# ---- block 1 ----
**Block 1: cell placement**

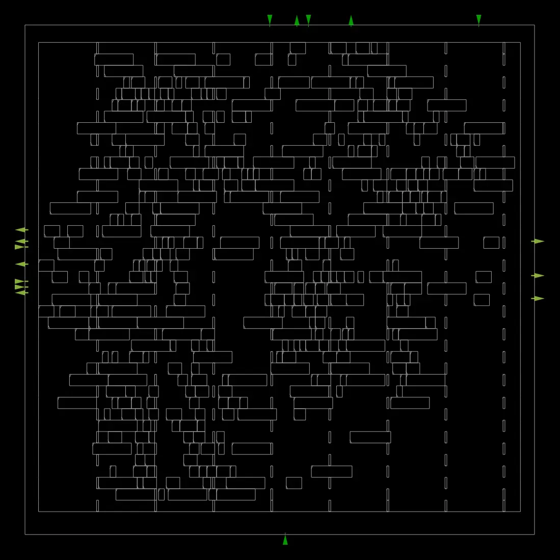

`config.mk`:
```
export PLATFORM = sky130hd
export DESIGN_NAME = key_scan
export DESIGN_NICKNAME = d
export VERILOG_FILES = /design/src/rtl/key_scan.sv
export SDC_FILE = /design/constraint.sdc
export NUM_CORES = 1
export LEC_CHECK = 0
export CAP_MARGIN = 5
export CORE_MARGIN = 3
export CORE_UTILIZATION = 30
export CTS_CLUSTER_SIZE = 8
export DETAILED_ROUTE_END_ITERATION = 7
export PLACE_DENSITY_LB_ADDON = 0.15
export SYNTH_ARGS = -nofsm -noshare
export SYNTH_HDL_FRONTEND = slang
export SYNTH_SLANG_ARGS = --single-unit
```
`constraint.sdc`:
```
create_clock -name iclk -period 2.98 [get_ports iclk]
set_clock_uncertainty 0.1 [all_clocks]
set_input_delay 0.596 -clock iclk [delete_from_list [all_inputs] [get_ports iclk]]
set_output_delay 0.596 -clock iclk [all_outputs]
set_load 0.01 [all_outputs]
```
`src/rtl/key_scan.sv`:
```
//==============================================================================
// Module   : key_scan
// Purpose  : Four-key synchroniser and debouncer that turns debounced press
//            (and, with KEY_RELEASE_EVT_EN defined, release) edges into
//            encoded events on a valid/ready handshake.
// Revision : 1.0 - initial release
//==============================================================================
`default_nettype none

module key_scan #(
   parameter int DB_CNT = 50000,
   parameter int CNT_W  = 16
) (
   input  logic       iclk,
   input  logic       rst,
   input  logic [3:0] keys_n,
   output logic [3:0] key_state,
   output logic       evt_valid,
   output logic [1:0] evt_code,
   output logic       evt_press,
   input  logic       evt_ready,
   output logic       evt_drop
);

   localparam logic [CNT_W-1:0] c_db_max = CNT_W'(DB_CNT - 1);

   logic [3:0]       r_sync1;
   logic [3:0]       r_sync2;
   logic [3:0]       w_s;
   logic [CNT_W-1:0] r_cnt [4];
   logic [3:0]       r_key_state;
   logic [3:0]       w_edge;
   logic [3:0]       w_rise;
   logic [3:0]       r_pend_p;
   logic [3:0]       w_clr_p;
   logic [3:0]       w_drop_p;
   logic             w_free;
   logic             w_any;
   logic [1:0]       w_code;
   logic             w_press;
   logic             r_valid;
   logic [1:0]       r_code;
   logic             r_press;
   logic             r_drop;
`ifdef KEY_RELEASE_EVT_EN
   logic [3:0]       w_fall;
   logic [3:0]       r_pend_r;
   logic [3:0]       w_clr_r;
   logic [3:0]       w_drop_r;
`endif

   always_ff @(posedge iclk or posedge rst) begin
      if (rst) begin
         r_sync1 <= 4'hF;
         r_sync2 <= 4'hF;
      end else begin
         r_sync1 <= keys_n;
         r_sync2 <= r_sync1;
      end
   end

   assign w_s = ~r_sync2;

   always_ff @(posedge iclk or posedge rst) begin
      if (rst) begin
         r_key_state <= 4'h0;
         for (int i = 0; i < 4; i++) r_cnt[i] <= '0;
      end else begin
         for (int i = 0; i < 4; i++) begin
            if (w_s[i] == r_key_state[i]) begin
               r_cnt[i] <= '0;
            end else if (r_cnt[i] == c_db_max) begin
               r_cnt[i]       <= '0;
               r_key_state[i] <= w_s[i];
            end else begin
               r_cnt[i] <= r_cnt[i] + 1'b1;
            end
         end
      end
   end

   always_comb begin
      w_edge = 4'h0;
      for (int i = 0; i < 4; i++)
         w_edge[i] = (w_s[i] != r_key_state[i]) && (r_cnt[i] == c_db_max);
   end

   assign w_rise = w_edge & w_s;
   assign w_free = !r_valid || evt_ready;

   // Scan from the top so the lowest pending index ends up selected.
   always_comb begin
      w_any   = 1'b0;
      w_code  = 2'd0;
      w_press = 1'b1;
      w_clr_p = 4'h0;
      for (int i = 3; i >= 0; i--) begin
`ifdef KEY_RELEASE_EVT_EN
         if (r_pend_p[i] || r_pend_r[i]) begin
            w_any   = 1'b1;
            w_code  = 2'(i);
            w_press = r_pend_p[i];
         end
`else
         if (r_pend_p[i]) begin
            w_any   = 1'b1;
            w_code  = 2'(i);
            w_press = 1'b1;
         end
`endif
      end
      if (w_free && w_any && w_press) w_clr_p[w_code] = 1'b1;
   end

   // A fresh edge landing on a bit being loaded this cycle is not a drop.
   assign w_drop_p = w_rise & r_pend_p & ~w_clr_p;

`ifdef KEY_RELEASE_EVT_EN
   assign w_fall = w_edge & ~w_s;

   always_comb begin
      w_clr_r = 4'h0;
      if (w_free && w_any && !w_press) w_clr_r[w_code] = 1'b1;
   end

   assign w_drop_r = w_fall & r_pend_r & ~w_clr_r;

   always_ff @(posedge iclk or posedge rst) begin
      if (rst) r_pend_r <= 4'h0;
      else     r_pend_r <= (r_pend_r & ~w_clr_r) | w_fall;
   end
`endif

   always_ff @(posedge iclk or posedge rst) begin
      if (rst) begin
         r_pend_p <= 4'h0;
         r_drop   <= 1'b0;
      end else begin
         r_pend_p <= (r_pend_p & ~w_clr_p) | w_rise;
`ifdef KEY_RELEASE_EVT_EN
         r_drop   <= |(w_drop_p | w_drop_r);
`else
         r_drop   <= |w_drop_p;
`endif
      end
   end

   always_ff @(posedge iclk or posedge rst) begin
      if (rst) begin
         r_valid <= 1'b0;
         r_code  <= 2'd0;
         r_press <= 1'b0;
      end else if (w_free) begin
         r_valid <= w_any;
         if (w_any) begin
            r_code  <= w_code;
            r_press <= w_press;
         end
      end
   end

   assign key_state = r_key_state;
   assign evt_valid = r_valid;
   assign evt_code  = r_code;
   assign evt_press = r_press;
   assign evt_drop  = r_drop;

endmodule

`default_nettype wire

```
# ---- block 2 ----
`src/rtl/ifetch_pkg.sv`:
```
// rtl/ifetch_pkg.sv - shared types and constants for the instruction fetch unit
package ifetch_pkg;

    localparam logic [31:0] IFETCH_RESET_PC = 32'h0000_3000;

    typedef enum logic [1:0] {
        S_REQ   = 2'd0,
        S_WAIT  = 2'd1,
        S_HOLD  = 2'd2,
        S_FAULT = 2'd3
    } state_t;

endpackage

```
`src/rtl/ifetch.sv`:
```
// rtl/ifetch.sv - instruction fetch: PC, request/response FSM, commit counter (option: IFETCH_ALIGN_CHECK_EN)
module ifetch
    import ifetch_pkg::*;
#(
    parameter logic [31:0] RESET_PC = IFETCH_RESET_PC
) (
    input  logic        clk,
    input  logic        rst,
    input  logic [31:0] niaddr,
    input  logic        stall,
    output logic        ireq_valid,
    output logic [31:0] ireq_addr,
    input  logic        ireq_ready,
    input  logic        iresp_valid,
    input  logic [31:0] iresp_data,
    output logic [31:0] iaddr,
    output logic [31:0] ins,
    output logic        ins_valid,
    input  logic        ins_ready,
    output logic        fault,
    output logic [31:0] ins_count
);

    state_t      state_q, state_n;
    logic [31:0] pc_q, pc_n;
    logic [31:0] ins_q, ins_n;
    logic        ins_valid_q, ins_valid_n;
    logic        ireq_valid_q, ireq_valid_n;
    logic [31:0] count_q, count_n;
`ifdef IFETCH_ALIGN_CHECK_EN
    logic        fault_q, fault_n;
`endif

    always_ff @(posedge clk) begin
        if (rst) begin
            state_q      <= S_REQ;
            pc_q         <= RESET_PC;
            ins_q        <= 32'h0;
            ins_valid_q  <= 1'b0;
            ireq_valid_q <= 1'b0;
            count_q      <= 32'h0;
`ifdef IFETCH_ALIGN_CHECK_EN
            fault_q      <= 1'b0;
`endif
        end else begin
            state_q      <= state_n;
            pc_q         <= pc_n;
            ins_q        <= ins_n;
            ins_valid_q  <= ins_valid_n;
            ireq_valid_q <= ireq_valid_n;
            count_q      <= count_n;
`ifdef IFETCH_ALIGN_CHECK_EN
            fault_q      <= fault_n;
`endif
        end
    end

    always_comb begin
        state_n      = state_q;
        pc_n         = pc_q;
        ins_n        = ins_q;
        ins_valid_n  = ins_valid_q;
        ireq_valid_n = ireq_valid_q;
        count_n      = count_q;
`ifdef IFETCH_ALIGN_CHECK_EN
        fault_n      = fault_q;
`endif
        case (state_q)
            S_REQ: begin
                // Request rises one cycle after entering REQ from reset and is then held until accepted.
                if (!ireq_valid_q) begin
                    ireq_valid_n = 1'b1;
                end else if (ireq_ready) begin
                    ireq_valid_n = 1'b0;
                    state_n      = S_WAIT;
                end
            end
            S_WAIT: begin
                if (iresp_valid) begin
                    ins_n       = iresp_data;
                    ins_valid_n = 1'b1;
                    state_n     = S_HOLD;
                end
            end
            S_HOLD: begin
                if (ins_ready && !stall) begin
                    count_n     = count_q + 32'h1;
                    ins_valid_n = 1'b0;
`ifdef IFETCH_ALIGN_CHECK_EN
                    if (niaddr[1:0] != 2'b00) begin
                        fault_n      = 1'b1;
                        ireq_valid_n = 1'b0;
                        state_n      = S_FAULT;
                    end else begin
                        pc_n         = niaddr;
                        ireq_valid_n = 1'b1;
                        state_n      = S_REQ;
                    end
`else
                    pc_n         = niaddr & ~32'h3;
                    ireq_valid_n = 1'b1;
                    state_n      = S_REQ;
`endif
                end
            end
            S_FAULT: begin
                ireq_valid_n = 1'b0;
                ins_valid_n  = 1'b0;
`ifdef IFETCH_ALIGN_CHECK_EN
                fault_n      = 1'b1;
`endif
            end
            default: begin
                state_n = S_REQ;
            end
        endcase
    end

    assign ireq_valid = ireq_valid_q;
    assign ireq_addr  = pc_q;
    assign iaddr      = pc_q;
    assign ins        = ins_q;
    assign ins_valid  = ins_valid_q;
    assign ins_count  = count_q;
`ifdef IFETCH_ALIGN_CHECK_EN
    assign fault      = fault_q;
`else
    assign fault      = 1'b0;
`endif

endmodule

```
`config.mk`:
```
export PLATFORM = sky130hd
export DESIGN_NAME = ifetch
export DESIGN_NICKNAME = d
export VERILOG_FILES = /design/src/rtl/ifetch_pkg.sv /design/src/rtl/ifetch.sv
export SDC_FILE = /design/constraint.sdc
export NUM_CORES = 1
export LEC_CHECK = 0
export ABC_AREA = 0
export CORE_MARGIN = 2
export CORE_UTILIZATION = 41
export CTS_CLUSTER_DIAMETER = 50
export DETAILED_ROUTE_END_ITERATION = 10
export PLACE_DENSITY = 0.8
export RECOVER_POWER = 25
export SYNTH_ARGS = -nofsm -noshare
export SYNTH_HDL_FRONTEND = slang
export SYNTH_SLANG_ARGS = --single-unit
```
`constraint.sdc`:
```
create_clock -name clk -period 2.7 [get_ports clk]
set_clock_uncertainty 0.15 [all_clocks]
set_input_delay 0.54 -clock clk [delete_from_list [all_inputs] [get_ports clk]]
set_output_delay 0.54 -clock clk [all_outputs]
set_load 0.02 [all_outputs]
```

==> layout pictures side by side <==
I/O nets highlighted.
picture 1
Drawn at 3 px/um.
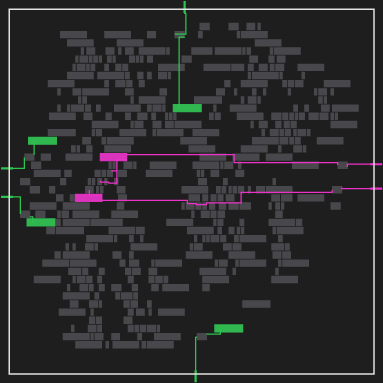
picture 2
Drawn at 4 px/um.
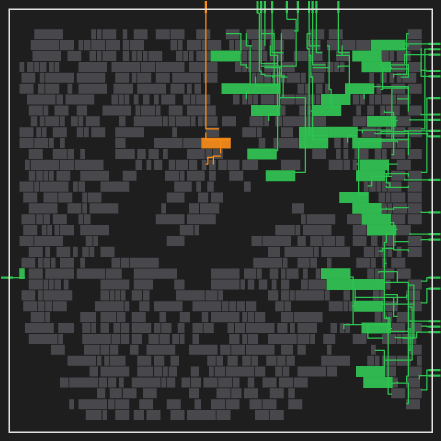
Picture 2 is block 2.
Picture 1 is block 1.

Key to picture 1:
green -> keys_n  # direction input, edge 2 west, 1 south, 1 north, end cells 4, wire 79.5 um
magenta -> evt_code  # direction output, edge east, end cells 2, wire 201 um

**Block 2: metal 1**

Drawn at 6 px/um. Supply wires on this layer in grey.
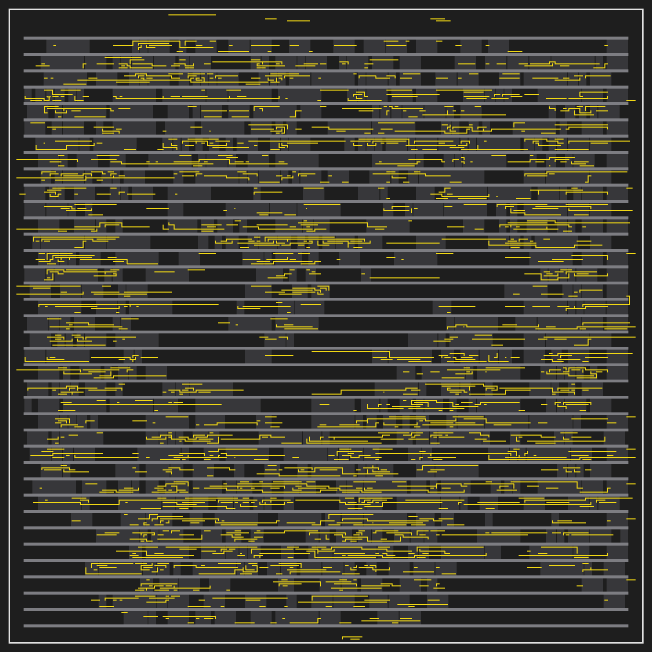
wire length on this layer = 4410 um
longest straight run = 29.9 um

==> results.tsv, block 2 <==
metric	value	unit
rrSetupSlack	0.22	ns
switching_share	0.287	
avgRoutedWirePerCell	13.9	um
setup_viol	0	
p_per_area	553	nW/um^2
routed_wl	11200	um
netlist_area	4210	sq um
top_area_frac	0.466	
clk_pin_slew	0.10	ns
final_cell_area	6210	sq um
reg2reg_depth	7	
logic_area	1860	sq um
crit_family	simple AND/OR/NAND/NOR gates	
numPortBuffers	193	
ant_nets	0	
diodes	0	
yosysChipArea	4210	sq um
async_flop_share	0	
ios	201	
initial_core_util	0.427	
m1WireLength	4410	um
cts_buffers	9	
final_core_util	0.630	
die_h	105	um
yosys.stat.seqShare	0.466	
drc	0	
status	completed	
tightestPinTransition	0.761	ns
dr.max_layer_used	met4	
top_cells_by_count	136 x nand2_1, 98 x dfxtp_1, 77 x a21oi_1	
worstPathRequired	2.80	ns
pwr-share-comb	0.233	
intPower	2450	uW
clockBufferDepth	2	
ir_drop	0.312	mV
max_freq	403	MHz
setup_tns	0	ns
vias	4073	
slowest_stage	mux2_2	
antenna_found_initial	0	
insertion_delay	0.35	ns
dp_cells	791	
relSlewSlack	0.492	
rr_startpoint	state_q[0]$_SDFFE_PP0P_	
cts_resized	0	
-- block 2: tightest hold or removal path, cell delays in order, from the launching register on --
cell     delay (ns)
dfxtp_1        0.32
nand2_1        0.05
a21oi_1        0.05
-- block 2: area by class of cell --
| cell class | count | share of cell area |
|---|---|---|
| timing repair buffer | 202 | 0.321 |
| sequential | 98 | 0.316 |
| clock buffer | 10 | 0.0205 |
| inverter | 5 | 0.00302 |
| tap | 133 | 0.0268 |
| multi-input combinational | 353 | 0.299 |
| clock inverter | 6 | 0.0147 |
-- block 2: registers in the layout, summed over array words and instances, names as in the netlist --
register	flops
state_q	2
ins	32
ireq_valid	1
ins_count	32
iaddr	30
ins_valid	1
-- block 2: power groups by stage --
stage	registers [uW]	clock network [uW]	logic, uW
2_1_floorplan	1740	0	332
3_3_place_gp	1630	0	785
3_5_place_dp	1640	0	807
4_1_cts	1610	1050	811
5_1_grt	1620	1110	878
6_report	1610	1030	802
-- block 2: logic make-up after synthesis --
group                    synth area share
flip-flops                          0.466
other                            0.000890
AND-OR/OR-AND                       0.121
adder cells (fa/ha/maj)            0.0208
XOR/XNOR                           0.0208
AND/OR/NAND/NOR                     0.250
multiplexers                       0.0238
buffers and inverters              0.0971
**Block 1: cell sizes after repair**

Drawn at 3 px/um.
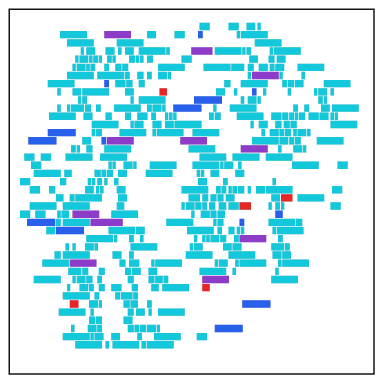
red -> _3 and _4 cells  # cells 5, share 1.2%
cyan -> _0 and _1 cells  # cells 383, share 93%
purple -> _6 and larger  # cells 11, share 2.7%
blue -> _2 cells  # cells 14, share 3.4%

About 'cell placement' of block 1:
sequential cell area share: 0.464
Core ar.: 12800 sq um
Util after Layout: 0.361
Finished Layout Cells: 585

==> results.tsv, block 1 <==
metric	value	unit
clock_buffers	9	
status	completed	
wl_met3	199	um
final_nets	419	
flop_cell	dfrtp_1	
clk_pin_slew	0.06	ns
hold_viol_final	0	
gp_congestion	0.825	
numPortBuffers	15	
dominant_cells	flip-flops and latches	
tightestPinTransition	0.597	ns
switching_share	0.223	
antenna_found_initial	0	
critPathLaunchType	register	
vias	2798	
edf_count	0	
p_per_area	522	nW/um^2
max_stage_delay	0.58	ns
relSlewSlack	0.602	
top_cells_by_count	77 x dfrtp_1, 71 x nor2_1, 46 x xnor2_1	
block 1: worst max path at each step:
stage | startpoint | endpoint | slack (ns) | cells past startpoint
2_1_floorplan | rst | evt_code[0]$_DFFE_PP0P_ | 0.10 | 1
3_3_place_gp | evt_ready | evt_drop$_DFF_PP0_ | 0.91 | 4
3_5_place_dp | evt_ready | evt_drop$_DFF_PP0_ | 0.87 | 4
4_1_cts | evt_code[0]$_DFFE_PP0P_ | evt_code[0] | 0.91 | 1
5_1_grt | r_cnt[16]$_DFF_PP0_ | r_cnt[26]$_DFF_PP0_ | 0.82 | 5
6_report | evt_code[0]$_DFFE_PP0P_ | evt_code[0] | 0.92 | 1
block 1: through the flow:
step / utilization / area, sq um / hold slack (ns) / setup WS [ns] / total power (uW)
after CTS: 0.361 / 4610 / 0.255 / 0.910 / 2460
after global routing: 0.361 / 4610 / 0.260 / 0.824 / 2510
final: 0.361 / 4610 / 0.254 / 0.920 / 2410
after floorplan: - / 3980 / 0.245 / 0.104 / 1280
after global placement: 0.338 / 4320 / 0.246 / 0.908 / 1330
after detailed placement: 0.338 / 4320 / 0.247 / 0.874 / 1340

# ---- block 3 ----
**Block 3: cell placement**

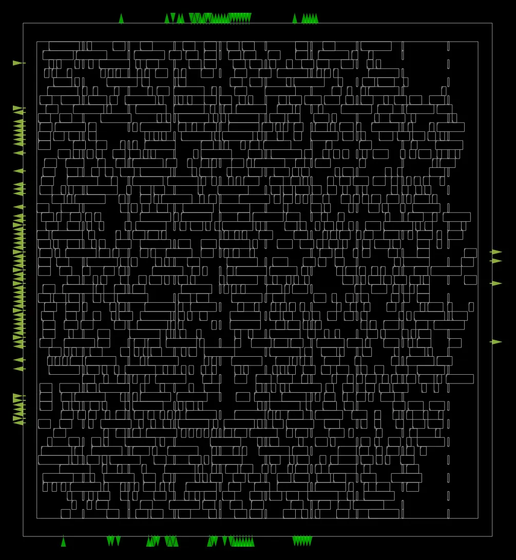

**config.mk**
```make
export PLATFORM = sky130hd
export DESIGN_NAME = alu_exec_unit_flat
export DESIGN_NICKNAME = d
export VERILOG_FILES = /design/src/rtl/alu_exec_pkg.sv /design/src/rtl/alu_exec_if.sv /design/src/rtl/alu16_core.sv /design/src/rtl/alu_exec_unit.sv /design/src/flat_wrapper.sv
export SDC_FILE = /design/constraint.sdc
export NUM_CORES = 1
export LEC_CHECK = 0
export CAP_MARGIN = 10
export CELL_PAD_IN_SITES_DETAIL_PLACEMENT = 1
export CELL_PAD_IN_SITES_GLOBAL_PLACEMENT = 1
export CORE_ASPECT_RATIO = 1.1
export CORE_MARGIN = 4
export CORE_UTILIZATION = 40
export CTS_CLUSTER_DIAMETER = 40
export CTS_CLUSTER_SIZE = 20
export DETAILED_ROUTE_END_ITERATION = 10
export PLACE_DENSITY_LB_ADDON = 0.1
export SLEW_MARGIN = 25
export SYNTH_ARGS = -nofsm -noshare
export SYNTH_HDL_FRONTEND = slang
export SYNTH_HIERARCHICAL = 1
export SYNTH_SLANG_ARGS = --single-unit
```
**constraint.sdc**
```tcl
create_clock -name clk -period 8.5 [get_ports clk]
set_input_delay 1.7 -clock clk [delete_from_list [all_inputs] [get_ports clk]]
set_output_delay 1.7 -clock clk [all_outputs]
set_load 0.02 [all_outputs]
```
**src/rtl/alu_exec_pkg.sv**
```systemverilog
// Shared definitions for the NandGame-style execution unit: FSM encoding,
// instruction field positions and the decoded ALU control bundle.
package alu_exec_pkg;

    localparam logic [1:0] IDLE = 2'd0;
    localparam logic [1:0] RD   = 2'd1;
    localparam logic [1:0] EXEC = 2'd2;
    localparam logic [1:0] WR   = 2'd3;

    localparam int CI      = 15;
    localparam int SEL_MEM = 12;
    localparam int U       = 10;
    localparam int OP1     = 9;
    localparam int OP0     = 8;
    localparam int ZX      = 7;
    localparam int SW      = 6;
    localparam int DST_A   = 5;
    localparam int DST_D   = 4;
    localparam int DST_MEM = 3;
    localparam int LT      = 2;
    localparam int EQ      = 1;
    localparam int GT      = 0;

    typedef struct packed {
        logic u;
        logic op1;
        logic op0;
        logic zx;
        logic sw;
    } alu_ctrl_t;

endpackage

```
**src/rtl/alu_exec_if.sv**
```systemverilog
// Instruction handshake plus data-memory req/ack bus of the execution unit.
// master = execution unit, slave = fetch stage / memory side.
interface alu_exec_if #(parameter int WIDTH = 16);

    logic             instr_valid;
    logic             instr_ready;
    logic [WIDTH-1:0] instr;
    logic             mem_req;
    logic             mem_we;
    logic [WIDTH-1:0] mem_addr;
    logic [WIDTH-1:0] mem_wdata;
    logic [WIDTH-1:0] mem_rdata;
    logic             mem_ack;

    modport master (
        input  instr_valid, instr, mem_rdata, mem_ack,
        output instr_ready, mem_req, mem_we, mem_addr, mem_wdata
    );

    modport slave (
        output instr_valid, instr, mem_rdata, mem_ack,
        input  instr_ready, mem_req, mem_we, mem_addr, mem_wdata
    );

endinterface

```
**src/rtl/alu16_core.sv**
```systemverilog
// Combinational 16-bit NandGame ALU: optional operand swap, zero-X, then a
// logic unit (and/or/xor/not) or an arithmetic unit (add/inc/sub/dec).
module alu16_core (
    input  logic [15:0] x_i,
    input  logic [15:0] y_i,
    input  logic        u_i,
    input  logic        op1_i,
    input  logic        op0_i,
    input  logic        zx_i,
    input  logic        sw_i,
    output logic [15:0] r_o
);

    logic [15:0] xs;
    logic [15:0] ys;
    logic [15:0] logicR;
    logic [15:0] arithR;

    assign xs = zx_i ? 16'h0000 : (sw_i ? y_i : x_i);
    assign ys = sw_i ? x_i : y_i;

    always_comb begin
        logicR = 16'h0000;
        unique case ({op1_i, op0_i})
            2'b00: logicR = xs & ys;
            2'b01: logicR = xs | ys;
            2'b10: logicR = xs ^ ys;
            2'b11: logicR = ~xs;
            default: logicR = 16'h0000;
        endcase
    end

    // Carry and borrow fall off the top; results wrap modulo 2^16.
    always_comb begin
        arithR = 16'h0000;
        unique case ({op1_i, op0_i})
            2'b00: arithR = xs + ys;
            2'b01: arithR = xs + 16'd1;
            2'b10: arithR = xs - ys;
            2'b11: arithR = xs - 16'd1;
            default: arithR = 16'h0000;
        endcase
    end

    assign r_o = u_i ? arithR : logicR;

endmodule

```
**src/rtl/alu_exec_unit.sv**
```systemverilog
// Execution unit: decodes NandGame instructions, runs the ALU, updates A/D/PC
// and performs *A reads/writes over a req/ack memory handshake.
module alu_exec_unit
    import alu_exec_pkg::*;
#(
    parameter int WIDTH = 16
) (
    input  logic             clk,
    input  logic             rst_n,
    alu_exec_if.master       bus,
    output logic [WIDTH-1:0] pc,
    output logic [WIDTH-1:0] reg_a,
    output logic [WIDTH-1:0] reg_d
);

    logic [1:0]       state_q,   state_d;
    logic             ready_q,   ready_d;
    logic [WIDTH-1:0] instr_q,   instr_d;
    logic [WIDTH-1:0] operand_q, operand_d;
    logic [WIDTH-1:0] addr_q,    addr_d;
    logic [WIDTH-1:0] wdata_q,   wdata_d;
    logic [WIDTH-1:0] pc_q,      pc_d;
    logic [WIDTH-1:0] a_q,       a_d;
    logic [WIDTH-1:0] d_q,       d_d;

    alu_ctrl_t        ctrl;
    logic [WIDTH-1:0] aluR;
    logic             accept;
    logic             jump;
    logic             unused_instr_bits;

    assign ctrl = '{u:   instr_q[U],
                    op1: instr_q[OP1],
                    op0: instr_q[OP0],
                    zx:  instr_q[ZX],
                    sw:  instr_q[SW]};

    assign unused_instr_bits = ^{instr_q[CI], instr_q[14:13], instr_q[11]};

    alu16_core u_core (
        .x_i   (d_q),
        .y_i   (operand_q),
        .u_i   (ctrl.u),
        .op1_i (ctrl.op1),
        .op0_i (ctrl.op0),
        .zx_i  (ctrl.zx),
        .sw_i  (ctrl.sw),
        .r_o   (aluR)
    );

    assign accept = bus.instr_valid & ready_q;

    assign jump = (instr_q[LT] &  aluR[WIDTH-1])
                | (instr_q[EQ] & (aluR == '0))
                | (instr_q[GT] & ~aluR[WIDTH-1] & (aluR != '0));

    // addr_q holds the pre-instruction A for the whole ALU instruction, so it
    // doubles as the memory address and the jump target.
    always_comb begin
        state_d   = state_q;
        instr_d   = instr_q;
        operand_d = operand_q;
        addr_d    = addr_q;
        wdata_d   = wdata_q;
        pc_d      = pc_q;
        a_d       = a_q;
        d_d       = d_q;
        unique case (state_q)
            IDLE: begin
                if (accept) begin
                    if (!bus.instr[CI]) begin
                        a_d  = {1'b0, bus.instr[WIDTH-2:0]};
                        pc_d = pc_q + WIDTH'(1);
                    end else begin
                        instr_d   = bus.instr;
                        addr_d    = a_q;
                        operand_d = a_q;
                        state_d   = bus.instr[SEL_MEM] ? RD : EXEC;
                    end
                end
            end
            RD: begin
                if (bus.mem_ack) begin
                    operand_d = bus.mem_rdata;
                    state_d   = EXEC;
                end
            end
            EXEC: begin
                if (instr_q[DST_A]) a_d = aluR;
                if (instr_q[DST_D]) d_d = aluR;
                pc_d    = jump ? addr_q : pc_q + WIDTH'(1);
                wdata_d = aluR;
                state_d = instr_q[DST_MEM] ? WR : IDLE;
            end
            WR: begin
                if (bus.mem_ack) state_d = IDLE;
            end
            default: state_d = IDLE;
        endcase
        ready_d = (state_d == IDLE);
    end

    always_ff @(posedge clk or negedge rst_n) begin
        if (!rst_n) begin
            state_q   <= IDLE;
            ready_q   <= 1'b0;
            instr_q   <= '0;
            operand_q <= '0;
            addr_q    <= '0;
            wdata_q   <= '0;
            pc_q      <= '0;
            a_q       <= '0;
            d_q       <= '0;
        end else begin
            state_q   <= state_d;
            ready_q   <= ready_d;
            instr_q   <= instr_d;
            operand_q <= operand_d;
            addr_q    <= addr_d;
            wdata_q   <= wdata_d;
            pc_q      <= pc_d;
            a_q       <= a_d;
            d_q       <= d_d;
        end
    end

    assign bus.instr_ready = ready_q;
    assign bus.mem_req     = (state_q == RD) || (state_q == WR);
    assign bus.mem_we      = (state_q == WR);
    assign bus.mem_addr    = addr_q;
    assign bus.mem_wdata   = wdata_q;
    assign pc              = pc_q;
    assign reg_a           = a_q;
    assign reg_d           = d_q;

endmodule

```
**src/flat_wrapper.sv**
```systemverilog
// flat-port wrapper written by rule: the top's interface ports become plain ports
module alu_exec_unit_flat import alu_exec_pkg::*;
#(
    parameter int WIDTH = 16
)
  (clk, rst_n, pc, reg_a, reg_d, bus_instr_valid, bus_instr, bus_mem_rdata, bus_mem_ack, bus_instr_ready, bus_mem_req, bus_mem_we, bus_mem_addr, bus_mem_wdata);
  alu_exec_if #(.WIDTH(WIDTH)) bus_i ();
  input  logic clk;
  input  logic rst_n;
  output logic [WIDTH-1:0] pc;
  output logic [WIDTH-1:0] reg_a;
  output logic [WIDTH-1:0] reg_d;
  input wire logic [$bits(bus_i.instr_valid)-1:0] bus_instr_valid;
  input wire logic [$bits(bus_i.instr)-1:0] bus_instr;
  input wire logic [$bits(bus_i.mem_rdata)-1:0] bus_mem_rdata;
  input wire logic [$bits(bus_i.mem_ack)-1:0] bus_mem_ack;
  output wire logic [$bits(bus_i.instr_ready)-1:0] bus_instr_ready;
  output wire logic [$bits(bus_i.mem_req)-1:0] bus_mem_req;
  output wire logic [$bits(bus_i.mem_we)-1:0] bus_mem_we;
  output wire logic [$bits(bus_i.mem_addr)-1:0] bus_mem_addr;
  output wire logic [$bits(bus_i.mem_wdata)-1:0] bus_mem_wdata;
  assign bus_i.instr_valid = bus_instr_valid;
  assign bus_i.instr = bus_instr;
  assign bus_i.mem_rdata = bus_mem_rdata;
  assign bus_i.mem_ack = bus_mem_ack;
  assign bus_instr_ready = bus_i.instr_ready;
  assign bus_mem_req = bus_i.mem_req;
  assign bus_mem_we = bus_i.mem_we;
  assign bus_mem_addr = bus_i.mem_addr;
  assign bus_mem_wdata = bus_i.mem_wdata;
  alu_exec_unit #(.WIDTH(WIDTH)) u_core (.clk(clk), .rst_n(rst_n), .bus(bus_i), .pc(pc), .reg_a(reg_a), .reg_d(reg_d));
endmodule
```
# ---- block 4 ----
<file path="config.mk">
export PLATFORM = sky130hd
export DESIGN_NAME = gemm_cmd_ctrl_flat
export DESIGN_NICKNAME = d
export VERILOG_FILES = /design/src/rtl/gemm_pkg.sv /design/src/rtl/gemm_cmd_ctrl_if.sv /design/src/rtl/gemm_cmd_fifo.sv /design/src/rtl/gemm_cmd_ctrl.sv /design/src/flat_wrapper.sv
export SDC_FILE = /design/constraint.sdc
export NUM_CORES = 1
export LEC_CHECK = 0
export CAP_MARGIN = 0
export CORE_ASPECT_RATIO = 2
export CORE_UTILIZATION = 35
export CTS_BUF_LIST = sky130_fd_sc_hd__clkbuf_2
export DETAILED_ROUTE_END_ITERATION = 12
export PLACE_DENSITY = 0.58
export RECOVER_POWER = 50
export SLEW_MARGIN = 40
export SYNTH_ARGS = -nofsm -noshare
export SYNTH_HDL_FRONTEND = slang
export SYNTH_SLANG_ARGS = --single-unit
</file>
<file path="constraint.sdc">
create_clock -name clk -period 3.59 [get_ports clk]
set_clock_uncertainty 0.2 [all_clocks]
set_input_delay 0.5385 -clock clk [delete_from_list [all_inputs] [get_ports clk]]
set_output_delay 0.5385 -clock clk [all_outputs]
set_load 0.05 [all_outputs]
</file>
<file path="src/rtl/gemm_pkg.sv">
// Shared types for the GEMM command path: operation codes, the decoded command
// record held in the queue, and the sequencer state encoding.
package gemm_pkg;

  typedef enum logic [1:0] {
    LOAD_W  = 2'd0,
    LOAD_A  = 2'd1,
    COMPUTE = 2'd2,
    STORE   = 2'd3
  } gemm_op_e;

  localparam logic [6:0] GEMM_OPCODE = 7'b0001011;

  typedef struct packed {
    gemm_op_e    op;
    logic        legal;
    logic [31:0] addr;
    logic [15:0] len;
  } gemm_cmd_t;

  typedef enum logic [2:0] {
    S_IDLE,
    S_ISSUE,
    S_WAIT,
    S_ABORT,
    S_DONE
  } gemm_state_e;

  // Only funct3 values 0..3 map onto an accelerator operation.
  function automatic gemm_cmd_t gemm_decode(input logic [6:0]  opcode,
                                            input logic [2:0]  funct3,
                                            input logic [31:0] base,
                                            input logic [15:0] len);
    gemm_cmd_t cmd;
    cmd.op    = gemm_op_e'(funct3[1:0]);
    cmd.legal = (opcode == GEMM_OPCODE) && (funct3 <= 3'd3);
    cmd.addr  = base;
    cmd.len   = len;
    return cmd;
  endfunction

endpackage

</file>
<file path="src/rtl/gemm_cmd_ctrl_if.sv">
// Core-side GEMM issue port: command in, completion status and back-pressure out.
interface gemm_cmd_ctrl_if;

  logic        gemm_valid;
  logic [31:0] gemm_instruction;
  logic [31:0] gemm_rdata1;
  logic [31:0] gemm_rdata2;
  logic        gemm_done;
  logic        gemm_err;
  logic        gemm_full;

  modport master (
    output gemm_valid, gemm_instruction, gemm_rdata1, gemm_rdata2,
    input  gemm_done, gemm_err, gemm_full
  );

  modport slave (
    input  gemm_valid, gemm_instruction, gemm_rdata1, gemm_rdata2,
    output gemm_done, gemm_err, gemm_full
  );

endinterface

</file>
<file path="src/rtl/gemm_cmd_fifo.sv">
// Synchronous FIFO of decoded GEMM commands; head is the oldest entry,
// full/empty come from the registered occupancy.
module gemm_cmd_fifo
  import gemm_pkg::*;
#(
  parameter int unsigned DEPTH = 4
) (
  input  logic      clk,
  input  logic      rst,
  input  logic      push,
  input  gemm_cmd_t din,
  input  logic      pop,
  output logic      full,
  output logic      empty,
  output gemm_cmd_t head
);

  localparam int unsigned AW = $clog2(DEPTH);
  localparam logic [AW:0] FULL_CNT = DEPTH[AW:0];

  gemm_cmd_t     mem [DEPTH];
  logic [AW-1:0] wr_ptr;
  logic [AW-1:0] rd_ptr;
  logic [AW:0]   count;
  logic          do_push;
  logic          do_pop;

  assign full    = (count == FULL_CNT);
  assign empty   = (count == '0);
  assign do_push = push && !full;
  assign do_pop  = pop && !empty;
  assign head    = mem[rd_ptr];

  always_ff @(posedge clk or negedge rst) begin
    if (!rst) begin
      wr_ptr <= '0;
      rd_ptr <= '0;
      count  <= '0;
    end else begin
      if (do_push) wr_ptr <= wr_ptr + 1'b1;
      if (do_pop)  rd_ptr <= rd_ptr + 1'b1;
      case ({do_push, do_pop})
        2'b10:   count <= count + 1'b1;
        2'b01:   count <= count - 1'b1;
        default: ;
      endcase
    end
  end

  always_ff @(posedge clk) begin
    if (do_push) mem[wr_ptr] <= din;
  end

endmodule

</file>
<file path="src/rtl/gemm_cmd_ctrl.sv">
// GEMM command sequencer: queues decoded core commands and dispatches them one
// at a time to the accelerator with a start/done handshake and a watchdog.
module gemm_cmd_ctrl
  import gemm_pkg::*;
#(
  parameter int unsigned DEPTH   = 4,
  parameter int unsigned TIMEOUT = 1024
) (
  input  logic               clk,
  input  logic               rst,
  gemm_cmd_ctrl_if.slave     core,
  output logic               acc_start,
  output logic [1:0]         acc_op,
  output logic [31:0]        acc_addr,
  output logic [15:0]        acc_len,
  input  logic               acc_done,
  output logic               acc_abort,
  output logic               ovf,
  output logic [31:0]        cmd_count
);

  localparam int unsigned WD_W = $clog2(TIMEOUT);
  localparam logic [WD_W-1:0] WD_LAST = WD_W'(TIMEOUT - 1);

  gemm_state_e     state;
  logic [WD_W-1:0] wd;
  gemm_cmd_t       push_cmd;
  gemm_cmd_t       head;
  logic            fifo_full;
  logic            fifo_empty;
  logic            pop;

  assign push_cmd = gemm_decode(core.gemm_instruction[6:0], core.gemm_instruction[14:12],
                                core.gemm_rdata1, core.gemm_rdata2[15:0]);
  assign pop = (state == S_DONE);
  assign core.gemm_full = fifo_full;

  gemm_cmd_fifo #(.DEPTH(DEPTH)) u_fifo (
    .clk   (clk),
    .rst   (rst),
    .push  (core.gemm_valid),
    .din   (push_cmd),
    .pop   (pop),
    .full  (fifo_full),
    .empty (fifo_empty),
    .head  (head)
  );

  // A push against a full queue is dropped inside the FIFO; remember that it happened.
  always_ff @(posedge clk or negedge rst) begin
    if (!rst) ovf <= 1'b0;
    else if (core.gemm_valid && fifo_full) ovf <= 1'b1;
  end

  always_ff @(posedge clk or negedge rst) begin
    if (!rst) begin
      state          <= S_IDLE;
      wd             <= '0;
      acc_start      <= 1'b0;
      acc_abort      <= 1'b0;
      acc_op         <= '0;
      acc_addr       <= '0;
      acc_len        <= '0;
      core.gemm_done <= 1'b0;
      core.gemm_err  <= 1'b0;
      cmd_count      <= '0;
    end else begin
      acc_start      <= 1'b0;
      acc_abort      <= 1'b0;
      core.gemm_done <= 1'b0;
      core.gemm_err  <= 1'b0;
      case (state)
        S_IDLE: begin
          if (!fifo_empty) begin
            if (!head.legal) begin
              state          <= S_DONE;
              core.gemm_done <= 1'b1;
              core.gemm_err  <= 1'b1;
            end else if (head.len == '0) begin
              state          <= S_DONE;
              core.gemm_done <= 1'b1;
            end else begin
              state     <= S_ISSUE;
              acc_start <= 1'b1;
              acc_op    <= head.op;
              acc_addr  <= head.addr;
              acc_len   <= head.len;
            end
          end
        end
        S_ISSUE: begin
          wd    <= '0;
          state <= S_WAIT;
        end
        // Completion takes priority over the watchdog expiring in the same cycle.
        S_WAIT: begin
          wd <= wd + 1'b1;
          if (acc_done) begin
            state          <= S_DONE;
            core.gemm_done <= 1'b1;
          end else if (wd == WD_LAST) begin
            state     <= S_ABORT;
            acc_abort <= 1'b1;
          end
        end
        S_ABORT: begin
          state          <= S_DONE;
          core.gemm_done <= 1'b1;
          core.gemm_err  <= 1'b1;
        end
        S_DONE: begin
          if (!core.gemm_err) cmd_count <= cmd_count + 32'd1;
          state <= S_IDLE;
        end
        default: state <= S_IDLE;
      endcase
    end
  end

endmodule

</file>
<file path="src/flat_wrapper.sv">
// flat-port wrapper written by rule: the top's interface ports become plain ports
module gemm_cmd_ctrl_flat import gemm_pkg::*;
#(
  parameter int unsigned DEPTH   = 4,
  parameter int unsigned TIMEOUT = 1024
)
  (clk, rst, acc_start, acc_op, acc_addr, acc_len, acc_done, acc_abort, ovf, cmd_count, core_gemm_valid, core_gemm_instruction, core_gemm_rdata1, core_gemm_rdata2, core_gemm_done, core_gemm_err, core_gemm_full);
  gemm_cmd_ctrl_if core_i ();
  input  logic clk;
  input  logic rst;
  output logic acc_start;
  output logic [1:0] acc_op;
  output logic [31:0] acc_addr;
  output logic [15:0] acc_len;
  input  logic acc_done;
  output logic acc_abort;
  output logic ovf;
  output logic [31:0] cmd_count;
  input wire logic [$bits(core_i.gemm_valid)-1:0] core_gemm_valid;
  input wire logic [$bits(core_i.gemm_instruction)-1:0] core_gemm_instruction;
  input wire logic [$bits(core_i.gemm_rdata1)-1:0] core_gemm_rdata1;
  input wire logic [$bits(core_i.gemm_rdata2)-1:0] core_gemm_rdata2;
  output wire logic [$bits(core_i.gemm_done)-1:0] core_gemm_done;
  output wire logic [$bits(core_i.gemm_err)-1:0] core_gemm_err;
  output wire logic [$bits(core_i.gemm_full)-1:0] core_gemm_full;
  assign core_i.gemm_valid = core_gemm_valid;
  assign core_i.gemm_instruction = core_gemm_instruction;
  assign core_i.gemm_rdata1 = core_gemm_rdata1;
  assign core_i.gemm_rdata2 = core_gemm_rdata2;
  assign core_gemm_done = core_i.gemm_done;
  assign core_gemm_err = core_i.gemm_err;
  assign core_gemm_full = core_i.gemm_full;
  gemm_cmd_ctrl #(.DEPTH(DEPTH), .TIMEOUT(TIMEOUT)) u_core (.clk(clk), .rst(rst), .core(core_i), .acc_start(acc_start), .acc_op(acc_op), .acc_addr(acc_addr), .acc_len(acc_len), .acc_done(acc_done), .acc_abort(acc_abort), .ovf(ovf), .cmd_count(cmd_count));
endmodule
</file>
# ---- block 5 ----
$ cat config.mk
export PLATFORM = sky130hd
export DESIGN_NAME = adv7513_init_sequencer
export DESIGN_NICKNAME = d
export VERILOG_FILES = /design/src/rtl/adv7513_init_sequencer.sv
export SDC_FILE = /design/constraint.sdc
export NUM_CORES = 1
export LEC_CHECK = 0
export ABC_AREA = 1
export CAP_MARGIN = 5
export CORE_UTILIZATION = 54
export DETAILED_ROUTE_END_ITERATION = 6
export PLACE_DENSITY = 0.88
export REMOVE_ABC_BUFFERS = 1
export SLEW_MARGIN = 0
export SYNTH_ARGS = -nofsm -noshare
export SYNTH_HDL_FRONTEND = slang
export SYNTH_SLANG_ARGS = --single-unit
$ cat constraint.sdc
create_clock -name Clock -period 2.9 [get_ports Clock]
set_clock_uncertainty 0.1 [all_clocks]
set_input_delay 0.58 -clock Clock [delete_from_list [all_inputs] [get_ports Clock]]
set_output_delay 0.58 -clock Clock [all_outputs]
set_load 0.01 [all_outputs]
$ cat src/rtl/adv7513_init_sequencer.sv
// -----------------------------------------------------------------------------
// adv7513_init_sequencer
//
// Walks a fixed 12-entry {register, data} table and hands each entry to an
// external I2C write master.
// - A NACKed write is retried up to RETRY_MAX times.
// - Once retries are exhausted, the block parks in ERROR.
// - After the last entry it parks in DONE.
//
// Optional feature (compile-time macro ADV_HPD_REINIT_EN):
//   A rising edge on HPD acts as a start request in IDLE/DONE/ERROR.
//   An edge seen while a run is in progress is remembered, and the table is
//   re-run once after the current run finishes. Without the macro, HPD is
//   ignored.
//
// Ports:
//   Clock        system clock, rising-edge active
//   Reset        asynchronous active-high reset
//   Start        level request to run the sequence (sampled in IDLE)
//   HPD          hot-plug detect, already synchronous to Clock
//   I2C_Req      write request to the I2C master (high in ISSUE/WAIT)
//   I2C_DevAddr  device write address of the current transfer
//   I2C_RegAddr  register address of the current transfer
//   I2C_Data     data byte of the current transfer
//   I2C_Ack      one-cycle completion pulse from the master
//   I2C_Nack     NACK flag, valid with I2C_Ack
//   Busy         sequence in progress (ISSUE/WAIT/GAP)
//   Done         table written successfully (level)
//   Error        retries exhausted on an entry (level)
//   Index        table entry currently being written
// -----------------------------------------------------------------------------
`timescale 1ns/1ps

module adv7513_init_sequencer #(
    parameter logic [7:0] DEV_ADDR  = 8'h72,
    parameter int         RETRY_MAX = 3
) (
    input  logic       Clock,
    input  logic       Reset,
    input  logic       Start,
    input  logic       HPD,
    output logic       I2C_Req,
    output logic [7:0] I2C_DevAddr,
    output logic [7:0] I2C_RegAddr,
    output logic [7:0] I2C_Data,
    input  logic       I2C_Ack,
    input  logic       I2C_Nack,
    output logic       Busy,
    output logic       Done,
    output logic       Error,
    output logic [3:0] Index
);

    typedef enum logic [2:0] {
        ST_IDLE  = 3'd0,
        ST_ISSUE = 3'd1,
        ST_WAIT  = 3'd2,
        ST_GAP   = 3'd3,
        ST_DONE  = 3'd4,
        ST_ERROR = 3'd5
    } state_t;

    localparam logic [2:0] RETRY_LIMIT = 3'(RETRY_MAX);
    localparam logic [3:0] LAST_INDEX  = 4'd11;

    // Initialisation table: {register address, data}.
    function automatic logic [15:0] rom_entry(input logic [3:0] idx);
        logic [15:0] val;
        case (idx)
            4'd0:    val = 16'h4110;
            4'd1:    val = 16'h9803;
            4'd2:    val = 16'h9AE0;
            4'd3:    val = 16'h9C30;
            4'd4:    val = 16'h9D61;
            4'd5:    val = 16'hA2A4;
            4'd6:    val = 16'hA3A4;
            4'd7:    val = 16'hE0D0;
            4'd8:    val = 16'hF900;
            4'd9:    val = 16'h1500;
            4'd10:   val = 16'h1630;
            4'd11:   val = 16'hAF04;
            default: val = 16'h0000;
        endcase
        return val;
    endfunction

    state_t      state_r, state_next_s;
    logic [3:0]  index_r, index_next_s;
    logic [2:0]  retry_r, retry_next_s;
    logic        pending_r, pending_next_s;
    logic        hpd_rise_s;
    logic        txn_next_s;

    logic        req_r, busy_r, done_r, error_r;
    logic [7:0]  dev_addr_r, reg_addr_r, data_r;

`ifdef ADV_HPD_REINIT_EN
    logic        hpd_prev_r;

    assign hpd_rise_s = HPD & ~hpd_prev_r;

    // Previous HPD sample for rising-edge detection.
    always_ff @(posedge Clock or posedge Reset) begin
        if (Reset) begin
            hpd_prev_r <= 1'b0;
        end else begin
            hpd_prev_r <= HPD;
        end
    end
`else
    logic        hpd_unused_s;

    assign hpd_unused_s = HPD;
    assign hpd_rise_s   = 1'b0;
`endif

    // Next-state, table index, retry count and deferred re-run request.
    always_comb begin
        state_next_s   = state_r;
        index_next_s   = index_r;
        retry_next_s   = retry_r;
        pending_next_s = pending_r;
        case (state_r)
            ST_IDLE: begin
                if (Start || hpd_rise_s) begin
                    state_next_s = ST_ISSUE;
                    index_next_s = 4'd0;
                    retry_next_s = 3'd0;
                end else begin
                    state_next_s = ST_IDLE;
                end
            end
            ST_ISSUE: begin
                state_next_s = ST_WAIT;
            end
            ST_WAIT: begin
                if (I2C_Ack) begin
                    if (!I2C_Nack) begin
                        retry_next_s = 3'd0;
                        if (index_r == LAST_INDEX) begin
                            state_next_s = ST_DONE;
                        end else begin
                            state_next_s = ST_GAP;
                            index_next_s = index_r + 4'd1;
                        end
                    end else if (retry_r < RETRY_LIMIT) begin
                        state_next_s = ST_GAP;
                        retry_next_s = retry_r + 3'd1;
                    end else begin
                        state_next_s = ST_ERROR;
                    end
                end else begin
                    state_next_s = ST_WAIT;
                end
            end
            ST_GAP: begin
                state_next_s = ST_ISSUE;
            end
            ST_DONE, ST_ERROR: begin
                // A fresh HPD edge or one remembered from the last run restarts;
                // a plain Start level never auto-restarts from here.
                if (hpd_rise_s || pending_r) begin
                    state_next_s   = ST_ISSUE;
                    index_next_s   = 4'd0;
                    retry_next_s   = 3'd0;
                    pending_next_s = 1'b0;
                end else if (!Start) begin
                    state_next_s = ST_IDLE;
                end else begin
                    state_next_s = state_r;
                end
            end
            default: begin
                state_next_s = ST_IDLE;
            end
        endcase

        // An HPD edge mid-run is remembered and served once the run ends.
        if ((state_r == ST_ISSUE || state_r == ST_WAIT || state_r == ST_GAP) && hpd_rise_s) begin
            pending_next_s = 1'b1;
        end else begin
            pending_next_s = pending_next_s;
        end
    end

    assign txn_next_s = (state_next_s == ST_ISSUE) || (state_next_s == ST_WAIT);

    // State registers plus outputs registered from the next state so they
    // line up with state_r and are cleared asynchronously by Reset.
    always_ff @(posedge Clock or posedge Reset) begin
        if (Reset) begin
            state_r    <= ST_IDLE;
            index_r    <= 4'd0;
            retry_r    <= 3'd0;
            pending_r  <= 1'b0;
            req_r      <= 1'b0;
            busy_r     <= 1'b0;
            done_r     <= 1'b0;
            error_r    <= 1'b0;
            dev_addr_r <= 8'h00;
            reg_addr_r <= 8'h00;
            data_r     <= 8'h00;
        end else begin
            state_r    <= state_next_s;
            index_r    <= index_next_s;
            retry_r    <= retry_next_s;
            pending_r  <= pending_next_s;
            req_r      <= txn_next_s;
            busy_r     <= txn_next_s || (state_next_s == ST_GAP);
            done_r     <= (state_next_s == ST_DONE);
            error_r    <= (state_next_s == ST_ERROR);
            dev_addr_r <= txn_next_s ? DEV_ADDR : 8'h00;
            {reg_addr_r, data_r} <= txn_next_s ? rom_entry(index_next_s) : 16'h0000;
        end
    end

    assign I2C_Req     = req_r;
    assign I2C_DevAddr = dev_addr_r;
    assign I2C_RegAddr = reg_addr_r;
    assign I2C_Data    = data_r;
    assign Busy        = busy_r;
    assign Done        = done_r;
    assign Error       = error_r;
    assign Index       = index_r;

endmodule

**Block 4: cell placement**

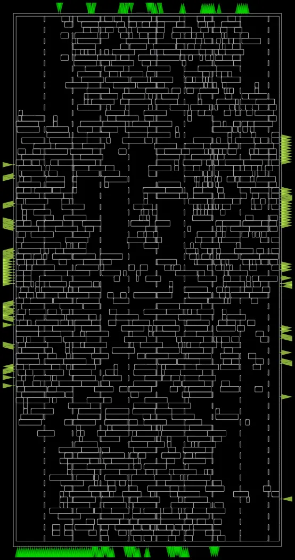
well tap count: 436
# rows: 95
Finished Layout Cells: 1391

**Block 4: cell sizes after repair**

Drawn at 2 px/um.
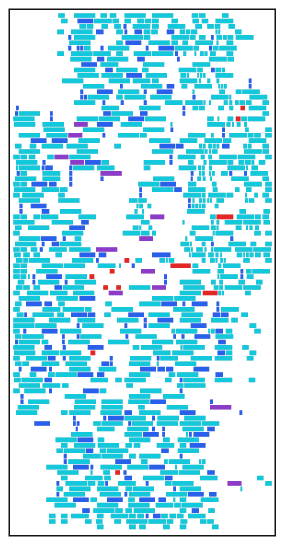
red -> _3 and _4 cells  # cells 12, share 1.3%
blue -> _2 cells  # cells 219, share 23%
cyan -> _0 and _1 cells  # cells 708, share 74%
purple -> _6 and larger  # cells 13, share 1.4%
Area Growth Syn to Fin: 28.9%
final instance area: 15300 sq um
Non-clk bufs: 222
final worst slack: 0.283 ns

==> results.tsv, block 4 <==
metric	value	unit
status	finished, violations left	
violations	capacitance limit, slew limit	
cap_violations	1	
maxSlewViolCount	76	
post-route-period-util	0.921	
min_path_type	in -> reg	
largest_reg_flops	204	
logic_gate_count	279	
antenna_found_initial	3	
grt_pass1_wl	39100	um
min_period	3.31	ns
relSlewSlack	-0.311	
setup_tns	0	ns
hold_slack	0.152	ns
crit_family	multiplexers	
[block 4: cell usage in the layout, fill, tap and decap left out, types with 5 or more instances in the layout]
master           netlist  layout
ha_1                   7       7
xnor2_1               29      29
and3_1                 8       8
dlygate4sd3_1          0     103
edfxtp_1             204     204
xor2_1                 8       8
buf_4                  1       9
dfrtp_1              107     105
nand4_1                9       9
clkdlybuf4s50_1        0      97
mux2_2                46      46
and2_0                 0       5
nand2_1               25      25
clkinv_2               0       6
clkinv_1               0      10
mux2_1                 5       5
o21ai_0               13      13
mux4_2                51      51
nor4_1                 5       5
a21oi_1                8       8
inv_1                  8       8
clkbuf_2               0     112
nand3_1               14      14
buf_12                 0      10
nor2_1                14      14
[block 4: layer usage]
metal	up-vias	wire length [um]	GRT usage	share of wire
li1	3011	-	-	-
met1	3323	8370	0.139	0.33
met2	179	14700	0.298	0.59
met3	50	1110	0.0411	0.044
met4	0	872	0.0789	0.035
met5	-	0	0	0
[block 4: timing repair]
| action | in CTS | in global routing |
|---|---|---|
| hold endpoints to repair | 295 | 0 |
| buffers inserted | 0 | 0 |
| hold buffers | 53 | 0 |
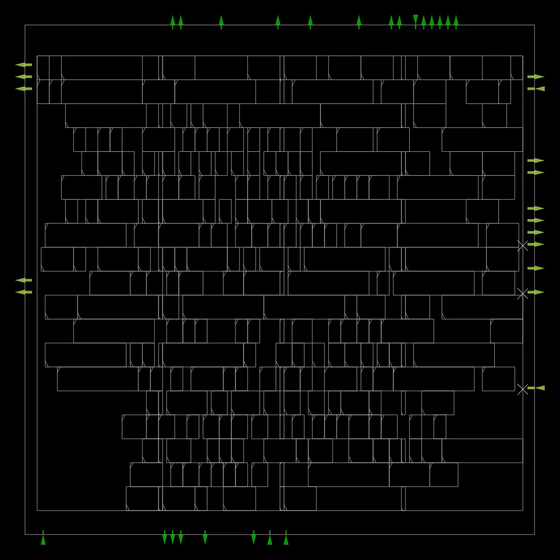
**Above:** block 5 (cell placement).
Finished Layout Cells: 276
# rows: 19
Filler Cell Count: 241
num sequential: 29
sequential cell area share: 0.357

**Block 5: cell sizes after repair**

Drawn at 6 px/um.
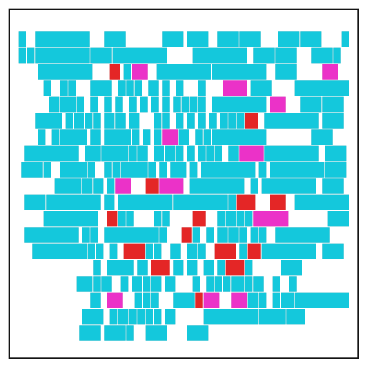
cyan -> _0 and _1 cells  # cells 219, share 89%
magenta -> _3 and _4 cells  # cells 12, share 4.9%
red -> _2 cells  # cells 14, share 5.7%
final worst slack: 0.501 ns
Non-clk bufs: 34
final instance area: 2030 sq um
Area Growth Syn to Fin: 20.3%

==> results.tsv, block 5 <==
metric	value	unit
post-place-ws	0.203	ns
m1WireLength	1440	um
synthSimpleGateAreaFrac	0.308	
violations	DRC	
placed_area	1980	sq um
avgRoutedWirePerCell	11.2	um
ys_warn_count	0	
max_stage_delay	0.53	ns
gp_congestion	0.864	
wl_met3	149	um
postCtsSetupRepairBufs	0	
yosysChipArea	1690	sq um
dr_wl_met2	1440	um
ys_sh_mux	0.00593	
reg2reg_depth	13	
via_per_inst	5.03	
synth_cell_types	31	
ios	38	
crit_chain	clkdlybuf4s50_1 > nor2_4 > nand2_1 > nand2_1 > nand3_1 > nand2_1 > inv_1 > ha_1 > nand3_1 > nand2_1 > nand2_1 > nand2_1 > nor2_1	
drt-pass1-iter-count	6	
cap_violations	0	
worst-setup-path-type	in -> reg	
vias	1387	
cp_num_cells	13	
xor_share	0.00519	
grt_pass1_wl	5540	um
coreArea	2850	sq um
cp-end-kind	register	
cts_buffers	5	
routed_wl	3090	um
cts_tree	yes	
drc	3	
status	finished, violations left	
critPathLaunchType	input pin	
min_to	retry_r[0]$_DFFE_PP0P_	
## block 5: final cells by class
type                       instances  area [sq um]
clock buffer                       6          41.3
clock inverter                     2          10.0
fill                             241           822
inverter                          26          98.8
multi-input combinational        148           783
sequential                        29           726
tap                               31          38.8
timing repair buffer              34           333
## block 5: cells in the mapped netlist (all sizes together)
| cell | count | area share |
|---|---|---|
| o22ai | 1 | 0.0037 |
| o21ai | 9 | 0.038 |
| nor2 | 26 | 0.068 |
| inv | 25 | 0.056 |
| clkinv | 1 | 0.0030 |
| mux2i | 1 | 0.0059 |
| conb | 1 | 0.0022 |
| nand3 | 28 | 0.089 |
| o211ai | 2 | 0.0089 |
| a31oi | 1 | 0.0037 |
| nand2 | 60 | 0.14 |
| nand3b | 1 | 0.0044 |
| buf | 12 | 0.056 |
| ha | 9 | 0.067 |
| o21a | 1 | 0.0044 |
| xnor2 | 1 | 0.0052 |
| dfrtp | 29 | 0.43 |
| a21oi | 2 | 0.0082 |
| and2 | 1 | 0.0044 |
**Block 3: cell sizes after repair**

Drawn at 2 px/um.
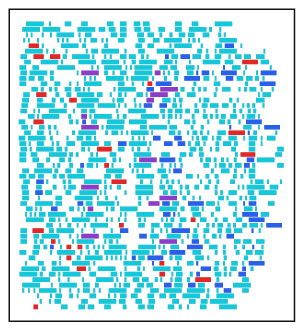
red -> _3 and _4 cells  # cells 25, share 2.6%
blue -> _2 cells  # cells 66, share 6.8%
cyan -> _0 and _1 cells  # cells 865, share 89%
purple -> _6 and larger  # cells 14, share 1.4%
final instance area: 9500 sq um
Area Growth Syn to Fin: 20.6%
Non-clk bufs: 127
final worst slack: 2.88 ns

**Block 3: cell area per tile**

Drawn at 2 px/um. The die is cut into 14 by 16 equal tiles; dark blue is low, red is high, 0 to 100% covered.
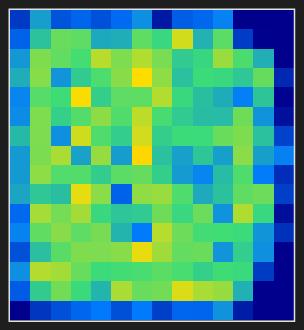
mean over tiles = 42%
fullest tile = 76%
nearly empty tiles = 6.2%
tiles over 75% full = 0.40%
Init Core Util: 0.410
Util after Layout: 0.494
Core ar.: 19200 sq um

## Picture notes: 'cell placement' of block 3
well tap count: 247
# rows: 53
num sequential: 110
Filler Cell Count: 2280

==> results.tsv, block 3 <==
metric	value	unit
regArea	2750	sq um
hpwl	19300	um
clkSinkCount	110	
rr_startpoint	u_core/instr_q[6]$_DFFE_PN0P_	
clockBufferDepth	2	
routed_wl	25900	um
crit_fanout	16	
synth_cell_types	82	
dieArea	22000	sq um
cts_buffers	9	
cts-htree-levels	3	
final_cell_count_no_fill	1217	
status	completed	
hold_depth	2	
min_path_type	reg -> reg	
grt_pass1_vias	7398	
-- block 3: final cells by class --
cell class | instances | share of cell area
clock inverters | 6 | 0.00658
well taps | 247 | 0.0325
inverters | 59 | 0.0233
repair buffers | 127 | 0.131
multi-input cells | 658 | 0.493
flip-flops and latches | 110 | 0.290
clock buffers | 10 | 0.0241
-- block 3: registers in the layout, indices dropped and copies added (netlist names) --
| register | flops |
|---|---|
| u_core/bus.instr_ready | 1 |
| u_core/bus.mem_addr | 16 |
| u_core/bus.mem_wdata | 16 |
| u_core/instr_q | 11 |
| u_core/operand_q | 16 |
| u_core/pc | 16 |
| u_core/reg_a | 16 |
| u_core/reg_d | 16 |
| u_core/state_q | 2 |
-- block 3: logic make-up after synthesis --
| family | Yosys count |
|---|---|
| xor gates and xnor gates | 14 |
| muxes | 91 |
| buffers and inverters | 108 |
| adders and majority gates | 50 |
| AOI/OAI and AO/OA | 180 |
| and+or+nand+nor | 323 |
| DFF | 110 |
-- block 3: stage by stage --
stage,util
5_1_grt,0.494
3_3_place_gp,0.479
6_report,0.494
2_1_floorplan,-
4_1_cts,0.494
3_5_place_dp,0.479

# ---- block 6 ----
**Block 6: cell sizes after repair**

Drawn at 4 px/um.
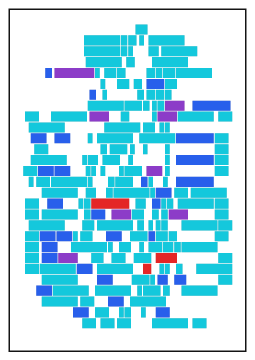

===== config.mk =====
export PLATFORM = sky130hd
export DESIGN_NAME = zjh_scan_display
export DESIGN_NICKNAME = d
export VERILOG_FILES = /design/src/rtl/zjh_scan_display.sv
export SDC_FILE = /design/constraint.sdc
export NUM_CORES = 1
export LEC_CHECK = 0
export CAP_MARGIN = 20
export CORE_ASPECT_RATIO = 1.5
export CORE_MARGIN = 3
export CORE_UTILIZATION = 45
export CTS_CLUSTER_DIAMETER = 100
export DETAILED_ROUTE_END_ITERATION = 16
export GPL_TIMING_DRIVEN = 0
export PLACE_DENSITY = 0.77
export SLEW_MARGIN = 25
export SYNTH_ARGS = -nofsm -noshare
export SYNTH_HDL_FRONTEND = slang
export SYNTH_SLANG_ARGS = --single-unit

===== constraint.sdc =====
create_clock -name Clock -period 6.6 [get_ports Clock]
set_input_delay 1.32 -clock Clock [delete_from_list [all_inputs] [get_ports Clock]]
set_output_delay 1.32 -clock Clock [all_outputs]
set_load 0.005 [all_outputs]

===== src/rtl/zjh_scan_display.sv =====
// Multiplexed BCD 7-segment scanner with a shadow register, a one-cycle ghost guard
// between digit slots, and a frame pulse. Define ZJH_LZB_EN to enable leading-zero blanking.
module zjh_scan_display #(
    parameter int DIGITS   = 4,
    parameter int SCAN_DIV = 1000
) (
    input  logic                  Clock,
    input  logic                  Aclr,
    input  logic [4*DIGITS-1:0]   Data,
    input  logic                  Load,
    input  logic                  Blank,
    output logic [DIGITS-1:0]     Sel,
    output logic [6:0]            Seg,
    output logic                  Frame
);

    localparam int CNT_W = $clog2(SCAN_DIV);
    localparam int IDX_W = $clog2(DIGITS);
    localparam logic [CNT_W-1:0] CNT_LAST = CNT_W'(SCAN_DIV - 1);
    localparam logic [IDX_W-1:0] IDX_LAST = IDX_W'(DIGITS - 1);

    logic [CNT_W-1:0]    cnt_q,    cnt_d;
    logic [IDX_W-1:0]    idx_q,    idx_d;
    logic [4*DIGITS-1:0] shadow_q, shadow_d;
    logic [DIGITS-1:0]   sel_q,    sel_d;
    logic [6:0]          seg_q,    seg_d;
    logic                frame_q,  frame_d;

    logic       tick;
    logic [3:0] cur_digit;
    logic       force_off;

    // Segment order is a..g from bit 6 down to bit 0; non-BCD codes go dark.
    function automatic logic [6:0] seg_decode(input logic [3:0] d);
        logic [6:0] s;
        case (d)
            4'd0:    s = 7'b1111110;
            4'd1:    s = 7'b0110000;
            4'd2:    s = 7'b1101101;
            4'd3:    s = 7'b1111001;
            4'd4:    s = 7'b0110011;
            4'd5:    s = 7'b1011011;
            4'd6:    s = 7'b0011111;
            4'd7:    s = 7'b1110000;
            4'd8:    s = 7'b1111111;
            4'd9:    s = 7'b1110011;
            default: s = 7'b0000000;
        endcase
        return s;
    endfunction

    always_comb begin
        // NOTE: every combinational output gets a default first so no latch is inferred.
        cur_digit = 4'd0;
        for (int i = 0; i < DIGITS; i++) begin
            if (idx_q == IDX_W'(i)) begin
                cur_digit = shadow_q[4*i +: 4];
            end
        end
    end

`ifdef ZJH_LZB_EN
    // upper_zero[g] is set when shadow digits g..DIGITS-1 are all zero.
    logic [DIGITS-1:1] upper_zero;
    logic              suppress;

    for (genvar g = 1; g < DIGITS; g++) begin : g_lz
        assign upper_zero[g] = ~|shadow_q[4*DIGITS-1:4*g];
    end

    always_comb begin
        suppress = 1'b0;
        for (int i = 1; i < DIGITS; i++) begin
            if (idx_q == IDX_W'(i)) begin
                suppress = upper_zero[i];
            end
        end
    end

    assign force_off = Blank | suppress;
`else
    assign force_off = Blank;
`endif

    assign tick = (cnt_q == CNT_LAST);

    always_comb begin
        cnt_d    = tick ? '0 : cnt_q + CNT_W'(1);
        idx_d    = idx_q;
        if (tick) begin
            idx_d = (idx_q == IDX_LAST) ? '0 : idx_q + IDX_W'(1);
        end
        shadow_d = Load ? Data : shadow_q;

        // The tick edge opens the guard cycle; the following edge enables the new index.
        sel_d = '1;
        if (!tick) begin
            for (int i = 0; i < DIGITS; i++) begin
                sel_d[i] = (idx_q != IDX_W'(i));
            end
        end

        seg_d   = (tick || force_off) ? 7'b0000000 : seg_decode(cur_digit);
        frame_d = tick && (idx_q == IDX_LAST);
    end

    // NOTE: sequential state uses non-blocking assignments; the shadow register is
    // reset as well because it drives visible segments straight after reset release.
    always_ff @(posedge Clock or negedge Aclr) begin
        if (!Aclr) begin
            cnt_q    <= '0;
            idx_q    <= '0;
            shadow_q <= '0;
            sel_q    <= '1;
            seg_q    <= 7'b0000000;
            frame_q  <= 1'b0;
        end else begin
            cnt_q    <= cnt_d;
            idx_q    <= idx_d;
            shadow_q <= shadow_d;
            sel_q    <= sel_d;
            seg_q    <= seg_d;
            frame_q  <= frame_d;
        end
    end

    assign Sel   = sel_q;
    assign Seg   = seg_q;
    assign Frame = frame_q;

endmodule

# ---- block 7 ----
--- src/rtl/remote_requester_pkg.sv ---
// remote_requester_pkg
//   Shared types and helpers for the remote_requester traffic source/checker.
//   - state_e     : top-level run state
//   - LFSR_SEED / LFSR_TAPS : response-throttle LFSR constants (used only when
//                   REMOTE_REQUESTER_THROTTLE_EN is defined)
//   - pack_req()  : builds a request word {seq, tag}
package remote_requester_pkg;

  typedef enum logic [1:0] {
    IDLE  = 2'd0,
    ISSUE = 2'd1,
    DRAIN = 2'd2,
    DONE  = 2'd3
  } state_e;

  // 8-bit Fibonacci LFSR, taps 8,6,5,4 -> bit positions 7,5,4,3.
  localparam logic [7:0] LFSR_SEED = 8'h01;
  localparam logic [7:0] LFSR_TAPS = 8'b1011_1000;

  // Request word is {seq, tag}; callers truncate the result to width_p.
  function automatic logic [63:0] pack_req(input logic [63:0] seq,
                                           input logic [63:0] tag,
                                           input int unsigned lg_els);
    return (seq << lg_els) | tag;
  endfunction

endpackage

--- src/rtl/remote_requester_tag_alloc.sv ---
// remote_requester_tag_alloc
//   Combinational lowest-free-tag finder.
//   Ports:
//     mask_i     [els_p-1:0]    outstanding-tag bitmask (1 = in use)
//     tag_o      [lg_els_p-1:0] index of the lowest clear bit of mask_i
//     any_free_o                at least one bit of mask_i is clear
module remote_requester_tag_alloc
  import remote_requester_pkg::*;
#(
  parameter int els_p    = 8,
  parameter int lg_els_p = $clog2(els_p)
) (
  input  logic [els_p-1:0]    mask_i,
  output logic [lg_els_p-1:0] tag_o,
  output logic                any_free_o
);

  logic [els_p-1:0]                  free_vec;
  logic [els_p-1:0]                  lowest_vec;
  logic [lg_els_p-1:0][els_p-1:0]    bit_hits;

  assign free_vec   = ~mask_i;
  // x & -x isolates the lowest set bit of the free vector.
  assign lowest_vec = free_vec & (mask_i + els_p'(1));
  assign any_free_o = |free_vec;

  // One-hot to binary: tag bit b is the OR of every one-hot position whose
  // index has bit b set.
  genvar gi, gb;
  generate
    for (gi = 0; gi < els_p; gi++) begin : g_pos
      localparam logic [lg_els_p-1:0] idx_lp = lg_els_p'(gi);
      for (gb = 0; gb < lg_els_p; gb++) begin : g_bit
        assign bit_hits[gb][gi] = lowest_vec[gi] & idx_lp[gb];
      end
    end
    for (gb = 0; gb < lg_els_p; gb++) begin : g_enc
      assign tag_o[gb] = |bit_hits[gb];
    end
  endgenerate

endmodule

--- src/rtl/remote_requester.sv ---
// remote_requester
//   Initiator-side test node: issues tagged requests {seq, tag} to a remote
//   responder, consumes echoed (possibly out-of-order) responses and checks
//   each against the outstanding mask and the per-tag expected sequence.
//   Optional macro REMOTE_REQUESTER_THROTTLE_EN gates response acceptance with
//   an LFSR to create backpressure on the return path.
//   Ports:
//     clk_i, reset_n_i   clock, asynchronous active-low reset
//     en_i               start, sampled in IDLE
//     v_o, data_o        request valid / {seq, tag}
//     yumi_i             request taken by remote (only while v_o)
//     v_i, data_i        response valid / echoed request word
//     yumi_o             response consumed this cycle
//     done_o             run complete (terminal until reset)
//     error_o            sticky bad-response flag
//     issued_o           requests taken by remote
//     returned_o         responses consumed
module remote_requester
  import remote_requester_pkg::*;
#(
  parameter int width_p    = 16,
  parameter int els_p      = 8,
  parameter int num_reqs_p = 64
) (
  input  logic                            clk_i,
  input  logic                            reset_n_i,
  input  logic                            en_i,
  output logic                            v_o,
  output logic [width_p-1:0]              data_o,
  input  logic                            yumi_i,
  input  logic                            v_i,
  input  logic [width_p-1:0]              data_i,
  output logic                            yumi_o,
  output logic                            done_o,
  output logic                            error_o,
  output logic [$clog2(num_reqs_p+1)-1:0] issued_o,
  output logic [$clog2(num_reqs_p+1)-1:0] returned_o
);

  localparam int lg_els_lp = $clog2(els_p);
  localparam int seq_w_lp  = width_p - lg_els_lp;
  localparam int cnt_w_lp  = $clog2(num_reqs_p+1);

  state_e                state_reg, state_next;
  logic                  req_v_reg;
  logic [width_p-1:0]    req_data_reg;
  logic [els_p-1:0]      mask_reg, mask_next;
  logic [cnt_w_lp-1:0]   loaded_reg, issued_reg, returned_reg;
  logic                  error_reg;
  logic [seq_w_lp-1:0]   seq_mem [els_p];

  logic [lg_els_lp-1:0]  alloc_tag;
  logic                  any_free;
  logic                  active;
  logic                  take_req;
  logic                  load;
  logic                  accept;
  logic                  bad_resp;
  logic                  yumi_gate;
  logic [lg_els_lp-1:0]  resp_tag;
  logic [seq_w_lp-1:0]   resp_seq;
  logic [seq_w_lp-1:0]   load_seq;

  assign resp_tag = data_i[lg_els_lp-1:0];
  assign resp_seq = data_i[width_p-1:lg_els_lp];
  // Sequence numbers wrap modulo 2^seq_w; the check compares truncated values.
  assign load_seq = seq_w_lp'(loaded_reg);

  // Allocation looks at the registered mask, so a tag freed this cycle only
  // becomes available next cycle.
  remote_requester_tag_alloc #(
    .els_p    (els_p),
    .lg_els_p (lg_els_lp)
  ) u_tag_alloc (
    .mask_i     (mask_reg),
    .tag_o      (alloc_tag),
    .any_free_o (any_free)
  );

`ifdef REMOTE_REQUESTER_THROTTLE_EN
  logic [7:0] lfsr_reg;

  always_ff @(posedge clk_i or negedge reset_n_i) begin
    if (!reset_n_i) begin
      lfsr_reg <= LFSR_SEED;
    end else begin
      lfsr_reg <= {lfsr_reg[6:0], ^(lfsr_reg & LFSR_TAPS)};
    end
  end

  assign yumi_gate = lfsr_reg[0];
`else
  assign yumi_gate = 1'b1;
`endif

  always_comb begin
    state_next = state_reg;
    mask_next  = mask_reg;
    active     = (state_reg == ISSUE) || (state_reg == DRAIN);
    take_req   = req_v_reg & yumi_i;
    accept     = active & v_i & yumi_gate;
    bad_resp   = accept & (!mask_reg[resp_tag] || (resp_seq != seq_mem[resp_tag]));
    // Refill the request slot when it is empty or being taken this cycle.
    load       = (state_reg == ISSUE) && (!req_v_reg || take_req) && any_free &&
                 (loaded_reg < cnt_w_lp'(num_reqs_p));

    // Clear first, then set: if a bogus response names the tag being
    // allocated this cycle, the new request stays tracked.
    if (accept) mask_next[resp_tag]  = 1'b0;
    if (load)   mask_next[alloc_tag] = 1'b1;

    case (state_reg)
      IDLE:  if (en_i) state_next = ISSUE;
      ISSUE: if (take_req && (issued_reg == cnt_w_lp'(num_reqs_p - 1))) state_next = DRAIN;
      DRAIN: if ((mask_reg == '0) && !req_v_reg) state_next = DONE;
      DONE:  state_next = DONE;
      default: state_next = IDLE;
    endcase
  end

  always_ff @(posedge clk_i or negedge reset_n_i) begin
    if (!reset_n_i) begin
      state_reg    <= IDLE;
      req_v_reg    <= 1'b0;
      req_data_reg <= '0;
      mask_reg     <= '0;
      loaded_reg   <= '0;
      issued_reg   <= '0;
      returned_reg <= '0;
      error_reg    <= 1'b0;
    end else begin
      state_reg <= state_next;
      mask_reg  <= mask_next;
      if (load) begin
        req_v_reg    <= 1'b1;
        req_data_reg <= width_p'(pack_req(64'(load_seq), 64'(alloc_tag),
                                          int'(lg_els_lp)));
        loaded_reg   <= loaded_reg + cnt_w_lp'(1);
      end else if (take_req) begin
        req_v_reg <= 1'b0;
      end
      if (take_req) issued_reg   <= issued_reg + cnt_w_lp'(1);
      if (accept)   returned_reg <= returned_reg + cnt_w_lp'(1);
      if (bad_resp) error_reg    <= 1'b1;
    end
  end

  // Expected-sequence storage; contents are only meaningful for set mask bits.
  always_ff @(posedge clk_i) begin
    if (load) seq_mem[alloc_tag] <= load_seq;
  end

  assign v_o        = req_v_reg;
  assign data_o     = req_data_reg;
  assign yumi_o     = accept;
  assign done_o     = (state_reg == DONE);
  assign error_o    = error_reg;
  assign issued_o   = issued_reg;
  assign returned_o = returned_reg;

endmodule

--- config.mk ---
export PLATFORM = sky130hd
export DESIGN_NAME = remote_requester
export DESIGN_NICKNAME = d
export VERILOG_FILES = /design/src/rtl/remote_requester_pkg.sv /design/src/rtl/remote_requester_tag_alloc.sv /design/src/rtl/remote_requester.sv
export SDC_FILE = /design/constraint.sdc
export NUM_CORES = 1
export LEC_CHECK = 0
export CAP_MARGIN = 20
export CORE_ASPECT_RATIO = 0.7
export CORE_UTILIZATION = 50
export CTS_BUF_LIST = sky130_fd_sc_hd__clkbuf_4 sky130_fd_sc_hd__clkbuf_8
export DETAILED_ROUTE_END_ITERATION = 8
export PLACE_DENSITY = 0.73
export SYNTH_ARGS = -nofsm -noshare
export SYNTH_HDL_FRONTEND = slang
export SYNTH_SLANG_ARGS = --single-unit
--- constraint.sdc ---
create_clock -name clk_i -period 2.78 [get_ports clk_i]
set_input_delay 0.278 -clock clk_i [delete_from_list [all_inputs] [get_ports clk_i]]
set_output_delay 0.278 -clock clk_i [all_outputs]
set_load 0.01 [all_outputs]
# ---- block 8 ----
--- config.mk ---
export PLATFORM = sky130hd
export DESIGN_NAME = control_unit
export DESIGN_NICKNAME = d
export VERILOG_FILES = /design/src/rtl/mini_src_pkg.sv /design/src/rtl/ir_decoder.sv /design/src/rtl/control_unit.sv
export SDC_FILE = /design/constraint.sdc
export NUM_CORES = 1
export LEC_CHECK = 0
export ABC_AREA = 1
export CELL_PAD_IN_SITES_DETAIL_PLACEMENT = 0
export CELL_PAD_IN_SITES_GLOBAL_PLACEMENT = 1
export CORE_UTILIZATION = 29
export DETAILED_ROUTE_END_ITERATION = 16
export PLACE_DENSITY = 0.92
export SLEW_MARGIN = 10
export SYNTH_ARGS = -nofsm -noshare
export SYNTH_HDL_FRONTEND = slang
export SYNTH_SLANG_ARGS = --single-unit
--- constraint.sdc ---
create_clock -name Clock -period 2.3 [get_ports Clock]
set_input_delay 0.69 -clock Clock [delete_from_list [all_inputs] [get_ports Clock]]
set_output_delay 0.69 -clock Clock [all_outputs]
set_load 0.02 [all_outputs]
--- src/rtl/mini_src_pkg.sv ---
// Shared constants for the Mini-SRC control sequencer: opcodes, IR field
// positions and the sequencer state encoding.
package mini_src_pkg;

   localparam int OPC_HI = 31;
   localparam int OPC_LO = 27;
   localparam int RA_HI  = 26;
   localparam int RA_LO  = 23;
   localparam int RB_HI  = 22;
   localparam int RB_LO  = 19;
   localparam int RC_HI  = 18;
   localparam int RC_LO  = 15;

   localparam logic [4:0] OPC_ADD  = 5'b00011;
   localparam logic [4:0] OPC_SUB  = 5'b00100;
   localparam logic [4:0] OPC_AND  = 5'b00101;
   localparam logic [4:0] OPC_OR   = 5'b00110;
   localparam logic [4:0] OPC_SHR  = 5'b00111;
   localparam logic [4:0] OPC_SHRA = 5'b01000;
   localparam logic [4:0] OPC_SHL  = 5'b01001;
   localparam logic [4:0] OPC_ROR  = 5'b01010;
   localparam logic [4:0] OPC_ROL  = 5'b01011;
   localparam logic [4:0] OPC_MUL  = 5'b01111;
   localparam logic [4:0] OPC_DIV  = 5'b10000;
   localparam logic [4:0] OPC_NEG  = 5'b10001;
   localparam logic [4:0] OPC_NOT  = 5'b10010;
   localparam logic [4:0] OPC_NOP  = 5'b11010;
   localparam logic [4:0] OPC_HALT = 5'b11011;

   typedef enum logic [3:0] {
      S_RESET = 4'd0,
      S_T0    = 4'd1,
      S_T1    = 4'd2,
      S_T2    = 4'd3,
      S_T3    = 4'd4,
      S_T4    = 4'd5,
      S_T5    = 4'd6,
      S_T6    = 4'd7,
      S_HALT  = 4'd8
   } state_t;

endpackage

--- src/rtl/ir_decoder.sv ---
// Combinational IR field extraction: register one-hots and opcode class.
module ir_decoder
   import mini_src_pkg::*;
(
   input  logic [31:0] ir,
   output logic [4:0]  opcode,
   output logic [15:0] ra_oh,
   output logic [15:0] rb_oh,
   output logic [15:0] rc_oh,
   output logic        is_alu,
   output logic        is_muldiv,
   output logic        is_unary,
   output logic        is_halt
);

   // Low IR bits carry immediates/unused fields for these instruction classes.
   logic unused_ir_bits;
   assign unused_ir_bits = ^ir[RC_LO-1:0];

   assign opcode = ir[OPC_HI:OPC_LO];
   assign ra_oh  = 16'd1 << ir[RA_HI:RA_LO];
   assign rb_oh  = 16'd1 << ir[RB_HI:RB_LO];
   assign rc_oh  = 16'd1 << ir[RC_HI:RC_LO];

   always_comb begin
      is_alu    = 1'b0;
      is_muldiv = 1'b0;
      is_unary  = 1'b0;
      is_halt   = 1'b0;
      case (opcode)
         OPC_ADD, OPC_SUB, OPC_AND, OPC_OR, OPC_SHR,
         OPC_SHRA, OPC_SHL, OPC_ROR, OPC_ROL: is_alu    = 1'b1;
         OPC_MUL, OPC_DIV:                    is_muldiv = 1'b1;
         OPC_NEG, OPC_NOT:                    is_unary  = 1'b1;
         OPC_HALT:                            is_halt   = 1'b1;
         default: ;
      endcase
   end

endmodule

--- src/rtl/control_unit.sv ---
// Hard-wired Mini-SRC sequencer: fetch T0-T2, class-dependent execute T3-T6.
// Strobes are decoded from the state register and the latched IR only.
module control_unit
   import mini_src_pkg::*;
#(
   parameter int RESET_PC_HOLD = 0
) (
   input  logic        Clock,
   input  logic        Clear,
   input  logic [31:0] IR,
   output logic [15:0] Rin,
   output logic [15:0] Rout,
   output logic        PCin,
   output logic        PCout,
   output logic        IncPC,
   output logic        IRin,
   output logic        MARin,
   output logic        MDRin,
   output logic        MDRout,
   output logic        Read,
   output logic        Yin,
   output logic        ZLowin,
   output logic        ZHighin,
   output logic        ZLowout,
   output logic        ZHighout,
   output logic        HIin,
   output logic        LOin,
   output logic [4:0]  OP,
   output logic        Run,
   output logic [3:0]  dbg_state
);

   state_t      state;
   logic [15:0] hold_cnt;
   logic [4:0]  opcode;
   logic [15:0] ra_oh, rb_oh, rc_oh;
   logic        is_alu, is_muldiv, is_unary, is_halt;

   ir_decoder u_dec (
      .ir        (IR),
      .opcode    (opcode),
      .ra_oh     (ra_oh),
      .rb_oh     (rb_oh),
      .rc_oh     (rc_oh),
      .is_alu    (is_alu),
      .is_muldiv (is_muldiv),
      .is_unary  (is_unary),
      .is_halt   (is_halt)
   );

   always_ff @(posedge Clock or negedge Clear) begin
      if (!Clear) begin
         state    <= S_RESET;
         hold_cnt <= '0;
      end else begin
         case (state)
            S_RESET: begin
               if (hold_cnt == 16'(RESET_PC_HOLD)) state <= S_T0;
               else hold_cnt <= hold_cnt + 16'd1;
            end
            S_T0: state <= S_T1;
            S_T1: state <= S_T2;
            S_T2: state <= S_T3;
            // IR was loaded at the T2->T3 edge, so class decode is valid here on.
            S_T3: begin
               if (is_alu || is_muldiv || is_unary) state <= S_T4;
               else if (is_halt)                    state <= S_HALT;
               else                                 state <= S_T0;
            end
            S_T4:    state <= is_unary  ? S_T0 : S_T5;
            S_T5:    state <= is_muldiv ? S_T6 : S_T0;
            S_T6:    state <= S_T0;
            S_HALT:  state <= S_HALT;
            default: state <= S_RESET;
         endcase
      end
   end

   assign dbg_state = state;
   assign Run       = (state != S_RESET) && (state != S_HALT);

   always_comb begin
      Rin = '0;  Rout = '0;  OP = '0;
      PCin = 1'b0;  PCout = 1'b0;  IncPC = 1'b0;  IRin = 1'b0;
      MARin = 1'b0;  MDRin = 1'b0;  MDRout = 1'b0;  Read = 1'b0;
      Yin = 1'b0;  ZLowin = 1'b0;  ZHighin = 1'b0;  ZLowout = 1'b0;
      ZHighout = 1'b0;  HIin = 1'b0;  LOin = 1'b0;
      case (state)
         S_T0: begin PCout = 1'b1; MARin = 1'b1; IncPC = 1'b1; end
         S_T1: begin Read = 1'b1; MDRin = 1'b1; PCin = 1'b1; end
         S_T2: begin MDRout = 1'b1; IRin = 1'b1; end
         S_T3: begin
            if (is_alu)         begin Rout = rb_oh; Yin = 1'b1; end
            else if (is_muldiv) begin Rout = ra_oh; Yin = 1'b1; end
            else if (is_unary)  begin Rout = rb_oh; OP = opcode; ZLowin = 1'b1; end
         end
         S_T4: begin
            if (is_alu)         begin Rout = rc_oh; OP = opcode; ZLowin = 1'b1; end
            else if (is_muldiv) begin Rout = rb_oh; OP = opcode; ZLowin = 1'b1; ZHighin = 1'b1; end
            else if (is_unary)  begin ZLowout = 1'b1; Rin = ra_oh; end
         end
         S_T5: begin
            if (is_alu)         begin ZLowout = 1'b1; Rin = ra_oh; end
            else if (is_muldiv) begin ZLowout = 1'b1; LOin = 1'b1; end
         end
         S_T6: begin ZHighout = 1'b1; HIin = 1'b1; end
         default: ;
      endcase
   end

endmodule
# ---- block 9 ----
==> config.mk <==
export PLATFORM = sky130hd
export DESIGN_NAME = syn_fifo_reader_flat
export DESIGN_NICKNAME = d
export VERILOG_FILES = /design/src/rtl/syn_fifo_reader_if.sv /design/src/rtl/syn_fifo_reader.sv /design/src/flat_wrapper.sv
export SDC_FILE = /design/constraint.sdc
export NUM_CORES = 1
export LEC_CHECK = 0
export CORE_ASPECT_RATIO = 1.1
export CORE_MARGIN = 5
export CORE_UTILIZATION = 50
export CTS_CLUSTER_SIZE = 10
export DETAILED_ROUTE_END_ITERATION = 8
export PLACE_DENSITY = 0.79
export REMOVE_ABC_BUFFERS = 1
export SLEW_MARGIN = 40
export SYNTH_ARGS = -nofsm -noshare
export SYNTH_HDL_FRONTEND = slang
export SYNTH_SLANG_ARGS = --single-unit
==> constraint.sdc <==
create_clock -name sys_clk_i -period 2.8 [get_ports sys_clk_i]
set_input_delay 0.56 -clock sys_clk_i [delete_from_list [all_inputs] [get_ports sys_clk_i]]
set_output_delay 0.56 -clock sys_clk_i [all_outputs]
set_load 0.02 [all_outputs]
==> src/rtl/syn_fifo_reader_if.sv <==
// Bundle of FIFO read-port, stream and status signals for syn_fifo_reader.
// FIFO_READER_HOLD_EN adds the hold_i pause input.
interface syn_fifo_reader_if #(
    parameter int unsigned DATA_WIDTH = 8,
    parameter int unsigned CNT_WIDTH  = 16
);
    logic                  fifo_empty_i;
    logic                  half_full_i;
    logic [DATA_WIDTH-1:0] fifo_rdata_i;
    logic                  fifo_rd_o;
    logic                  m_valid_o;
    logic [DATA_WIDTH-1:0] m_data_o;
    logic                  m_ready_i;
    logic                  flush_i;
    logic                  busy_o;
    logic [CNT_WIDTH-1:0]  word_cnt_o;
    logic                  underflow_o;
`ifdef FIFO_READER_HOLD_EN
    logic                  hold_i;

    modport master (
        input  fifo_empty_i, half_full_i, fifo_rdata_i, m_ready_i, flush_i, hold_i,
        output fifo_rd_o, m_valid_o, m_data_o, busy_o, word_cnt_o, underflow_o
    );

    modport slave (
        output fifo_empty_i, half_full_i, fifo_rdata_i, m_ready_i, flush_i, hold_i,
        input  fifo_rd_o, m_valid_o, m_data_o, busy_o, word_cnt_o, underflow_o
    );
`else
    modport master (
        input  fifo_empty_i, half_full_i, fifo_rdata_i, m_ready_i, flush_i,
        output fifo_rd_o, m_valid_o, m_data_o, busy_o, word_cnt_o, underflow_o
    );

    modport slave (
        output fifo_empty_i, half_full_i, fifo_rdata_i, m_ready_i, flush_i,
        input  fifo_rd_o, m_valid_o, m_data_o, busy_o, word_cnt_o, underflow_o
    );
`endif
endinterface

==> src/rtl/syn_fifo_reader.sv <==
// Read-side consumer for syn_fifo: 1-cycle-latency pops into a 2-entry skid buffer feeding a
// valid/ready stream, with flush and delivered-word counter. FIFO_READER_HOLD_EN adds hold_i.
module syn_fifo_reader #(
    parameter int unsigned DATA_WIDTH = 8,
    parameter int unsigned CNT_WIDTH  = 16
) (
    input  logic               sys_clk_i,
    input  logic               sys_rst_ni,
    syn_fifo_reader_if.master  bus
);

    typedef enum logic [1:0] {
        IDLE  = 2'd0,
        FETCH = 2'd1,
        FLUSH = 2'd2
    } state_t;

    state_t                state;
    state_t                state_nxt;

    logic [1:0]            occ;
    logic                  inflight;
    logic [DATA_WIDTH-1:0] head;
    logic [DATA_WIDTH-1:0] tail;
    logic [CNT_WIDTH-1:0]  word_cnt;
    logic                  underflow;

    logic                  rd;
    logic                  pop;
    logic                  capture;
    logic                  flush_take;
    logic                  hold;
    logic [1:0]            credit_used;

`ifdef FIFO_READER_HOLD_EN
    assign hold = bus.hold_i;
`else
    assign hold = 1'b0;
`endif

    logic unused_status;
    assign unused_status = bus.half_full_i;

    always_ff @(posedge sys_clk_i or negedge sys_rst_ni) begin
        if (!sys_rst_ni) begin
            state <= IDLE;
        end else begin
            state <= state_nxt;
        end
    end

    always_comb begin
        state_nxt = state;
        case (state)
            IDLE: begin
                if (bus.flush_i) begin
                    state_nxt = FLUSH;
                end else if (!bus.fifo_empty_i) begin
                    state_nxt = FETCH;
                end
            end
            FETCH: begin
                if (bus.flush_i) begin
                    state_nxt = FLUSH;
                end else if (bus.fifo_empty_i && (occ == 2'd0) && !inflight) begin
                    state_nxt = IDLE;
                end
            end
            FLUSH: begin
                if (bus.fifo_empty_i && !inflight) begin
                    state_nxt = IDLE;
                end
            end
            default: state_nxt = IDLE;
        endcase
    end

    // A pop in the same cycle frees a slot before the read data lands, so the credit check
    // counts it; without that the buffer could only sustain one word every other cycle.
    always_comb begin
        flush_take  = bus.flush_i && (state != FLUSH);
        pop         = (occ != 2'd0) && bus.m_ready_i && !flush_take;
        capture     = inflight && (state != FLUSH) && !flush_take;
        credit_used = occ + {1'b0, inflight};
        rd          = 1'b0;
        case (state)
            FETCH: rd = !bus.fifo_empty_i && !hold &&
                        ((credit_used < 2'd2) || (pop && (credit_used == 2'd2)));
            FLUSH: rd = !bus.fifo_empty_i;
            default: rd = 1'b0;
        endcase
    end

    always_ff @(posedge sys_clk_i or negedge sys_rst_ni) begin
        if (!sys_rst_ni) begin
            occ  <= 2'd0;
            head <= '0;
            tail <= '0;
        end else if (flush_take || (state == FLUSH)) begin
            occ <= 2'd0;
        end else begin
            case ({capture, pop})
                2'b10: begin
                    if (occ == 2'd0) begin
                        head <= bus.fifo_rdata_i;
                        occ  <= 2'd1;
                    end else begin
                        tail <= bus.fifo_rdata_i;
                        occ  <= 2'd2;
                    end
                end
                2'b01: begin
                    head <= tail;
                    occ  <= occ - 2'd1;
                end
                2'b11: begin
                    if (occ == 2'd1) begin
                        head <= bus.fifo_rdata_i;
                    end else begin
                        head <= tail;
                        tail <= bus.fifo_rdata_i;
                    end
                end
                default: ;
            endcase
        end
    end

    always_ff @(posedge sys_clk_i or negedge sys_rst_ni) begin
        if (!sys_rst_ni) begin
            inflight  <= 1'b0;
            word_cnt  <= '0;
            underflow <= 1'b0;
        end else begin
            inflight <= rd;
            if (pop) begin
                word_cnt <= word_cnt + 1'b1;
            end
            if (rd && bus.fifo_empty_i) begin
                underflow <= 1'b1;
            end
        end
    end

    assign bus.fifo_rd_o   = rd;
    assign bus.m_valid_o   = (occ != 2'd0);
    assign bus.m_data_o    = head;
    assign bus.busy_o      = (state != IDLE);
    assign bus.word_cnt_o  = word_cnt;
    assign bus.underflow_o = underflow;

endmodule

==> src/flat_wrapper.sv <==
// flat-port wrapper written by rule: the top's interface ports become plain ports
module syn_fifo_reader_flat 
#(
    parameter int unsigned DATA_WIDTH = 8,
    parameter int unsigned CNT_WIDTH  = 16
)
  (sys_clk_i, sys_rst_ni, bus_fifo_empty_i, bus_half_full_i, bus_fifo_rdata_i, bus_m_ready_i, bus_flush_i, bus_fifo_rd_o, bus_m_valid_o, bus_m_data_o, bus_busy_o, bus_word_cnt_o, bus_underflow_o);
  syn_fifo_reader_if #(.DATA_WIDTH(DATA_WIDTH), .CNT_WIDTH(CNT_WIDTH)) bus_i ();
  input  logic sys_clk_i;
  input  logic sys_rst_ni;
  input wire logic [$bits(bus_i.fifo_empty_i)-1:0] bus_fifo_empty_i;
  input wire logic [$bits(bus_i.half_full_i)-1:0] bus_half_full_i;
  input wire logic [$bits(bus_i.fifo_rdata_i)-1:0] bus_fifo_rdata_i;
  input wire logic [$bits(bus_i.m_ready_i)-1:0] bus_m_ready_i;
  input wire logic [$bits(bus_i.flush_i)-1:0] bus_flush_i;
  output wire logic [$bits(bus_i.fifo_rd_o)-1:0] bus_fifo_rd_o;
  output wire logic [$bits(bus_i.m_valid_o)-1:0] bus_m_valid_o;
  output wire logic [$bits(bus_i.m_data_o)-1:0] bus_m_data_o;
  output wire logic [$bits(bus_i.busy_o)-1:0] bus_busy_o;
  output wire logic [$bits(bus_i.word_cnt_o)-1:0] bus_word_cnt_o;
  output wire logic [$bits(bus_i.underflow_o)-1:0] bus_underflow_o;
  assign bus_i.fifo_empty_i = bus_fifo_empty_i;
  assign bus_i.half_full_i = bus_half_full_i;
  assign bus_i.fifo_rdata_i = bus_fifo_rdata_i;
  assign bus_i.m_ready_i = bus_m_ready_i;
  assign bus_i.flush_i = bus_flush_i;
  assign bus_fifo_rd_o = bus_i.fifo_rd_o;
  assign bus_m_valid_o = bus_i.m_valid_o;
  assign bus_m_data_o = bus_i.m_data_o;
  assign bus_busy_o = bus_i.busy_o;
  assign bus_word_cnt_o = bus_i.word_cnt_o;
  assign bus_underflow_o = bus_i.underflow_o;
  syn_fifo_reader #(.DATA_WIDTH(DATA_WIDTH), .CNT_WIDTH(CNT_WIDTH)) u_core (.sys_clk_i(sys_clk_i), .sys_rst_ni(sys_rst_ni), .bus(bus_i));
endmodule

==> notes/layouts.md <==
Pictures saved along the way, in no particular order.

Cell sizes after repair.
image #1
Drawn at 4 px/um.
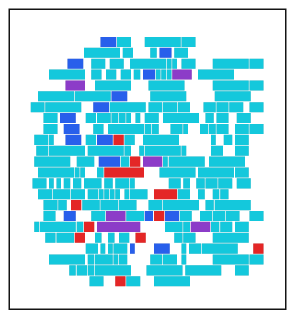
image #2
Drawn at 4 px/um.
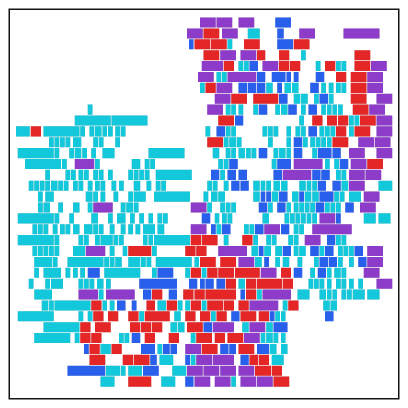
image #3
Drawn at 3 px/um.
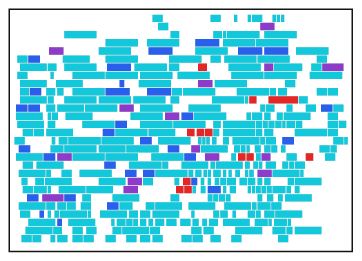
- image #3 = block 7
- image #1 = block 9
- image #2 = block 8
- smallest die: image #1
- most cells: image #2

Key to image #2:
purple -> _6 and larger  # cells 69, share 11%
red -> _3 and _4 cells  # cells 98, share 15%
blue -> _2 cells  # cells 99, share 15%
cyan -> _0 and _1 cells  # cells 384, share 59%

**Block 6: I/O nets highlighted**

Drawn at 4 px/um.
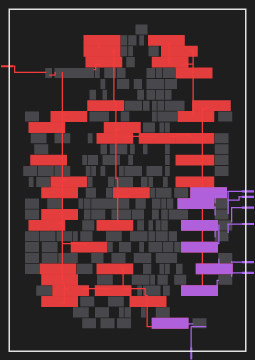
red -> Aclr  # direction input, edge west, end cells 40, wire 259 um
purple -> Seg  # direction output, edge 6 east, 1 south, end cells 7, wire 67.1 um

## Picture notes: 'cell sizes after repair' of block 6
purple -> _6 and larger  # cells 8, share 4.0%
red -> _3 and _4 cells  # cells 3, share 1.5%
blue -> _2 cells  # cells 30, share 15%
cyan -> _0 and _1 cells  # cells 161, share 80%

==> results.tsv, block 6 <==
metric	value	unit
status	completed	
cp_num_cells	1	
worst-setup-path-type	reg -> out	
pwr-share-comb	0.134	
regArea	1010	sq um
grt_max_degree	25	
pwr-share-seq	0.538	
grt_use_met1	0.167	
initial_core_util	0.470	
relSlewSlack	0.592	
drt-pass1-iter-count	4	
switching_share	0.228	
yosysTopAreaCell	dfrtp_1	
max_stage_delay	0.52	ns
numPortBuffers	30	
cp_data_arrival_time	1.29	ns
area_delta_synth_final	25.1	%
critPathLaunchType	register	
num_rows	28	
pg_clk	162	uW
reg2reg_depth	9	
worstPathRequired	5.28	ns
cp_num_buf_inv	1	
rrSetupSlack	4.00	ns
ys_warn_count	0	
hold_slack	0.488	ns
grt_usage	0.147	
nFillCells	360	
dr_wl_met2	1620	um
clock_skew	0.00595	ns
dr.max_layer_used	met4	
cts_hold_buf	0	
block 6: registers in the layout, indices dropped and copies added, names as in the netlist:
register / cells
idx_q: 2
cnt_q: 10
Seg: 7
Sel: 4
Frame: 1
shadow_q: 16
block 6: layout make-up:
class / count / share of cell area
Tap cell: 45 / 0.0240
Multi-Input combinational cell: 110 / 0.346
Clock buffer: 6 / 0.0351
Buffer: 5 / 0.0117
Clock inverter: 2 / 0.00426
Sequential cell: 40 / 0.428
Timing Repair Buffer: 31 / 0.137
Inverter: 8 / 0.0138
block 6: logic make-up after synthesis:
logic type	after synthesis	share of synthesized area
AOI/OAI and AO/OA	27	0.105
xor gates and xnor gates	6	0.0280
adders and majority gates	9	0.0600
buffers and inverters	13	0.0320
DFF	40	0.536
muxes	17	0.103
and+or+nand+nor	51	0.137
block 6: cell usage in the layout, fill, tap and decap left out, types with 4 or more instances in the layout:
master and instances:
a21oi_1 5, clkbuf_8 6, clkdlybuf4s50_1 29, dfrtp_1 36, dfstp_2 4, ha_1 9
inv_1 7, mux2_2 15, nand2_1 18, nand3_1 5, nor2_1 11, o21ai_0 10
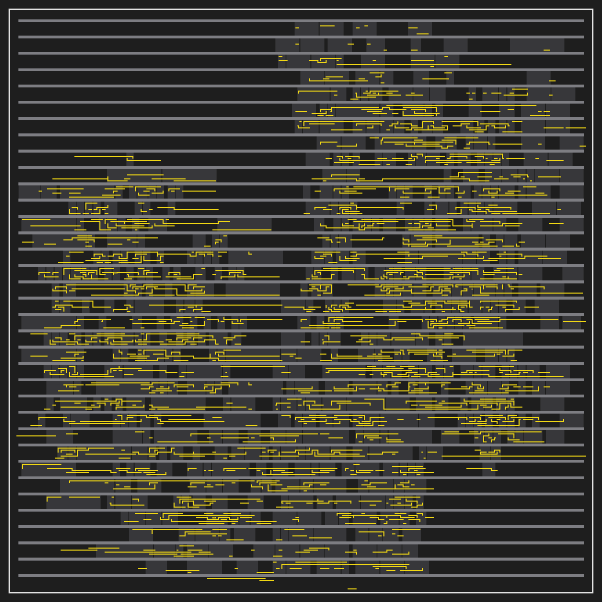
**Above:** block 8 (metal 1).
Drawn at 6 px/um. Supply wires on this layer in grey.
nets with wire on the layer = 591
wire length on this layer = 3710 um
share of all routed wire = 40%
Vias: 3625
final WL: 9290 um
met1 usage: 0.222

**Block 8: cell placement**

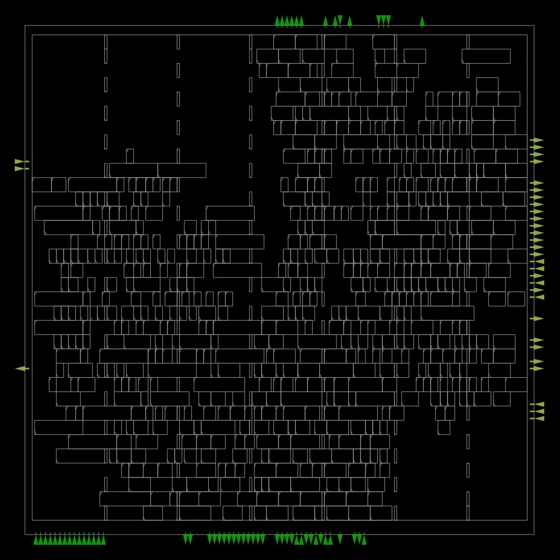
Core ar.: 8720 sq um
num sequential: 20

==> results.tsv, block 8 <==
metric	value	unit
netlist_instances	523	
clockBufferDepth	2	
top_logic_kind	simple AND/OR/NAND/NOR gates	
drive_gt1_frac	0.409	
avgSynthCellArea	5.00	sq um
layout_setup_ws	-0.212	ns
postCtsSetupRepairBufs	7	
crit_start	IR[30]	
grt-busiest-layer	met2	
diodes	0	
violations	setup timing	
seq-cell-share	0.107	
rsz0062_at_grt	yes	
setup_viol	41	
most-common-layout-cells	182 x nand2_1, 57 x inv_1, 53 x buf_4	
status	finished, violations left	
block 8: cells in the mapped netlist (all sizes together):
master | count | share of area
xor2 | 3 | 0.010
buf | 17 | 0.041
nand3 | 55 | 0.11
ha | 2 | 0.0096
nand2 | 222 | 0.32
o21ai | 9 | 0.017
a21oi | 2 | 0.0038
nor2 | 97 | 0.14
nor3 | 4 | 0.012
inv | 78 | 0.11
xnor2 | 4 | 0.013
o31ai | 2 | 0.0057
clkbuf | 2 | 0.0029
dfrtp | 20 | 0.19
nand4 | 6 | 0.014
block 8: state kept, by name (all words and copies together), names as in the netlist:
signal	cells
hold_cnt	16
dbg_state	4
block 8: worst paths after layout:
check / cells past startpoint / slack [ns] / endpoint
max: 12 / -0.21 / Rout[15]
min: 2 / 0.52 / hold_cnt[15]$_DFFE_PN0P_
max reg2reg: 7 / 0.46 / hold_cnt[2]$_DFFE_PN0P_
min reg2reg: 2 / 0.52 / hold_cnt[15]$_DFFE_PN0P_
max in group asynchronous: 2 / 1.31 / dbg_state[0]$_DFFE_PN0N_
min in group asynchronous: 2 / 0.76 / hold_cnt[11]$_DFFE_PN0P_
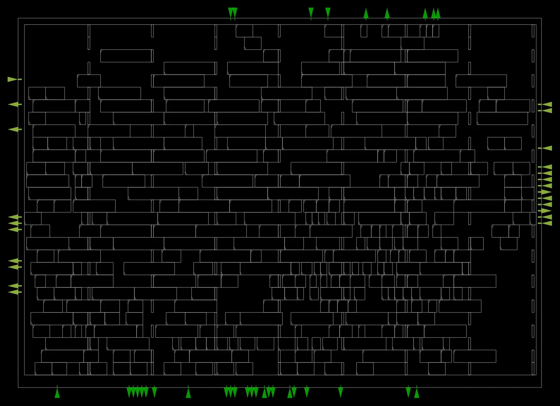
**Above:** block 7 (cell placement).
Util after Layout: 0.614
Finished Layout Cells: 491
well tap count: 120

**Block 7: I/O nets highlighted**

Drawn at 3 px/um.
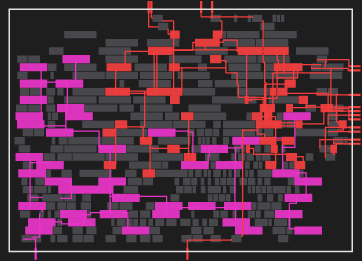
red -> data_i  # direction input, edge 11 east, 4 north, 1 south, end cells 48, wire 890 um
magenta -> reset_n_i  # direction input, edge south, end cells 43, wire 373 um
I/O pins: 55
Port Buffers: 48

==> results.tsv, block 7 <==
metric	value	unit
num_rows	28	
worstPathRequired	2.50	ns
maxSlewViolCount	0	
drt-pass1-iter-count	4	
power_leakage	0.00221	uW
buf_share	0.115	
dr.max_layer_used	met4	
avgRoutedWirePerCell	18.8	um
grt_max_degree	44	
cap_violations	0	
use_met2	0.318	
warning_count	30	
grt_use_met1	0.323	
top_area_frac	0.384	
largest_reg_flops	56	
synth-seq-cells	99	
critPathLaunchType	register	
synth_cell_types	45	
grt-busiest-layer	met1	
status	completed	
logic_area	1490	sq um
edf_count	56	
flop-count	99	
cts-htree-levels	3	
[block 7: cell usage in the layout, fill, tap and decap left out, drive strengths merged, types with 5 or more instances in the layout]
cell and n:
mux2i 10, clkdlybuf4s50 47, mux4 8, o21ai 21, xor2 5, o22ai 6
mux2 20, nand3 9, dfrtp 43, nand2 13, nor2 12, clkbuf 10
inv 9, nand4 5, buf 13, edfxtp 56, conb 6, xnor2 16
nand2b 8, ha 8
[block 7: cell families (layout without fill, tap and decap cells)]
kind of cell,count (synthesis),after routing
compound gates,45,45
xor+xnor,21,21
fa+ha+maj,8,8
buf+inv,24,83
flops,99,99
mux,38,38
other cells,1,6
simple gates,71,71
[block 7: what timing repair did]
action,CTS,global route
endpoints found under the hold margin,0,43
setup buffers,0,0
hold buffers,0,1
endpoints found under the setup margin,0,0
[block 7: power by group through the flow]
stage          Combinational [uW]  Clock [uW]  Sequential [uW]
4_1_cts                      99.1         887             1540
5_1_grt                       112         942             1540
6_report                      102         853             1540
3_5_place_dp                 98.8           0             1570
3_3_place_gp                 96.4           0             1570
2_1_floorplan                56.0           0             1570
**Block 9: I/O nets highlighted**

Drawn at 4 px/um.
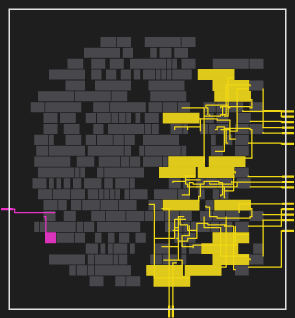
yellow -> bus_word_cnt_o  # direction output, edge 14 east, 2 south, end cells 16, wire 590 um
magenta -> bus_fifo_rd_o  # direction output, edge west, end cells 1, wire 16.5 um
Port Buffers: 40
I/O pins: 42

**Block 9: metal 1**

Drawn at 8 px/um. Supply wires on this layer in grey.
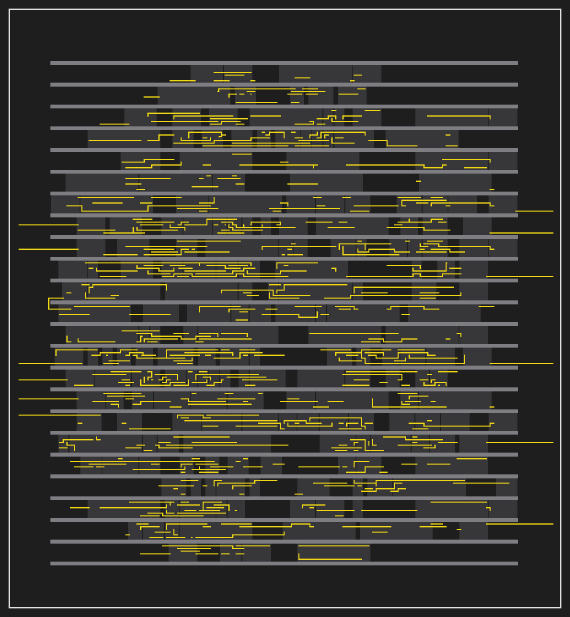
main direction = horizontal
share of all routed wire = 43%

==> results.tsv, block 9 <==
metric	value	unit
status	completed	
warning_count	32	
cp-end-kind	output pin	
critPathLaunchType	register	
switchingPower	648	uW
comb-cell-share	0.356	
switching_share	0.334	
layout_setup_ws	0.135	ns
seq-cell-share	0.380	
drc	0	
crit_start	u_core.occ[0]$_DFFE_PN0P_	
via_per_inst	5.41	
vias	1449	
dieArea	5130	sq um
cp_num_cells	7	
## block 9: cells in the mapped netlist
cell,n
ha_1,11
o21ai_0,3
and2b_1,1
nor2_1,12
nand3_1,6
buf_6,1
clkbuf_1,2
nor2b_2,1
a2111oi_4,1
nand4_1,4
xor2_1,5
nor3_2,1
mux2i_1,2
nor2_2,1
nor3_1,2
a32o_1,1
buf_2,1
and4_1,2
nand3b_1,1
inv_1,8
a22oi_1,8
nor3b_1,1
o22a_1,1
xnor2_1,11
nor2b_1,1
inv_2,1
nor3_4,1
o31ai_1,1
o211a_1,1
and3_1,3
a21oi_2,2
nand2b_1,3
a21oi_1,9
nand2_1,7
o2111ai_2,1
dfrtp_1,38
mux2_2,9
and2_1,1
o22ai_1,1
## block 9: registers in the layout (all words and copies together), names as in the netlist
signal,flops
u_core.bus.word_cnt_o,16
u_core.bus.m_data_o,8
u_core.tail,8
u_core.occ,2
u_core.state,2
u_core.bus.underflow_o,1
u_core.inflight,1
## block 9: kinds of logic after synthesis
family	count (synthesis)	synth area share
compound gates	29	0.117
xor+xnor	16	0.0738
fa+ha+maj	11	0.0725
buf+inv	13	0.0303
flops	38	0.501
mux	11	0.0639
simple gates	48	0.141

# ---- block 10 ----
**Block 10: cell placement**

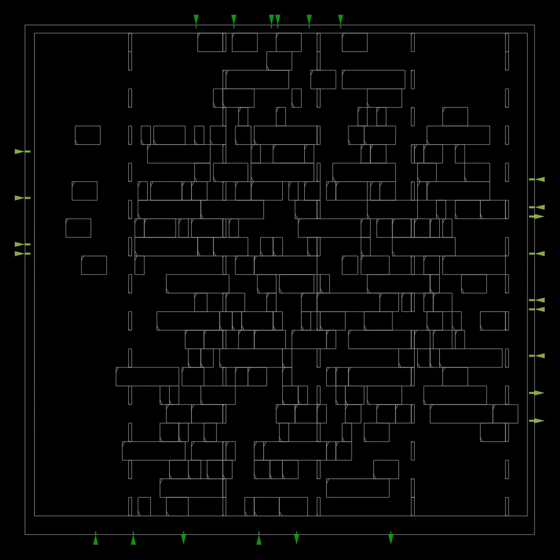

--- config.mk ---
export PLATFORM = sky130hd
export DESIGN_NAME = shiftreg_writer
export DESIGN_NICKNAME = d
export VERILOG_FILES = /design/src/rtl/shiftreg_pkg.sv /design/src/rtl/shiftreg_writer.sv
export SDC_FILE = /design/constraint.sdc
export NUM_CORES = 1
export LEC_CHECK = 0
export CORE_UTILIZATION = 30
export CTS_CLUSTER_SIZE = 20
export DETAILED_ROUTE_END_ITERATION = 10
export GPL_TIMING_DRIVEN = 0
export HOLD_SLACK_MARGIN = 0.05
export SYNTH_ARGS = -nofsm -noshare
export SYNTH_HDL_FRONTEND = slang
export SYNTH_SLANG_ARGS = --single-unit
--- constraint.sdc ---
create_clock -name clock_50m -period 2.15 [get_ports clock_50m]
set_input_delay 0.43 -clock clock_50m [delete_from_list [all_inputs] [get_ports clock_50m]]
set_output_delay 0.43 -clock clock_50m [all_outputs]
set_load 0.03 [all_outputs]
--- src/rtl/shiftreg_pkg.sv ---
// shiftreg_pkg: shared types for the display-board shift register controllers
package shiftreg_pkg;

    // Transmit sequencer phases: idle, serial clock low, serial clock high, storage latch
    typedef enum logic [1:0] {
        IDLE,
        SHIFT_LO,
        SHIFT_HI,
        LATCH
    } sr_state_t;

endpackage

--- src/rtl/shiftreg_writer.sv ---
// shiftreg_writer: shifts a parallel word MSB-first into a 74HC595-class register and latches it
module shiftreg_writer
    import shiftreg_pkg::*;
#(
    parameter int WIDTH  = 16,
    parameter int CLKDIV = 8
) (
    input  logic             clock_50m,
    input  logic             reset_n,
    input  logic [WIDTH-1:0] data_in,
    input  logic             load_valid,
    output logic             load_ready,
    output logic             busy,
    output logic             done,
    output logic             shiftreg_clk,
    output logic             shiftreg_data,
    output logic             shiftreg_latch
);

    localparam int HW = $clog2(CLKDIV + 1);
    localparam int BW = $clog2(WIDTH + 1);

    sr_state_t        state, next_state;
    logic [HW-1:0]    half_cnt;
    logic [BW-1:0]    bit_cnt;
    logic [WIDTH-1:0] shift_q;
    logic             accept, half_end, last_bit;
    logic             clk_d, latch_d, done_d;

    assign load_ready    = state == IDLE;
    assign busy          = !load_ready;
    assign accept        = load_valid && load_ready;
    assign half_end      = half_cnt == '0;
    assign last_bit      = bit_cnt == BW'(1);
    assign shiftreg_data = shift_q[WIDTH-1];

    // State register
    always_ff @(posedge clock_50m or negedge reset_n) begin
        if (!reset_n) state <= IDLE;
        else          state <= next_state;
    end

    // Next state: every non-idle phase lasts exactly one half-period
    always_comb begin
        next_state = state;
        case (state)
            IDLE:     next_state = accept ? SHIFT_LO : IDLE;
            SHIFT_LO: next_state = half_end ? SHIFT_HI : SHIFT_LO;
            SHIFT_HI: next_state = half_end ? (last_bit ? LATCH : SHIFT_LO) : SHIFT_HI;
            LATCH:    next_state = half_end ? IDLE : LATCH;
            default:  next_state = IDLE;
        endcase
    end

    // Output decode from the next state so the pins flip on the same edge as the state
    always_comb begin
        clk_d   = next_state == SHIFT_HI;
        latch_d = next_state == LATCH;
        done_d  = state == LATCH && next_state == IDLE;
    end

    // Pin registers keep the board-facing signals glitch-free
    always_ff @(posedge clock_50m or negedge reset_n) begin
        if (!reset_n) begin
            shiftreg_clk   <= 1'b0;
            shiftreg_latch <= 1'b0;
            done           <= 1'b0;
        end else begin
            shiftreg_clk   <= clk_d;
            shiftreg_latch <= latch_d;
            done           <= done_d;
        end
    end

    // Half-period timer reloads whenever the phase changes
    always_ff @(posedge clock_50m or negedge reset_n) begin
        if (!reset_n)                 half_cnt <= '0;
        else if (next_state != state) half_cnt <= HW'(CLKDIV - 1);
        else if (!half_end)           half_cnt <= half_cnt - HW'(1);
    end

    // Word capture and MSB-first shifting; data only moves on the high-to-low transition
    always_ff @(posedge clock_50m or negedge reset_n) begin
        if (!reset_n) begin
            bit_cnt <= '0;
            shift_q <= '0;
        end else if (accept) begin
            bit_cnt <= BW'(WIDTH);
            shift_q <= data_in;
        end else if (state == SHIFT_HI && half_end) begin
            bit_cnt <= bit_cnt - BW'(1);
            if (!last_bit) shift_q <= shift_q << 1;
        end
    end

endmodule
# ---- block 11 ----
===== config.mk =====
export PLATFORM = sky130hd
export DESIGN_NAME = rcc_switch_ctrl
export DESIGN_NICKNAME = d
export VERILOG_FILES = /design/src/rtl/rcc_switch_ctrl.sv
export SDC_FILE = /design/constraint.sdc
export NUM_CORES = 1
export LEC_CHECK = 0
export CORE_MARGIN = 3
export CORE_UTILIZATION = 28
export DETAILED_ROUTE_END_ITERATION = 8
export PLACE_DENSITY_LB_ADDON = 0.12
export SLEW_MARGIN = 10
export SYNTH_ARGS = -nofsm -noshare
export SYNTH_HDL_FRONTEND = slang
export SYNTH_SLANG_ARGS = --single-unit

===== constraint.sdc =====
create_clock -name clk -period 5.1 [get_ports clk]
set_clock_uncertainty 0.1 [all_clocks]
set_input_delay 1.02 -clock clk [delete_from_list [all_inputs] [get_ports clk]]
set_output_delay 1.02 -clock clk [all_outputs]
set_load 0.005 [all_outputs]

===== src/rtl/rcc_switch_ctrl.sv =====
// rcc_switch_ctrl: sequences RCC_CR (HSE_ON, SW) into the clock switching module; optional clock security via RCC_CSS_EN
module rcc_switch_ctrl #(
  parameter int READY_TIMEOUT = 65536,
  parameter int STABLE_CYCLES = 16,
  parameter int SETTLE_CYCLES = 8,
  parameter int SYNC_STAGES   = 2
) (
  input  logic       clk,
  input  logic       rst,
  input  logic       req_valid,
  input  logic       req_src,
  output logic       req_ready,
  input  logic       clk_ext_ready_async,
  output logic [1:0] rcc_cr_out,
  output logic       cur_src,
  output logic       busy,
  output logic       done,
  output logic       err_timeout,
  output logic       css_fault
);
  localparam int TW   = $clog2(READY_TIMEOUT) + 1;
  localparam int CMAX = (STABLE_CYCLES > SETTLE_CYCLES) ? STABLE_CYCLES : SETTLE_CYCLES;
  localparam int CW   = $clog2(CMAX) + 1;

  typedef enum logic [1:0] {IDLE, HSE_WAIT, HSE_STABLE, SW_SETTLE} state_t;

  state_t                 state_q, state_d;
  logic [TW-1:0]          timer_q, timer_d;
  logic [CW-1:0]          cnt_q, cnt_d;
  logic                   dir_q, dir_d;
  logic [1:0]             cr_q, cr_d;
  logic                   cur_q, cur_d;
  logic                   done_q, done_d;
  logic                   err_q, err_d;
  logic                   css_q, css_d;
  logic [SYNC_STAGES-1:0] sync_q, sync_d;
  logic                   rdy_sync;
  logic                   css_trig;

  assign rdy_sync = sync_q[SYNC_STAGES-1];

`ifdef RCC_CSS_EN
  assign css_trig = (state_q == IDLE) && cur_q && !rdy_sync;
`else
  assign css_trig = 1'b0;
`endif

  assign req_ready   = (state_q == IDLE) && !css_trig;
  assign busy        = (state_q != IDLE);
  assign rcc_cr_out  = cr_q;
  assign cur_src     = cur_q;
  assign done        = done_q;
  assign err_timeout = err_q;
  assign css_fault   = css_q;

  // next-state and output-register computation for the switch sequencer
  always_comb begin
    sync_d  = {sync_q[SYNC_STAGES-2:0], clk_ext_ready_async};
    state_d = state_q;
    timer_d = timer_q;
    cnt_d   = cnt_q;
    dir_d   = dir_q;
    cr_d    = cr_q;
    cur_d   = cur_q;
    done_d  = 1'b0;
    err_d   = err_q;
    css_d   = css_q;
    case (state_q)
      IDLE: begin
        if (css_trig) begin
          cr_d   = 2'b00;
          cur_d  = 1'b0;
          css_d  = 1'b1;
          done_d = 1'b1;
        end else if (req_valid) begin
          err_d = 1'b0;
          css_d = 1'b0;
          if (req_src == cur_q) begin
            done_d = 1'b1;
          end else if (req_src) begin
            cr_d    = 2'b10;
            timer_d = '0;
            state_d = HSE_WAIT;
          end else begin
            cr_d[0] = 1'b0;
            cnt_d   = '0;
            dir_d   = 1'b0;
            state_d = SW_SETTLE;
          end
        end
      end
      HSE_WAIT: begin
        timer_d = timer_q + 1'b1;
        if (rdy_sync) begin
          cnt_d   = '0;
          state_d = HSE_STABLE;
        end else if (timer_q >= TW'(READY_TIMEOUT - 1)) begin
          cr_d    = 2'b00;
          err_d   = 1'b1;
          done_d  = 1'b1;
          state_d = IDLE;
        end
      end
      HSE_STABLE: begin
        if (!rdy_sync) begin
          state_d = HSE_WAIT;
        end else if (cnt_q == CW'(STABLE_CYCLES - 1)) begin
          cr_d    = 2'b11;
          cnt_d   = '0;
          dir_d   = 1'b1;
          state_d = SW_SETTLE;
        end else begin
          cnt_d = cnt_q + 1'b1;
        end
      end
      SW_SETTLE: begin
        cnt_d = cnt_q + 1'b1;
        if (cnt_q == CW'(SETTLE_CYCLES - 1)) begin
          cur_d   = dir_q;
          cr_d    = dir_q ? cr_q : 2'b00;
          done_d  = 1'b1;
          state_d = IDLE;
        end
      end
      default: state_d = IDLE;
    endcase
  end

  // state, counters, synchronizer and output registers with async reset
  always_ff @(posedge clk or posedge rst) begin
    if (rst) begin
      state_q <= IDLE;
      timer_q <= '0;
      cnt_q   <= '0;
      dir_q   <= 1'b0;
      cr_q    <= 2'b00;
      cur_q   <= 1'b0;
      done_q  <= 1'b0;
      err_q   <= 1'b0;
      css_q   <= 1'b0;
      sync_q  <= '0;
    end else begin
      state_q <= state_d;
      timer_q <= timer_d;
      cnt_q   <= cnt_d;
      dir_q   <= dir_d;
      cr_q    <= cr_d;
      cur_q   <= cur_d;
      done_q  <= done_d;
      err_q   <= err_d;
      css_q   <= css_d;
      sync_q  <= sync_d;
    end
  end
endmodule

# ---- block 12 ----
[config.mk]
export PLATFORM = sky130hd
export DESIGN_NAME = avalon_mem_if_arb2
export DESIGN_NICKNAME = d
export VERILOG_FILES = /design/src/rtl/avalon_mem_if_arb2.sv
export SDC_FILE = /design/constraint.sdc
export NUM_CORES = 1
export LEC_CHECK = 0
export CORE_UTILIZATION = 39
export CTS_CLUSTER_SIZE = 8
export DETAILED_ROUTE_END_ITERATION = 10
export PLACE_DENSITY = 0.81
export SYNTH_ARGS = -nofsm -noshare
export SYNTH_HDL_FRONTEND = slang
export SYNTH_SLANG_ARGS = --single-unit
[constraint.sdc]
create_clock -name clk -period 4.44 [get_ports clk]
set_clock_uncertainty 0.2 [all_clocks]
set_input_delay 0.444 -clock clk [delete_from_list [all_inputs] [get_ports clk]]
set_output_delay 0.444 -clock clk [all_outputs]
set_load 0.02 [all_outputs]
[src/rtl/avalon_mem_if_arb2.sv]
// Two-way round-robin arbiter sharing one Avalon-MM memory port between two requesters.
// Write bursts hold the grant until their final beat; read responses are steered by an in-order tag FIFO.
module avalon_mem_if_arb2 #(
  parameter int DATA_WIDTH      = 32,
  parameter int ADDR_WIDTH      = 10,
  parameter int BURST_CNT_WIDTH = 4,
  parameter int MAX_READS       = 16
) (
  input  logic                       clk,
  input  logic                       reset,

  output logic [ADDR_WIDTH-1:0]      mem_fiu_address,
  output logic [BURST_CNT_WIDTH-1:0] mem_fiu_burstcount,
  output logic [DATA_WIDTH-1:0]      mem_fiu_writedata,
  output logic [DATA_WIDTH/8-1:0]    mem_fiu_byteenable,
  output logic                       mem_fiu_read,
  output logic                       mem_fiu_write,
  input  logic                       mem_fiu_waitrequest,
  input  logic [DATA_WIDTH-1:0]      mem_fiu_readdata,
  input  logic                       mem_fiu_readdatavalid,

  input  logic [ADDR_WIDTH-1:0]      mem_afu0_address,
  input  logic [BURST_CNT_WIDTH-1:0] mem_afu0_burstcount,
  input  logic [DATA_WIDTH-1:0]      mem_afu0_writedata,
  input  logic [DATA_WIDTH/8-1:0]    mem_afu0_byteenable,
  input  logic                       mem_afu0_read,
  input  logic                       mem_afu0_write,
  output logic                       mem_afu0_waitrequest,
  output logic [DATA_WIDTH-1:0]      mem_afu0_readdata,
  output logic                       mem_afu0_readdatavalid,

  input  logic [ADDR_WIDTH-1:0]      mem_afu1_address,
  input  logic [BURST_CNT_WIDTH-1:0] mem_afu1_burstcount,
  input  logic [DATA_WIDTH-1:0]      mem_afu1_writedata,
  input  logic [DATA_WIDTH/8-1:0]    mem_afu1_byteenable,
  input  logic                       mem_afu1_read,
  input  logic                       mem_afu1_write,
  output logic                       mem_afu1_waitrequest,
  output logic [DATA_WIDTH-1:0]      mem_afu1_readdata,
  output logic                       mem_afu1_readdatavalid
);

  localparam int PTR_W = $clog2(MAX_READS);
  localparam int CNT_W = PTR_W + 1;

  typedef enum logic {GRANT_ARB, WR_LOCK} state_t;

  state_t                     state;
  logic                       owner;
  logic                       last;
  logic [BURST_CNT_WIDTH-1:0] beats_left;
  logic                       hold_valid;
  logic                       hold_id;

  logic [MAX_READS-1:0]       fifo_id;
  logic [BURST_CNT_WIDTH-1:0] fifo_bc [MAX_READS];
  logic [PTR_W-1:0]           wr_ptr;
  logic [PTR_W-1:0]           rd_ptr;
  logic [CNT_W-1:0]           fifo_count;
  logic [BURST_CNT_WIDTH-1:0] beat_cnt;
  logic                       fifo_full;
  logic                       fifo_empty;
  logic                       head_id;
  logic [BURST_CNT_WIDTH-1:0] head_bc;

  logic                       cand0;
  logic                       cand1;
  logic                       gnt_valid;
  logic                       gnt_id;
  logic                       fiu_accept;
  logic                       push;
  logic                       rsp_valid;
  logic                       pop;

  assign fifo_full  = (fifo_count == CNT_W'(MAX_READS));
  assign fifo_empty = (fifo_count == '0);
  assign head_id    = fifo_id[rd_ptr];
  assign head_bc    = fifo_bc[rd_ptr];

  // A stalled grant is pinned by hold_* so a late-arriving rival cannot steal it mid-handshake.
  always_comb begin
    cand0     = mem_afu0_write | (mem_afu0_read & ~fifo_full);
    cand1     = mem_afu1_write | (mem_afu1_read & ~fifo_full);
    gnt_valid = 1'b0;
    gnt_id    = 1'b0;
    if (reset) begin
      gnt_valid = 1'b0;
    end else if (state == WR_LOCK) begin
      gnt_valid = 1'b1;
      gnt_id    = owner;
    end else if (hold_valid && (hold_id ? cand1 : cand0)) begin
      gnt_valid = 1'b1;
      gnt_id    = hold_id;
    end else if (cand0 && cand1) begin
      gnt_valid = 1'b1;
      gnt_id    = ~last;
    end else if (cand0 || cand1) begin
      gnt_valid = 1'b1;
      gnt_id    = cand1;
    end
  end

  always_comb begin
    mem_fiu_address    = gnt_id ? mem_afu1_address    : mem_afu0_address;
    mem_fiu_burstcount = gnt_id ? mem_afu1_burstcount : mem_afu0_burstcount;
    mem_fiu_writedata  = gnt_id ? mem_afu1_writedata  : mem_afu0_writedata;
    mem_fiu_byteenable = gnt_id ? mem_afu1_byteenable : mem_afu0_byteenable;
    mem_fiu_write      = gnt_valid & (gnt_id ? mem_afu1_write : mem_afu0_write);
    mem_fiu_read       = gnt_valid & (state == GRANT_ARB) & ~fifo_full &
                         (gnt_id ? mem_afu1_read : mem_afu0_read);
  end

  assign fiu_accept = (mem_fiu_read | mem_fiu_write) & ~mem_fiu_waitrequest;
  assign push       = mem_fiu_read & ~mem_fiu_waitrequest;
  assign rsp_valid  = mem_fiu_readdatavalid & ~fifo_empty & ~reset;
  assign pop        = rsp_valid & (beat_cnt == head_bc - BURST_CNT_WIDTH'(1));

  assign mem_afu0_waitrequest   = ~(fiu_accept & ~gnt_id);
  assign mem_afu1_waitrequest   = ~(fiu_accept & gnt_id);
  assign mem_afu0_readdata      = mem_fiu_readdata;
  assign mem_afu1_readdata      = mem_fiu_readdata;
  assign mem_afu0_readdatavalid = rsp_valid & ~head_id;
  assign mem_afu1_readdatavalid = rsp_valid & head_id;

  always_ff @(posedge clk) begin
    if (reset) begin
      state      <= GRANT_ARB;
      owner      <= 1'b0;
      last       <= 1'b1;
      beats_left <= '0;
      hold_valid <= 1'b0;
      hold_id    <= 1'b0;
    end else begin
      case (state)
        GRANT_ARB: begin
          if (fiu_accept) begin
            last       <= gnt_id;
            hold_valid <= 1'b0;
            if (mem_fiu_write && (mem_fiu_burstcount > BURST_CNT_WIDTH'(1))) begin
              state      <= WR_LOCK;
              owner      <= gnt_id;
              beats_left <= mem_fiu_burstcount - BURST_CNT_WIDTH'(1);
            end
          end else if (gnt_valid && mem_fiu_waitrequest) begin
            hold_valid <= 1'b1;
            hold_id    <= gnt_id;
          end else begin
            hold_valid <= 1'b0;
          end
        end
        WR_LOCK: begin
          if (fiu_accept) begin
            beats_left <= beats_left - BURST_CNT_WIDTH'(1);
            if (beats_left == BURST_CNT_WIDTH'(1)) state <= GRANT_ARB;
          end
        end
        default: state <= GRANT_ARB;
      endcase
    end
  end

  always_ff @(posedge clk) begin
    if (reset) begin
      wr_ptr     <= '0;
      rd_ptr     <= '0;
      fifo_count <= '0;
      beat_cnt   <= '0;
    end else begin
      if (push) wr_ptr <= wr_ptr + PTR_W'(1);
      if (pop)  rd_ptr <= rd_ptr + PTR_W'(1);
      case ({push, pop})
        2'b10:   fifo_count <= fifo_count + CNT_W'(1);
        2'b01:   fifo_count <= fifo_count - CNT_W'(1);
        default: fifo_count <= fifo_count;
      endcase
      if (pop)            beat_cnt <= '0;
      else if (rsp_valid) beat_cnt <= beat_cnt + BURST_CNT_WIDTH'(1);
    end
  end

  always_ff @(posedge clk) begin
    if (push) begin
      fifo_id[wr_ptr] <= gnt_id;
      fifo_bc[wr_ptr] <= mem_fiu_burstcount;
    end
  end

  a_no_read_in_lock: assert property (@(posedge clk) disable iff (reset)
    !(state == WR_LOCK && (owner ? mem_afu1_read : mem_afu0_read)));
  a_no_orphan_rdv: assert property (@(posedge clk) disable iff (reset)
    !(mem_fiu_readdatavalid && fifo_empty));
  a_no_zero_burst: assert property (@(posedge clk) disable iff (reset)
    !(fiu_accept && mem_fiu_burstcount == '0));

endmodule

# ---- block 13 ----
### src/rtl/wbledwalker_pkg.sv
// Shared constants and types for the Wishbone LED walker: register map,
// CTRL bit positions, mode/state encodings and the divider helper.
package wbledwalker_pkg;

    localparam logic [1:0] ADDR_CTRL = 2'd0;
    localparam logic [1:0] ADDR_DIV  = 2'd1;
    localparam logic [1:0] ADDR_REP  = 2'd2;
    localparam logic [1:0] ADDR_LED  = 2'd3;

    localparam int CTRL_GO    = 0;
    localparam int CTRL_MODE  = 1;
    localparam int CTRL_ABORT = 2;

    typedef enum logic { MODE_BOUNCE = 1'b0, MODE_WRAP = 1'b1 } mode_e;
    typedef enum logic { ST_IDLE = 1'b0, ST_WALK = 1'b1 } state_e;

    // A divider of 0 behaves like 1, so the terminal count never underflows.
    function automatic logic [31:0] period_m1(input logic [31:0] div);
        return (div == 32'd0) ? 32'd0 : div - 32'd1;
    endfunction

endpackage

### src/rtl/wbledwalker_tick.sv
// Step-period counter: emits a one-cycle step strobe every (period_m1+1)
// enabled clocks; a start clear restarts the period from zero.
module wbledwalker_tick (
    input  logic        clk,
    input  logic        reset,
    input  logic        clear,
    input  logic        enable,
    input  logic [31:0] period_m1,
    output logic        step
);

    logic [31:0] count;

    assign step = enable && !clear && (count == period_m1);

    // Period counter, restarted on start and at every step.
    always_ff @(posedge clk or posedge reset) begin
        if (reset) begin
            count <= 32'd0;
        end else if (clear || step) begin
            count <= 32'd0;
        end else if (enable) begin
            count <= count + 32'd1;
        end else begin
            count <= count;
        end
    end

endmodule

### src/rtl/wbledwalker.sv
// Wishbone-controlled LED walker (bounce/wrap, programmable period and repeats).
// Optional macro WBLEDWALKER_ABORT_EN adds a CTRL abort and removes CTRL stalls.
module wbledwalker
    import wbledwalker_pkg::*;
#(
    parameter int          NLEDS       = 8,
    parameter logic [31:0] DEFAULT_DIV = 32'd50_000_000
) (
    input  logic             i_clk,
    input  logic             i_reset,
    input  logic             i_wb_cyc,
    input  logic             i_wb_stb,
    input  logic             i_wb_we,
    input  logic [1:0]       i_wb_addr,
    input  logic [31:0]      i_wb_data,
    output logic             o_wb_stall,
    output logic             o_wb_ack,
    output logic [31:0]      o_wb_data,
    output logic [NLEDS-1:0] o_led,
    output logic             o_int
);

    localparam int               PW        = $clog2(NLEDS);
    localparam logic [PW-1:0]    POS_LAST  = PW'(NLEDS - 1);
    localparam logic [PW-1:0]    POS_TURN  = PW'(NLEDS - 2);
    localparam logic [NLEDS-1:0] LED_FIRST = NLEDS'(1);

    state_e           state, state_n;
    mode_e            mode;
    logic [PW-1:0]    pos, pos_n;
    logic             dir_down, dir_down_n;
    logic [15:0]      rep_left, rep_left_n;
    logic [NLEDS-1:0] led, led_n;
    logic             irq, irq_n;
    logic             end_pass;
    logic [31:0]      period_sh;
    logic [31:0]      div_reg;
    logic [15:0]      rep_reg;
    logic             ack;
    logic [31:0]      rdata, rd_mux, ctrl_rd;
    logic             busy, accept, ctrl_wr, go, abort, step;

    assign busy    = (state == ST_WALK);
`ifdef WBLEDWALKER_ABORT_EN
    assign o_wb_stall = 1'b0;
`else
    assign o_wb_stall = busy && i_wb_we && (i_wb_addr == ADDR_CTRL);
`endif
    assign accept  = i_wb_cyc && i_wb_stb && !o_wb_stall;
    assign ctrl_wr = accept && i_wb_we && (i_wb_addr == ADDR_CTRL);
    assign go      = ctrl_wr && !busy && i_wb_data[CTRL_GO];
`ifdef WBLEDWALKER_ABORT_EN
    assign abort   = ctrl_wr && busy && i_wb_data[CTRL_ABORT];
`else
    assign abort   = 1'b0;
`endif

    wbledwalker_tick u_tick (
        .clk       (i_clk),
        .reset     (i_reset),
        .clear     (go),
        .enable    (busy),
        .period_m1 (period_sh),
        .step      (step)
    );

    // Walker next-state: start, abort, position advance and pass completion.
    always_comb begin
        state_n    = state;
        pos_n      = pos;
        dir_down_n = dir_down;
        rep_left_n = rep_left;
        led_n      = led;
        irq_n      = 1'b0;
        end_pass   = 1'b0;
        if (state == ST_IDLE) begin
            if (go) begin
                state_n    = ST_WALK;
                pos_n      = '0;
                dir_down_n = 1'b0;
                rep_left_n = rep_reg;
                led_n      = LED_FIRST;
            end else begin
                led_n      = '0;
            end
        end else if (abort) begin
            state_n    = ST_IDLE;
            pos_n      = '0;
            dir_down_n = 1'b0;
            rep_left_n = 16'd0;
            led_n      = '0;
        end else if (step) begin
            case (mode)
                MODE_WRAP: begin
                    if (pos == POS_LAST) end_pass = 1'b1;
                    else                 pos_n    = pos + PW'(1);
                end
                MODE_BOUNCE: begin
                    if (!dir_down) begin
                        if (pos == POS_LAST) begin
                            dir_down_n = 1'b1;
                            pos_n      = POS_TURN;
                        end else begin
                            pos_n      = pos + PW'(1);
                        end
                    end else if (pos == '0) begin
                        end_pass = 1'b1;
                    end else begin
                        pos_n    = pos - PW'(1);
                    end
                end
                default: end_pass = 1'b1;
            endcase
            if (end_pass) begin
                pos_n      = '0;
                dir_down_n = 1'b0;
                if (rep_left != 16'd0) begin
                    rep_left_n = rep_left - 16'd1;
                end else begin
                    state_n = ST_IDLE;
                    irq_n   = 1'b1;
                end
            end else begin
                rep_left_n = rep_left;
            end
            led_n = (state_n == ST_WALK) ? (LED_FIRST << pos_n) : '0;
        end else begin
            led_n = led;
        end
    end

    // Walker state registers; mode and period are shadowed only at GO.
    always_ff @(posedge i_clk or posedge i_reset) begin
        if (i_reset) begin
            state     <= ST_IDLE;
            pos       <= '0;
            dir_down  <= 1'b0;
            rep_left  <= 16'd0;
            led       <= '0;
            irq       <= 1'b0;
            mode      <= MODE_BOUNCE;
            period_sh <= 32'd0;
        end else begin
            state    <= state_n;
            pos      <= pos_n;
            dir_down <= dir_down_n;
            rep_left <= rep_left_n;
            led      <= led_n;
            irq      <= irq_n;
            if (go) begin
                mode      <= mode_e'(i_wb_data[CTRL_MODE]);
                period_sh <= period_m1(div_reg);
            end
        end
    end

    // Read-back multiplexer.
    always_comb begin
        ctrl_rd = {rep_left, 3'd0, 5'(pos), 6'd0, mode, busy};
        case (i_wb_addr)
            ADDR_CTRL: rd_mux = ctrl_rd;
            ADDR_DIV:  rd_mux = div_reg;
            ADDR_REP:  rd_mux = {16'd0, rep_reg};
            ADDR_LED:  rd_mux = 32'(led);
            default:   rd_mux = 32'd0;
        endcase
    end

    // Bus registers: programmable DIV/REP, ack and registered read data.
    always_ff @(posedge i_clk or posedge i_reset) begin
        if (i_reset) begin
            ack     <= 1'b0;
            rdata   <= 32'd0;
            div_reg <= DEFAULT_DIV;
            rep_reg <= 16'd0;
        end else begin
            ack   <= accept;
            rdata <= (accept && !i_wb_we) ? rd_mux : 32'd0;
            if (accept && i_wb_we) begin
                case (i_wb_addr)
                    ADDR_DIV: div_reg <= i_wb_data;
                    ADDR_REP: rep_reg <= i_wb_data[15:0];
                    default:  div_reg <= div_reg;
                endcase
            end
        end
    end

    assign o_wb_ack  = ack;
    assign o_wb_data = rdata;
    assign o_led     = led;
    assign o_int     = irq;

endmodule

### config.mk
export PLATFORM = sky130hd
export DESIGN_NAME = wbledwalker
export DESIGN_NICKNAME = d
export VERILOG_FILES = /design/src/rtl/wbledwalker_pkg.sv /design/src/rtl/wbledwalker_tick.sv /design/src/rtl/wbledwalker.sv
export SDC_FILE = /design/constraint.sdc
export NUM_CORES = 1
export LEC_CHECK = 0
export CORE_MARGIN = 1.5
export CORE_UTILIZATION = 60
export CTS_BUF_LIST = sky130_fd_sc_hd__clkbuf_4 sky130_fd_sc_hd__clkbuf_8
export DETAILED_ROUTE_END_ITERATION = 8
export PLACE_DENSITY = 0.87
export SYNTH_ARGS = -nofsm -noshare
export SYNTH_HDL_FRONTEND = slang
export SYNTH_SLANG_ARGS = --single-unit
### constraint.sdc
create_clock -name i_clk -period 6.9 [get_ports i_clk]
set_clock_uncertainty 0.2 [all_clocks]
set_input_delay 1.38 -clock i_clk [delete_from_list [all_inputs] [get_ports i_clk]]
set_output_delay 1.38 -clock i_clk [all_outputs]
set_load 0.02 [all_outputs]
**Block 11: I/O nets highlighted**

Drawn at 4 px/um.
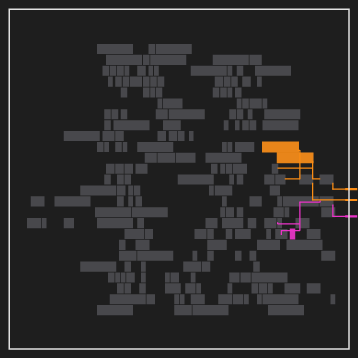
orange -> rcc_cr_out  # direction output, edge east, end cells 2, wire 44.0 um
magenta -> busy  # direction output, edge east, end cells 1, wire 30.4 um
I/O pins: 13
Port Buffers: 11

==> results.tsv, block 11 <==
metric	value	unit
clock_area_frac	0.0391	
intPower	547	uW
power_leakage	0.000841	uW
switchingPower	365	uW
drt-pass1-iter-count	4	
layout_setup_ws	2.22	ns
use_met2	0.169	
reg_top3	timer_q (17), cnt_q (5)	
num_rows	27	
ys_warn_count	0	
status	completed	
tightestPinTransition	0.884	ns
die_w	84.6	um
final_nets	214	
vias	1432	
hold_viol_final	0	
top_logic_kind	AND-OR/OR-AND gates	
avgSynthCellArea	8.95	sq um
## block 11: power groups by stage
stage	Clock, uW	Sequential [uW]	Combinational, uW
finish	183	389	339
global route	203	402	392
CTS	190	388	343
detailed placement	0	394	341
global placement	0	391	334
floorplan	0	360	257
## block 11: worst max-delay path, delay by kind of cell, from the launching register on
family	cells	cell delay, ns
AND/OR/NAND/NOR	1	0.16
buffers and inverters	2	0.63
flip-flops	1	0.68
## block 11: worst paths after layout
| kind | from | to | slack [ns] |
|---|---|---|---|
| min reg2reg | sync_q[0]$_DFF_PP0_ | sync_q[1]$_DFF_PP0_ | 0.26 |
| min | sync_q[0]$_DFF_PP0_ | sync_q[1]$_DFF_PP0_ | 0.26 |
| min in group asynchronous | rst | timer_q[7]$_DFFE_PP0P_ | 1.03 |
| max reg2reg | state_q[0]$_DFFE_PP0P_ | cnt_q[3]$_DFFE_PP0P_ | 2.65 |
| max in group asynchronous | rst | err_timeout$_DFFE_PP0P_ | 3.57 |
| max | state_q[0]$_DFFE_PP0P_ | busy | 2.22 |
## block 11: routing by layer
metal	up-vias	wire, um
met3	4	153
li1	718	-
met2	24	1680
met4	0	46
met1	686	1800
met5	-	0
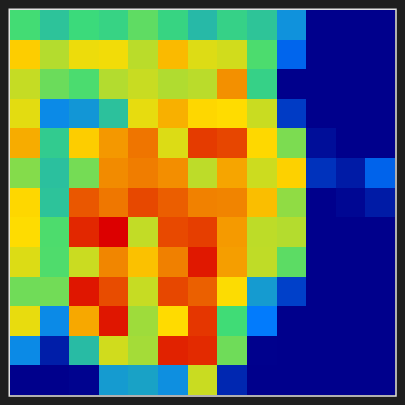
**Above:** block 12 (cell area per tile).
Drawn at 3 px/um. The die is cut into 13 by 13 equal tiles; dark blue is low, red is high, 0 to 100% covered.
emptiest ninth of the die = south-east
densest ninth of the die = centre
fullest tile = 100%
mean over tiles = 47%
nearly empty tiles = 25%
Core ar.: 15400 sq um
Util after Layout: 0.521
Init Core Util: 0.404

**Block 12: metal 1**

Drawn at 4 px/um. Supply wires on this layer in grey.
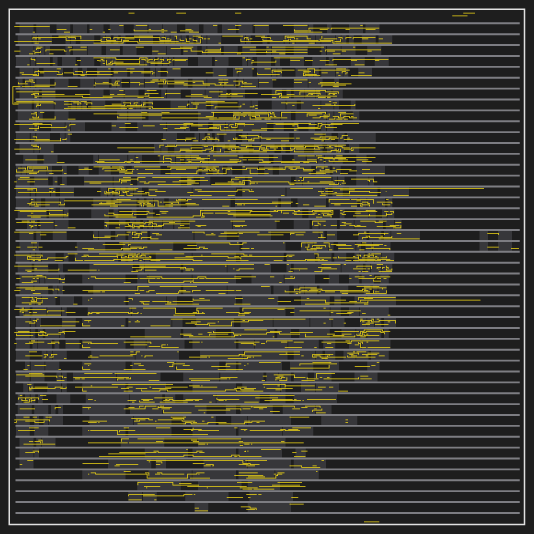
nets with wire on the layer = 743
longest straight run = 43.6 um
main direction = horizontal
share of all routed wire = 40%
wire length on this layer = 5840 um

==> results.tsv, block 12 <==
metric	value	unit
switching_share	0.267	
slowest_stage	mux4_2	
power_leakage	0.00297	uW
top_cells_by_count	165 x nand2_1, 80 x edfxtp_1, 64 x buf_4	
yosysTopAreaCell	edfxtp_1	
clock_buffers	9	
crit_end	fifo_count[4]$_SDFFE_PP0P_	
n_tap_cell	211	
root_buffer	clkbuf_16	
cts-htree-levels	3	
setup_viol	0	
min_from	hold_valid$_SDFFE_PP0N_	
status	completed	
cp_num_buf_inv	1	
intPower	1770	uW
grt_max_degree	69	
clockBufferDepth	2	
ys_sh_mux	0.111	
seq-cell-share	0.374	
min_period	4.28	ns
-- block 12: state kept, by name (all words and copies together), names as in the netlist, named ones only --
| name | cells |
|---|---|
| wr_ptr | 4 |
| beats_left | 4 |
| fifo_count | 5 |
| fifo_id | 16 |
| hold_valid | 1 |
| owner | 1 |
| beat_cnt | 4 |
| hold_id | 1 |
| fifo_bc | 64 |
| last | 1 |
| state | 1 |
| rd_ptr | 4 |
-- block 12: metal layers --
metal  global-route usage  part of all wire  vias up
met1                0.210              0.40     2125
met5                    0                 0        -
met4               0.0699             0.015        0
met2                0.318              0.54      174
li1                     -                 -     2220
met3               0.0295             0.045       21
-- block 12: cell families (layout without fill, tap and decap cells) --
kind of cell,count (synthesis),in the layout
adders and majority gates,15,15
xor gates and xnor gates,19,19
AOI/OAI and AO/OA,57,57
DFF,110,110
and+or+nand+nor,249,249
muxes,37,37
buffers and inverters,106,221
-- block 12: what timing repair did --
item                                    CTS  global route
resized                                   0            16
buffers inserted                          0             7
endpoints found under the setup margin    0             1
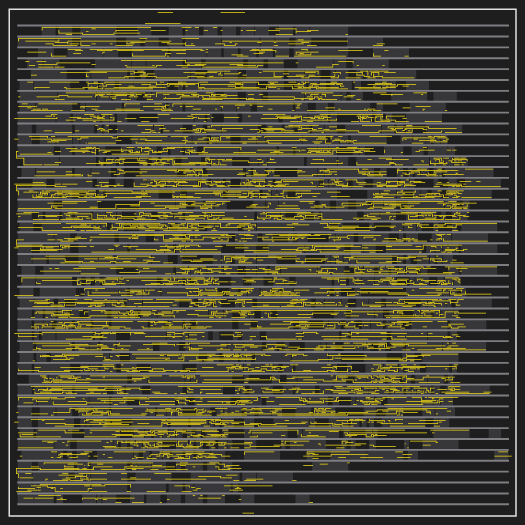
**Above:** block 13 (metal 1).
Drawn at 4 px/um. Supply wires on this layer in grey.
share of all routed wire = 41%
wire length on this layer = 9700 um
main direction = horizontal
final WL: 23400 um
Vias: 7364

==> results.tsv, block 13 <==
metric	value	unit
status	completed	
tightestPinTransition	1.15	ns
relSlewSlack	0.229	
hpwl	16700	um
clock_buffers	17	
drtIter0Drc	781	
crit_family	buffers and inverters	
yosysTopAreaCell	dfrtp_1	
ant_nets	0	
max_freq	208	MHz
cts-htree-levels	4	
flop_cell	dfrtp_1	
clk_pin_slew	0.10	ns
yosys.stat.seqShare	0.484	
most-common-layout-cells	164 x dfrtp_1, 89 x nand2_1, 86 x nor2_1	
dominant_cells	combinational gates	
top_area_frac	0.450	
warning_count	31	
netlist_instances	901	
cp_num_cells	4	
post-place-ws	2.11	ns
layout_top_cell	dfrtp_1	
coreArea	14700	sq um
via_per_inst	6.35	
clock_area_frac	0.0383	
rrSetupSlack	3.82	ns
yosysChipArea	9120	sq um
min_path_type	reg -> reg	
max_stage_delay	0.70	ns
cts_buffers	17	
slowest_stage	clkdlybuf4s50_1	
yosys_cells	901	
grt_usage	0.305	
crit_chain	clkdlybuf4s50_1 > nor3b_1 > and2_1 > clkdlybuf4s50_1	
flop-count	176	
grt_max_degree	82	
yosysMostFrequentCell	dfrtp_1	
synth-seq-cells	176	
ios	82	
grt_pass1_wl	37300	um
overflow	0	
cts_hold_buf	0	
drive_gt1_frac	0.141	
cts_resized	0	
min_period	4.82	ns
==> block 13: tightest hold or removal path: cells and delay by family, from the launching register on <==
family | cells | cell delay [ns]
compound gates | 1 | 0.06
flops | 1 | 0.37
simple gates | 1 | 0.06
==> block 13: stage by stage <==
stage | instance area (sq um) | cells | hold WS (ns)
floorplan | 9120 | 901 | 0.254
global placement | 10000 | 1128 | 0.280
detailed placement | 10000 | 1128 | 0.295
CTS | 10400 | 1160 | 0.317
global route | 10400 | 1160 | 0.342
finish | 10400 | 1160 | 0.320
==> block 13: layer usage <==
metal / track usage / vias to the layer above / wire length, um
li1: - / 3343 / -
met1: 0.416 / 3587 / 9700
met2: 0.475 / 347 / 11000
met3: 0.0603 / 87 / 1750
met4: 0.146 / 0 / 1010
met5: 0 / - / 0
==> block 13: cells by family after synthesis <==
family,count (synthesis),share of synthesized area
muxes,75,0.0925
buffers and inverters,64,0.0310
DFF,176,0.484
AOI/OAI and AO/OA,165,0.117
xor gates and xnor gates,68,0.0661
and+or+nand+nor,343,0.195
adders and majority gates,10,0.0137
**Block 10: metal 1**

Drawn at 8 px/um. Supply wires on this layer in grey.
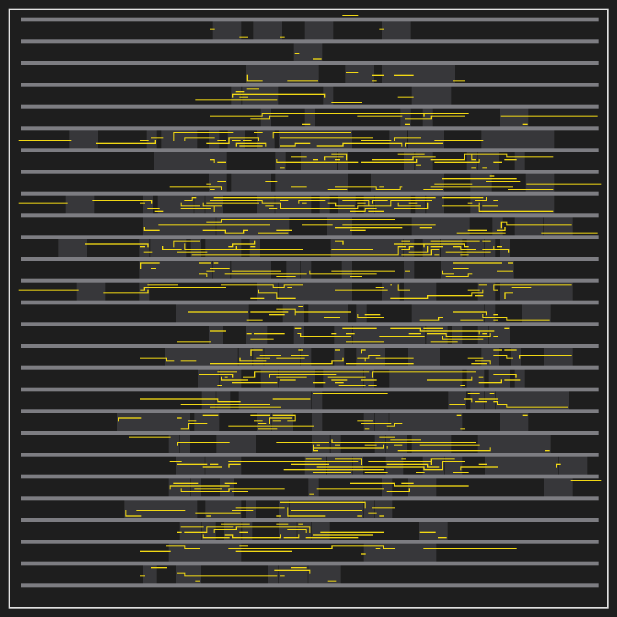
share of all routed wire = 48%
nets with wire on the layer = 194
longest straight run = 27.6 um
Vias: 1313
met1 usage: 0.188
final WL: 3540 um

About 'cell placement' of block 10:
Filler Cell Count: 536
Util after Layout: 0.390
# rows: 26

==> results.tsv, block 10 <==
metric	value	unit
status	completed	
overflow	0	
edf_count	0	
dieArea	5570	sq um
crit_end	busy	
flop_cell	dfrtp_1	
ios	25	
critPathLaunchType	register	
synth_cell_types	34	
grt_pass1_vias	1259	
rr_startpoint	half_cnt[0]$_DFFE_PN0P_	
cts_hold_buf	0	
grt-busiest-layer	met2	
ys_sh_mux	0.0190	
synthSimpleGateAreaFrac	0.241	
final_cell_area	1990	sq um
cts_buffers	5	
crit_family	buffers and inverters	
synth_adder_area_share	0.0237	
regArea	751	sq um
clockBufferDepth	2	
hold_slack	0.184	ns
cp-end-kind	output pin	
fp_nets	187	
crit_chain	or2_2 > clkbuf_1 > dlygate4sd2_1	
yosys.stat.seqShare	0.474	
layout_setup_ws	0.107	ns
yosysMostFrequentCell	nand2_1	
hold_viol_final	0	
cp_data_arrival_time	1.61	ns
reg2reg_depth	6	
setup_viol	0	
rsz0062_at_grt	no	
crit_fanout	11	
total_power	2480	uW
hpwl	2430	um
via_per_inst	4.95	
[block 10: timing repair]
item / CTS / global route
gates resized: 4 / 1
gates cloned: 0 / 0
endpoints found under the setup margin: 2 / 17
[block 10: registers in the layout, indices dropped and copies added (netlist names)]
name,count
shiftreg_clk,1
shiftreg_latch,1
shift_q,16
state,2
bit_cnt,5
done,1
half_cnt,4
[block 10: final cells by class]
cell class	count	area share
plain buffers	14	0.0433
clock buffers	7	0.0433
clock inverters	1	0.00251
inverters	7	0.0132
multi-input cells	112	0.359
flip-flops and latches	30	0.376
well taps	70	0.0439
repair buffers	24	0.118
[block 10: report_power, final]
group / internal, uW / switching, uW
logic: 427 / 543
clock network: 258 / 214
registers: 832 / 207
total: 1520 / 964
[block 10: cell usage in the layout (no fill, tap or decap), types with 2 or more instances in the layout]
cell and instances:
dfrtp_1 30, or4_1 2, buf_2 3, mux2i_1 3
nand4_1 16, a21oi_1 4, o211ai_1 10, clkbuf_1 8
o21ai_0 2, o31ai_1 2, and3_1 2, inv_1 7
buf_1 2, or3_1 2, clkbuf_8 6, o211ai_2 9
buf_6 2, nor2_1 5, ha_1 3, clkdlybuf4s50_1 21
nor4_1 2, nand2_1 36

## Gallery

Cell sizes after repair.
(a)
Drawn at 4 px/um.
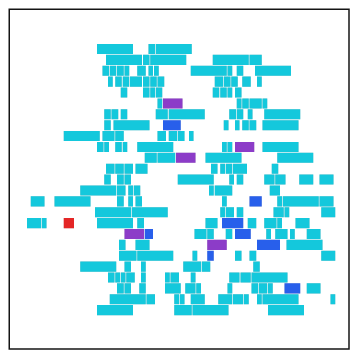
(b)
Drawn at 3 px/um.
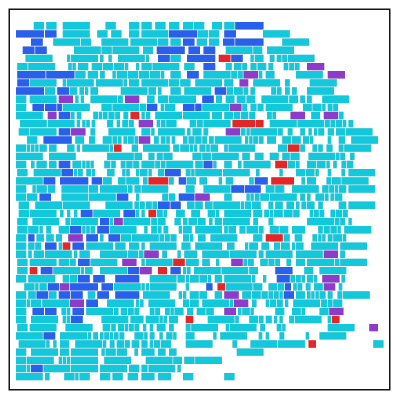
(c)
Drawn at 4 px/um.
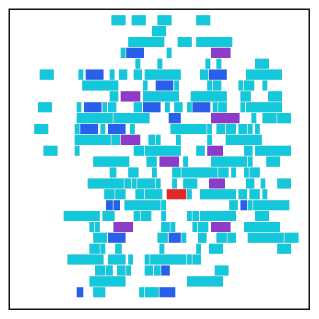
(d)
Drawn at 3 px/um.
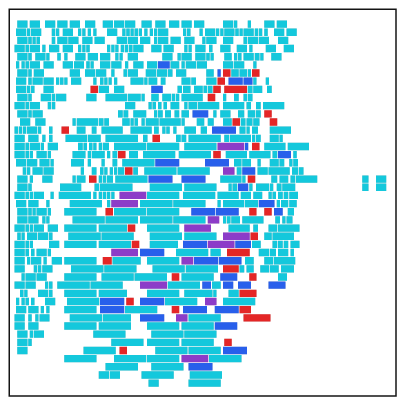
- most cells: (b)
| picture | from |
|---|---|
| (b) | block 13 |
| (a) | block 11 |
| (c) | block 10 |
| (d) | block 12 |

Key to (b):
purple -> _6 and larger  # cells 31, share 3.2%
red -> _3 and _4 cells  # cells 19, share 1.9%
blue -> _2 cells  # cells 88, share 9.0%
cyan -> _0 and _1 cells  # cells 838, share 86%



==> screenshots <==
Metal 1.
shot_01.png
Drawn at 6 px/um. Supply wires on this layer in grey.
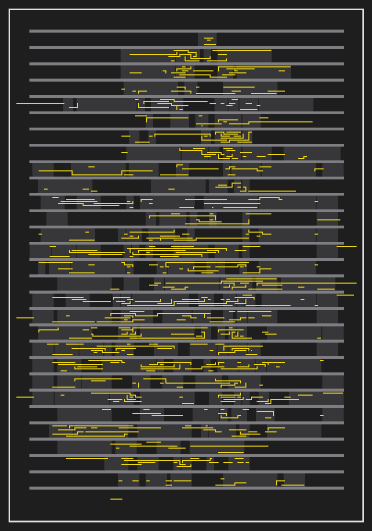
shot_02.png
Drawn at 10 px/um. Supply wires on this layer in grey.
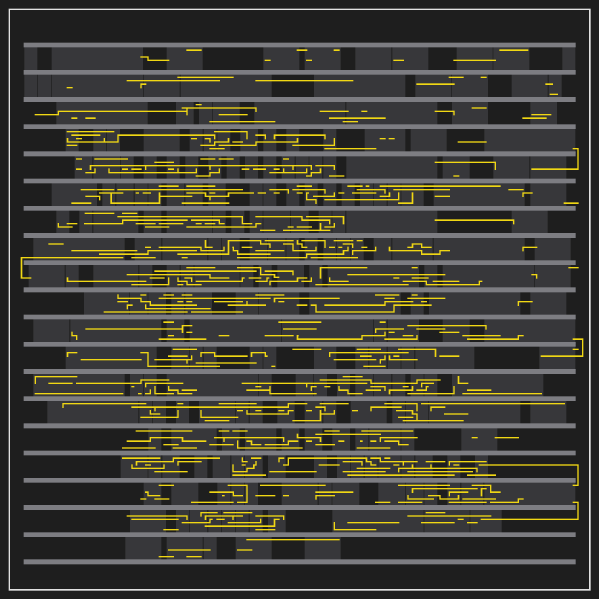
shot_03.png
Drawn at 4 px/um. Supply wires on this layer in grey.
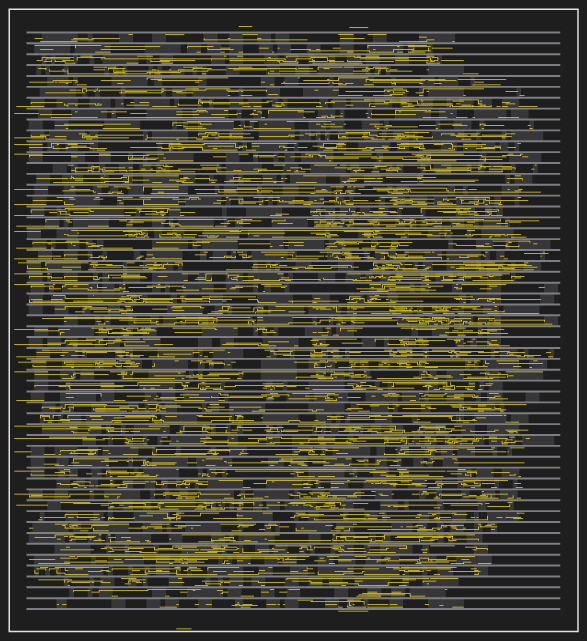
shot_04.png
Drawn at 6 px/um. Supply wires on this layer in grey.
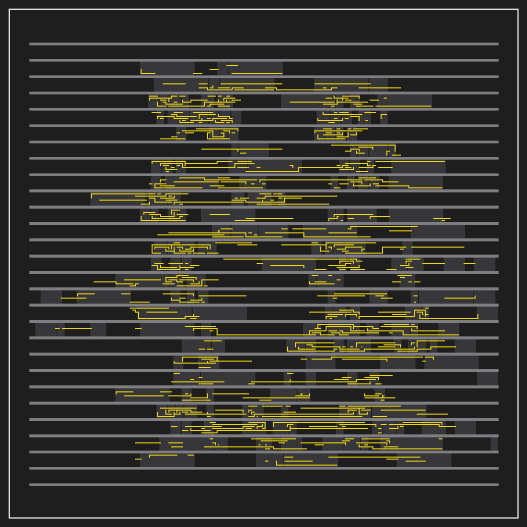
shot_05.png
Drawn at 3 px/um. Supply wires on this layer in grey.
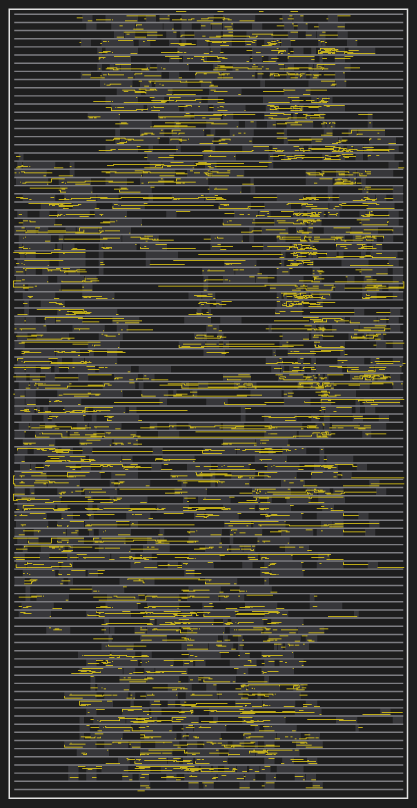
shot_06.png
Drawn at 4 px/um. Supply wires on this layer in grey.
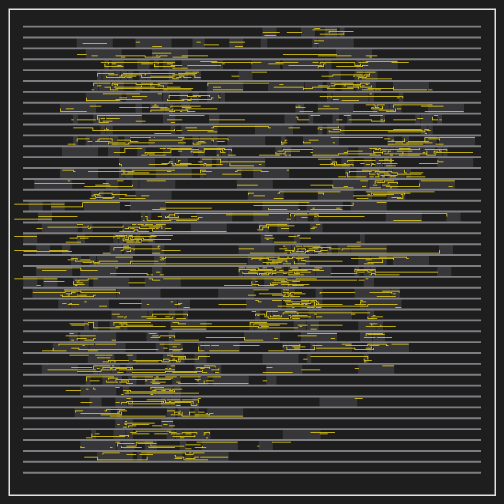
shot_03.png comes from block 3.
shot_04.png comes from block 11.
shot_06.png comes from block 1.
shot_01.png comes from block 6.
shot_02.png comes from block 5.
shot_05.png comes from block 4.


==> layout pictures side by side <==
Cell area per tile.
panel A
Drawn at 3 px/um. The die is cut into 12 by 12 equal tiles; dark blue is low, red is high, 0 to 100% covered.
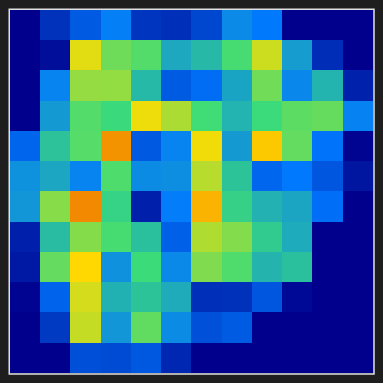
panel B
Drawn at 3 px/um. The die is cut into 13 by 13 equal tiles; dark blue is low, red is high, 0 to 100% covered.
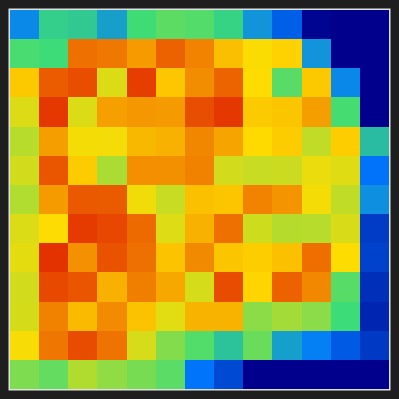
panel C
Drawn at 4 px/um. The die is cut into 7 by 7 equal tiles; dark blue is low, red is high, 0 to 100% covered.
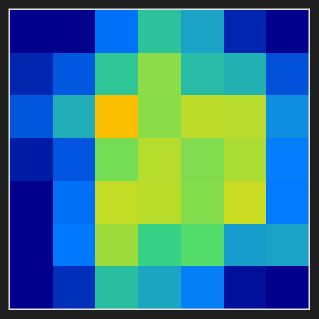
panel D
Drawn at 4 px/um. The die is cut into 6 by 9 equal tiles; dark blue is low, red is high, 0 to 100% covered.
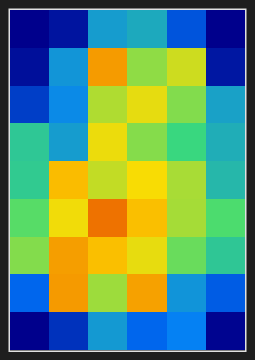
panel E
Drawn at 6 px/um. The die is cut into 12 by 12 equal tiles; dark blue is low, red is high, 0 to 100% covered.
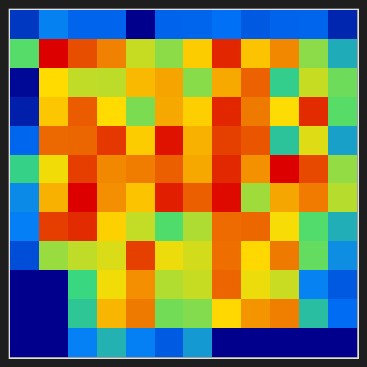
panel F
Drawn at 4 px/um. The die is cut into 8 by 8 equal tiles; dark blue is low, red is high, 0 to 100% covered.
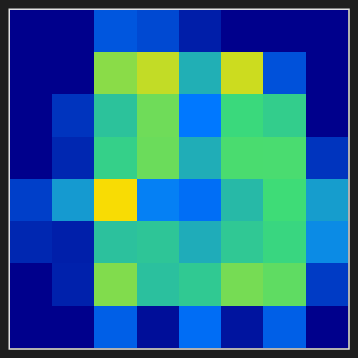
panel E: block 5
panel B: block 13
panel C: block 10
panel F: block 11
panel A: block 1
panel D: block 6

Power and IR drop assume default switching activity.
